######## block 1 ########
==> block_1/ff_map.png <==
The bar under the picture is 20 µm long. Other sequential cells in the stronger grey, the rest of the logic in the fainter grey.
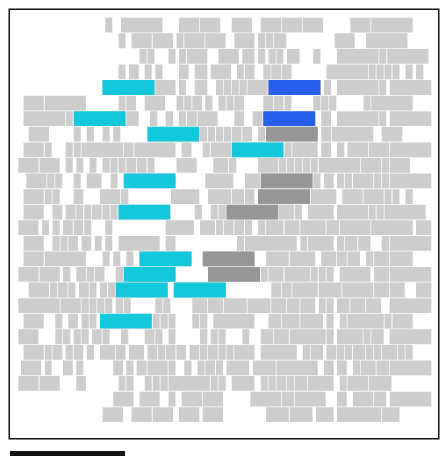

[src/rtl/reg_arb_pkg.sv]
// reg_arb_pkg
//   Shared types for the register command arbiter.
//   - op_e    : command encoding carried on req_op (READ/LOAD/INC/DEC)
//   - state_e : arbiter FSM states (IDLE -> ISSUE -> RESP -> IDLE)
package reg_arb_pkg;

    typedef enum logic [1:0] {
        OP_READ = 2'b00,
        OP_LOAD = 2'b01,
        OP_INC  = 2'b10,
        OP_DEC  = 2'b11
    } op_e;

    typedef enum logic [1:0] {
        ST_IDLE  = 2'b00,
        ST_ISSUE = 2'b01,
        ST_RESP  = 2'b10
    } state_e;

endpackage

[src/rtl/rr_arbiter.sv]
// rr_arbiter
//   Combinational round-robin grant. Picks the first asserted request at or
//   after ptr, wrapping modulo NUM_REQ.
//   Ports:
//     req        in   NUM_REQ  request vector
//     ptr        in   ID_W     highest-priority index for this decision
//     grant      out  NUM_REQ  one-hot grant (all zero when no request)
//     grant_idx  out  ID_W     encoded index of the granted request
//     grant_any  out  1        at least one request present
module rr_arbiter #(
    parameter  int NUM_REQ = 4,
    localparam int ID_W    = $clog2(NUM_REQ)
) (
    input  logic [NUM_REQ-1:0] req,
    input  logic [ID_W-1:0]    ptr,
    output logic [NUM_REQ-1:0] grant,
    output logic [ID_W-1:0]    grant_idx,
    output logic               grant_any
);

    int idx;

    always_comb begin
        grant     = '0;
        grant_idx = '0;
        grant_any = 1'b0;
        idx       = 0;
        // Scan NUM_REQ positions starting at ptr; the first hit wins.
        for (int i = 0; i < NUM_REQ; i++) begin
            idx = int'(ptr) + i;
            if (idx >= NUM_REQ) begin
                idx = idx - NUM_REQ;
            end
            if (!grant_any && req[idx]) begin
                grant_any  = 1'b1;
                grant[idx] = 1'b1;
                grant_idx  = ID_W'(idx);
            end
        end
    end

endmodule

[src/rtl/reg_cmd_arbiter.sv]
// reg_cmd_arbiter
//   Shares one external load/inc/dec register among NUM_REQ requesters.
//   One command is served at a time: IDLE (grant) -> ISSUE (strobe) -> RESP.
//   Ports:
//     clk, rst             clock (rising edge), async active-high reset
//     req_valid/ready      per-requester handshake; ready is a one-hot pulse
//     req_op, req_data     flattened per-requester op (2b) and LOAD data
//     rsp_valid/id/data    one-cycle response with post-operation value
//     rsp_err              saturation-blocked flag
//     reg_load/inc/dec     register strobes (mutually exclusive)
//     reg_in, reg_out      register load data / current register value
//     busy                 FSM not in IDLE
//   Build option: define REG_ARB_SAT_GUARD_EN to suppress INC at all-ones and
//   DEC at zero; the response then carries the unchanged value with rsp_err=1.
//
//   Handshake: a requester holds req_valid/op/data stable until it sees its
//   req_ready bit high in a cycle; the command is accepted at that clock edge.
//   req_ready is only ever high in IDLE, for the granted index alone. A request
//   dropped before it is granted is not served.
module reg_cmd_arbiter
    import reg_arb_pkg::*;
#(
    parameter  int DATA_SIZE = 11,
    parameter  int NUM_REQ   = 4,
    localparam int ID_W      = $clog2(NUM_REQ)
) (
    input  logic                         clk,
    input  logic                         rst,
    input  logic [NUM_REQ-1:0]           req_valid,
    output logic [NUM_REQ-1:0]           req_ready,
    input  logic [2*NUM_REQ-1:0]         req_op,
    input  logic [DATA_SIZE*NUM_REQ-1:0] req_data,
    output logic                         rsp_valid,
    output logic [ID_W-1:0]              rsp_id,
    output logic [DATA_SIZE-1:0]         rsp_data,
    output logic                         rsp_err,
    output logic                         reg_load,
    output logic                         reg_inc,
    output logic                         reg_dec,
    output logic [DATA_SIZE-1:0]         reg_in,
    input  logic [DATA_SIZE-1:0]         reg_out,
    output logic                         busy
);

    state_e               state_q, state_d;
    logic [ID_W-1:0]      ptr_q, ptr_d;
    logic [ID_W-1:0]      id_q, id_d;
    op_e                  op_q, op_d;
    logic [DATA_SIZE-1:0] data_q, data_d;
`ifdef REG_ARB_SAT_GUARD_EN
    logic                 err_q, err_d;
    logic                 blocked;
`endif

    logic [NUM_REQ-1:0]   grant;
    logic [ID_W-1:0]      grant_idx;
    logic                 grant_any;

    rr_arbiter #(.NUM_REQ(NUM_REQ)) u_rr_arbiter (
        .req       (req_valid),
        .ptr       (ptr_q),
        .grant     (grant),
        .grant_idx (grant_idx),
        .grant_any (grant_any)
    );

    always_ff @(posedge clk or posedge rst) begin
        if (rst) begin
            state_q <= ST_IDLE;
            ptr_q   <= '0;
            id_q    <= '0;
            op_q    <= OP_READ;
            data_q  <= '0;
`ifdef REG_ARB_SAT_GUARD_EN
            err_q   <= 1'b0;
`endif
        end else begin
            state_q <= state_d;
            ptr_q   <= ptr_d;
            id_q    <= id_d;
            op_q    <= op_d;
            data_q  <= data_d;
`ifdef REG_ARB_SAT_GUARD_EN
            err_q   <= err_d;
`endif
        end
    end

    always_comb begin
        state_d   = state_q;
        ptr_d     = ptr_q;
        id_d      = id_q;
        op_d      = op_q;
        data_d    = data_q;
        req_ready = '0;
        rsp_valid = 1'b0;
        rsp_id    = '0;
        rsp_data  = '0;
        rsp_err   = 1'b0;
        reg_load  = 1'b0;
        reg_inc   = 1'b0;
        reg_dec   = 1'b0;
        reg_in    = '0;
        busy      = (state_q != ST_IDLE);
`ifdef REG_ARB_SAT_GUARD_EN
        err_d     = err_q;
        blocked   = 1'b0;
`endif

        case (state_q)
            ST_IDLE: begin
                if (grant_any) begin
                    req_ready = grant;
                    id_d      = grant_idx;
                    op_d      = op_e'(req_op[grant_idx*2 +: 2]);
                    data_d    = req_data[grant_idx*DATA_SIZE +: DATA_SIZE];
                    // Next decision starts just past the winner.
                    ptr_d     = (grant_idx == ID_W'(NUM_REQ - 1)) ? '0 : grant_idx + ID_W'(1);
                    state_d   = ST_ISSUE;
                end
            end

            ST_ISSUE: begin
                reg_in = data_q;
`ifdef REG_ARB_SAT_GUARD_EN
                blocked = ((op_q == OP_INC) && (&reg_out)) ||
                          ((op_q == OP_DEC) && (reg_out == '0));
                err_d   = blocked;
                reg_load = (op_q == OP_LOAD);
                reg_inc  = (op_q == OP_INC) && !blocked;
                reg_dec  = (op_q == OP_DEC) && !blocked;
`else
                reg_load = (op_q == OP_LOAD);
                reg_inc  = (op_q == OP_INC);
                reg_dec  = (op_q == OP_DEC);
`endif
                state_d = ST_RESP;
            end

            ST_RESP: begin
                // The register updated on the ISSUE edge, so reg_out is post-op.
                reg_in    = data_q;
                rsp_valid = 1'b1;
                rsp_id    = id_q;
                rsp_data  = reg_out;
`ifdef REG_ARB_SAT_GUARD_EN
                rsp_err   = err_q;
`endif
                state_d   = ST_IDLE;
            end

            default: begin
                state_d = ST_IDLE;
            end
        endcase
    end

endmodule

[config.mk]
export PLATFORM = sky130hd
export DESIGN_NAME = reg_cmd_arbiter
export DESIGN_NICKNAME = d
export VERILOG_FILES = /design/src/rtl/reg_arb_pkg.sv /design/src/rtl/rr_arbiter.sv /design/src/rtl/reg_cmd_arbiter.sv
export SDC_FILE = /design/constraint.sdc
export NUM_CORES = 1
export LEC_CHECK = 0
export ABC_AREA = 1
export CAP_MARGIN = 5
export CORE_UTILIZATION = 40
export CTS_CLUSTER_SIZE = 16
export DETAILED_ROUTE_END_ITERATION = 6
export PLACE_DENSITY = 0.87
export SLEW_MARGIN = 10
export SYNTH_ARGS = -nofsm -noshare
export SYNTH_HDL_FRONTEND = slang
export SYNTH_SLANG_ARGS = --single-unit
[constraint.sdc]
create_clock -name clk -period 3.02 [get_ports clk]
set_clock_uncertainty 0.1 [all_clocks]
set_input_delay 0.906 -clock clk [delete_from_list [all_inputs] [get_ports clk]]
set_output_delay 0.906 -clock clk [all_outputs]
set_load 0.1 [all_outputs]
######## block 2 ########
==> src/rtl/execute_issue_scheduler_if.sv <==
// Decode->Execute issue bundle: decode request fields, writeback retire,
// LSU completion, and the scheduler's stall/issue/status outputs.
interface execute_issue_scheduler_if #(
    parameter int NUM_REGS = 32
);
    // Handshake: decode presents valid_decode with its fields; the transfer
    // happens in any cycle where issue=1 (valid_decode & ~stall). While stall=1
    // decode must hold every field stable; with valid_decode=0, stall is 0.
    logic                valid_decode;
    logic                au_decode;
    logic                mul_decode;
    logic                lsu_decode;
    logic                reg_write_decode;
    logic [4:0]          rd_decode;
    logic [4:0]          rs1_decode;
    logic [4:0]          rs2_decode;
    logic                rs1_used;
    logic                rs2_used;
    logic                lsu_done;
    logic                wb_valid;
    logic [4:0]          wb_rd;
    logic                stall;
    logic                issue;
    logic                mul_busy;
    logic                lsu_busy;
    logic [NUM_REGS-1:0] pending;
    logic                lsu_state_dbg;

    modport master (
        output valid_decode, au_decode, mul_decode, lsu_decode, reg_write_decode,
        output rd_decode, rs1_decode, rs2_decode, rs1_used, rs2_used,
        output lsu_done, wb_valid, wb_rd,
        input  stall, issue, mul_busy, lsu_busy, pending, lsu_state_dbg
    );

    modport slave (
        input  valid_decode, au_decode, mul_decode, lsu_decode, reg_write_decode,
        input  rd_decode, rs1_decode, rs2_decode, rs1_used, rs2_used,
        input  lsu_done, wb_valid, wb_rd,
        output stall, issue, mul_busy, lsu_busy, pending, lsu_state_dbg
    );
endinterface

==> src/rtl/execute_issue_scheduler.sv <==
// Decode->Execute issue controller: register scoreboard, multiplier occupancy
// and LSU busy tracking. Optional macro SB_WB_BYPASS_EN lets a retiring register resolve hazards same-cycle.
module execute_issue_scheduler #(
    parameter int MUL_LATENCY = 3,
    parameter int NUM_REGS    = 32
) (
    input logic clk,
    input logic rst_n,
    execute_issue_scheduler_if.slave bus
);
    typedef enum logic {
        LSU_IDLE = 1'b0,
        LSU_BUSY = 1'b1
    } lsu_state_t;

    localparam logic [NUM_REGS-1:0] ONE_HOT0 = NUM_REGS'(1);
    localparam logic [3:0]          MUL_LOAD = 4'(MUL_LATENCY - 1);

    lsu_state_t          lsu_state;
    logic                lsu_busy_q;
    logic [3:0]          mul_cnt;
    logic                mul_busy;
    logic [NUM_REGS-1:0] pending_q;
    logic [NUM_REGS-1:0] clear_mask;
    logic [NUM_REGS-1:0] set_mask;
    logic [NUM_REGS-1:0] hazard_view;
    logic                raw1;
    logic                raw2;
    logic                waw;
    logic                mulc;
    logic                lsuc;
    logic                stall;
    logic                issue;
    logic                unused_au;

    // The arithmetic unit is never a structural hazard.
    assign unused_au = bus.au_decode;

    always_comb begin
        clear_mask = '0;
        if (bus.wb_valid && bus.wb_rd != 5'd0) begin
            clear_mask = ONE_HOT0 << bus.wb_rd;
        end
    end

`ifdef SB_WB_BYPASS_EN
    assign hazard_view = pending_q & ~clear_mask;
`else
    assign hazard_view = pending_q;
`endif

    assign mul_busy = (mul_cnt != 4'd0);

    assign raw1  = bus.rs1_used && (bus.rs1_decode != 5'd0) && hazard_view[bus.rs1_decode];
    assign raw2  = bus.rs2_used && (bus.rs2_decode != 5'd0) && hazard_view[bus.rs2_decode];
    assign waw   = bus.reg_write_decode && (bus.rd_decode != 5'd0) && hazard_view[bus.rd_decode];
    assign mulc  = bus.mul_decode && mul_busy;
    assign lsuc  = bus.lsu_decode && lsu_busy_q;
    assign stall = bus.valid_decode && (raw1 || raw2 || waw || mulc || lsuc);
    assign issue = bus.valid_decode && !stall;

    always_comb begin
        set_mask = '0;
        if (issue && bus.reg_write_decode && bus.rd_decode != 5'd0) begin
            set_mask = ONE_HOT0 << bus.rd_decode;
        end
    end

    // Set is applied after clear so a same-index retire/issue leaves the bit set.
    always_ff @(posedge clk or negedge rst_n) begin
        if (!rst_n) begin
            pending_q <= '0;
        end else begin
            pending_q <= ((pending_q & ~clear_mask) | set_mask) & ~ONE_HOT0;
        end
    end

    always_ff @(posedge clk or negedge rst_n) begin
        if (!rst_n) begin
            mul_cnt <= 4'd0;
        end else if (issue && bus.mul_decode) begin
            mul_cnt <= MUL_LOAD;
        end else if (mul_cnt != 4'd0) begin
            mul_cnt <= mul_cnt - 4'd1;
        end
    end

    // A request arriving with lsu_done while BUSY is stalled by lsuc above and
    // issues next cycle from IDLE.
    always_ff @(posedge clk or negedge rst_n) begin
        if (!rst_n) begin
            lsu_state  <= LSU_IDLE;
            lsu_busy_q <= 1'b0;
        end else begin
            case (lsu_state)
                LSU_IDLE: begin
                    if (issue && bus.lsu_decode) begin
                        lsu_state  <= LSU_BUSY;
                        lsu_busy_q <= 1'b1;
                    end
                end
                LSU_BUSY: begin
                    if (bus.lsu_done) begin
                        lsu_state  <= LSU_IDLE;
                        lsu_busy_q <= 1'b0;
                    end
                end
                default: begin
                    lsu_state  <= LSU_IDLE;
                    lsu_busy_q <= 1'b0;
                end
            endcase
        end
    end

    assign bus.stall         = stall;
    assign bus.issue         = issue;
    assign bus.mul_busy      = mul_busy;
    assign bus.lsu_busy      = lsu_busy_q;
    assign bus.pending       = pending_q;
    assign bus.lsu_state_dbg = lsu_state;
endmodule

==> src/flat_wrapper.sv <==
// flat-port wrapper written by rule: the top's interface ports become plain ports
module execute_issue_scheduler_flat 
#(
    parameter int MUL_LATENCY = 3,
    parameter int NUM_REGS    = 32
)
  (clk, rst_n, bus_valid_decode, bus_au_decode, bus_mul_decode, bus_lsu_decode, bus_reg_write_decode, bus_rd_decode, bus_rs1_decode, bus_rs2_decode, bus_rs1_used, bus_rs2_used, bus_lsu_done, bus_wb_valid, bus_wb_rd, bus_stall, bus_issue, bus_mul_busy, bus_lsu_busy, bus_pending, bus_lsu_state_dbg);
  execute_issue_scheduler_if #(.NUM_REGS(NUM_REGS)) bus_i ();
  input logic clk;
  input logic rst_n;
  input wire logic [$bits(bus_i.valid_decode)-1:0] bus_valid_decode;
  input wire logic [$bits(bus_i.au_decode)-1:0] bus_au_decode;
  input wire logic [$bits(bus_i.mul_decode)-1:0] bus_mul_decode;
  input wire logic [$bits(bus_i.lsu_decode)-1:0] bus_lsu_decode;
  input wire logic [$bits(bus_i.reg_write_decode)-1:0] bus_reg_write_decode;
  input wire logic [$bits(bus_i.rd_decode)-1:0] bus_rd_decode;
  input wire logic [$bits(bus_i.rs1_decode)-1:0] bus_rs1_decode;
  input wire logic [$bits(bus_i.rs2_decode)-1:0] bus_rs2_decode;
  input wire logic [$bits(bus_i.rs1_used)-1:0] bus_rs1_used;
  input wire logic [$bits(bus_i.rs2_used)-1:0] bus_rs2_used;
  input wire logic [$bits(bus_i.lsu_done)-1:0] bus_lsu_done;
  input wire logic [$bits(bus_i.wb_valid)-1:0] bus_wb_valid;
  input wire logic [$bits(bus_i.wb_rd)-1:0] bus_wb_rd;
  output wire logic [$bits(bus_i.stall)-1:0] bus_stall;
  output wire logic [$bits(bus_i.issue)-1:0] bus_issue;
  output wire logic [$bits(bus_i.mul_busy)-1:0] bus_mul_busy;
  output wire logic [$bits(bus_i.lsu_busy)-1:0] bus_lsu_busy;
  output wire logic [$bits(bus_i.pending)-1:0] bus_pending;
  output wire logic [$bits(bus_i.lsu_state_dbg)-1:0] bus_lsu_state_dbg;
  assign bus_i.valid_decode = bus_valid_decode;
  assign bus_i.au_decode = bus_au_decode;
  assign bus_i.mul_decode = bus_mul_decode;
  assign bus_i.lsu_decode = bus_lsu_decode;
  assign bus_i.reg_write_decode = bus_reg_write_decode;
  assign bus_i.rd_decode = bus_rd_decode;
  assign bus_i.rs1_decode = bus_rs1_decode;
  assign bus_i.rs2_decode = bus_rs2_decode;
  assign bus_i.rs1_used = bus_rs1_used;
  assign bus_i.rs2_used = bus_rs2_used;
  assign bus_i.lsu_done = bus_lsu_done;
  assign bus_i.wb_valid = bus_wb_valid;
  assign bus_i.wb_rd = bus_wb_rd;
  assign bus_stall = bus_i.stall;
  assign bus_issue = bus_i.issue;
  assign bus_mul_busy = bus_i.mul_busy;
  assign bus_lsu_busy = bus_i.lsu_busy;
  assign bus_pending = bus_i.pending;
  assign bus_lsu_state_dbg = bus_i.lsu_state_dbg;
  execute_issue_scheduler #(.MUL_LATENCY(MUL_LATENCY), .NUM_REGS(NUM_REGS)) u_core (.clk(clk), .rst_n(rst_n), .bus(bus_i));
endmodule
==> config.mk <==
export PLATFORM = sky130hd
export DESIGN_NAME = execute_issue_scheduler_flat
export DESIGN_NICKNAME = d
export VERILOG_FILES = /design/src/rtl/execute_issue_scheduler_if.sv /design/src/rtl/execute_issue_scheduler.sv /design/src/flat_wrapper.sv
export SDC_FILE = /design/constraint.sdc
export NUM_CORES = 1
export LEC_CHECK = 0
export CAP_MARGIN = 15
export CORE_MARGIN = 5
export CORE_UTILIZATION = 47
export CTS_BUF_LIST = sky130_fd_sc_hd__clkbuf_4 sky130_fd_sc_hd__clkbuf_8
export DETAILED_ROUTE_END_ITERATION = 8
export PLACE_DENSITY = 0.79
export SYNTH_ARGS = -nofsm -noshare
export SYNTH_HDL_FRONTEND = slang
export SYNTH_SLANG_ARGS = --single-unit
==> constraint.sdc <==
create_clock -name clk -period 2.3 [get_ports clk]
set_input_delay 0.345 -clock clk [delete_from_list [all_inputs] [get_ports clk]]
set_output_delay 0.345 -clock clk [all_outputs]
set_load 0.02 [all_outputs]
######## block 3 ########
==> config.mk <==
export PLATFORM = sky130hd
export DESIGN_NAME = pe_config_loader_flat
export DESIGN_NICKNAME = d
export VERILOG_FILES = /design/src/rtl/pe_cfg_pkg.sv /design/src/rtl/pe_config_loader_if.sv /design/src/rtl/pe_cfg_shadow_bank.sv /design/src/rtl/pe_config_loader.sv /design/src/flat_wrapper.sv
export SDC_FILE = /design/constraint.sdc
export NUM_CORES = 1
export LEC_CHECK = 0
export ABC_AREA = 1
export CAP_MARGIN = 30
export CORE_MARGIN = 2
export CORE_UTILIZATION = 59
export DETAILED_ROUTE_END_ITERATION = 10
export PLACE_DENSITY_LB_ADDON = 0.05
export SYNTH_ARGS = -nofsm -noshare
export SYNTH_HDL_FRONTEND = slang
export SYNTH_HIERARCHICAL = 1
export SYNTH_SLANG_ARGS = --single-unit
export TNS_END_PERCENT = 10
==> constraint.sdc <==
create_clock -name clk -period 3.95 [get_ports clk]
set_clock_uncertainty 0.1 [all_clocks]
set_input_delay 0.9875 -clock clk [delete_from_list [all_inputs] [get_ports clk]]
set_output_delay 0.9875 -clock clk [all_outputs]
set_load 0.05 [all_outputs]
==> src/rtl/pe_cfg_pkg.sv <==
// Shared definitions for the PE configuration loader.
//   - FSM state encoding
//   - default header magic and header field offsets
//   - derivation of the configuration payload size
//   - packed layout of the configuration vector at default sizing
package pe_cfg_pkg;

    typedef enum logic [1:0] {
        StIdle,
        StLoad,
        StSkip,
        StCommit
    } cfg_state_e;

    localparam logic [7:0]  CFG_MAGIC_DEFAULT = 8'hC5;
    localparam logic [7:0]  BROADCAST_ID      = 8'hFF;
    localparam int unsigned WORD_WIDTH        = 32;

    // Header layout: {magic, dest id, word count, reserved}
    localparam int unsigned HDR_MAGIC_LSB = 24;
    localparam int unsigned HDR_ID_LSB    = 16;
    localparam int unsigned HDR_COUNT_LSB = 8;

    // Payload bits: instruction word, both crossbar select arrays and two enables.
    function automatic int unsigned calc_cfg_bits(input int unsigned inst_w,
                                                  input int unsigned n_out1,
                                                  input int unsigned cw1,
                                                  input int unsigned n_out2,
                                                  input int unsigned cw2);
        return inst_w + n_out1 * cw1 + n_out2 * cw2 + 2;
    endfunction

    function automatic int unsigned calc_num_words(input int unsigned cfg_bits);
        return (cfg_bits + WORD_WIDTH - 1) / WORD_WIDTH;
    endfunction

    // Configuration vector at default sizing (146 bits), LSB-first on the stream.
    typedef struct packed {
        logic        cb2_en;
        logic        cb1_en;
        logic [15:0] cb2;
        logic [63:0] cb1;
        logic [63:0] all;
    } cfg_t;

endpackage

==> src/rtl/pe_config_loader_if.sv <==
// Configuration word stream (valid/ready).
//   cfg_data  : 32-bit stream word
//   cfg_valid : word valid (driven by the config network)
//   cfg_ready : loader can accept a word (driven by the loader)
interface pe_config_loader_if;
    logic [31:0] cfg_data;
    logic        cfg_valid;
    logic        cfg_ready;

    modport master (
        output cfg_data,
        output cfg_valid,
        input  cfg_ready
    );

    modport slave (
        input  cfg_data,
        input  cfg_valid,
        output cfg_ready
    );
endinterface

==> src/rtl/pe_cfg_shadow_bank.sv <==
// Shadow store for an incoming configuration frame.
//   clk, rst_n : clock, asynchronous active-low reset (clears all words)
//   we_i       : write enable
//   idx_i      : word index to write
//   wdata_i    : word to write
//   rdata_o    : all words flattened, word 0 at the LSBs
module pe_cfg_shadow_bank #(
    parameter int unsigned NUM_WORDS = 5,
    parameter int unsigned IDX_W     = 3
) (
    input  logic                      clk,
    input  logic                      rst_n,
    input  logic                      we_i,
    input  logic [IDX_W-1:0]          idx_i,
    input  logic [31:0]               wdata_i,
    output logic [NUM_WORDS*32-1:0]   rdata_o
);

    logic [NUM_WORDS-1:0][31:0] mem_q;

    always_ff @(posedge clk or negedge rst_n) begin
        if (!rst_n) begin
            mem_q <= '0;
        end else if (we_i) begin
            for (int i = 0; i < NUM_WORDS; i++) begin
                if (idx_i == IDX_W'(i)) begin
                    mem_q[i] <= wdata_i;
                end
            end
        end
    end

    assign rdata_o = mem_q;

endmodule

==> src/rtl/pe_config_loader.sv <==
// Per-PE configuration loader. Accepts header + payload frames from the config
// network, builds the config in a shadow bank and commits it atomically to the
// active registers that drive the PE crossbars and functional unit.
//   clk, rst_n   : clock, asynchronous active-low reset
//   cfg_if       : config word stream (slave side)
//   hold_i       : defer commit while the PE is mid-operation
//   flush_i      : synchronous abort of the frame in progress, clears err_o
//   config_all_o : active instruction word
//   config_cb1_o : active crossbar-1 selects, output 0 at the LSBs
//   config_cb2_o : active crossbar-2 selects
//   cb1_en_o     : active crossbar-1 enable
//   cb2_en_o     : active crossbar-2 enable
//   cfg_valid_o  : some config has been committed since reset
//   cfg_done_o   : one-cycle pulse in the first cycle a new config is visible
//   err_o        : sticky frame error
module pe_config_loader
    import pe_cfg_pkg::*;
#(
    parameter logic [7:0]  PE_ID           = 8'h00,
    parameter int unsigned INST_WIDTH      = 64,
    parameter int unsigned NUM_INPUTS_CB1  = 14,
    parameter int unsigned NUM_OUTPUTS_CB1 = 16,
    parameter int unsigned NUM_INPUTS_CB2  = 10,
    parameter int unsigned NUM_OUTPUTS_CB2 = 4,
    parameter logic [7:0]  CFG_MAGIC       = CFG_MAGIC_DEFAULT,
    localparam int unsigned CW1   = $clog2(NUM_INPUTS_CB1),
    localparam int unsigned CW2   = $clog2(NUM_INPUTS_CB2),
    localparam int unsigned CB1_W = NUM_OUTPUTS_CB1 * CW1,
    localparam int unsigned CB2_W = NUM_OUTPUTS_CB2 * CW2
) (
    input  logic                   clk,
    input  logic                   rst_n,
    pe_config_loader_if.slave      cfg_if,
    input  logic                   hold_i,
    input  logic                   flush_i,
    output logic [INST_WIDTH-1:0]  config_all_o,
    output logic [CB1_W-1:0]       config_cb1_o,
    output logic [CB2_W-1:0]       config_cb2_o,
    output logic                   cb1_en_o,
    output logic                   cb2_en_o,
    output logic                   cfg_valid_o,
    output logic                   cfg_done_o,
    output logic                   err_o
);

    localparam int unsigned CFG_BITS =
        calc_cfg_bits(INST_WIDTH, NUM_OUTPUTS_CB1, CW1, NUM_OUTPUTS_CB2, CW2);
    localparam int unsigned NUM_WORDS = calc_num_words(CFG_BITS);
    localparam int unsigned VEC_W     = NUM_WORDS * WORD_WIDTH;
    localparam int unsigned CNT_W     = $clog2(NUM_WORDS + 1);

    localparam logic [CNT_W-1:0] LAST_IDX      = CNT_W'(NUM_WORDS - 1);
    localparam logic [7:0]       NUM_WORDS_HDR = 8'(NUM_WORDS);

    localparam int unsigned CB1_LSB = INST_WIDTH;
    localparam int unsigned CB2_LSB = CB1_LSB + CB1_W;
    localparam int unsigned EN1_BIT = CB2_LSB + CB2_W;
    localparam int unsigned EN2_BIT = EN1_BIT + 1;

    cfg_state_e             state_q;
    logic [CNT_W-1:0]       cnt_q;
    logic [7:0]             skip_q;
    logic                   ready_q;

    logic [INST_WIDTH-1:0]  all_q;
    logic [CB1_W-1:0]       cb1_q;
    logic [CB2_W-1:0]       cb2_q;
    logic                   cb1_en_q;
    logic                   cb2_en_q;
    logic                   valid_q;
    logic                   done_q;
    logic                   err_q;

    logic                   accept;
    logic                   shadow_we;
    logic [VEC_W-1:0]       shadow_vec;
    logic [7:0]             hdr_magic;
    logic [7:0]             hdr_id;
    logic [7:0]             hdr_count;
    logic                   id_hit;

    always_comb begin
        accept    = cfg_if.cfg_valid && ready_q;
        // flush_i wins over a coincident transfer, so the word is dropped
        shadow_we = accept && (state_q == StLoad) && !flush_i;
        hdr_magic = cfg_if.cfg_data[HDR_MAGIC_LSB +: 8];
        hdr_id    = cfg_if.cfg_data[HDR_ID_LSB +: 8];
        hdr_count = cfg_if.cfg_data[HDR_COUNT_LSB +: 8];
        id_hit    = (hdr_id == PE_ID) || (hdr_id == BROADCAST_ID);
    end

    pe_cfg_shadow_bank #(
        .NUM_WORDS (NUM_WORDS),
        .IDX_W     (CNT_W)
    ) u_shadow (
        .clk     (clk),
        .rst_n   (rst_n),
        .we_i    (shadow_we),
        .idx_i   (cnt_q),
        .wdata_i (cfg_if.cfg_data),
        .rdata_o (shadow_vec)
    );

    // Top bits of the last payload word carry no configuration.
    if (VEC_W > CFG_BITS) begin : g_pad
        logic unused_pad;
        assign unused_pad = ^shadow_vec[VEC_W-1:CFG_BITS];
    end

    always_ff @(posedge clk or negedge rst_n) begin
        if (!rst_n) begin
            state_q  <= StIdle;
            cnt_q    <= '0;
            skip_q   <= '0;
            ready_q  <= 1'b0;
            all_q    <= '0;
            cb1_q    <= '0;
            cb2_q    <= '0;
            cb1_en_q <= 1'b0;
            cb2_en_q <= 1'b0;
            valid_q  <= 1'b0;
            done_q   <= 1'b0;
            err_q    <= 1'b0;
        end else begin
            done_q  <= 1'b0;
            // ready mirrors "next state is not COMMIT"; cleared below where that holds
            ready_q <= 1'b1;
            if (flush_i) begin
                state_q <= StIdle;
                cnt_q   <= '0;
                skip_q  <= '0;
                err_q   <= 1'b0;
            end else begin
                unique case (state_q)
                    StIdle: begin
                        if (accept) begin
                            if (hdr_magic != CFG_MAGIC) begin
                                err_q <= 1'b1;
                            end else if (hdr_count != NUM_WORDS_HDR) begin
                                err_q <= 1'b1;
                                if (hdr_count != 8'd0) begin
                                    state_q <= StSkip;
                                    skip_q  <= hdr_count;
                                end
                            end else if (id_hit) begin
                                state_q <= StLoad;
                                cnt_q   <= '0;
                            end else begin
                                state_q <= StSkip;
                                skip_q  <= NUM_WORDS_HDR;
                            end
                        end
                    end
                    StLoad: begin
                        if (accept) begin
                            cnt_q <= cnt_q + CNT_W'(1);
                            if (cnt_q == LAST_IDX) begin
                                state_q <= StCommit;
                                ready_q <= 1'b0;
                            end
                        end
                    end
                    StSkip: begin
                        if (accept) begin
                            skip_q <= skip_q - 8'd1;
                            if (skip_q == 8'd1) begin
                                state_q <= StIdle;
                            end
                        end
                    end
                    StCommit: begin
                        if (hold_i) begin
                            ready_q <= 1'b0;
                        end else begin
                            all_q    <= shadow_vec[INST_WIDTH-1:0];
                            cb1_q    <= shadow_vec[CB1_LSB +: CB1_W];
                            cb2_q    <= shadow_vec[CB2_LSB +: CB2_W];
                            cb1_en_q <= shadow_vec[EN1_BIT];
                            cb2_en_q <= shadow_vec[EN2_BIT];
                            valid_q  <= 1'b1;
                            done_q   <= 1'b1;
                            state_q  <= StIdle;
                        end
                    end
                    default: state_q <= StIdle;
                endcase
            end
        end
    end

    assign cfg_if.cfg_ready = ready_q;
    assign config_all_o     = all_q;
    assign config_cb1_o     = cb1_q;
    assign config_cb2_o     = cb2_q;
    assign cb1_en_o         = cb1_en_q;
    assign cb2_en_o         = cb2_en_q;
    assign cfg_valid_o      = valid_q;
    assign cfg_done_o       = done_q;
    assign err_o            = err_q;

endmodule

==> src/flat_wrapper.sv <==
// flat-port wrapper written by rule: the top's interface ports become plain ports
module pe_config_loader_flat import pe_cfg_pkg::*;
#(
    parameter logic [7:0]  PE_ID           = 8'h00,
    parameter int unsigned INST_WIDTH      = 64,
    parameter int unsigned NUM_INPUTS_CB1  = 14,
    parameter int unsigned NUM_OUTPUTS_CB1 = 16,
    parameter int unsigned NUM_INPUTS_CB2  = 10,
    parameter int unsigned NUM_OUTPUTS_CB2 = 4,
    parameter logic [7:0]  CFG_MAGIC       = CFG_MAGIC_DEFAULT,
    localparam int unsigned CW1   = $clog2(NUM_INPUTS_CB1),
    localparam int unsigned CW2   = $clog2(NUM_INPUTS_CB2),
    localparam int unsigned CB1_W = NUM_OUTPUTS_CB1 * CW1,
    localparam int unsigned CB2_W = NUM_OUTPUTS_CB2 * CW2
)
  (clk, rst_n, hold_i, flush_i, config_all_o, config_cb1_o, config_cb2_o, cb1_en_o, cb2_en_o, cfg_valid_o, cfg_done_o, err_o, cfg_if_cfg_data, cfg_if_cfg_valid, cfg_if_cfg_ready);
  pe_config_loader_if cfg_if_i ();
  input  logic clk;
  input  logic rst_n;
  input  logic hold_i;
  input  logic flush_i;
  output logic [INST_WIDTH-1:0] config_all_o;
  output logic [CB1_W-1:0] config_cb1_o;
  output logic [CB2_W-1:0] config_cb2_o;
  output logic cb1_en_o;
  output logic cb2_en_o;
  output logic cfg_valid_o;
  output logic cfg_done_o;
  output logic err_o;
  input wire logic [$bits(cfg_if_i.cfg_data)-1:0] cfg_if_cfg_data;
  input wire logic [$bits(cfg_if_i.cfg_valid)-1:0] cfg_if_cfg_valid;
  output wire logic [$bits(cfg_if_i.cfg_ready)-1:0] cfg_if_cfg_ready;
  assign cfg_if_i.cfg_data = cfg_if_cfg_data;
  assign cfg_if_i.cfg_valid = cfg_if_cfg_valid;
  assign cfg_if_cfg_ready = cfg_if_i.cfg_ready;
  pe_config_loader #(.PE_ID(PE_ID), .INST_WIDTH(INST_WIDTH), .NUM_INPUTS_CB1(NUM_INPUTS_CB1), .NUM_OUTPUTS_CB1(NUM_OUTPUTS_CB1), .NUM_INPUTS_CB2(NUM_INPUTS_CB2), .NUM_OUTPUTS_CB2(NUM_OUTPUTS_CB2), .CFG_MAGIC(CFG_MAGIC)) u_core (.clk(clk), .rst_n(rst_n), .cfg_if(cfg_if_i), .hold_i(hold_i), .flush_i(flush_i), .config_all_o(config_all_o), .config_cb1_o(config_cb1_o), .config_cb2_o(config_cb2_o), .cb1_en_o(cb1_en_o), .cb2_en_o(cb2_en_o), .cfg_valid_o(cfg_valid_o), .cfg_done_o(cfg_done_o), .err_o(err_o));
endmodule
==> block_3/congestion_map.png <==
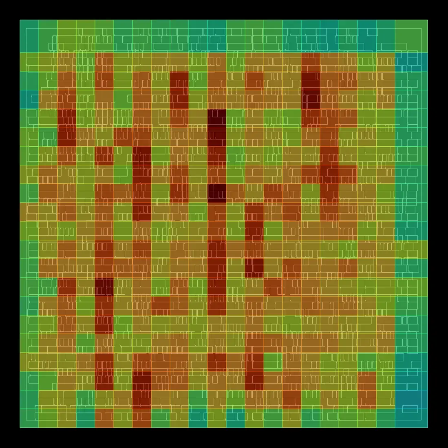
combined global-route utilization of all metal layers: 29.7%
drt wl/cell: 16.9 µm
utilization after layout: 74.2%
met3 usage: 4.70%

==> block_3/m1.png <==
Cells faint in the background.
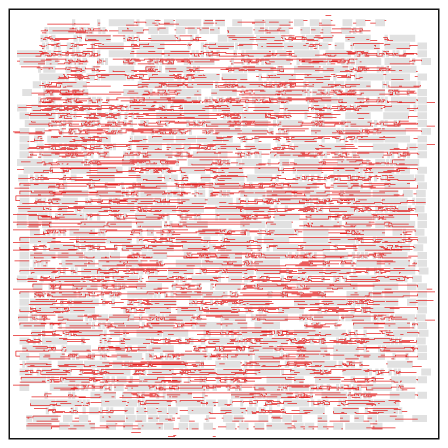
longest straight run	78.7 µm
share of all routed wire	44%
main direction	horizontal
wire length on this layer	14300 µm
nets with wire on the layer	1514
met1 track demand over resource: 44.5%
Routed WL: 32700 µm
number of vias after detailed routing: 10300

==> tab_implementation.tex, block 3 <==
% Yosys + OpenROAD metrics
\begin{tabular}{lr}
\hline
Metric & Value \\
\hline
\multicolumn{2}{l}{\textbf{Synth}} \\
Total number of yosys warnings & 6 \\
\multicolumn{2}{l}{\textbf{Drt}} \\
Uppermost layer routed & met4 \\
\multicolumn{2}{l}{\textbf{Clocking}} \\
Hold buffers post-CTS & 0 \\
\multicolumn{2}{l}{\textbf{Setup path}} \\
Category of cells accounting for the largest share of critical-path delay & buffers and inverters \\
Logic depth of the worst register-to-register path & 10 \\
Setup crit start & flush\_i \\
WP buf/inv & 4 \\
Most common cell on crit path & nand2\_1 \\
\multicolumn{2}{l}{\textbf{Layout}} \\
Multi-input gates & 1054 \\
Filler cell count in the final layout & 1650 \\
Post-layout nets & 1683 \\
Most common library cell in the layout ignoring fill and taps & nand2\_1 \\
Data buffer area share & 13.5\% \\
\multicolumn{2}{l}{\textbf{Placement}} \\
Detail Placement HPWL & 20600 µm \\
\multicolumn{2}{l}{\textbf{GRT}} \\
Remaining global-route overflow & 0 \\
\multicolumn{2}{l}{\textbf{Final timing}} \\
Unrepaired setup endpoints after global routing & no \\
\multicolumn{2}{l}{\textbf{Status}} \\
Result of the run & finished clean \\
\hline
\end{tabular}
==> block 3: final timing paths <==
path / slack, ns / endpoint
worst min-delay path: 0.36 / u_core/u_shadow/rdata_o[55]
worst min register to register: 0.37 / u_core/config_all_o[51]
worst max register to register: 1.47 / u_core/u_shadow/rdata_o[91]
worst max-delay path: 1.05 / u_core/u_shadow/rdata_o[91]
max in group asynchronous: 2.50 / u_core/skip_q[7]
min in group clk: 0.37 / u_core/config_all_o[51]
==> block 3: registers in the layout, indices dropped and copies added (netlist names) <==
name / cells
u_core/config_all_o: 64
u_core/skip_q: 8
u_core/cb2_en_o: 1
u_core/cb1_en_o: 1
u_core/cnt_q: 3
u_core/u_shadow/rdata_o: 146
u_core/config_cb1_o: 64
u_core/config_cb2_o: 16
u_core/err_o: 1
u_core/cfg_if.cfg_ready: 1
u_core/cfg_done_o: 1
u_core/state_q: 2
u_core/cfg_valid_o: 1
==> block_1/m2.png <==
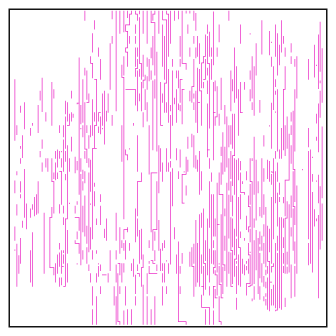
main direction	vertical
wire length on this layer	3470 µm
number of vias after detailed routing: 2598
Routed WL: 6580 µm
GR Util met2: 46.1%

Notes on block_1/ff_map.png above:
colour	netlist name	placed flops
blue	`op_q`	2
cyan	`data_q`	11
not coloured	6
share of the final layout cell area in sequential cells: 12.4%
sequential standard cell area: 475 µm²

==> tab_implementation.tex, block 1 <==
% Yosys + OpenROAD metrics
\begin{tabular}{lr}
\hline
Metric & Value \\
\hline
\multicolumn{2}{l}{\textbf{Floorplan}} \\
Die footprint & 5580 µm² \\
CORE AREA & 5110 µm² \\
Die y size & 74.7 µm \\
\multicolumn{2}{l}{\textbf{Layout}} \\
Number of flip-flops in the largest register & 11 \\
Most common library cell in the layout ignoring fill and taps & nand2\_1 \\
Number of antenna diodes & 0 \\
Fraction of area in clock buffers and inverters & 1.21\% \\
Multi-input logic area & 1320 µm² \\
Data buffer area share & 38.7\% \\
\multicolumn{2}{l}{\textbf{Placement}} \\
Routability-driven placement congestion ratio & 0.827 \\
Detail Placement HPWL & 5200 µm \\
\multicolumn{2}{l}{\textbf{Clocking}} \\
Number of clock sinks & 19 \\
\multicolumn{2}{l}{\textbf{Status}} \\
Result of the run & finished, violations left \\
Violations in the final reports & negative setup slack \\
\multicolumn{2}{l}{\textbf{Final timing}} \\
Worst Slack Setup Final & -0.0871 ns \\
Hold slack & 0.392 ns \\
Total setup violations reported at the end of the flow & 4 \\
Count of final max-slew check failures & 0 \\
\multicolumn{2}{l}{\textbf{Setup path}} \\
Critical-path cell with the highest stage delay & o221ai\_2 \\
\multicolumn{2}{l}{\textbf{Synth}} \\
Synthesized cell area & 2120 µm² \\
Share of the synthesized netlist area taken by xor and xnor gates & 0\% \\
\hline
\end{tabular}
-- block 1: routing by layer --
layer  GRT usage, %  vias to the layer above  part of all wire, %
met2           46.1                      109                   53
met1           26.2                     1181                   39
met5              0                        -                    0
met4           7.76                        0                  1.1
met3           6.02                       10                  7.3
li1               -                     1298                    -
-- block 1: worst paths after layout --
path	start	endpoint	cells after the start
max reg2reg	ptr_q[0]	data_q[1]	17
min in group asynchronous	rst	op_q[1]	2
min reg2reg	data_q[6]	data_q[6]	2
max	req_valid[2]	req_ready[0]	11
min	data_q[6]	data_q[6]	2
max in group asynchronous	rst	data_q[6]	2
-- block 1: timing repair --
action / 4_1_cts / 5_1_grt
pin swaps: 8 / 4
resized: 43 / 5
buffers inserted: 2 / 1
hold endpoints to repair: 0 / 0
setup endpoints to repair: 4 / 4
==> block_2/m3.png <==
Cells faint in the background.
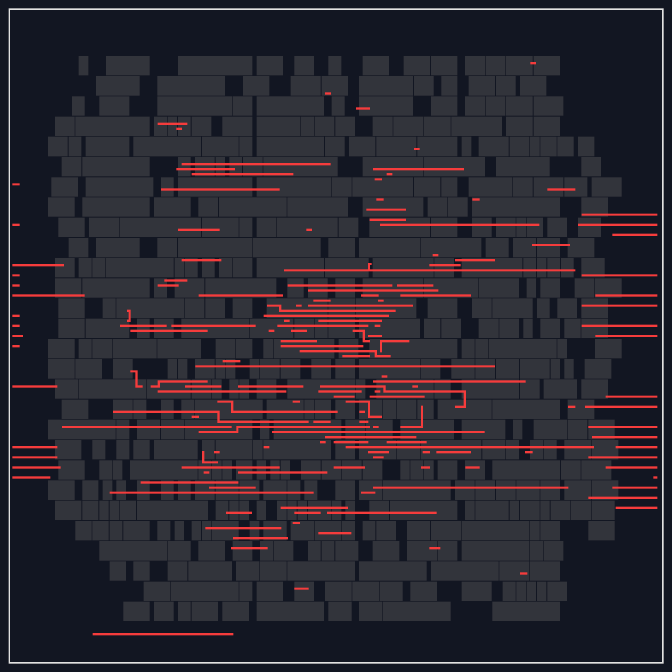
share of all routed wire	9.4%
main direction	horizontal
nets with wire on the layer	99
Routed WL: 11900 µm
number of vias after detailed routing: 3378
met3 usage: 6.77%

==> tab_implementation.tex, block 2 <==
% Yosys + OpenROAD metrics
\begin{tabular}{lr}
\hline
Metric & Value \\
\hline
\multicolumn{2}{l}{\textbf{Setup path}} \\
Kind of capture point of the worst setup path & primary output \\
Signal arrival time at the worst endpoint & 2.28 ns \\
\multicolumn{2}{l}{\textbf{Final timing}} \\
Total setup violations reported at the end of the flow & 37 \\
Worst Slack Setup Final & -0.325 ns \\
\multicolumn{2}{l}{\textbf{Drt}} \\
Routed length on met3 & 1110 µm \\
Uppermost layer routed & met4 \\
\multicolumn{2}{l}{\textbf{Floorplan}} \\
Die footprint & 7690 µm² \\
Initial Util & 48.2\% \\
Number of tap cells inserted & 75 \\
\multicolumn{2}{l}{\textbf{Layout}} \\
Layout cells sized above 1 & 44.4\% \\
Utilization after layout & 82.7\% \\
Number of antenna diodes & 0 \\
\multicolumn{2}{l}{\textbf{Worst hold path}} \\
Type of the tightest min-delay check & input port to async pin \\
\multicolumn{2}{l}{\textbf{Status}} \\
Result of the run & finished, violations left \\
Violations in the final reports & negative setup slack \\
\multicolumn{2}{l}{\textbf{Synth}} \\
Count of instantiated cells in the yosys netlist & 293 \\
\hline
\end{tabular}
block 2: cells by family after synthesis:
family | after synthesis | share of synthesized area [%]
muxes | 35 | 20.5
and+or+nand+nor | 100 | 17.6
other | 1 | 0.132
DFF | 37 | 32.6
adders and majority gates | 2 | 0.881
xor gates and xnor gates | 1 | 0.309
buffers and inverters | 29 | 5.42
AOI/OAI and AO/OA | 88 | 22.5
block 2: state kept, by name, indices dropped and copies added (netlist names):
register                  cells
u_core.bus.lsu_busy           1
u_core.bus.lsu_state_dbg      1
u_core.bus.pending           31
u_core.mul_cnt                4
block 2: what timing repair did:
item | 4_1_cts | 5_1_grt
endpoints found under the hold margin | 0 | 0
endpoints found under the setup margin | 38 | 36
pin swaps | 28 | 17
buffers inserted | 12 | 11
hold buffers | 0 | 0
cloned | 3 | 1
resized | 65 | 32

######## block 4 ########
==> block_4/m4.png <==
The bar under the picture is 50 µm long. Cells faint in the background.
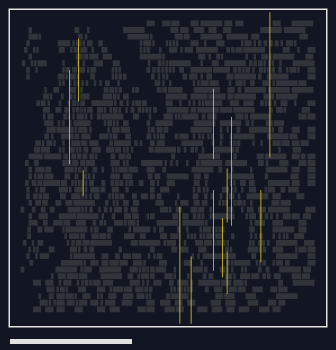

[src/rtl/instr_encode_loader.sv]
// instr_encode_loader
//   Program loader for the multi-cycle processor. Accepts decoded
//   instructions (ID + three 32-bit parameters) over a valid/ready
//   handshake, encodes each into a 32-bit R/I/J word and writes it into
//   instruction memory at consecutive addresses starting at BASE_ADDR.
//   Illegal IDs, out-of-range operands and memory overflow are flagged
//   on err_code and park the loader in ERR until the next start.
//
// Parameters:
//   ADDR_W     instruction memory address width (capacity 2^ADDR_W words)
//   BASE_ADDR  first write address of a load session
//
// Ports:
//   clk, rst        clock, asynchronous active-high reset
//   start           begins a load session, clears count and err_code
//   in_valid/ready  instruction handshake (ready == state LOAD)
//   in_id           instruction ID 1..26
//   in_rs/rt/rd     decoded parameters
//   in_last         accepted instruction ends the session
//   mem_we/addr/wdata  registered instruction memory write port
//   busy, done      state LOAD / state DONE
//   err_code        0 none, 1 bad ID, 2 operand range, 3 memory full
//   count           words written in the current session
module instr_encode_loader #(
  parameter int unsigned ADDR_W    = 8,
  parameter int unsigned BASE_ADDR = 0
) (
  input  logic              clk,
  input  logic              rst,
  input  logic              start,
  input  logic              in_valid,
  output logic              in_ready,
  input  logic [31:0]       in_id,
  input  logic [31:0]       in_rs,
  input  logic [31:0]       in_rt,
  input  logic [31:0]       in_rd,
  input  logic              in_last,
  output logic              mem_we,
  output logic [ADDR_W-1:0] mem_addr,
  output logic [31:0]       mem_wdata,
  output logic              busy,
  output logic              done,
  output logic [1:0]        err_code,
  output logic [ADDR_W:0]   count
);

  localparam logic [1:0] IDLE = 2'd0;
  localparam logic [1:0] LOAD = 2'd1;
  localparam logic [1:0] DONE = 2'd2;
  localparam logic [1:0] ERR  = 2'd3;

  localparam logic [ADDR_W-1:0] BASE     = ADDR_W'(BASE_ADDR);
  localparam logic [ADDR_W:0]   CAPACITY = {1'b1, {ADDR_W{1'b0}}};

  logic [1:0]  state;
  logic        accept;
  logic        full;
  logic [31:0] enc_word;
  logic        id_bad;
  logic        range_bad;

  // Operand range flags, shared by every format that uses the operand.
  logic rs_bad, rt_bad, rd_bad, imm_bad, jmp_bad;
  logic [5:0] id6;

  assign in_ready = (state == LOAD);
  assign busy     = (state == LOAD);
  assign done     = (state == DONE);
  assign accept   = in_valid & in_ready;
  assign full     = (count == CAPACITY);

  assign id6     = in_id[5:0];
  assign rs_bad  = |in_rs[31:5];
  assign rt_bad  = |in_rt[31:5];
  assign rd_bad  = |in_rd[31:5];
  // Immediate fits in 16 signed bits only when bits 31..15 all agree.
  assign imm_bad = ~((&in_rt[31:15]) | ~(|in_rt[31:15]));
  assign jmp_bad = |in_rs[31:26];

  // Encoder: picks the word layout and the operand checks by ID group.
  always_comb begin
    enc_word  = 32'd0;
    id_bad    = 1'b0;
    range_bad = 1'b0;
    case (in_id)
      32'd1, 32'd2, 32'd3, 32'd4: begin
        enc_word  = {6'd0, in_rs[4:0], in_rt[4:0], in_rd[4:0], 5'd0, id6 - 6'd1};
        range_bad = rs_bad | rt_bad | rd_bad;
      end
      32'd7: begin
        enc_word  = {6'd3, in_rs[4:0], in_rt[4:0], in_rd[4:0], 11'd0};
        range_bad = rs_bad | rt_bad | rd_bad;
      end
      32'd8: begin
        enc_word  = {6'd4, in_rs[4:0], in_rt[4:0], in_rd[4:0], 11'd0};
        range_bad = rs_bad | rt_bad | rd_bad;
      end
      32'd24: begin
        enc_word  = {6'd19, in_rs[4:0], in_rt[4:0], in_rd[4:0], 11'd0};
        range_bad = rs_bad | rt_bad | rd_bad;
      end
      32'd5, 32'd6, 32'd9, 32'd10: begin
        enc_word  = {id6 - 6'd4, in_rs[4:0], in_rd[4:0], in_rt[15:0]};
        range_bad = rs_bad | rd_bad | imm_bad;
      end
      32'd13, 32'd14, 32'd15, 32'd16, 32'd17, 32'd18, 32'd19, 32'd20, 32'd25: begin
        enc_word  = {id6 - 6'd5, in_rs[4:0], in_rd[4:0], in_rt[15:0]};
        range_bad = rs_bad | rd_bad | imm_bad;
      end
      32'd11, 32'd12: begin
        // Shifts: in_rt is the shift amount, so it is range-checked as a register field.
        enc_word  = {6'd7, in_rs[4:0], in_rd[4:0], 5'd0, in_rt[4:0], id6 - 6'd11};
        range_bad = rs_bad | rd_bad | rt_bad;
      end
      32'd21, 32'd22, 32'd23: begin
        enc_word  = {id6 - 6'd5, in_rs[25:0]};
        range_bad = jmp_bad;
      end
      32'd26: begin
        enc_word  = {6'd21, 26'd0};
      end
      default: begin
        id_bad = 1'b1;
      end
    endcase
  end

  // Session FSM and registered write port. start outranks any handshake in
  // the same cycle; an erroring instruction is never written. Error
  // priority is memory full, then bad ID, then operand range.
  always_ff @(posedge clk or posedge rst) begin
    if (rst) begin
      state     <= IDLE;
      count     <= '0;
      err_code  <= 2'd0;
      mem_we    <= 1'b0;
      mem_addr  <= '0;
      mem_wdata <= 32'd0;
    end else begin
      mem_we <= 1'b0;
      if (start) begin
        state    <= LOAD;
        count    <= '0;
        err_code <= 2'd0;
      end else if (accept) begin
        if (full) begin
          err_code <= 2'd3;
          state    <= ERR;
        end else if (id_bad) begin
          err_code <= 2'd1;
          state    <= ERR;
        end else if (range_bad) begin
          err_code <= 2'd2;
          state    <= ERR;
        end else begin
          mem_we    <= 1'b1;
          mem_addr  <= BASE + count[ADDR_W-1:0];
          mem_wdata <= enc_word;
          count     <= count + (ADDR_W+1)'(1);
          if (in_last) begin
            state <= DONE;
          end
        end
      end
    end
  end

endmodule

[config.mk]
export PLATFORM = sky130hd
export DESIGN_NAME = instr_encode_loader
export DESIGN_NICKNAME = d
export VERILOG_FILES = /design/src/rtl/instr_encode_loader.sv
export SDC_FILE = /design/constraint.sdc
export NUM_CORES = 1
export LEC_CHECK = 0
export ABC_AREA = 1
export CAP_MARGIN = 20
export CELL_PAD_IN_SITES_DETAIL_PLACEMENT = 0
export CELL_PAD_IN_SITES_GLOBAL_PLACEMENT = 1
export CORE_MARGIN = 4
export CORE_UTILIZATION = 33
export CTS_CLUSTER_DIAMETER = 30
export CTS_CLUSTER_SIZE = 10
export DETAILED_ROUTE_END_ITERATION = 10
export GPL_TIMING_DRIVEN = 0
export PLACE_DENSITY_LB_ADDON = 0.12
export SLEW_MARGIN = 20
export SYNTH_ARGS = -nofsm -noshare
export SYNTH_HDL_FRONTEND = slang
export SYNTH_SLANG_ARGS = --single-unit
[constraint.sdc]
create_clock -name clk -period 2.7 [get_ports clk]
set_input_delay 0.81 -clock clk [delete_from_list [all_inputs] [get_ports clk]]
set_output_delay 0.81 -clock clk [all_outputs]
set_load 0.01 [all_outputs]
######## block 5 ########
--- src/rtl/fb_pkg.sv ---
// Shared framebuffer types and constants for the display, game and write-scheduler blocks.
package fb_pkg;
  localparam int FB_W_DEFAULT = 320;
  localparam int FB_H_DEFAULT = 200;
  localparam int X_W = 9;
  localparam int Y_W = 8;

  typedef enum logic [1:0] {
    WAIT  = 2'd0,
    SWEEP = 2'd1,
    DONE  = 2'd2
  } fb_state_e;
endpackage

--- src/rtl/fb_raster_counter.sv ---
// Raster-order (x fastest) coordinate counter over an FB_W x FB_H grid.
module fb_raster_counter
  import fb_pkg::*;
#(
  parameter int FB_W = FB_W_DEFAULT,
  parameter int FB_H = FB_H_DEFAULT
) (
  input  logic           clk,
  input  logic           rst_n,
  input  logic           clr,
  input  logic           step,
  output logic [X_W-1:0] x,
  output logic [Y_W-1:0] y,
  output logic           last
);
  localparam logic [X_W-1:0] X_LAST = X_W'(FB_W - 1);
  localparam logic [Y_W-1:0] Y_LAST = Y_W'(FB_H - 1);

  logic [X_W-1:0] x_q, x_d;
  logic [Y_W-1:0] y_q, y_d;

  always_comb begin
    x_d = x_q;
    y_d = y_q;
    if (clr) begin
      x_d = '0;
      y_d = '0;
    end else if (step) begin
      if (x_q == X_LAST) begin
        x_d = '0;
        y_d = (y_q == Y_LAST) ? '0 : y_q + 1'b1;
      end else begin
        x_d = x_q + 1'b1;
      end
    end
  end

  always_ff @(posedge clk or negedge rst_n) begin
    if (!rst_n) begin
      x_q <= '0;
      y_q <= '0;
    end else begin
      x_q <= x_d;
      y_q <= y_d;
    end
  end

  assign x    = x_q;
  assign y    = y_q;
  assign last = (x_q == X_LAST) && (y_q == Y_LAST);
endmodule

--- src/rtl/fb_write_scheduler.sv ---
// Repaints the framebuffer once per vertical blank from the game pixel source,
// with optional clear sweeps and a sweep-divided next_move pulse.
module fb_write_scheduler
  import fb_pkg::*;
#(
  parameter int FB_W     = FB_W_DEFAULT,
  parameter int FB_H     = FB_H_DEFAULT,
  parameter int MOVE_DIV = 2
) (
  input  logic           clk,
  input  logic           rst_n,
  input  logic           enable,
  input  logic           vblank,
  input  logic           clear_req,
  output logic [X_W-1:0] src_x,
  output logic [Y_W-1:0] src_y,
  output logic           src_valid,
  input  logic           src_pixel,
  output logic           wr_en,
  output logic [X_W-1:0] wr_x,
  output logic [Y_W-1:0] wr_y,
  output logic           wr_data,
  output logic           next_move,
  output logic           busy,
  output logic           overrun,
  output logic [7:0]     frame_cnt
);
  localparam logic [7:0] DIV_LAST = 8'(MOVE_DIV - 1);

  fb_state_e      state_q, state_d;
  logic           vblank_d_q;
  logic           clear_pending_q, clear_pending_d;
  logic           clear_active_q, clear_active_d;
  logic [7:0]     div_cnt_q, div_cnt_d;
  logic [7:0]     frame_cnt_q, frame_cnt_d;
  logic           next_move_q, next_move_d;
  logic           overrun_q, overrun_d;
  logic           wr_en_q, wr_en_d;
  logic [X_W-1:0] wr_x_q, wr_x_d;
  logic [Y_W-1:0] wr_y_q, wr_y_d;
  logic           wr_data_q, wr_data_d;

  logic [X_W-1:0] cx;
  logic [Y_W-1:0] cy;
  logic           clast;
  logic           start;

  assign start = (state_q == WAIT) && vblank && !vblank_d_q && enable;

  fb_raster_counter #(.FB_W(FB_W), .FB_H(FB_H)) u_raster (
    .clk  (clk),
    .rst_n(rst_n),
    .clr  (start),
    .step (src_valid),
    .x    (cx),
    .y    (cy),
    .last (clast)
  );

  always_ff @(posedge clk or negedge rst_n) begin
    if (!rst_n) state_q <= WAIT;
    else        state_q <= state_d;
  end

  always_comb begin
    state_d = state_q;
    case (state_q)
      WAIT:    if (start) state_d = SWEEP;
      SWEEP:   if (!vblank) state_d = WAIT;
               else if (clast) state_d = DONE;
      DONE:    state_d = WAIT;
      default: state_d = WAIT;
    endcase
  end

  // A sweep cycle with vblank low is dropped outright: no source, no write.
  always_comb begin
    src_valid = (state_q == SWEEP) && vblank;
    busy      = (state_q != WAIT);
    src_x     = src_valid ? cx : '0;
    src_y     = src_valid ? cy : '0;
  end

  always_comb begin
    clear_pending_d = start ? 1'b0 : (clear_pending_q | clear_req);
    clear_active_d  = clear_active_q;
    if (start) clear_active_d = clear_pending_q | clear_req;
    else if (state_q == DONE) clear_active_d = 1'b0;

    overrun_d   = overrun_q | ((state_q == SWEEP) && !vblank);
    frame_cnt_d = frame_cnt_q;
    div_cnt_d   = div_cnt_q;
    next_move_d = 1'b0;
    if (state_q == DONE) begin
      frame_cnt_d = frame_cnt_q + 8'd1;
      if (div_cnt_q == DIV_LAST) begin
        div_cnt_d   = '0;
        next_move_d = 1'b1;
      end else begin
        div_cnt_d = div_cnt_q + 8'd1;
      end
    end

    wr_en_d   = src_valid;
    wr_x_d    = src_valid ? cx : wr_x_q;
    wr_y_d    = src_valid ? cy : wr_y_q;
    wr_data_d = src_valid ? (src_pixel & ~clear_active_q) : wr_data_q;
  end

  always_ff @(posedge clk or negedge rst_n) begin
    if (!rst_n) begin
      vblank_d_q      <= 1'b0;
      clear_pending_q <= 1'b0;
      clear_active_q  <= 1'b0;
      div_cnt_q       <= '0;
      frame_cnt_q     <= '0;
      next_move_q     <= 1'b0;
      overrun_q       <= 1'b0;
      wr_en_q         <= 1'b0;
      wr_x_q          <= '0;
      wr_y_q          <= '0;
      wr_data_q       <= 1'b0;
    end else begin
      vblank_d_q      <= vblank;
      clear_pending_q <= clear_pending_d;
      clear_active_q  <= clear_active_d;
      div_cnt_q       <= div_cnt_d;
      frame_cnt_q     <= frame_cnt_d;
      next_move_q     <= next_move_d;
      overrun_q       <= overrun_d;
      wr_en_q         <= wr_en_d;
      wr_x_q          <= wr_x_d;
      wr_y_q          <= wr_y_d;
      wr_data_q       <= wr_data_d;
    end
  end

  assign wr_en     = wr_en_q;
  assign wr_x      = wr_x_q;
  assign wr_y      = wr_y_q;
  assign wr_data   = wr_data_q;
  assign next_move = next_move_q;
  assign overrun   = overrun_q;
  assign frame_cnt = frame_cnt_q;
endmodule

--- config.mk ---
export PLATFORM = sky130hd
export DESIGN_NAME = fb_write_scheduler
export DESIGN_NICKNAME = d
export VERILOG_FILES = /design/src/rtl/fb_pkg.sv /design/src/rtl/fb_raster_counter.sv /design/src/rtl/fb_write_scheduler.sv
export SDC_FILE = /design/constraint.sdc
export NUM_CORES = 1
export LEC_CHECK = 0
export CORE_MARGIN = 3
export CORE_UTILIZATION = 30
export DETAILED_ROUTE_END_ITERATION = 6
export PLACE_DENSITY_LB_ADDON = 0.15
export SYNTH_ARGS = -nofsm -noshare
export SYNTH_HDL_FRONTEND = slang
export SYNTH_SLANG_ARGS = --single-unit
--- constraint.sdc ---
create_clock -name clk -period 2.15 [get_ports clk]
set_input_delay 0.3225 -clock clk [delete_from_list [all_inputs] [get_ports clk]]
set_output_delay 0.3225 -clock clk [all_outputs]
set_load 0.05 [all_outputs]
######## block 6 ########
[config.mk]
export PLATFORM = sky130hd
export DESIGN_NAME = v3_credit_sender
export DESIGN_NICKNAME = d
export VERILOG_FILES = /design/src/rtl/v3_credit_sender.sv
export SDC_FILE = /design/constraint.sdc
export NUM_CORES = 1
export LEC_CHECK = 0
export CAP_MARGIN = 10
export CORE_UTILIZATION = 30
export DETAILED_ROUTE_END_ITERATION = 7
export PLACE_DENSITY = 0.72
export SLEW_MARGIN = 20
export SYNTH_ARGS = -nofsm -noshare
export SYNTH_HDL_FRONTEND = slang
export SYNTH_SLANG_ARGS = --single-unit
[constraint.sdc]
create_clock -name clk -period 5.76 [get_ports clk]
set_input_delay 1.152 -clock clk [delete_from_list [all_inputs] [get_ports clk]]
set_output_delay 1.152 -clock clk [all_outputs]
set_load 0.005 [all_outputs]
[src/rtl/v3_credit_sender.sv]
// v3_credit_sender: credit-based producer front end for v3_SyncFifo.
// It turns a back-pressured val/rdy stream into single-cycle FIFO write
// pulses. It never writes while the downstream FIFO has no free slot.
// Optional feature macro: V3_CREDIT_SENDER_STALL_CNT_EN adds a saturating
// 16-bit stall counter on output stall_count.
module v3_credit_sender #(
    parameter int p_num_entries = 8,
    parameter int p_bit_width   = 32
) (
    input  logic                               clk,
    input  logic                               reset,
    input  logic [p_bit_width-1:0]             istream_msg,
    input  logic                               istream_val,
    output logic                               istream_rdy,
    output logic [p_bit_width-1:0]             ostream_msg,
    output logic                               ostream_val,
    input  logic                               credit_return,
    output logic [$clog2(p_num_entries+1)-1:0] credits,
`ifdef V3_CREDIT_SENDER_STALL_CNT_EN
    output logic [15:0]                        stall_count,
`endif
    output logic                               overflow_err
);

    localparam int CW = $clog2(p_num_entries + 1);
    // Credit arithmetic uses one extra bit so that a return at full count
    // can be detected before it is saturated.
    localparam logic [CW-1:0] FULL_CR  = CW'(p_num_entries);
    localparam logic [CW:0]   FULL_EXT = (CW + 1)'(p_num_entries);

    logic [CW-1:0]          credits_q, credits_d;
    logic                   ovf_q, ovf_d;
    logic                   oval_q, oval_d;
    logic [p_bit_width-1:0] omsg_q, omsg_d;
    logic                   accept_s;
    logic [CW:0]            credits_ext_s;

    // Ready depends only on registered credit state.
    assign istream_rdy = (credits_q != {CW{1'b0}});
    assign accept_s    = istream_val & istream_rdy;

    assign credits_ext_s = {1'b0, credits_q}
                         - {{CW{1'b0}}, accept_s}
                         + {{CW{1'b0}}, credit_return};

    // Next-state for the credit counter and the sticky overflow flag.
    always_comb begin
        credits_d = credits_q;
        ovf_d     = ovf_q;
        if (credits_ext_s > FULL_EXT) begin
            // A credit came back while no slot was outstanding: saturate.
            credits_d = FULL_CR;
            ovf_d     = 1'b1;
        end else begin
            credits_d = credits_ext_s[CW-1:0];
            ovf_d     = ovf_q;
        end
    end

    // Next-state for the FIFO write pulse and its held data.
    always_comb begin
        oval_d = accept_s;
        omsg_d = omsg_q;
        if (accept_s) begin
            omsg_d = istream_msg;
        end else begin
            omsg_d = omsg_q;
        end
    end

    // State registers; reset drops any in-flight write pulse at once.
    always_ff @(posedge clk or negedge reset) begin
        if (!reset) begin
            credits_q <= FULL_CR;
            ovf_q     <= 1'b0;
            oval_q    <= 1'b0;
            omsg_q    <= {p_bit_width{1'b0}};
        end else begin
            credits_q <= credits_d;
            ovf_q     <= ovf_d;
            oval_q    <= oval_d;
            omsg_q    <= omsg_d;
        end
    end

    assign credits      = credits_q;
    assign overflow_err = ovf_q;
    assign ostream_val  = oval_q;
    assign ostream_msg  = omsg_q;

`ifdef V3_CREDIT_SENDER_STALL_CNT_EN
    logic [15:0] stall_cnt_q, stall_cnt_d;

    // Count cycles where upstream offers data but no credit is available.
    always_comb begin
        stall_cnt_d = stall_cnt_q;
        if (istream_val && !istream_rdy && (stall_cnt_q != 16'hFFFF)) begin
            stall_cnt_d = stall_cnt_q + 16'd1;
        end else begin
            stall_cnt_d = stall_cnt_q;
        end
    end

    // Stall counter register.
    always_ff @(posedge clk or negedge reset) begin
        if (!reset) begin
            stall_cnt_q <= 16'd0;
        end else begin
            stall_cnt_q <= stall_cnt_d;
        end
    end

    assign stall_count = stall_cnt_q;
`endif

endmodule


==> screenshots <==
Metal 3.
Cells faint in the background.
panel A
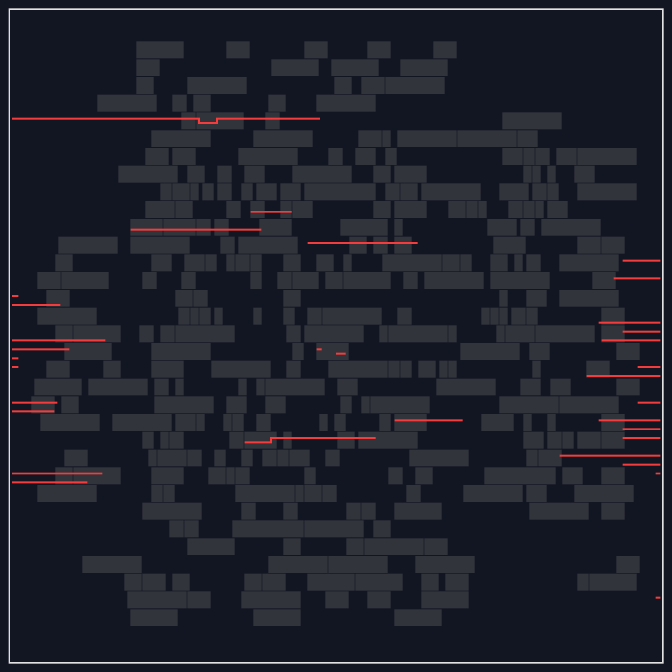
panel B
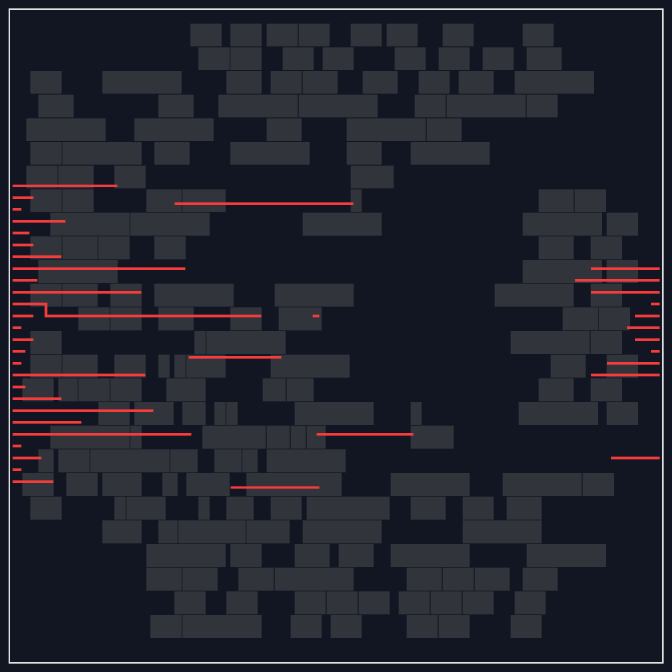
panel C
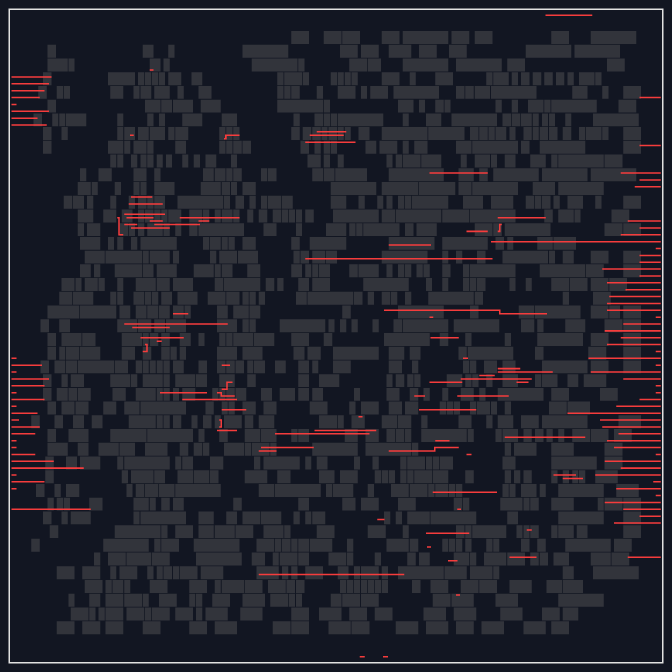
For block 4, see panel C.
For block 5, see panel A.
For block 6, see panel B.

Key to panel C:
main direction	horizontal
longest straight run	36.8 µm
wire length on this layer	1010 µm
share of all routed wire	4.9%
nets with wire on the layer	135

==> block_4/m2.png <==
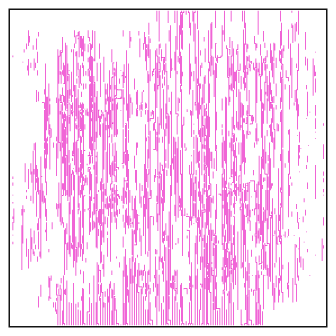
wire length on this layer	10700 µm
main direction	vertical
share of all routed wire	52%
longest straight run	53.4 µm
nets with wire on the layer	958
GR Util met2: 41.1%
number of vias after detailed routing: 5998

Notes on block_4/m4.png above:
share of all routed wire	2.0%
nets with wire on the layer	12
longest straight run	59.2 µm
Routed WL: 20700 µm

==> tab_implementation.tex, block 4 <==
% Yosys + OpenROAD metrics
\begin{tabular}{lr}
\hline
Metric & Value \\
\hline
\multicolumn{2}{l}{\textbf{Worst hold path}} \\
Hold path depth & 2 \\
\multicolumn{2}{l}{\textbf{GRT}} \\
Met1 track demand over resource & 28.1\% \\
GRT Max-Usage Layer & met2 \\
Combined global-route utilization of all metal layers & 22.4\% \\
\multicolumn{2}{l}{\textbf{Power and ir drop}} \\
Power in combinational cells & 458 µW \\
Tot Pwr & 2.05 mW \\
\multicolumn{2}{l}{\textbf{Setup path}} \\
Signal arrival time at the worst endpoint & 2.86 ns \\
Category of the most critical setup path & input port to flop \\
Logic depth of the worst register-to-register path & 13 \\
R2r startpoint & count[0] \\
\multicolumn{2}{l}{\textbf{Status}} \\
Result of the run & finished clean \\
\multicolumn{2}{l}{\textbf{Placement}} \\
Count of buffers from port buffering & 186 \\
\multicolumn{2}{l}{\textbf{Clocking}} \\
Maximum buffer depth of the clock tree & 2 \\
\multicolumn{2}{l}{\textbf{Synth}} \\
Fraction of the mapped netlist area in compound gates & 14.1\% \\
Post-synth seq share & 27.9\% \\
Top cell type's share of synthesized area & 27.9\% \\
Mean post-synth cell area & 6.46 µm² \\
\multicolumn{2}{l}{\textbf{Drt}} \\
Drt wl/cell & 17.5 µm \\
Initial DRT Pass Iterations & 7 \\
\multicolumn{2}{l}{\textbf{Layout}} \\
Non-clock inverters & 71 \\
Top reg by flops & mem\_wdata \\
Final non-filler cell area & 8340 µm² \\
\multicolumn{2}{l}{\textbf{Final timing}} \\
Count of final max-slew check failures & 0 \\
\hline
\end{tabular}
==> block 4: worst max-delay path: stages <==
cell             delay [ns]
clkdlybuf4s50_1        0.47
nor2_1                 0.12
nand2_1                0.05
nor2_1                 0.11
nand3_1                0.11
nor2_2                 0.20
nand3_2                0.11
nand2_2                0.09
inv_2                  0.06
nor2_8                 0.16
nand3_4                0.19
clkbuf_16              0.24
nand2_4                0.06
o21ai_2                0.05
==> block 4: worst max path at each step <==
stage | cells past startpoint | slack, ns | to | from
final | 14 | 0.03 | mem_wdata[11] | in_rs[24]
after global routing | 16 | -0.03 | count[1] | in_id[10]
after CTS | 13 | 0.0004 | mem_wdata[5] | in_id[0]
after detailed placement | 16 | -1.27 | count[7] | in_id[0]
after global placement | 16 | -1.20 | mem_wdata[0] | in_id[0]
after floorplan | 14 | 0.002 | mem_wdata[5] | in_id[2]
==> block 4: cell usage after synthesis (all sizes together) <==
cell,count
nand2,240
o21a,2
ha,14
clkbuf,7
dfrtp,54
o21ai,52
a21o,2
xnor2,2
nor3b,2
nand4,12
nand3,58
nor2,136
nor3,13
a21oi,28
a211o,1
o221ai,5
o21bai,1
fa,1
a22oi,3
inv,71
xor2,11
o211ai,12
a21boi,1
or2,1
buf,20
and3,1
==> block_6/ff_map.png <==
The bar under the picture is 20 µm long. Other sequential cells in the stronger grey, the rest of the logic in the fainter grey.
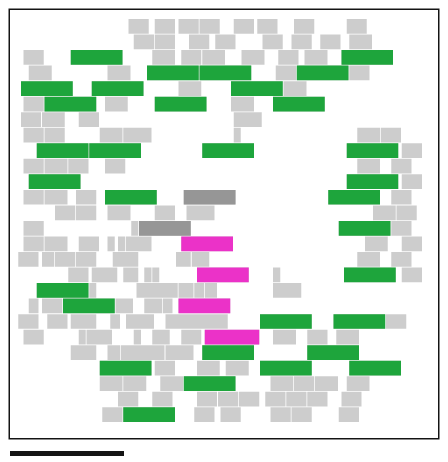
colour	netlist name	placed flops
green	`ostream_msg`	32
magenta	`credits`	4
not coloured	2
sequential standard cell area: 952 µm²
utilization after layout: 49.0%
flip-flop and latch power: 410 µW
share of the final layout cell area in sequential cells: 38.0%

==> block_6/m2.png <==
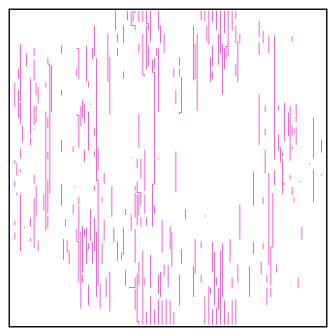
nets with wire on the layer	203
longest straight run	30.7 µm
main direction	vertical
Routed WL: 3180 µm
GR Util met2: 18.3%
number of vias after detailed routing: 1077

==> tab_implementation.tex, block 6 <==
% Yosys + OpenROAD metrics
\begin{tabular}{lr}
\hline
Metric & Value \\
\hline
\multicolumn{2}{l}{\textbf{Synth}} \\
Mux area share & 22.6\% \\
Fraction of the mapped netlist area in compound gates & 2.66\% \\
Synth Register Bits & 38 \\
Fraction of registers with async set/reset & 100\% \\
Net count of the mapped netlist & 147 \\
Leading post-synthesis cells by cell area & dfrtp\_1 (58\%), mux2\_2 (23\%), ha\_1 (4.7\%) \\
Mean post-synth cell area & 15.4 µm² \\
\multicolumn{2}{l}{\textbf{Floorplan}} \\
Number of tap cells inserted & 70 \\
Initial Util & 31.3\% \\
IO Pins & 75 \\
Die y size & 75.0 µm \\
\multicolumn{2}{l}{\textbf{Layout}} \\
Multi-input gates & 55 \\
Most common library cell in the layout ignoring fill and taps & clkdlybuf4s50\_1 \\
Layout cells sized above 1 & 24.0\% \\
Non-clock buffer count in the final layout & 74 \\
\multicolumn{2}{l}{\textbf{GRT}} \\
Remaining global-route overflow & 0 \\
Largest net degree at the start of global routing & 39 \\
\multicolumn{2}{l}{\textbf{Status}} \\
Result of the run & finished clean \\
\multicolumn{2}{l}{\textbf{Final timing}} \\
Hold slack & 0.505 ns \\
Unrepaired setup endpoints after global routing & no \\
Max-slew headroom at the worst pin & 44.3\% \\
Count of final max-slew check failures & 0 \\
Hold Fails Final Rpt & 0 \\
\multicolumn{2}{l}{\textbf{Setup path}} \\
Setup crit start kind & input port \\
Worst path required time & 5.93 ns \\
Worst stage delay on the critical path & 0.56 ns \\
\multicolumn{2}{l}{\textbf{Drt}} \\
Remaining design rule violation count & 0 \\
\multicolumn{2}{l}{\textbf{Power and ir drop}} \\
Clock network power share & 19.6\% \\
\multicolumn{2}{l}{\textbf{Clocking}} \\
Clk root buf & clkbuf\_8 \\
\hline
\end{tabular}
-- block 6: layer usage --
metal / routed length, µm / global-route usage [%] / up-vias / share of wire [%]
li1: - / - / 507 / -
met4: 41 / 5.03 / 0 / 1.3
met1: 1390 / 15.2 / 522 / 44
met5: 0 / 0 / - / 0
met2: 1460 / 18.3 / 42 / 46
met3: 280 / 5.89 / 6 / 8.8
-- block 6: registers in the layout, indices dropped and copies added, names as in the netlist --
signal	cells
ostream_msg	32
overflow_err	1
credits	4
ostream_val	1
-- block 6: worst max-delay path by stage --
stage,from,to,cells past startpoint,slack [ns]
after detailed placement,istream_val,overflow_err,12,1.65
after CTS,istream_val,overflow_err,12,1.97
after floorplan,istream_val,overflow_err,12,2.61
final,istream_val,overflow_err,12,2.00
after global routing,istream_val,overflow_err,12,1.82
after global placement,istream_val,overflow_err,12,1.70
-- block 6: worst max-delay path, delay by kind of cell --
family | cells | cell delay [ns]
buf+inv | 4 | 0.64
simple gates | 2 | 0.71
xor+xnor | 1 | 0.19
compound gates | 2 | 0.35
fa+ha+maj | 3 | 0.88
==> block_5/congestion_map.png <==
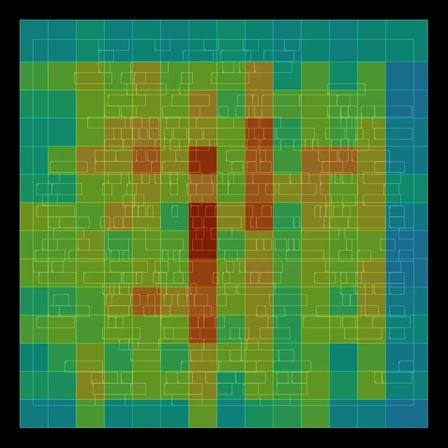
combined global-route utilization of all metal layers: 13.0%
met3 usage: 5.28%
utilization after layout: 45.6%
GRT Max-Usage Layer: met2

==> tab_implementation.tex, block 5 <==
% Yosys + OpenROAD metrics
\begin{tabular}{lr}
\hline
Metric & Value \\
\hline
\multicolumn{2}{l}{\textbf{Status}} \\
Result of the run & finished clean \\
\multicolumn{2}{l}{\textbf{Clocking}} \\
CTS tree & built \\
Max H-tree Level & 3 \\
Clock input transition at the sequential cells of the worst setup and hold paths & 0.06 ns \\
\multicolumn{2}{l}{\textbf{Placement}} \\
Count of placed standard cells including taps & 407 \\
\multicolumn{2}{l}{\textbf{Setup path}} \\
Setup crit start & vblank \\
CP Cell Sequence & clkdlybuf4s50\_1 -> nand3b\_4 -> inv\_1 -> buf\_12 -> and2\_1 -> buf\_12 \\
Kind of capture point of the worst setup path & primary output \\
\multicolumn{2}{l}{\textbf{Final timing}} \\
Count of final max-slew check failures & 0 \\
Sum of negative setup slack & 0 ns \\
Hold slack & 0.465 ns \\
\multicolumn{2}{l}{\textbf{Layout}} \\
Most common library cell in the layout ignoring fill and taps & dfrtp\_1 \\
Sequential standard cell area & 1480 µm² \\
Most frequent logic cells in the routed design & dfrtp\_1 (59), clkdlybuf4s50\_1 (33), nand2\_1 (23), a21o\_1 (20), buf\_12 (20) \\
Fraction of area in clock buffers and inverters & 6.80\% \\
\multicolumn{2}{l}{\textbf{Power and ir drop}} \\
Portion of total power attributed to sequential cells & 42.5\% \\
\multicolumn{2}{l}{\textbf{Drt}} \\
Initial DRT Pass Iterations & 4 \\
\multicolumn{2}{l}{\textbf{GRT}} \\
Global-route wire length before repair & 10300 µm \\
GR Util met2 & 20.7\% \\
\multicolumn{2}{l}{\textbf{Floorplan}} \\
Die y size & 100 µm \\
\multicolumn{2}{l}{\textbf{Synth}} \\
Top cell type's share of synthesized area & 55.7\% \\
\hline
\end{tabular}
-- block 5: kinds of logic (layout without fill, tap and decap cells) --
| group | Yosys count | after routing | share of synthesized area, % |
|---|---|---|---|
| simple gates | 111 | 111 | 23.5 |
| flops | 59 | 59 | 55.7 |
| compound gates | 43 | 43 | 11.1 |
| xor+xnor | 16 | 16 | 5.29 |
| buf+inv | 12 | 85 | 1.98 |
| fa+ha+maj | 5 | 5 | 2.36 |
-- block 5: sequential cells by signal, indices dropped and copies added (netlist names) --
register / count
clear_active_q: 1
clear_pending_q: 1
div_cnt_q: 8
frame_cnt: 8
next_move: 1
overrun: 1
state_q: 2
u_raster.x: 9
u_raster.y: 8
vblank_d_q: 1
wr_data: 1
wr_en: 1
wr_x: 9
wr_y: 8
-- block 5: power by group through the flow --
stage          clock network (mW)  registers, mW  logic [mW]
2_1_floorplan                   0           1.30      0.0914
3_3_place_gp                    0           1.21       0.315
3_5_place_dp                    0           1.21       0.318
4_1_cts                      1.35           1.19       0.319
5_1_grt                      1.39           1.20       0.336
6_report                     1.30           1.19       0.311
-- block 5: worst register-to-register path: cells and delay by family (launching register included) --
kind	cells	cell delay, ns
compound gates	1	0.14
flops	1	0.44
simple gates	3	1.25

######## block 7 ########
==> block_7/congestion_map.png <==
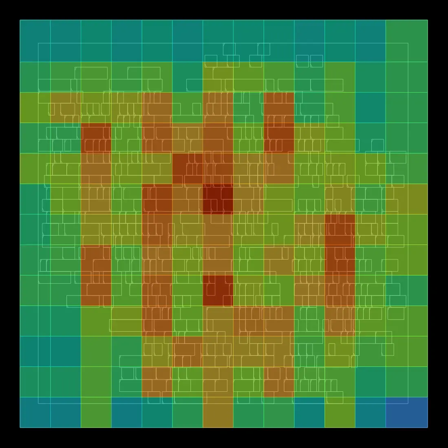

`config.mk`:
```
export PLATFORM = sky130hd
export DESIGN_NAME = alarm_set_ctrl_flat
export DESIGN_NICKNAME = d
export VERILOG_FILES = /design/src/rtl/alarm_set_ctrl_pkg.sv /design/src/rtl/alarm_set_ctrl_if.sv /design/src/rtl/alarm_set_ctrl_bcd2_wrap_inc.sv /design/src/rtl/alarm_set_ctrl.sv /design/src/flat_wrapper.sv
export SDC_FILE = /design/constraint.sdc
export NUM_CORES = 1
export LEC_CHECK = 0
export ABC_AREA = 1
export CAP_MARGIN = 10
export CORE_MARGIN = 4
export CORE_UTILIZATION = 40
export CTS_CLUSTER_DIAMETER = 50
export DETAILED_ROUTE_END_ITERATION = 8
export PLACE_DENSITY = 0.72
export SETUP_SLACK_MARGIN = 0.02
export SLEW_MARGIN = 30
export SYNTH_ARGS = -nofsm -noshare
export SYNTH_HDL_FRONTEND = slang
export SYNTH_SLANG_ARGS = --single-unit
```
`constraint.sdc`:
```
create_clock -name clk -period 1.7 [get_ports clk]
set_input_delay 0.255 -clock clk [delete_from_list [all_inputs] [get_ports clk]]
set_output_delay 0.255 -clock clk [all_outputs]
set_load 0.05 [all_outputs]
```
`src/rtl/alarm_set_ctrl_pkg.sv`:
```
// rtl/alarm_set_ctrl_pkg.sv - shared types and BCD limits for the alarm setting controller
package alarm_pkg;

  typedef enum logic [2:0] {
    IDLE     = 3'd0,
    SET_HOUR = 3'd1,
    SET_MIN  = 3'd2,
    RING     = 3'd3,
    SNOOZE   = 3'd4
  } state_e;

  typedef logic [3:0] bcd_t;

  localparam logic [7:0] HOUR_MAX_BCD = 8'h23;
  localparam logic [7:0] MIN_MAX_BCD  = 8'h59;

endpackage

```
`src/rtl/alarm_set_ctrl_if.sv`:
```
// rtl/alarm_set_ctrl_if.sv - button, running-time and display/buzzer signals of the alarm controller
interface alarm_set_ctrl_if;

  logic           tick_1hz;
  logic           btn_mode;
  logic           btn_inc;
  logic           btn_stop;
  alarm_pkg::bcd_t cur_min1, cur_min2, cur_hour1, cur_hour2;
  alarm_pkg::bcd_t alarm_min1, alarm_min2, alarm_hour1, alarm_hour2;
  alarm_pkg::bcd_t edit_min1, edit_min2, edit_hour1, edit_hour2;
  logic           editing;
  logic           field_sel;
  logic           alarm_en;
  logic           ring;

  modport master (
    output tick_1hz, btn_mode, btn_inc, btn_stop,
    output cur_min1, cur_min2, cur_hour1, cur_hour2,
    input  alarm_min1, alarm_min2, alarm_hour1, alarm_hour2,
    input  edit_min1, edit_min2, edit_hour1, edit_hour2,
    input  editing, field_sel, alarm_en, ring
  );

  modport slave (
    input  tick_1hz, btn_mode, btn_inc, btn_stop,
    input  cur_min1, cur_min2, cur_hour1, cur_hour2,
    output alarm_min1, alarm_min2, alarm_hour1, alarm_hour2,
    output edit_min1, edit_min2, edit_hour1, edit_hour2,
    output editing, field_sel, alarm_en, ring
  );

endinterface

```
`src/rtl/alarm_set_ctrl_bcd2_wrap_inc.sv`:
```
// rtl/alarm_set_ctrl_bcd2_wrap_inc.sv - two-digit BCD increment, wrapping to 00 past max_i
module bcd2_wrap_inc (
  input  logic [7:0] val_i,
  input  logic [7:0] max_i,
  output logic [7:0] inc_o
);

  // Packed BCD orders like binary, so >= also folds any out-of-range value back to 00.
  always_comb begin
    if (val_i >= max_i) begin
      inc_o = 8'h00;
    end else if (val_i[3:0] >= 4'd9) begin
      inc_o = {val_i[7:4] + 4'd1, 4'd0};
    end else begin
      inc_o = {val_i[7:4], val_i[3:0] + 4'd1};
    end
  end

endmodule

```
`src/rtl/alarm_set_ctrl.sv`:
```
// rtl/alarm_set_ctrl.sv - alarm edit/commit sequencer and ring control
// Optional snooze state is built when ALARM_SNOOZE_EN is defined.
module alarm_set_ctrl
  import alarm_pkg::*;
#(
  parameter int TIMEOUT_S = 10,
  parameter int RING_S    = 60,
  parameter int SNOOZE_S  = 300
) (
  input  logic           clk,
  input  logic           rst,
  alarm_set_ctrl_if.slave bus
);

  localparam int T_MAX2 = (TIMEOUT_S > RING_S) ? TIMEOUT_S : RING_S;
  localparam int T_MAX  = (T_MAX2 > SNOOZE_S) ? T_MAX2 : SNOOZE_S;
  localparam int TW     = $clog2(T_MAX + 1);

  state_e        state_q, state_d;
  logic [7:0]    alarm_hour_q, alarm_hour_d, alarm_min_q, alarm_min_d;
  logic [7:0]    edit_hour_q, edit_hour_d, edit_min_q, edit_min_d;
  logic          alarm_en_q, alarm_en_d;
  logic          match_q;
  logic [TW-1:0] tmr_q, tmr_d;

  logic [7:0] hour_inc, min_inc;
  logic       match, trigger, any_btn;

  bcd2_wrap_inc u_hour_inc (.val_i(edit_hour_q), .max_i(HOUR_MAX_BCD), .inc_o(hour_inc));
  bcd2_wrap_inc u_min_inc  (.val_i(edit_min_q),  .max_i(MIN_MAX_BCD),  .inc_o(min_inc));

  assign match   = alarm_en_q &
                   ({bus.cur_hour2, bus.cur_hour1, bus.cur_min2, bus.cur_min1} ==
                    {alarm_hour_q, alarm_min_q});
  assign trigger = match & ~match_q;
  assign any_btn = bus.btn_mode | bus.btn_inc | bus.btn_stop;

  // One timer serves every state: it is cleared on each state change.
  always_comb begin
    state_d      = state_q;
    alarm_hour_d = alarm_hour_q;
    alarm_min_d  = alarm_min_q;
    edit_hour_d  = edit_hour_q;
    edit_min_d   = edit_min_q;
    alarm_en_d   = alarm_en_q;
    tmr_d        = tmr_q;
    case (state_q)
      IDLE: begin
        tmr_d = '0;
        if (bus.btn_stop) begin
          alarm_en_d = ~alarm_en_q;
        end else if (bus.btn_mode) begin
          edit_hour_d = alarm_hour_q;
          edit_min_d  = alarm_min_q;
          state_d     = SET_HOUR;
        end else if (trigger) begin
          state_d = RING;
        end
      end
      SET_HOUR, SET_MIN: begin
        if (any_btn) begin
          tmr_d = '0;
        end else if (bus.tick_1hz) begin
          if (tmr_q == TW'(TIMEOUT_S - 1)) begin
            tmr_d   = '0;
            state_d = IDLE;
          end else begin
            tmr_d = tmr_q + 1'b1;
          end
        end
        // btn_stop outranks the edit buttons and otherwise does nothing here.
        if (!bus.btn_stop) begin
          if (bus.btn_mode) begin
            if (state_q == SET_HOUR) begin
              state_d = SET_MIN;
            end else begin
              alarm_hour_d = edit_hour_q;
              alarm_min_d  = edit_min_q;
              alarm_en_d   = 1'b1;
              state_d      = IDLE;
            end
          end else if (bus.btn_inc) begin
            if (state_q == SET_HOUR) edit_hour_d = hour_inc;
            else                     edit_min_d  = min_inc;
          end
        end
      end
      RING: begin
        if (bus.btn_stop) begin
          tmr_d = '0;
`ifdef ALARM_SNOOZE_EN
          state_d = SNOOZE;
`else
          state_d = IDLE;
`endif
        end else if (bus.tick_1hz) begin
          if (tmr_q == TW'(RING_S - 1)) begin
            tmr_d   = '0;
            state_d = IDLE;
          end else begin
            tmr_d = tmr_q + 1'b1;
          end
        end
      end
`ifdef ALARM_SNOOZE_EN
      SNOOZE: begin
        if (bus.btn_mode) begin
          tmr_d   = '0;
          state_d = IDLE;
        end else if (bus.tick_1hz) begin
          if (tmr_q == TW'(SNOOZE_S - 1)) begin
            tmr_d   = '0;
            state_d = RING;
          end else begin
            tmr_d = tmr_q + 1'b1;
          end
        end
      end
`endif
      default: begin
        tmr_d   = '0;
        state_d = IDLE;
      end
    endcase
  end

  always_ff @(posedge clk) begin
    if (rst) begin
      state_q      <= IDLE;
      alarm_hour_q <= 8'h00;
      alarm_min_q  <= 8'h00;
      edit_hour_q  <= 8'h00;
      edit_min_q   <= 8'h00;
      alarm_en_q   <= 1'b0;
      match_q      <= 1'b0;
      tmr_q        <= '0;
    end else begin
      state_q      <= state_d;
      alarm_hour_q <= alarm_hour_d;
      alarm_min_q  <= alarm_min_d;
      edit_hour_q  <= edit_hour_d;
      edit_min_q   <= edit_min_d;
      alarm_en_q   <= alarm_en_d;
      match_q      <= match;
      tmr_q        <= tmr_d;
    end
  end

  assign {bus.alarm_hour2, bus.alarm_hour1} = alarm_hour_q;
  assign {bus.alarm_min2, bus.alarm_min1}   = alarm_min_q;
  assign {bus.edit_hour2, bus.edit_hour1}   = edit_hour_q;
  assign {bus.edit_min2, bus.edit_min1}     = edit_min_q;
  assign bus.alarm_en  = alarm_en_q;
  assign bus.editing   = (state_q == SET_HOUR) || (state_q == SET_MIN);
  assign bus.field_sel = (state_q == SET_MIN);
  assign bus.ring      = (state_q == RING);

endmodule

```
`src/flat_wrapper.sv`:
```
// flat-port wrapper written by rule: the top's interface ports become plain ports
module alarm_set_ctrl_flat import alarm_pkg::*;
#(
  parameter int TIMEOUT_S = 10,
  parameter int RING_S    = 60,
  parameter int SNOOZE_S  = 300
)
  (clk, rst, bus_tick_1hz, bus_btn_mode, bus_btn_inc, bus_btn_stop, bus_cur_min1, bus_cur_min2, bus_cur_hour1, bus_cur_hour2, bus_alarm_min1, bus_alarm_min2, bus_alarm_hour1, bus_alarm_hour2, bus_edit_min1, bus_edit_min2, bus_edit_hour1, bus_edit_hour2, bus_editing, bus_field_sel, bus_alarm_en, bus_ring);
  alarm_set_ctrl_if bus_i ();
  input  logic clk;
  input  logic rst;
  input wire logic [$bits(bus_i.tick_1hz)-1:0] bus_tick_1hz;
  input wire logic [$bits(bus_i.btn_mode)-1:0] bus_btn_mode;
  input wire logic [$bits(bus_i.btn_inc)-1:0] bus_btn_inc;
  input wire logic [$bits(bus_i.btn_stop)-1:0] bus_btn_stop;
  input wire logic [$bits(bus_i.cur_min1)-1:0] bus_cur_min1;
  input wire logic [$bits(bus_i.cur_min2)-1:0] bus_cur_min2;
  input wire logic [$bits(bus_i.cur_hour1)-1:0] bus_cur_hour1;
  input wire logic [$bits(bus_i.cur_hour2)-1:0] bus_cur_hour2;
  output wire logic [$bits(bus_i.alarm_min1)-1:0] bus_alarm_min1;
  output wire logic [$bits(bus_i.alarm_min2)-1:0] bus_alarm_min2;
  output wire logic [$bits(bus_i.alarm_hour1)-1:0] bus_alarm_hour1;
  output wire logic [$bits(bus_i.alarm_hour2)-1:0] bus_alarm_hour2;
  output wire logic [$bits(bus_i.edit_min1)-1:0] bus_edit_min1;
  output wire logic [$bits(bus_i.edit_min2)-1:0] bus_edit_min2;
  output wire logic [$bits(bus_i.edit_hour1)-1:0] bus_edit_hour1;
  output wire logic [$bits(bus_i.edit_hour2)-1:0] bus_edit_hour2;
  output wire logic [$bits(bus_i.editing)-1:0] bus_editing;
  output wire logic [$bits(bus_i.field_sel)-1:0] bus_field_sel;
  output wire logic [$bits(bus_i.alarm_en)-1:0] bus_alarm_en;
  output wire logic [$bits(bus_i.ring)-1:0] bus_ring;
  assign bus_i.tick_1hz = bus_tick_1hz;
  assign bus_i.btn_mode = bus_btn_mode;
  assign bus_i.btn_inc = bus_btn_inc;
  assign bus_i.btn_stop = bus_btn_stop;
  assign bus_i.cur_min1 = bus_cur_min1;
  assign bus_i.cur_min2 = bus_cur_min2;
  assign bus_i.cur_hour1 = bus_cur_hour1;
  assign bus_i.cur_hour2 = bus_cur_hour2;
  assign bus_alarm_min1 = bus_i.alarm_min1;
  assign bus_alarm_min2 = bus_i.alarm_min2;
  assign bus_alarm_hour1 = bus_i.alarm_hour1;
  assign bus_alarm_hour2 = bus_i.alarm_hour2;
  assign bus_edit_min1 = bus_i.edit_min1;
  assign bus_edit_min2 = bus_i.edit_min2;
  assign bus_edit_hour1 = bus_i.edit_hour1;
  assign bus_edit_hour2 = bus_i.edit_hour2;
  assign bus_editing = bus_i.editing;
  assign bus_field_sel = bus_i.field_sel;
  assign bus_alarm_en = bus_i.alarm_en;
  assign bus_ring = bus_i.ring;
  alarm_set_ctrl #(.TIMEOUT_S(TIMEOUT_S), .RING_S(RING_S), .SNOOZE_S(SNOOZE_S)) u_core (.clk(clk), .rst(rst), .bus(bus_i));
endmodule
```
######## block 8 ########
### src/rtl/mnist_pixel_window.sv
// -----------------------------------------------------------------------------
// mnist_pixel_window
//
// Input-side receiver of the MNIST CNN pixel stream. Takes a raster-order
// pixel stream (one pixel per accepted cycle, IMG_W x IMG_H per frame),
// buffers K-1 previous rows and emits every fully populated KxK window
// ("valid" convolution, no padding) one cycle after its bottom-right pixel
// is accepted. A one-cycle frame_done pulse marks acceptance of the last
// pixel of a frame.
//
// Ports
//   clk          rising-edge clock
//   rst          asynchronous reset, active low
//   frame_start  forces the raster position to (0,0) this cycle
//   pixel_valid  pixel_in is accepted this cycle
//   pixel_in     pixel value
//   win_out      KxK window, win_out[DATA_W*(r*K+c) +: DATA_W],
//                r=0 top (oldest) row, c=0 leftmost column
//   win_valid    one-cycle pulse: win_out/win_row/win_col hold a new window
//   win_row      window row  = bottom row - (K-1)
//   win_col      window col  = right col  - (K-1)
//   frame_done   one-cycle pulse, last pixel of the frame was accepted
// -----------------------------------------------------------------------------
module mnist_pixel_window #(
  parameter int IMG_W  = 28,
  parameter int IMG_H  = 28,
  parameter int K      = 3,
  parameter int DATA_W = 8,
  localparam int COL_W = $clog2(IMG_W),
  localparam int ROW_W = $clog2(IMG_H)
) (
  input  logic                  clk,
  input  logic                  rst,
  input  logic                  frame_start,
  input  logic                  pixel_valid,
  input  logic [DATA_W-1:0]     pixel_in,
  output logic [K*K*DATA_W-1:0] win_out,
  output logic                  win_valid,
  output logic [ROW_W-1:0]      win_row,
  output logic [COL_W-1:0]      win_col,
  output logic                  frame_done
);

  localparam logic [COL_W-1:0] COL_LAST  = COL_W'(IMG_W - 1);
  localparam logic [ROW_W-1:0] ROW_LAST  = ROW_W'(IMG_H - 1);
  localparam logic [COL_W-1:0] COL_WIN0  = COL_W'(K - 1);
  localparam logic [ROW_W-1:0] ROW_WIN0  = ROW_W'(K - 1);
  // Last row that is still only filling the line buffers.
  localparam logic [ROW_W-1:0] ROW_FILLZ = ROW_W'(K - 2);

  typedef enum logic {
    FILL   = 1'b0,
    ACTIVE = 1'b1
  } state_t;

  state_t            state_p0;
  state_t            state_eff;
  state_t            state_nxt;
  logic [COL_W-1:0]  col_p0;
  logic [COL_W-1:0]  col_eff;
  logic [COL_W-1:0]  col_nxt;
  logic [ROW_W-1:0]  row_p0;
  logic [ROW_W-1:0]  row_eff;
  logic [ROW_W-1:0]  row_nxt;
  logic              accept;
  logic              last_pix;
  logic              emit;

  // Line buffers are addressed by column: lb_p0[0][c] is the pixel one row
  // above the current position at column c, lb_p0[j][c] is j+1 rows above.
  logic [DATA_W-1:0]     lb_p0   [K-1][IMG_W];
  logic [DATA_W-1:0]     win_sr  [K][K];
  logic [DATA_W-1:0]     win_nxt [K][K];
  logic [DATA_W-1:0]     new_col [K];
  logic [K*K*DATA_W-1:0] win_flat;

  // frame_start overrides the stored position and state in the same cycle,
  // so a pixel presented alongside it is taken as (0,0) of a fresh frame.
  always_comb begin
    col_eff   = frame_start ? '0 : col_p0;
    row_eff   = frame_start ? '0 : row_p0;
    state_eff = frame_start ? FILL : state_p0;
  end

  assign accept   = pixel_valid;
  assign last_pix = (row_eff == ROW_LAST) && (col_eff == COL_LAST);
  // A window is complete only once K columns of the current row are in, so
  // windows never straddle a row boundary or mix rows of two frames.
  assign emit     = accept && (state_eff == ACTIVE) && (col_eff >= COL_WIN0);

  always_comb begin
    state_nxt = state_eff;
    col_nxt   = col_eff;
    row_nxt   = row_eff;
    if (accept) begin
      if (col_eff == COL_LAST) begin
        col_nxt = '0;
        if (last_pix) begin
          row_nxt   = '0;
          state_nxt = FILL;
        end else begin
          row_nxt = row_eff + 1'b1;
          if (row_eff == ROW_FILLZ) begin
            state_nxt = ACTIVE;
          end
        end
      end else begin
        col_nxt = col_eff + 1'b1;
      end
    end
  end

  // New right-hand column: buffered rows on top, incoming pixel at the bottom.
  always_comb begin
    for (int r = 0; r < K - 1; r++) begin
      new_col[r] = lb_p0[K-2-r][col_eff];
    end
    new_col[K-1] = pixel_in;
    for (int r = 0; r < K; r++) begin
      for (int c = 0; c < K - 1; c++) begin
        win_nxt[r][c] = win_sr[r][c+1];
      end
      win_nxt[r][K-1] = new_col[r];
    end
    win_flat = '0;
    for (int r = 0; r < K; r++) begin
      for (int c = 0; c < K; c++) begin
        win_flat[DATA_W*(r*K+c) +: DATA_W] = win_nxt[r][c];
      end
    end
  end

  // ---- stage p0: raster position, FSM state, line buffers, window shift ----
  always_ff @(posedge clk or negedge rst) begin
    if (!rst) begin
      state_p0 <= FILL;
      col_p0   <= '0;
      row_p0   <= '0;
    end else begin
      state_p0 <= state_nxt;
      col_p0   <= col_nxt;
      row_p0   <= row_nxt;
    end
  end

  // Buffer contents are never emitted before being rewritten in the current
  // frame, so they carry no reset.
  always_ff @(posedge clk) begin
    if (accept) begin
      lb_p0[0][col_eff] <= pixel_in;
      for (int j = 1; j < K - 1; j++) begin
        lb_p0[j][col_eff] <= lb_p0[j-1][col_eff];
      end
      win_sr <= win_nxt;
    end
  end

  // ---- stage p1: registered window outputs, held until the next window ----
  always_ff @(posedge clk or negedge rst) begin
    if (!rst) begin
      win_valid  <= 1'b0;
      frame_done <= 1'b0;
      win_out    <= '0;
      win_row    <= '0;
      win_col    <= '0;
    end else begin
      win_valid  <= emit;
      frame_done <= accept && last_pix;
      if (emit) begin
        win_out <= win_flat;
        win_row <= row_eff - ROW_WIN0;
        win_col <= col_eff - COL_WIN0;
      end
    end
  end

endmodule

### config.mk
export PLATFORM = sky130hd
export DESIGN_NAME = mnist_pixel_window
export DESIGN_NICKNAME = d
export VERILOG_FILES = /design/src/rtl/mnist_pixel_window.sv
export SDC_FILE = /design/constraint.sdc
export NUM_CORES = 1
export LEC_CHECK = 0
export CELL_PAD_IN_SITES_DETAIL_PLACEMENT = 0
export CELL_PAD_IN_SITES_GLOBAL_PLACEMENT = 1
export CORE_MARGIN = 1.5
export CORE_UTILIZATION = 46
export DETAILED_ROUTE_END_ITERATION = 8
export PLACE_DENSITY = 0.85
export SLEW_MARGIN = 20
export SYNTH_ARGS = -nofsm -noshare
export SYNTH_HDL_FRONTEND = slang
export SYNTH_SLANG_ARGS = --single-unit
export TNS_END_PERCENT = 10
### constraint.sdc
create_clock -name clk -period 3.01 [get_ports clk]
set_input_delay 0.4515 -clock clk [delete_from_list [all_inputs] [get_ports clk]]
set_output_delay 0.4515 -clock clk [all_outputs]
set_load 0.01 [all_outputs]
==> block_7/m2.png <==
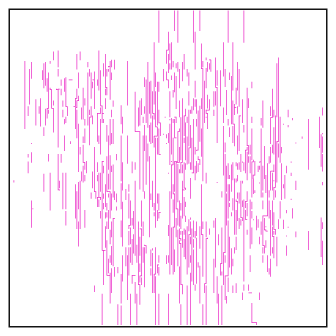
longest straight run	32.8 µm
share of all routed wire	48%
GR Util met2: 31.0%
Routed WL: 7520 µm
number of vias after detailed routing: 2867

==> block_7/m3.png <==
Cells faint in the background.
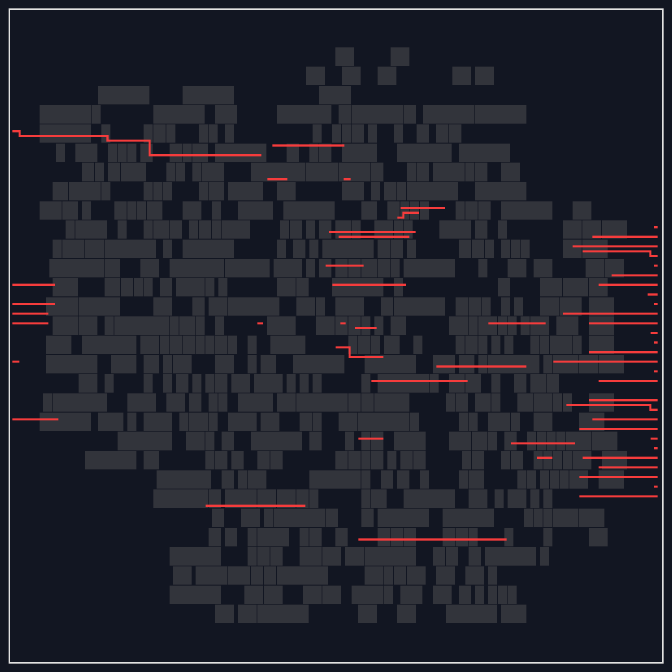
nets with wire on the layer	50
wire length on this layer	406 µm
met3 usage: 3.61%

## Picture notes: block_7/congestion_map.png
combined global-route utilization of all metal layers: 17.6%
utilization after layout: 55.9%
met1 track demand over resource: 22.2%
drt wl/cell: 12.7 µm

==> tab_implementation.tex, block 7 <==
% Yosys + OpenROAD metrics
\begin{tabular}{lr}
\hline
Metric & Value \\
\hline
\multicolumn{2}{l}{\textbf{Power and ir drop}} \\
Switching share of total power & 35.3\% \\
Portion of total power attributed to sequential cells & 44.0\% \\
Net switching power of the design & 975 µW \\
\multicolumn{2}{l}{\textbf{Status}} \\
Result of the run & finished clean \\
\multicolumn{2}{l}{\textbf{Setup path}} \\
CP endpoint & bus\_field\_sel \\
Crit path max fanout & 4 \\
Logic depth of the worst register-to-register path & 9 \\
CP Cell Sequence & inv\_2 -> nand3\_2 -> buf\_4 -> inv\_1 -> buf\_12 \\
Critical-path cell with the highest stage delay & dfxtp\_2 \\
RR Endpoint & u\_core.edit\_hour\_q[0] \\
\multicolumn{2}{l}{\textbf{Synth}} \\
Cell with the most instances after synthesis & nand2\_1 \\
Yosys stat area & 2840 µm² \\
Count of instantiated cells in the yosys netlist & 408 \\
\multicolumn{2}{l}{\textbf{GRT}} \\
Largest net degree at the start of global routing & 34 \\
\multicolumn{2}{l}{\textbf{Final timing}} \\
Worst Slack Setup Final & 0.0956 ns \\
Hold slack & 0.500 ns \\
\multicolumn{2}{l}{\textbf{Placement}} \\
Routability-driven placement congestion ratio & 0.885 \\
Detail Placement HPWL & 5880 µm \\
\multicolumn{2}{l}{\textbf{Floorplan}} \\
Initial Util & 41.6\% \\
\multicolumn{2}{l}{\textbf{Drt}} \\
Detailed-route vias per instance & 4.85 \\
Length of routed wiring on met1 & 3440 µm \\
\multicolumn{2}{l}{\textbf{Clocking}} \\
Hold buffers post-CTS & 0 \\
\hline
\end{tabular}
## block 7: logic make-up after synthesis
group	count (synthesis)	share of synthesized area [%]
AND-OR/OR-AND	88	17.6
XOR/XNOR	14	4.32
adder cells (fa/ha/maj)	12	5.28
buffers and inverters	71	10.4
flip-flops	46	32.4
other	1	0.132
AND/OR/NAND/NOR	176	29.9
## block 7: power by group through the flow
stage / Combinational (mW) / Sequential (mW) / Clock [mW]
CTS: 0.827 / 1.21 / 0.709
global placement: 0.805 / 1.24 / 0
detailed placement: 0.822 / 1.24 / 0
global route: 0.921 / 1.23 / 0.766
floorplan: 0.376 / 1.38 / 0
finish: 0.847 / 1.22 / 0.700
## block 7: final cells by class
cell class                 count  area [µm²]  share of cell area (%)
sequential                    46         931                    24.4
tap                           96         120                    3.15
clock inverter                 1        5.00                   0.131
clock buffer                   7        86.3                    2.26
timing repair buffer          87         771                    20.2
inverter                      63         239                    6.26
multi-input combinational    291        1670                    43.6
## block 7: state kept, by name, summed over array words and instances, names as in the netlist
register	flops
u_core.state_q	3
u_core.tmr_q	9
u_core.alarm_min_q	8
u_core.edit_hour_q	8
u_core.alarm_hour_q	8
u_core.edit_min_q	8
u_core.match_q	1
u_core.bus.alarm_en	1
==> block_8/congestion_map.png <==
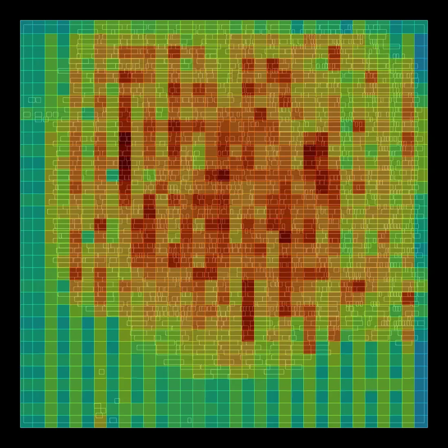
combined global-route utilization of all metal layers: 23.1%
drt wl/cell: 24.9 µm

==> tab_implementation.tex, block 8 <==
% Yosys + OpenROAD metrics
\begin{tabular}{lr}
\hline
Metric & Value \\
\hline
\multicolumn{2}{l}{\textbf{Status}} \\
Result of the run & finished clean \\
\multicolumn{2}{l}{\textbf{Synth}} \\
Total number of yosys warnings & 0 \\
Yosys stat area & 23300 µm² \\
\multicolumn{2}{l}{\textbf{Floorplan}} \\
Initial Util & 46.6\% \\
\multicolumn{2}{l}{\textbf{Setup path}} \\
Logic depth of the worst register-to-register path & 7 \\
Worst path required time & 3.36 ns \\
Kind of capture point of the worst setup path & flop \\
Setup crit start & col\_p0[0] \\
\multicolumn{2}{l}{\textbf{Clocking}} \\
Total CTS buffers & 58 \\
Number of buffers added for setup after CTS & 0 \\
\multicolumn{2}{l}{\textbf{Layout}} \\
Sequential standard cell area & 17300 µm² \\
Final non-filler cell area & 27800 µm² \\
Share of the final layout cell area in sequential cells & 62.2\% \\
\multicolumn{2}{l}{\textbf{GRT}} \\
GRT Max-Usage Layer & met2 \\
\multicolumn{2}{l}{\textbf{Placement}} \\
Post-detailed-placement cell area & 25800 µm² \\
\hline
\end{tabular}
[block 8: worst max-delay path: stages, from the launching register on]
cell	delay, ns
dfrtp_4	0.54
buf_12	0.19
mux2_2	0.36
a222oi_1	0.34
nor2_1	0.14
a2111oi_2	0.69
nand2_1	0.16
buf_4	0.23
[block 8: cells in the mapped netlist (all sizes together) (12+ instances only)]
library cell    n
mux4           21
nand2b         16
o22ai          24
a211oi         19
mux2           26
mux2i          87
dfrtp          95
o221ai         12
o21ai          46
nor3           26
a31oi          15
buf            67
nand2         246
nor2           57
clkbuf         19
edfxtp        496
inv            13
a21oi          33
nor2b          21
[block 8: report_power, final]
part | internal, mW | switching (mW) | total [mW]
Combinational | 0.540 | 1.06 | 1.60
Sequential | 9.16 | 0.0586 | 9.22
Clock | 4.47 | 3.01 | 7.48
Total | 14.2 | 4.13 | 18.3
[block 8: per-layer routing]
metal | wire, µm | vias to the layer above | part of all wire [%]
met5 | 0 | - | 0
met4 | 2100 | 0 | 3.5
met3 | 5530 | 141 | 9.2
met2 | 28400 | 753 | 47
met1 | 23900 | 7004 | 40
li1 | - | 6079 | -

######## block 9 ########
==> block_9/congestion_map.png <==
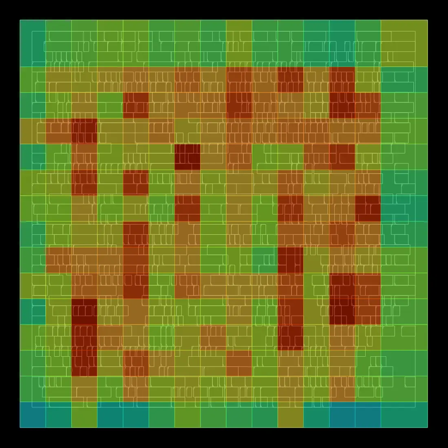

### src/rtl/rc_adder_error_sweep.sv
// rc_adder_error_sweep
// Exhaustive error-characterisation controller for an external WIDTH-bit
// approximate ripple-carry adder. Walks every operand pair, compares the
// adder's answer against an exact sum and accumulates error count,
// maximum absolute error, sum of absolute errors and mean absolute error.
// Two-stage pipeline: stage 1 captures exact/approx, stage 2 accumulates.

module rc_adder_error_sweep #(
  parameter int WIDTH = 8
) (
  input  logic                 clk,
  input  logic                 rst_n,
  input  logic                 start,
  input  logic                 abort,
  output logic [WIDTH-1:0]     op_a,
  output logic [WIDTH-1:0]     op_b,
  input  logic [WIDTH:0]       approx_sum,
  output logic                 busy,
  output logic                 done,
  output logic [2*WIDTH:0]     err_count,
  output logic [WIDTH:0]       max_err,
  output logic [3*WIDTH+1:0]   sum_abs_err,
  output logic [WIDTH+1:0]     mae
);

  localparam int CW = 2 * WIDTH;  // counter width: one bit per operand bit
  localparam int SW = 3 * WIDTH + 2;  // accumulator width, overflow-free

  typedef enum logic [1:0] {
    S_IDLE  = 2'd0,
    S_RUN   = 2'd1,
    S_DRAIN = 2'd2
  } state_t;

  state_t            state_r;
  state_t            state_n;
  logic [CW-1:0]     cnt_r;
  logic              busy_r;
  logic              done_r;
  logic              done_n;
  logic              cnt_clr_s;
  logic              cnt_inc_s;
  logic              cap_en_s;

  // Stage 1 registers
  logic              v1_r;
  logic [WIDTH:0]    exact_r;
  logic [WIDTH:0]    approx_r;

  // Stage 2 accumulators
  logic [CW:0]       err_r;
  logic [WIDTH:0]    max_r;
  logic [SW-1:0]     sum_r;
  logic [WIDTH+1:0]  mae_r;

  // Stage 2 combinational update values
  logic [WIDTH:0]    diff_s;
  logic [SW-1:0]     sum_next_s;
  logic [CW:0]       err_next_s;
  logic [WIDTH:0]    max_next_s;

  // Operands come straight from the registered counter so the adder sees
  // glitch-free inputs for a whole cycle.
  assign op_a        = cnt_r[WIDTH-1:0];
  assign op_b        = cnt_r[CW-1:WIDTH];
  assign busy        = busy_r;
  assign done        = done_r;
  assign err_count   = err_r;
  assign max_err     = max_r;
  assign sum_abs_err = sum_r;
  assign mae         = mae_r;

  // Next-state and control decode; start beats abort in IDLE, abort wins elsewhere.
  always_comb begin
    state_n   = state_r;
    done_n    = 1'b0;
    cnt_clr_s = 1'b0;
    cnt_inc_s = 1'b0;
    cap_en_s  = 1'b0;
    case (state_r)
      S_IDLE: begin
        if (start) begin
          state_n   = S_RUN;
          cnt_clr_s = 1'b1;
        end else begin
          state_n   = S_IDLE;
        end
      end
      S_RUN: begin
        if (abort) begin
          state_n = S_IDLE;
        end else begin
          cap_en_s = 1'b1;
          // Hold the counter on the last pair instead of wrapping.
          if (&cnt_r) begin
            state_n = S_DRAIN;
          end else begin
            cnt_inc_s = 1'b1;
          end
        end
      end
      S_DRAIN: begin
        if (abort) begin
          state_n = S_IDLE;
        end else if (!v1_r) begin
          // Stage 2 has consumed the final sample; results are complete.
          state_n = S_IDLE;
          done_n  = 1'b1;
        end else begin
          state_n = S_DRAIN;
        end
      end
      default: begin
        state_n = S_IDLE;
      end
    endcase
  end

  // State register with registered busy/done flags.
  always_ff @(posedge clk or negedge rst_n) begin
    if (!rst_n) begin
      state_r <= S_IDLE;
      busy_r  <= 1'b0;
      done_r  <= 1'b0;
    end else begin
      state_r <= state_n;
      busy_r  <= (state_n != S_IDLE);
      done_r  <= done_n;
    end
  end

  // Operand-pair counter.
  always_ff @(posedge clk or negedge rst_n) begin
    if (!rst_n) begin
      cnt_r <= '0;
    end else if (cnt_clr_s) begin
      cnt_r <= '0;
    end else if (cnt_inc_s) begin
      cnt_r <= cnt_r + {{(CW-1){1'b0}}, 1'b1};
    end else begin
      cnt_r <= cnt_r;
    end
  end

  // Stage 1: capture the exact reference and the adder's answer for the current pair.
  always_ff @(posedge clk or negedge rst_n) begin
    if (!rst_n) begin
      v1_r     <= 1'b0;
      exact_r  <= '0;
      approx_r <= '0;
    end else begin
      v1_r <= cap_en_s;
      if (cap_en_s) begin
        exact_r  <= {1'b0, cnt_r[WIDTH-1:0]} + {1'b0, cnt_r[CW-1:WIDTH]};
        approx_r <= approx_sum;
      end else begin
        exact_r  <= exact_r;
        approx_r <= approx_r;
      end
    end
  end

  // Stage 2 datapath: absolute error and candidate accumulator values.
  always_comb begin
    diff_s = '0;
    if (approx_r >= exact_r) begin
      diff_s = approx_r - exact_r;
    end else begin
      diff_s = exact_r - approx_r;
    end
    sum_next_s = sum_r + {{(SW-WIDTH-1){1'b0}}, diff_s};
    err_next_s = err_r + {{CW{1'b0}}, (diff_s != '0)};
    if (diff_s > max_r) begin
      max_next_s = diff_s;
    end else begin
      max_next_s = max_r;
    end
  end

  // Stage 2 accumulators; a new sweep clears them, otherwise they hold between sweeps.
  always_ff @(posedge clk or negedge rst_n) begin
    if (!rst_n) begin
      err_r <= '0;
      max_r <= '0;
      sum_r <= '0;
      mae_r <= '0;
    end else if (cnt_clr_s) begin
      err_r <= '0;
      max_r <= '0;
      sum_r <= '0;
      mae_r <= '0;
    end else if (v1_r) begin
      err_r <= err_next_s;
      max_r <= max_next_s;
      sum_r <= sum_next_s;
      mae_r <= sum_next_s[SW-1:CW];
    end else begin
      err_r <= err_r;
      max_r <= max_r;
      sum_r <= sum_r;
      mae_r <= mae_r;
    end
  end

endmodule

### config.mk
export PLATFORM = sky130hd
export DESIGN_NAME = rc_adder_error_sweep
export DESIGN_NICKNAME = d
export VERILOG_FILES = /design/src/rtl/rc_adder_error_sweep.sv
export SDC_FILE = /design/constraint.sdc
export NUM_CORES = 1
export LEC_CHECK = 0
export ABC_AREA = 1
export CORE_MARGIN = 3
export CORE_UTILIZATION = 60
export CTS_BUF_LIST = sky130_fd_sc_hd__clkbuf_8 sky130_fd_sc_hd__clkbuf_16
export CTS_CLUSTER_DIAMETER = 50
export DETAILED_ROUTE_END_ITERATION = 8
export PLACE_DENSITY_LB_ADDON = 0.1
export SYNTH_ARGS = -nofsm -noshare
export SYNTH_HDL_FRONTEND = slang
export SYNTH_SLANG_ARGS = --single-unit
### constraint.sdc
create_clock -name clk -period 10.3 [get_ports clk]
set_clock_uncertainty 0.1 [all_clocks]
set_input_delay 1.545 -clock clk [delete_from_list [all_inputs] [get_ports clk]]
set_output_delay 1.545 -clock clk [all_outputs]
set_load 0.02 [all_outputs]
######## block 10 ########
$ cat src/rtl/aes_sbox_fwd_seq.sv
// Sequential forward AES S-box (SubBytes) for a single byte.
//
// Computes out = Affine(in^-1) over GF(2^8) with the reduction polynomial 0x11B. The field
// inverse is formed as x^254 by square-and-multiply: seven iterations through one squarer
// and one general multiplier. The forward affine map is then applied in a separate cycle.
// Only one byte is in flight at a time.
//
// Ports:
//   clk_i        rising-edge clock
//   rst_i        synchronous reset, active-high
//   in_valid_i   in_data_i is presented
//   in_ready_o   block can accept a byte (high only while idle)
//   in_data_i    byte to substitute, sampled only at the accepting edge
//   out_valid_o  out_data_o holds a result
//   out_ready_i  downstream accepts out_data_o
//   out_data_o   substituted byte; keeps its last value after the handshake
//   busy_o       high while a byte is being processed or held for output
module aes_sbox_fwd_seq #(
    parameter logic [7:0] AFFINE_C = 8'h63
) (
    input  logic       clk_i,
    input  logic       rst_i,
    input  logic       in_valid_i,
    output logic       in_ready_o,
    input  logic [7:0] in_data_i,
    output logic       out_valid_o,
    input  logic       out_ready_i,
    output logic [7:0] out_data_o,
    output logic       busy_o
);

    typedef enum logic [1:0] {
        StIdle,
        StCalc,
        StAffine,
        StDone
    } state_e;

    state_e     state_q, state_d;
    logic [7:0] sq_q, sq_d;
    logic [7:0] acc_q, acc_d;
    logic [2:0] cnt_q, cnt_d;
    logic       out_valid_q, out_valid_d;
    logic [7:0] out_data_q, out_data_d;

    logic [7:0] sq_sqr;
    logic [7:0] acc_mul;
    logic [7:0] affine;

    // GF(2^8) multiply, shift-and-add with reduction by x^8 + x^4 + x^3 + x + 1.
    function automatic logic [7:0] gf_mul(input logic [7:0] a, input logic [7:0] b);
        logic [7:0] p;
        logic [7:0] t;
        p = 8'h00;
        t = a;
        for (int i = 0; i < 8; i++) begin
            if (b[i]) begin
                p = p ^ t;
            end
            t = {t[6:0], 1'b0} ^ (t[7] ? 8'h1b : 8'h00);
        end
        return p;
    endfunction

    // The new square feeds the accumulator in the same cycle, so after seven iterations
    // acc = x^(2+4+...+128) = x^254. An input of zero falls out as zero on its own.
    always_comb begin
        sq_sqr  = gf_mul(sq_q, sq_q);
        acc_mul = gf_mul(acc_q, sq_sqr);
    end

    // b[i] = a[i] ^ a[i-1] ^ a[i-2] ^ a[i-3] ^ a[i-4] (indices mod 8), i.e. XOR of
    // left-rotations by 0..4, followed by the constant.
    always_comb begin
        affine = acc_q
               ^ {acc_q[6:0], acc_q[7]}
               ^ {acc_q[5:0], acc_q[7:6]}
               ^ {acc_q[4:0], acc_q[7:5]}
               ^ {acc_q[3:0], acc_q[7:4]}
               ^ AFFINE_C;
    end

    always_comb begin
        state_d     = state_q;
        sq_d        = sq_q;
        acc_d       = acc_q;
        cnt_d       = cnt_q;
        out_valid_d = out_valid_q;
        out_data_d  = out_data_q;

        unique case (state_q)
            StIdle: begin
                if (in_valid_i) begin
                    sq_d    = in_data_i;
                    acc_d   = 8'h01;
                    cnt_d   = 3'd0;
                    state_d = StCalc;
                end
            end
            StCalc: begin
                sq_d  = sq_sqr;
                acc_d = acc_mul;
                cnt_d = cnt_q + 3'd1;
                if (cnt_q == 3'd6) begin
                    state_d = StAffine;
                end
            end
            StAffine: begin
                out_data_d  = affine;
                out_valid_d = 1'b1;
                state_d     = StDone;
            end
            StDone: begin
                if (out_ready_i) begin
                    out_valid_d = 1'b0;
                    state_d     = StIdle;
                end
            end
            default: begin
                state_d = StIdle;
            end
        endcase
    end

    always_ff @(posedge clk_i) begin
        if (rst_i) begin
            state_q     <= StIdle;
            sq_q        <= 8'h00;
            acc_q       <= 8'h00;
            cnt_q       <= 3'd0;
            out_valid_q <= 1'b0;
            out_data_q  <= 8'h00;
        end else begin
            state_q     <= state_d;
            sq_q        <= sq_d;
            acc_q       <= acc_d;
            cnt_q       <= cnt_d;
            out_valid_q <= out_valid_d;
            out_data_q  <= out_data_d;
        end
    end

    assign in_ready_o  = (state_q == StIdle);
    assign busy_o      = (state_q != StIdle);
    assign out_valid_o = out_valid_q;
    assign out_data_o  = out_data_q;

endmodule
$ cat config.mk
export PLATFORM = sky130hd
export DESIGN_NAME = aes_sbox_fwd_seq
export DESIGN_NICKNAME = d
export VERILOG_FILES = /design/src/rtl/aes_sbox_fwd_seq.sv
export SDC_FILE = /design/constraint.sdc
export NUM_CORES = 1
export LEC_CHECK = 0
export CAP_MARGIN = 20
export CORE_ASPECT_RATIO = 2
export CORE_MARGIN = 2
export CORE_UTILIZATION = 55
export DETAILED_ROUTE_END_ITERATION = 8
export GPL_TIMING_DRIVEN = 0
export PLACE_DENSITY = 0.78
export SYNTH_ARGS = -nofsm -noshare
export SYNTH_HDL_FRONTEND = slang
export SYNTH_SLANG_ARGS = --single-unit
$ cat constraint.sdc
create_clock -name clk_i -period 2.8 [get_ports clk_i]
set_input_delay 0.56 -clock clk_i [delete_from_list [all_inputs] [get_ports clk_i]]
set_output_delay 0.56 -clock clk_i [all_outputs]
set_load 0.01 [all_outputs]
######## block 11 ########
===== config.mk =====
export PLATFORM = sky130hd
export DESIGN_NAME = rx_udp_demux_flat
export DESIGN_NICKNAME = d
export VERILOG_FILES = /design/src/rtl/rx_udp_demux_if.sv /design/src/rtl/rx_udp_demux.sv /design/src/flat_wrapper.sv
export SDC_FILE = /design/constraint.sdc
export NUM_CORES = 1
export LEC_CHECK = 0
export ABC_AREA = 1
export CAP_MARGIN = 20
export CORE_MARGIN = 3
export CORE_UTILIZATION = 40
export DETAILED_ROUTE_END_ITERATION = 8
export MAX_ROUTING_LAYER = met4
export PLACE_DENSITY_LB_ADDON = 0.08
export REMOVE_ABC_BUFFERS = 1
export SLEW_MARGIN = 20
export SYNTH_ARGS = -nofsm -noshare
export SYNTH_HDL_FRONTEND = slang
export SYNTH_SLANG_ARGS = --single-unit

===== constraint.sdc =====
create_clock -name RX_CLK -period 3.9 [get_ports RX_CLK]
set_input_delay 0.39 -clock RX_CLK [delete_from_list [all_inputs] [get_ports RX_CLK]]
set_output_delay 0.39 -clock RX_CLK [all_outputs]
set_load 0.01 [all_outputs]

===== src/rtl/rx_udp_demux_if.sv =====
// Stream, channel-table and result bundle for the UDP receive demultiplexer.
// master = the side feeding bytes and programming the channel table,
// slave  = the parser itself.
interface rx_udp_demux_if #(
  parameter int OCT    = 8,
  parameter int NUM_CH = 4,
  parameter int CH_W   = 2
);
  // channel table: channel i listens on ch_port[16*i+15:16*i]
  logic [NUM_CH*16-1:0] ch_port;
  logic [NUM_CH-1:0]    ch_en;

  // IPv4-payload byte stream (UDP header followed by payload)
  logic                 rx_data_v;
  logic [OCT-1:0]       rx_data;

  // captured header fields and match result
  logic [15:0]          rx_src_port;
  logic [15:0]          rx_dst_port;
  logic [15:0]          rx_udp_len;
  logic [CH_W-1:0]      rx_udp_ch;

  // demultiplexed payload stream and status
  logic                 rx_udp_data_v;
  logic [OCT-1:0]       rx_udp_data;
  logic                 rx_udp_last;
  logic                 rx_udp_irq;
  logic                 rx_udp_err;
  logic [15:0]          rx_drop_cnt;

  modport master (
    output ch_port, ch_en, rx_data_v, rx_data,
    input  rx_src_port, rx_dst_port, rx_udp_len, rx_udp_ch,
    input  rx_udp_data_v, rx_udp_data, rx_udp_last,
    input  rx_udp_irq, rx_udp_err, rx_drop_cnt
  );

  modport slave (
    input  ch_port, ch_en, rx_data_v, rx_data,
    output rx_src_port, rx_dst_port, rx_udp_len, rx_udp_ch,
    output rx_udp_data_v, rx_udp_data, rx_udp_last,
    output rx_udp_irq, rx_udp_err, rx_drop_cnt
  );
endinterface


===== src/rtl/rx_udp_demux.sv =====
// UDP receive demultiplexer.
// Parses the 8-byte UDP header from the IPv4-payload stream, matches the
// destination port against a programmable channel table (lowest index wins),
// forwards payload bytes of matching datagrams with one cycle of latency,
// trims padding beyond the UDP length and flags bad-length / truncated
// datagrams. Datagrams matching no channel are counted and swallowed.
module rx_udp_demux #(
  parameter int OCT    = 8,
  parameter int NUM_CH = 4,
  parameter int CH_W   = 2
) (
  input  logic              RX_CLK,
  input  logic              rst,
  rx_udp_demux_if.slave     bus
);

  typedef enum logic [1:0] {
    S_SYNC,     // after reset: wait for an inter-datagram gap
    S_HDR,      // header bytes 0..7
    S_PAYLOAD,  // payload bytes 8..len-1
    S_DRAIN     // padding / rejected bytes until the gap
  } state_t;

  state_t          state_q, state_d;
  logic [15:0]     cnt_q, cnt_d;        // index of the byte being accepted
  logic            hit_q, hit_d;        // current datagram matched a channel
  logic [15:0]     src_q, src_d;
  logic [15:0]     dst_q, dst_d;
  logic [15:0]     len_q, len_d;
  logic [CH_W-1:0] ch_q, ch_d;
  logic            data_v_q, data_v_d;
  logic [OCT-1:0]  data_q, data_d;
  logic            last_q, last_d;
  logic            irq_q, irq_d;
  logic            err_q, err_d;
  logic [15:0]     drop_q, drop_d;

  // Destination port / length as they stand once their low byte arrives.
  logic [15:0]     dst_full;
  logic [15:0]     len_full;

  assign dst_full = {dst_q[15:8], bus.rx_data};
  assign len_full = {len_q[15:8], bus.rx_data};

  // Per-channel comparators against the destination port being completed.
  // Only consulted on header byte 3, so the table is effectively sampled
  // once per datagram.
  logic [NUM_CH-1:0] match_vec;

  for (genvar gi = 0; gi < NUM_CH; gi++) begin : g_match
    assign match_vec[gi] = bus.ch_en[gi] &&
                           (bus.ch_port[16*gi +: 16] == dst_full);
  end

  logic            match_any;
  logic [CH_W-1:0] match_idx;

  assign match_any = |match_vec;

  // Priority encoder: walk from the top so the lowest matching index wins.
  always_comb begin
    match_idx = '0;
    for (int i = NUM_CH - 1; i >= 0; i--) begin
      if (match_vec[i]) begin
        match_idx = CH_W'(i);
      end
    end
  end

  // Next-state / next-output computation for the whole parser.
  always_comb begin
    state_d  = state_q;
    cnt_d    = cnt_q;
    hit_d    = hit_q;
    src_d    = src_q;
    dst_d    = dst_q;
    len_d    = len_q;
    ch_d     = ch_q;
    data_d   = data_q;
    drop_d   = drop_q;
    // pulses and per-beat qualifiers default low every cycle
    data_v_d = 1'b0;
    last_d   = 1'b0;
    irq_d    = 1'b0;
    err_d    = 1'b0;

    if (state_q == S_SYNC) begin
      // Only a gap tells us where the next datagram starts.
      cnt_d = '0;
      if (!bus.rx_data_v) begin
        state_d = S_HDR;
      end
    end else if (!bus.rx_data_v) begin
      // Gap: re-arm for the next header. A gap while still short of the
      // required byte count means truncation. DRAIN is reached only after a
      // complete datagram or an already-reported bad length, so it never
      // reports here.
      state_d = S_HDR;
      cnt_d   = '0;
      if ((state_q == S_HDR || state_q == S_PAYLOAD) && cnt_q != 16'd0) begin
        err_d = 1'b1;
      end
    end else begin
      // Count accepted bytes; only DRAIN can run long enough to saturate.
      if (cnt_q != 16'hFFFF) begin
        cnt_d = cnt_q + 16'd1;
      end

      case (state_q)
        S_HDR: begin
          case (cnt_q)
            16'd0: src_d[15:8] = bus.rx_data;
            16'd1: src_d[7:0]  = bus.rx_data;
            16'd2: dst_d[15:8] = bus.rx_data;
            16'd3: begin
              dst_d[7:0] = bus.rx_data;
              hit_d      = match_any;
              if (match_any) begin
                ch_d = match_idx;
              end else if (drop_q != 16'hFFFF) begin
                drop_d = drop_q + 16'd1;
              end
            end
            16'd4: len_d[15:8] = bus.rx_data;
            16'd5: begin
              len_d[7:0] = bus.rx_data;
              // A length shorter than the header itself is unusable.
              if (len_full < 16'd8) begin
                err_d   = 1'b1;
                state_d = S_DRAIN;
              end
            end
            16'd7: begin
              // Bytes 6-7 are the checksum and are ignored. A header-only
              // datagram completes right here.
              if (len_q == 16'd8) begin
                irq_d   = hit_q;
                state_d = S_DRAIN;
              end else begin
                state_d = S_PAYLOAD;
              end
            end
            default: ;
          endcase
        end

        S_PAYLOAD: begin
          if (hit_q) begin
            data_v_d = 1'b1;
            data_d   = bus.rx_data;
            last_d   = (cnt_q == len_q - 16'd1);
            irq_d    = (cnt_q == len_q - 16'd1);
          end
          if (cnt_q == len_q - 16'd1) begin
            state_d = S_DRAIN;
          end
        end

        default: ;  // S_DRAIN: discard padding until the gap
      endcase
    end
  end

  // Single state register for FSM, datapath and outputs.
  always_ff @(posedge RX_CLK) begin
    if (rst) begin
      state_q  <= S_SYNC;
      cnt_q    <= '0;
      hit_q    <= 1'b0;
      src_q    <= '0;
      dst_q    <= '0;
      len_q    <= '0;
      ch_q     <= '0;
      data_v_q <= 1'b0;
      data_q   <= '0;
      last_q   <= 1'b0;
      irq_q    <= 1'b0;
      err_q    <= 1'b0;
      drop_q   <= '0;
    end else begin
      state_q  <= state_d;
      cnt_q    <= cnt_d;
      hit_q    <= hit_d;
      src_q    <= src_d;
      dst_q    <= dst_d;
      len_q    <= len_d;
      ch_q     <= ch_d;
      data_v_q <= data_v_d;
      data_q   <= data_d;
      last_q   <= last_d;
      irq_q    <= irq_d;
      err_q    <= err_d;
      drop_q   <= drop_d;
    end
  end

  assign bus.rx_src_port   = src_q;
  assign bus.rx_dst_port   = dst_q;
  assign bus.rx_udp_len    = len_q;
  assign bus.rx_udp_ch     = ch_q;
  assign bus.rx_udp_data_v = data_v_q;
  assign bus.rx_udp_data   = data_q;
  assign bus.rx_udp_last   = last_q;
  assign bus.rx_udp_irq    = irq_q;
  assign bus.rx_udp_err    = err_q;
  assign bus.rx_drop_cnt   = drop_q;

endmodule


===== src/flat_wrapper.sv =====
// flat-port wrapper written by rule: the top's interface ports become plain ports
module rx_udp_demux_flat 
#(
  parameter int OCT    = 8,
  parameter int NUM_CH = 4,
  parameter int CH_W   = 2
)
  (RX_CLK, rst, bus_ch_port, bus_ch_en, bus_rx_data_v, bus_rx_data, bus_rx_src_port, bus_rx_dst_port, bus_rx_udp_len, bus_rx_udp_ch, bus_rx_udp_data_v, bus_rx_udp_data, bus_rx_udp_last, bus_rx_udp_irq, bus_rx_udp_err, bus_rx_drop_cnt);
  rx_udp_demux_if #(.OCT(OCT), .NUM_CH(NUM_CH), .CH_W(CH_W)) bus_i ();
  input  logic RX_CLK;
  input  logic rst;
  input wire logic [$bits(bus_i.ch_port)-1:0] bus_ch_port;
  input wire logic [$bits(bus_i.ch_en)-1:0] bus_ch_en;
  input wire logic [$bits(bus_i.rx_data_v)-1:0] bus_rx_data_v;
  input wire logic [$bits(bus_i.rx_data)-1:0] bus_rx_data;
  output wire logic [$bits(bus_i.rx_src_port)-1:0] bus_rx_src_port;
  output wire logic [$bits(bus_i.rx_dst_port)-1:0] bus_rx_dst_port;
  output wire logic [$bits(bus_i.rx_udp_len)-1:0] bus_rx_udp_len;
  output wire logic [$bits(bus_i.rx_udp_ch)-1:0] bus_rx_udp_ch;
  output wire logic [$bits(bus_i.rx_udp_data_v)-1:0] bus_rx_udp_data_v;
  output wire logic [$bits(bus_i.rx_udp_data)-1:0] bus_rx_udp_data;
  output wire logic [$bits(bus_i.rx_udp_last)-1:0] bus_rx_udp_last;
  output wire logic [$bits(bus_i.rx_udp_irq)-1:0] bus_rx_udp_irq;
  output wire logic [$bits(bus_i.rx_udp_err)-1:0] bus_rx_udp_err;
  output wire logic [$bits(bus_i.rx_drop_cnt)-1:0] bus_rx_drop_cnt;
  assign bus_i.ch_port = bus_ch_port;
  assign bus_i.ch_en = bus_ch_en;
  assign bus_i.rx_data_v = bus_rx_data_v;
  assign bus_i.rx_data = bus_rx_data;
  assign bus_rx_src_port = bus_i.rx_src_port;
  assign bus_rx_dst_port = bus_i.rx_dst_port;
  assign bus_rx_udp_len = bus_i.rx_udp_len;
  assign bus_rx_udp_ch = bus_i.rx_udp_ch;
  assign bus_rx_udp_data_v = bus_i.rx_udp_data_v;
  assign bus_rx_udp_data = bus_i.rx_udp_data;
  assign bus_rx_udp_last = bus_i.rx_udp_last;
  assign bus_rx_udp_irq = bus_i.rx_udp_irq;
  assign bus_rx_udp_err = bus_i.rx_udp_err;
  assign bus_rx_drop_cnt = bus_i.rx_drop_cnt;
  rx_udp_demux #(.OCT(OCT), .NUM_CH(NUM_CH), .CH_W(CH_W)) u_core (.RX_CLK(RX_CLK), .rst(rst), .bus(bus_i));
endmodule

######## block 12 ########
==> config.mk <==
export PLATFORM = sky130hd
export DESIGN_NAME = dm_ctrl_flat
export DESIGN_NICKNAME = d
export VERILOG_FILES = /design/src/rtl/dm_ctrl_if.sv /design/src/rtl/dm_ctrl.sv /design/src/flat_wrapper.sv
export SDC_FILE = /design/constraint.sdc
export NUM_CORES = 1
export LEC_CHECK = 0
export CAP_MARGIN = 15
export CORE_ASPECT_RATIO = 0.7
export CORE_MARGIN = 3
export CORE_UTILIZATION = 35
export DETAILED_ROUTE_END_ITERATION = 8
export PLACE_DENSITY = 0.61
export SLEW_MARGIN = 20
export SYNTH_ARGS = -nofsm -noshare
export SYNTH_HDL_FRONTEND = slang
export SYNTH_SLANG_ARGS = --single-unit
export TNS_END_PERCENT = 5
==> constraint.sdc <==
create_clock -name clk -period 3.3 [get_ports clk]
set_input_delay 0.99 -clock clk [delete_from_list [all_inputs] [get_ports clk]]
set_output_delay 0.99 -clock clk [all_outputs]
set_load 0.02 [all_outputs]
==> src/rtl/dm_ctrl_if.sv <==
// Bus bundle for dm_ctrl: CPU load/store port, debug/loader port and the word-wide memory port.
// The slave modport is the controller's view; the master modport is the requester/memory side.
interface dm_ctrl_if #(
    parameter int ADDR_W = 10
);
    logic              cpu_req;
    logic              cpu_we;
    logic [1:0]        cpu_size;
    logic              cpu_sext;
    logic [ADDR_W-1:0] cpu_addr;
    logic [31:0]       cpu_wdata;
    logic [31:0]       cpu_rdata;
    logic              cpu_ack;
    logic              cpu_err;

    logic              dbg_req;
    logic              dbg_we;
    logic [ADDR_W-1:0] dbg_addr;
    logic [31:0]       dbg_wdata;
    logic [31:0]       dbg_rdata;
    logic              dbg_ack;

    logic [ADDR_W-1:0] mem_addr;
    logic [31:0]       mem_din;
    logic              mem_we;
    logic [31:0]       mem_dout;

    logic              busy;

    modport slave (
        input  cpu_req, cpu_we, cpu_size, cpu_sext, cpu_addr, cpu_wdata,
        output cpu_rdata, cpu_ack, cpu_err,
        input  dbg_req, dbg_we, dbg_addr, dbg_wdata,
        output dbg_rdata, dbg_ack,
        output mem_addr, mem_din, mem_we,
        input  mem_dout,
        output busy
    );

    modport master (
        output cpu_req, cpu_we, cpu_size, cpu_sext, cpu_addr, cpu_wdata,
        input  cpu_rdata, cpu_ack, cpu_err,
        output dbg_req, dbg_we, dbg_addr, dbg_wdata,
        input  dbg_rdata, dbg_ack,
        input  mem_addr, mem_din, mem_we,
        output mem_dout,
        input  busy
    );
endinterface

==> src/rtl/dm_ctrl.sv <==
// Data-memory access controller: round-robin CPU/debug arbitration, sub-word loads by lane
// extraction, sub-word stores by read-modify-write on a word-only memory.
module dm_ctrl #(
    parameter int ADDR_W = 10
) (
    input  logic      clk,
    input  logic      rst_n,
    dm_ctrl_if.slave  bus
);

    typedef enum logic [2:0] {S_IDLE, S_RMW_RD, S_ACCESS, S_ACK, S_ERR} state_t;

    state_t            r_state, w_next;
    logic              r_grant_dbg;   // current grant, doubles as last_grant for round-robin
    logic              r_we, r_sext;
    logic [1:0]        r_size;
    logic [ADDR_W-1:0] r_addr;
    logic [31:0]       r_wdata, r_merge, r_rdata;

    logic              w_cpu_win, w_dbg_win, w_misalign, w_sub_store;
    logic [7:0]        w_byte;
    logic [15:0]       w_half;
    logic [31:0]       w_load, w_store;

    // CPU wins when alone or when the debug port was served last.
    always_comb begin
        w_cpu_win   = bus.cpu_req && (!bus.dbg_req || r_grant_dbg);
        w_dbg_win   = bus.dbg_req && !w_cpu_win;
        w_misalign  = w_cpu_win &&
                      ((bus.cpu_size == 2'b01 && bus.cpu_addr[0]) ||
                       (bus.cpu_size[1] && bus.cpu_addr[1:0] != 2'b00));
        w_sub_store = w_cpu_win && bus.cpu_we && !bus.cpu_size[1];
    end

    // NOTE: every signal assigned in a combinational block gets a default first, so no latch is inferred.
    always_comb begin
        w_next = r_state;
        unique case (r_state)
            S_IDLE: begin
                if (w_misalign)                  w_next = S_ERR;
                else if (w_sub_store)            w_next = S_RMW_RD;
                else if (w_cpu_win || w_dbg_win) w_next = S_ACCESS;
            end
            S_RMW_RD: w_next = S_ACCESS;
            S_ACCESS: w_next = S_ACK;
            S_ACK:    w_next = S_IDLE;
            S_ERR:    w_next = S_IDLE;
            default:  w_next = S_IDLE;
        endcase
    end

    // NOTE: sequential state uses non-blocking assignments so every flop samples pre-edge values.
    always_ff @(posedge clk or negedge rst_n) begin
        if (!rst_n) r_state <= S_IDLE;
        else        r_state <= w_next;
    end

    always_comb begin
        w_byte = 8'(bus.mem_dout >> {r_addr[1:0], 3'b000});
        w_half = r_addr[1] ? bus.mem_dout[31:16] : bus.mem_dout[15:0];
        case (r_size)
            2'b00:   w_load = {{24{r_sext & w_byte[7]}}, w_byte};
            2'b01:   w_load = {{16{r_sext & w_half[15]}}, w_half};
            default: w_load = bus.mem_dout;
        endcase
        w_store = r_merge;
        case (r_size)
            2'b00:   w_store[{r_addr[1:0], 3'b000} +: 8]  = r_wdata[7:0];
            2'b01:   w_store[{r_addr[1], 4'b0000} +: 16]  = r_wdata[15:0];
            default: w_store = r_wdata;
        endcase
    end

    always_ff @(posedge clk or negedge rst_n) begin
        if (!rst_n) begin
            r_grant_dbg <= 1'b1;
            r_we        <= 1'b0;
            r_sext      <= 1'b0;
            r_size      <= 2'b00;
            r_addr      <= '0;
            r_wdata     <= '0;
            r_merge     <= '0;
            r_rdata     <= '0;
        end else begin
            if (r_state == S_IDLE && (w_cpu_win || w_dbg_win)) begin
                r_grant_dbg <= w_dbg_win;
                if (w_dbg_win) begin
                    r_we    <= bus.dbg_we;
                    r_size  <= 2'b10;
                    r_sext  <= 1'b0;
                    r_addr  <= bus.dbg_addr;
                    r_wdata <= bus.dbg_wdata;
                end else begin
                    r_we    <= bus.cpu_we;
                    r_size  <= bus.cpu_size;
                    r_sext  <= bus.cpu_sext;
                    r_addr  <= bus.cpu_addr;
                    r_wdata <= bus.cpu_wdata;
                end
            end
            if (r_state == S_RMW_RD) r_merge <= bus.mem_dout;
            if (r_state == S_ACCESS) r_rdata <= r_we ? 32'h0 : w_load;
        end
    end

    always_comb begin
        bus.mem_addr  = '0;
        bus.mem_din   = '0;
        bus.mem_we    = 1'b0;
        bus.cpu_ack   = 1'b0;
        bus.cpu_err   = 1'b0;
        bus.cpu_rdata = '0;
        bus.dbg_ack   = 1'b0;
        bus.dbg_rdata = '0;
        bus.busy      = (r_state != S_IDLE);
        case (r_state)
            S_RMW_RD: bus.mem_addr = {r_addr[ADDR_W-1:2], 2'b00};
            S_ACCESS: begin
                bus.mem_addr = {r_addr[ADDR_W-1:2], 2'b00};
                if (r_we) begin
                    bus.mem_we  = 1'b1;
                    bus.mem_din = w_store;
                end
            end
            S_ACK: begin
                if (r_grant_dbg) begin
                    bus.dbg_ack   = 1'b1;
                    bus.dbg_rdata = r_rdata;
                end else begin
                    bus.cpu_ack   = 1'b1;
                    bus.cpu_rdata = r_rdata;
                end
            end
            S_ERR: begin
                bus.cpu_ack = 1'b1;
                bus.cpu_err = 1'b1;
            end
            default: ;
        endcase
    end

endmodule

==> src/flat_wrapper.sv <==
// flat-port wrapper written by rule: the top's interface ports become plain ports
module dm_ctrl_flat 
#(
    parameter int ADDR_W = 10
)
  (clk, rst_n, bus_cpu_req, bus_cpu_we, bus_cpu_size, bus_cpu_sext, bus_cpu_addr, bus_cpu_wdata, bus_cpu_rdata, bus_cpu_ack, bus_cpu_err, bus_dbg_req, bus_dbg_we, bus_dbg_addr, bus_dbg_wdata, bus_dbg_rdata, bus_dbg_ack, bus_mem_addr, bus_mem_din, bus_mem_we, bus_mem_dout, bus_busy);
  dm_ctrl_if #(.ADDR_W(ADDR_W)) bus_i ();
  input  logic clk;
  input  logic rst_n;
  input wire logic [$bits(bus_i.cpu_req)-1:0] bus_cpu_req;
  input wire logic [$bits(bus_i.cpu_we)-1:0] bus_cpu_we;
  input wire logic [$bits(bus_i.cpu_size)-1:0] bus_cpu_size;
  input wire logic [$bits(bus_i.cpu_sext)-1:0] bus_cpu_sext;
  input wire logic [$bits(bus_i.cpu_addr)-1:0] bus_cpu_addr;
  input wire logic [$bits(bus_i.cpu_wdata)-1:0] bus_cpu_wdata;
  output wire logic [$bits(bus_i.cpu_rdata)-1:0] bus_cpu_rdata;
  output wire logic [$bits(bus_i.cpu_ack)-1:0] bus_cpu_ack;
  output wire logic [$bits(bus_i.cpu_err)-1:0] bus_cpu_err;
  input wire logic [$bits(bus_i.dbg_req)-1:0] bus_dbg_req;
  input wire logic [$bits(bus_i.dbg_we)-1:0] bus_dbg_we;
  input wire logic [$bits(bus_i.dbg_addr)-1:0] bus_dbg_addr;
  input wire logic [$bits(bus_i.dbg_wdata)-1:0] bus_dbg_wdata;
  output wire logic [$bits(bus_i.dbg_rdata)-1:0] bus_dbg_rdata;
  output wire logic [$bits(bus_i.dbg_ack)-1:0] bus_dbg_ack;
  output wire logic [$bits(bus_i.mem_addr)-1:0] bus_mem_addr;
  output wire logic [$bits(bus_i.mem_din)-1:0] bus_mem_din;
  output wire logic [$bits(bus_i.mem_we)-1:0] bus_mem_we;
  input wire logic [$bits(bus_i.mem_dout)-1:0] bus_mem_dout;
  output wire logic [$bits(bus_i.busy)-1:0] bus_busy;
  assign bus_i.cpu_req = bus_cpu_req;
  assign bus_i.cpu_we = bus_cpu_we;
  assign bus_i.cpu_size = bus_cpu_size;
  assign bus_i.cpu_sext = bus_cpu_sext;
  assign bus_i.cpu_addr = bus_cpu_addr;
  assign bus_i.cpu_wdata = bus_cpu_wdata;
  assign bus_cpu_rdata = bus_i.cpu_rdata;
  assign bus_cpu_ack = bus_i.cpu_ack;
  assign bus_cpu_err = bus_i.cpu_err;
  assign bus_i.dbg_req = bus_dbg_req;
  assign bus_i.dbg_we = bus_dbg_we;
  assign bus_i.dbg_addr = bus_dbg_addr;
  assign bus_i.dbg_wdata = bus_dbg_wdata;
  assign bus_dbg_rdata = bus_i.dbg_rdata;
  assign bus_dbg_ack = bus_i.dbg_ack;
  assign bus_mem_addr = bus_i.mem_addr;
  assign bus_mem_din = bus_i.mem_din;
  assign bus_mem_we = bus_i.mem_we;
  assign bus_i.mem_dout = bus_mem_dout;
  assign bus_busy = bus_i.busy;
  dm_ctrl #(.ADDR_W(ADDR_W)) u_core (.clk(clk), .rst_n(rst_n), .bus(bus_i));
endmodule
==> block_10/m2.png <==
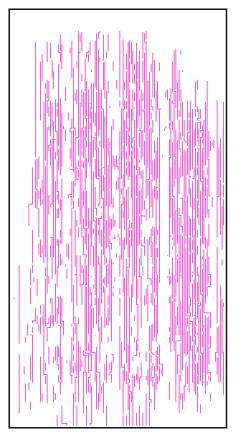
share of all routed wire	53%
wire length on this layer	5900 µm
longest straight run	56.8 µm
GR Util met2: 57.2%
number of vias after detailed routing: 3338

==> tab_implementation.tex, block 10 <==
% Yosys + OpenROAD metrics
\begin{tabular}{lr}
\hline
Metric & Value \\
\hline
\multicolumn{2}{l}{\textbf{Status}} \\
Result of the run & finished, violations left \\
Violations in the final reports & negative setup slack \\
\multicolumn{2}{l}{\textbf{Setup path}} \\
Setup crit start kind & flop \\
Worst stage delay on the critical path & 0.36 ns \\
R2r startpoint & sq\_q[0] \\
Critical-path cell with the highest stage delay & or3b\_4 \\
\multicolumn{2}{l}{\textbf{Placement}} \\
Post-detailed-placement cell area & 3820 µm² \\
\multicolumn{2}{l}{\textbf{Drt}} \\
Routed WL & 11200 µm \\
\multicolumn{2}{l}{\textbf{Layout}} \\
Non-clock buffer count in the final layout & 82 \\
Final non-filler cell area & 4580 µm² \\
Data buffer area share & 14.7\% \\
\multicolumn{2}{l}{\textbf{Final timing}} \\
Unrepaired setup endpoints after global routing & yes \\
Total setup violations reported at the end of the flow & 6 \\
Worst Slack Setup Final & -0.158 ns \\
\multicolumn{2}{l}{\textbf{Synth}} \\
Top cell type's share of synthesized area & 17.3\% \\
\multicolumn{2}{l}{\textbf{Clocking}} \\
Clk root buf & clkbuf\_16 \\
\hline
\end{tabular}
block 10: cells by family (layout without fill, tap and decap cells):
kind of cell             Yosys count  after routing  share of synthesized area (%)
AND-OR/OR-AND                     87             87                           17.4
adder cells (fa/ha/maj)            7              7                           2.53
buffers and inverters             46            102                           5.78
multiplexers                      10             10                           2.93
flip-flops                        30             30                           17.3
AND/OR/NAND/NOR                  149            149                           20.4
XOR/XNOR                          92             92                           33.6
block 10: path summary, 6_finish.rpt:
path                   endpoint  slack, ns  cells after the start
setup / recovery       acc_q[2]      -0.16                     12
hold / removal    out_data_o[1]       0.49                      2
setup reg to reg       acc_q[2]      -0.16                     12
hold reg to reg   out_data_o[1]       0.49                      2
block 10: metrics by stage:
| stage | worst slack (ns) | util (%) | TNS (ns) |
|---|---|---|---|
| 3_3_place_gp | -0.513 | 63.1 | -3.10 |
| 6_report | -0.158 | 75.6 | -0.670 |
| 2_1_floorplan | -0.0955 | - | -0.101 |
| 3_5_place_dp | -0.605 | 63.1 | -3.84 |
| 5_1_grt | -0.268 | 75.6 | -1.33 |
| 4_1_cts | -0.106 | 71.2 | -0.202 |
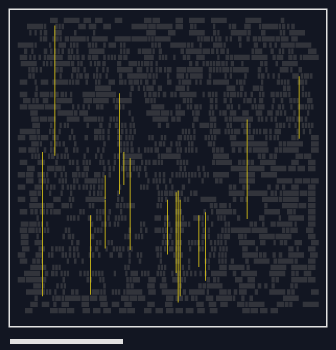
(block_11/m4.png)
The bar under the picture is 50 µm long. Cells faint in the background.
longest straight run	63.2 µm
main direction	vertical
Routed WL: 26400 µm
number of vias after detailed routing: 8096

==> tab_implementation.tex, block 11 <==
% Yosys + OpenROAD metrics
\begin{tabular}{lr}
\hline
Metric & Value \\
\hline
\multicolumn{2}{l}{\textbf{Final timing}} \\
Worst Slack Setup Final & 1.44 ns \\
Unrepaired setup endpoints after global routing & no \\
\multicolumn{2}{l}{\textbf{Clocking}} \\
Number of clock sinks & 97 \\
\multicolumn{2}{l}{\textbf{Placement}} \\
Count of buffers from port buffering & 156 \\
\multicolumn{2}{l}{\textbf{GRT}} \\
Global-route wire length before repair & 41500 µm \\
\multicolumn{2}{l}{\textbf{Synth}} \\
Yosys stat area & 7100 µm² \\
Top cell type's share of synthesized area & 27.4\% \\
Post-synth top area cell & dfxtp\_1 \\
\multicolumn{2}{l}{\textbf{Setup path}} \\
WP buf/inv & 2 \\
\multicolumn{2}{l}{\textbf{Worst hold path}} \\
Hold path depth & 2 \\
\multicolumn{2}{l}{\textbf{Status}} \\
Result of the run & finished clean \\
\multicolumn{2}{l}{\textbf{Layout}} \\
Post-layout nets & 1456 \\
Most common library cell in the layout ignoring fill and taps & nand2\_1 \\
\multicolumn{2}{l}{\textbf{Job}} \\
Number of logged tool warnings & 30 \\
\hline
\end{tabular}
==> block 11: layout make-up <==
type,instances,area [µm²]
repair buffers,160,1590
clock inverters,7,81.3
flip-flops and latches,97,1940
clock buffers,9,225
multi-input cells,927,4390
inverters,173,659
fillers,1903,8190
well taps,225,282
==> block 11: cells by family (layout without fill, tap and decap cells) <==
family / count (synthesis) / in the layout / synth area share [%]
AND-OR/OR-AND: 158 / 158 / 11.6
flip-flops: 97 / 97 / 27.4
adder cells (fa/ha/maj): 9 / 9 / 1.59
XOR/XNOR: 26 / 26 / 3.21
AND/OR/NAND/NOR: 734 / 734 / 45.5
buffers and inverters: 195 / 349 / 10.8
==> block 11: tightest hold or removal path, stage by stage, from the launching register on <==
cell and delay [ns]:
dfxtp_1 0.32, inv_1 0.05, a21oi_1 0.05
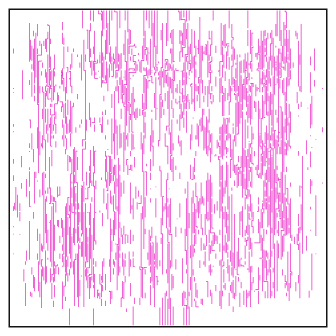
(block_9/m2.png)
wire length on this layer	7490 µm
main direction	vertical
nets with wire on the layer	812
share of all routed wire	45%
longest straight run	43.9 µm
GR Util met2: 44.8%
number of vias after detailed routing: 6035
Routed WL: 16500 µm

## Picture notes: block_9/congestion_map.png
GRT Max-Usage Layer: met2
met3 usage: 4.56%
utilization after layout: 72.9%
met1 track demand over resource: 41.2%

==> tab_implementation.tex, block 9 <==
% Yosys + OpenROAD metrics
\begin{tabular}{lr}
\hline
Metric & Value \\
\hline
\multicolumn{2}{l}{\textbf{Status}} \\
Result of the run & finished clean \\
\multicolumn{2}{l}{\textbf{Setup path}} \\
Reg2reg setup slack & 5.75 ns \\
Signal arrival time at the worst endpoint & 4.97 ns \\
\multicolumn{2}{l}{\textbf{Synth}} \\
Mux area share & 0\% \\
Mean post-synth cell area & 7.43 µm² \\
\multicolumn{2}{l}{\textbf{Clocking}} \\
CTS tree & built \\
Number of gates given a new drive strength after cts & 0 \\
\multicolumn{2}{l}{\textbf{Floorplan}} \\
Number of tap cells inserted & 136 \\
Die x size & 109 µm \\
\multicolumn{2}{l}{\textbf{Layout}} \\
Layout-stage area growth over the synthesis result & 18.0\% \\
Seq cells & 91 \\
\multicolumn{2}{l}{\textbf{Final timing}} \\
Fin crit share & 46.2\% \\
Sum of negative setup slack & 0 ns \\
Count of final max-slew check failures & 0 \\
\multicolumn{2}{l}{\textbf{Placement}} \\
Routability-driven placement congestion ratio & 0.979 \\
\hline
\end{tabular}
-- block 9: sequential cells by signal, indices dropped and copies added (netlist names) --
| signal | cells |
|---|---|
| err_count | 17 |
| done | 1 |
| busy | 1 |
| max_err | 9 |
| v1_r | 1 |
| sum_abs_err | 26 |
| state_r | 2 |
| approx_r | 9 |
| cnt_r | 16 |
| exact_r | 9 |
-- block 9: stage by stage --
stage / instances / area, µm² / hold WS (ns)
6_report: 1075 / 7530 / 0.415
5_1_grt: 1075 / 7530 / 0.433
4_1_cts: 1075 / 7530 / 0.409
3_5_place_dp: 1059 / 7290 / 0.396
2_1_floorplan: 859 / 6380 / 0.325
3_3_place_gp: 1059 / 7290 / 0.375
-- block 9: routing by layer --
layer  vias up  part of all wire (%)  global-route usage (%)
met5         -                     0                       0
met4         0                   2.1                    10.5
met1      2799                    45                    41.2
met3        35                   7.3                    4.56
met2       260                    45                    44.8
li1       2941                     -                       -
==> block_12/congestion_map.png <==
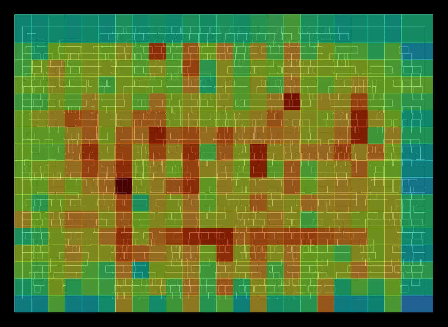
utilization after layout: 55.2%
met3 usage: 6.62%

==> tab_implementation.tex, block 12 <==
% Yosys + OpenROAD metrics
\begin{tabular}{lr}
\hline
Metric & Value \\
\hline
\multicolumn{2}{l}{\textbf{Worst hold path}} \\
Worst Hold End & u\_core.r\_addr[7] \\
\multicolumn{2}{l}{\textbf{Drt}} \\
DRC marker count from the first detailed-route iteration & 444 \\
\multicolumn{2}{l}{\textbf{Setup path}} \\
Kind of capture point of the worst setup path & primary output \\
Category of cells accounting for the largest share of critical-path delay & buffers and inverters \\
Signal arrival time at the worst endpoint & 2.27 ns \\
CP endpoint & bus\_mem\_din[5] \\
\multicolumn{2}{l}{\textbf{Status}} \\
Result of the run & finished clean \\
\multicolumn{2}{l}{\textbf{Floorplan}} \\
Number of tap cells inserted & 236 \\
Site row count & 41 \\
IO Pins & 236 \\
\multicolumn{2}{l}{\textbf{Placement}} \\
Pre-CTS worst setup slack & -0.0237 ns \\
\multicolumn{2}{l}{\textbf{Synth}} \\
Count of instantiated cells in the yosys netlist & 696 \\
\multicolumn{2}{l}{\textbf{Clocking}} \\
Clock insertion delay at the later pin of the skew report & 0.41 ns \\
\multicolumn{2}{l}{\textbf{GRT}} \\
Combined global-route utilization of all metal layers & 23.0\% \\
\multicolumn{2}{l}{\textbf{Layout}} \\
Number of antenna diodes & 0 \\
\hline
\end{tabular}
## block 12: sequential cells by signal (all words and copies together), names as in the netlist
name,cells
u_core.r_we,1
u_core.r_sext,1
u_core.r_state,3
u_core.r_grant_dbg,1
u_core.r_rdata,32
u_core.r_wdata,32
u_core.r_addr,10
u_core.r_merge,32
u_core.r_size,2
## block 12: what timing repair did
item                       4_1_cts  5_1_grt
hold buffers                     0        0
setup endpoints to repair      102       55
gates resized                  109       55
hold endpoints to repair         0        0
cloned                           0        0
pin swaps                        0        0
## block 12: Yosys cell counts (all sizes together) (2+ instances only)
master	n	area [µm²]
mux2i	52	521
nor3b	2	20.0
o22ai	26	169
inv	11	41.3
or2	2	12.5
dfrtp	113	2830
a221oi	24	210
a22oi	26	195
a221o	8	80.1
and4	2	17.5
a32o	8	80.1
or3b	2	17.5
nor2b	19	119
buf	23	123
and2	66	413
or3	2	12.5
clkbuf	29	109
o21ai	67	339
ha	5	62.6
mux2	47	529
nor3	20	111
a22o	4	35.0
nand2	88	330
nor2	13	65.1
a222oi	7	70.1
a21oi	15	75.1


==> layout pictures side by side <==
The metal 2 layer.
Plate I
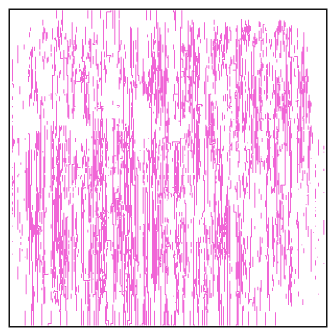
Plate II
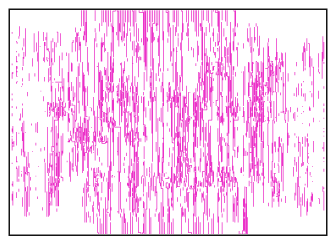
Plate III
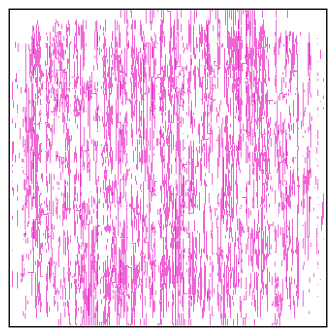
Plate IV
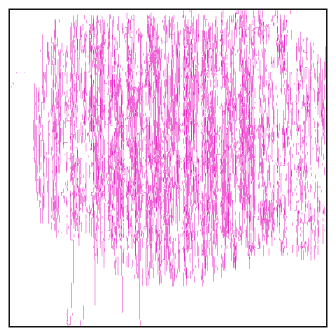
Plate V
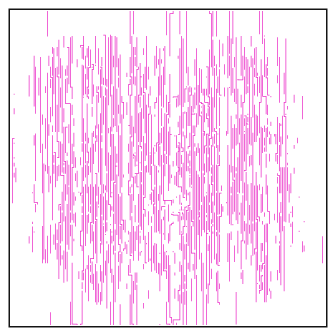
Plate VI
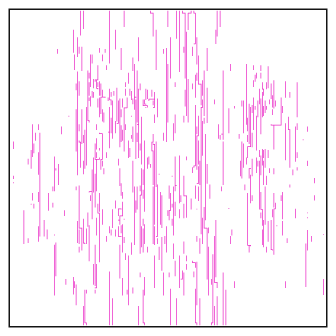
| from | picture |
|---|---|
| block 11 | Plate I |
| block 2 | Plate V |
| block 3 | Plate III |
| block 8 | Plate IV |
| block 12 | Plate II |
| block 5 | Plate VI |

Key to Plate V:
longest straight run	30.9 µm
wire length on this layer	5660 µm
main direction	vertical
nets with wire on the layer	446


==> gallery <==
Metal 3.
Cells faint in the background.
image #1
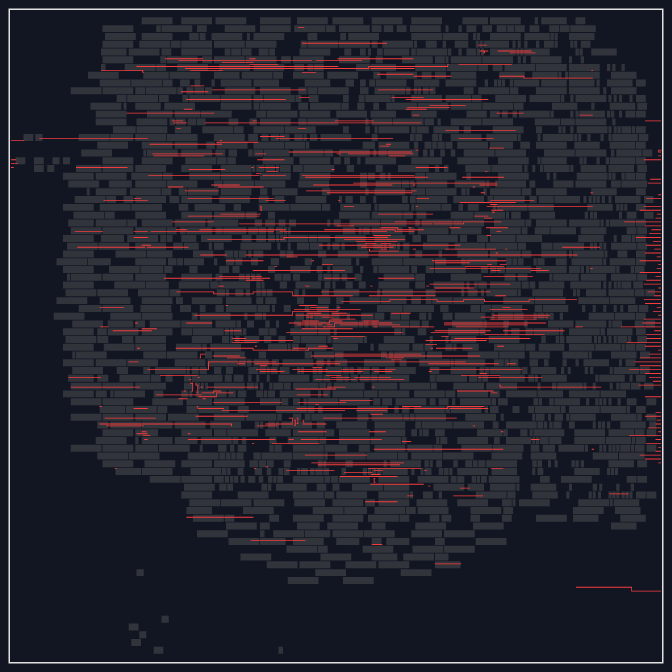
image #2
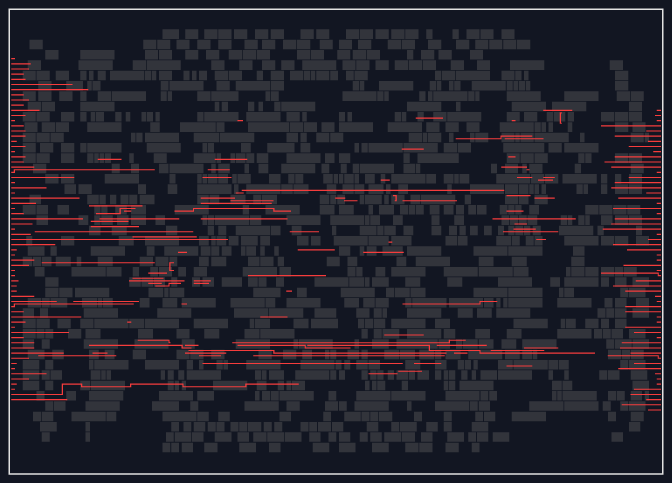
image #3
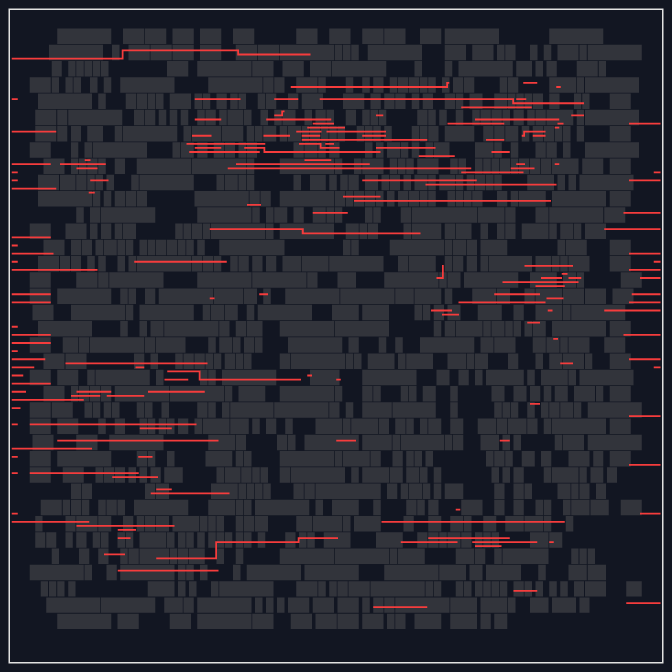
image #4
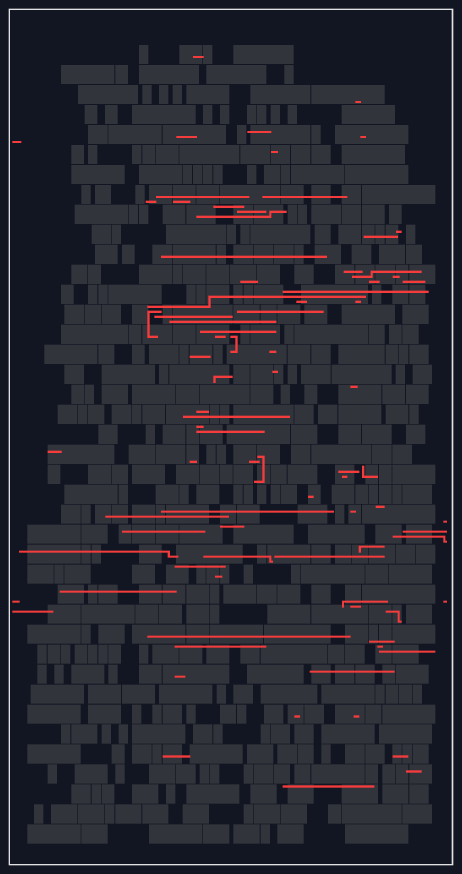
image #5
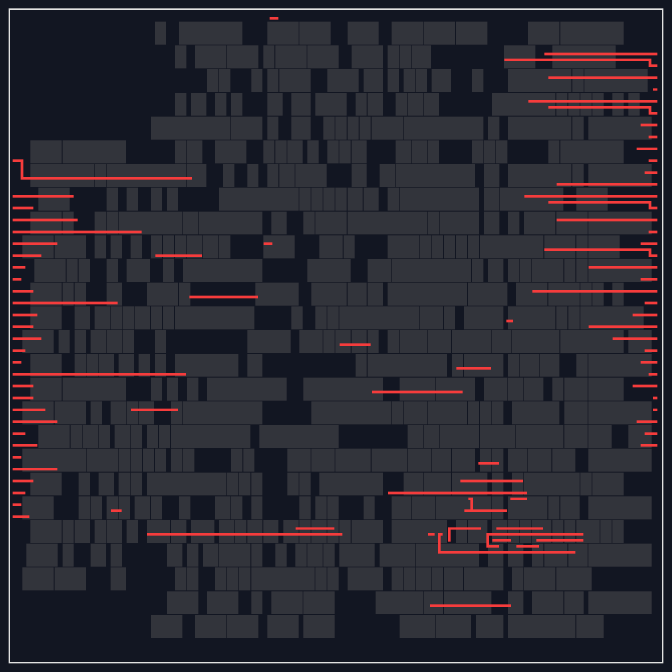
image #6
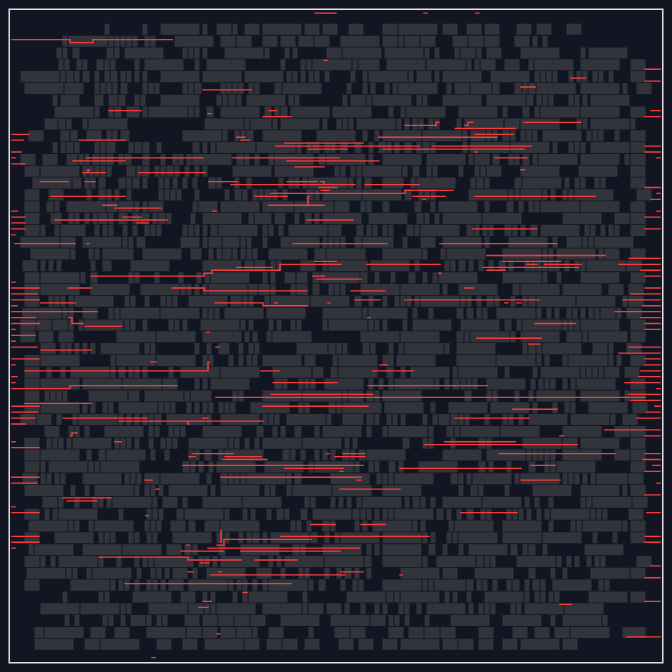
Image #6 comes from block 3.
Image #1 comes from block 8.
Image #3 comes from block 9.
Image #2 comes from block 12.
Image #5 comes from block 1.
Image #4 comes from block 10.

Key to image #3:
longest straight run	40.5 µm
nets with wire on the layer	133
wire length on this layer	1210 µm
main direction	horizontal
share of all routed wire	7.3%

Power is estimated from default activity; no workload was simulated.
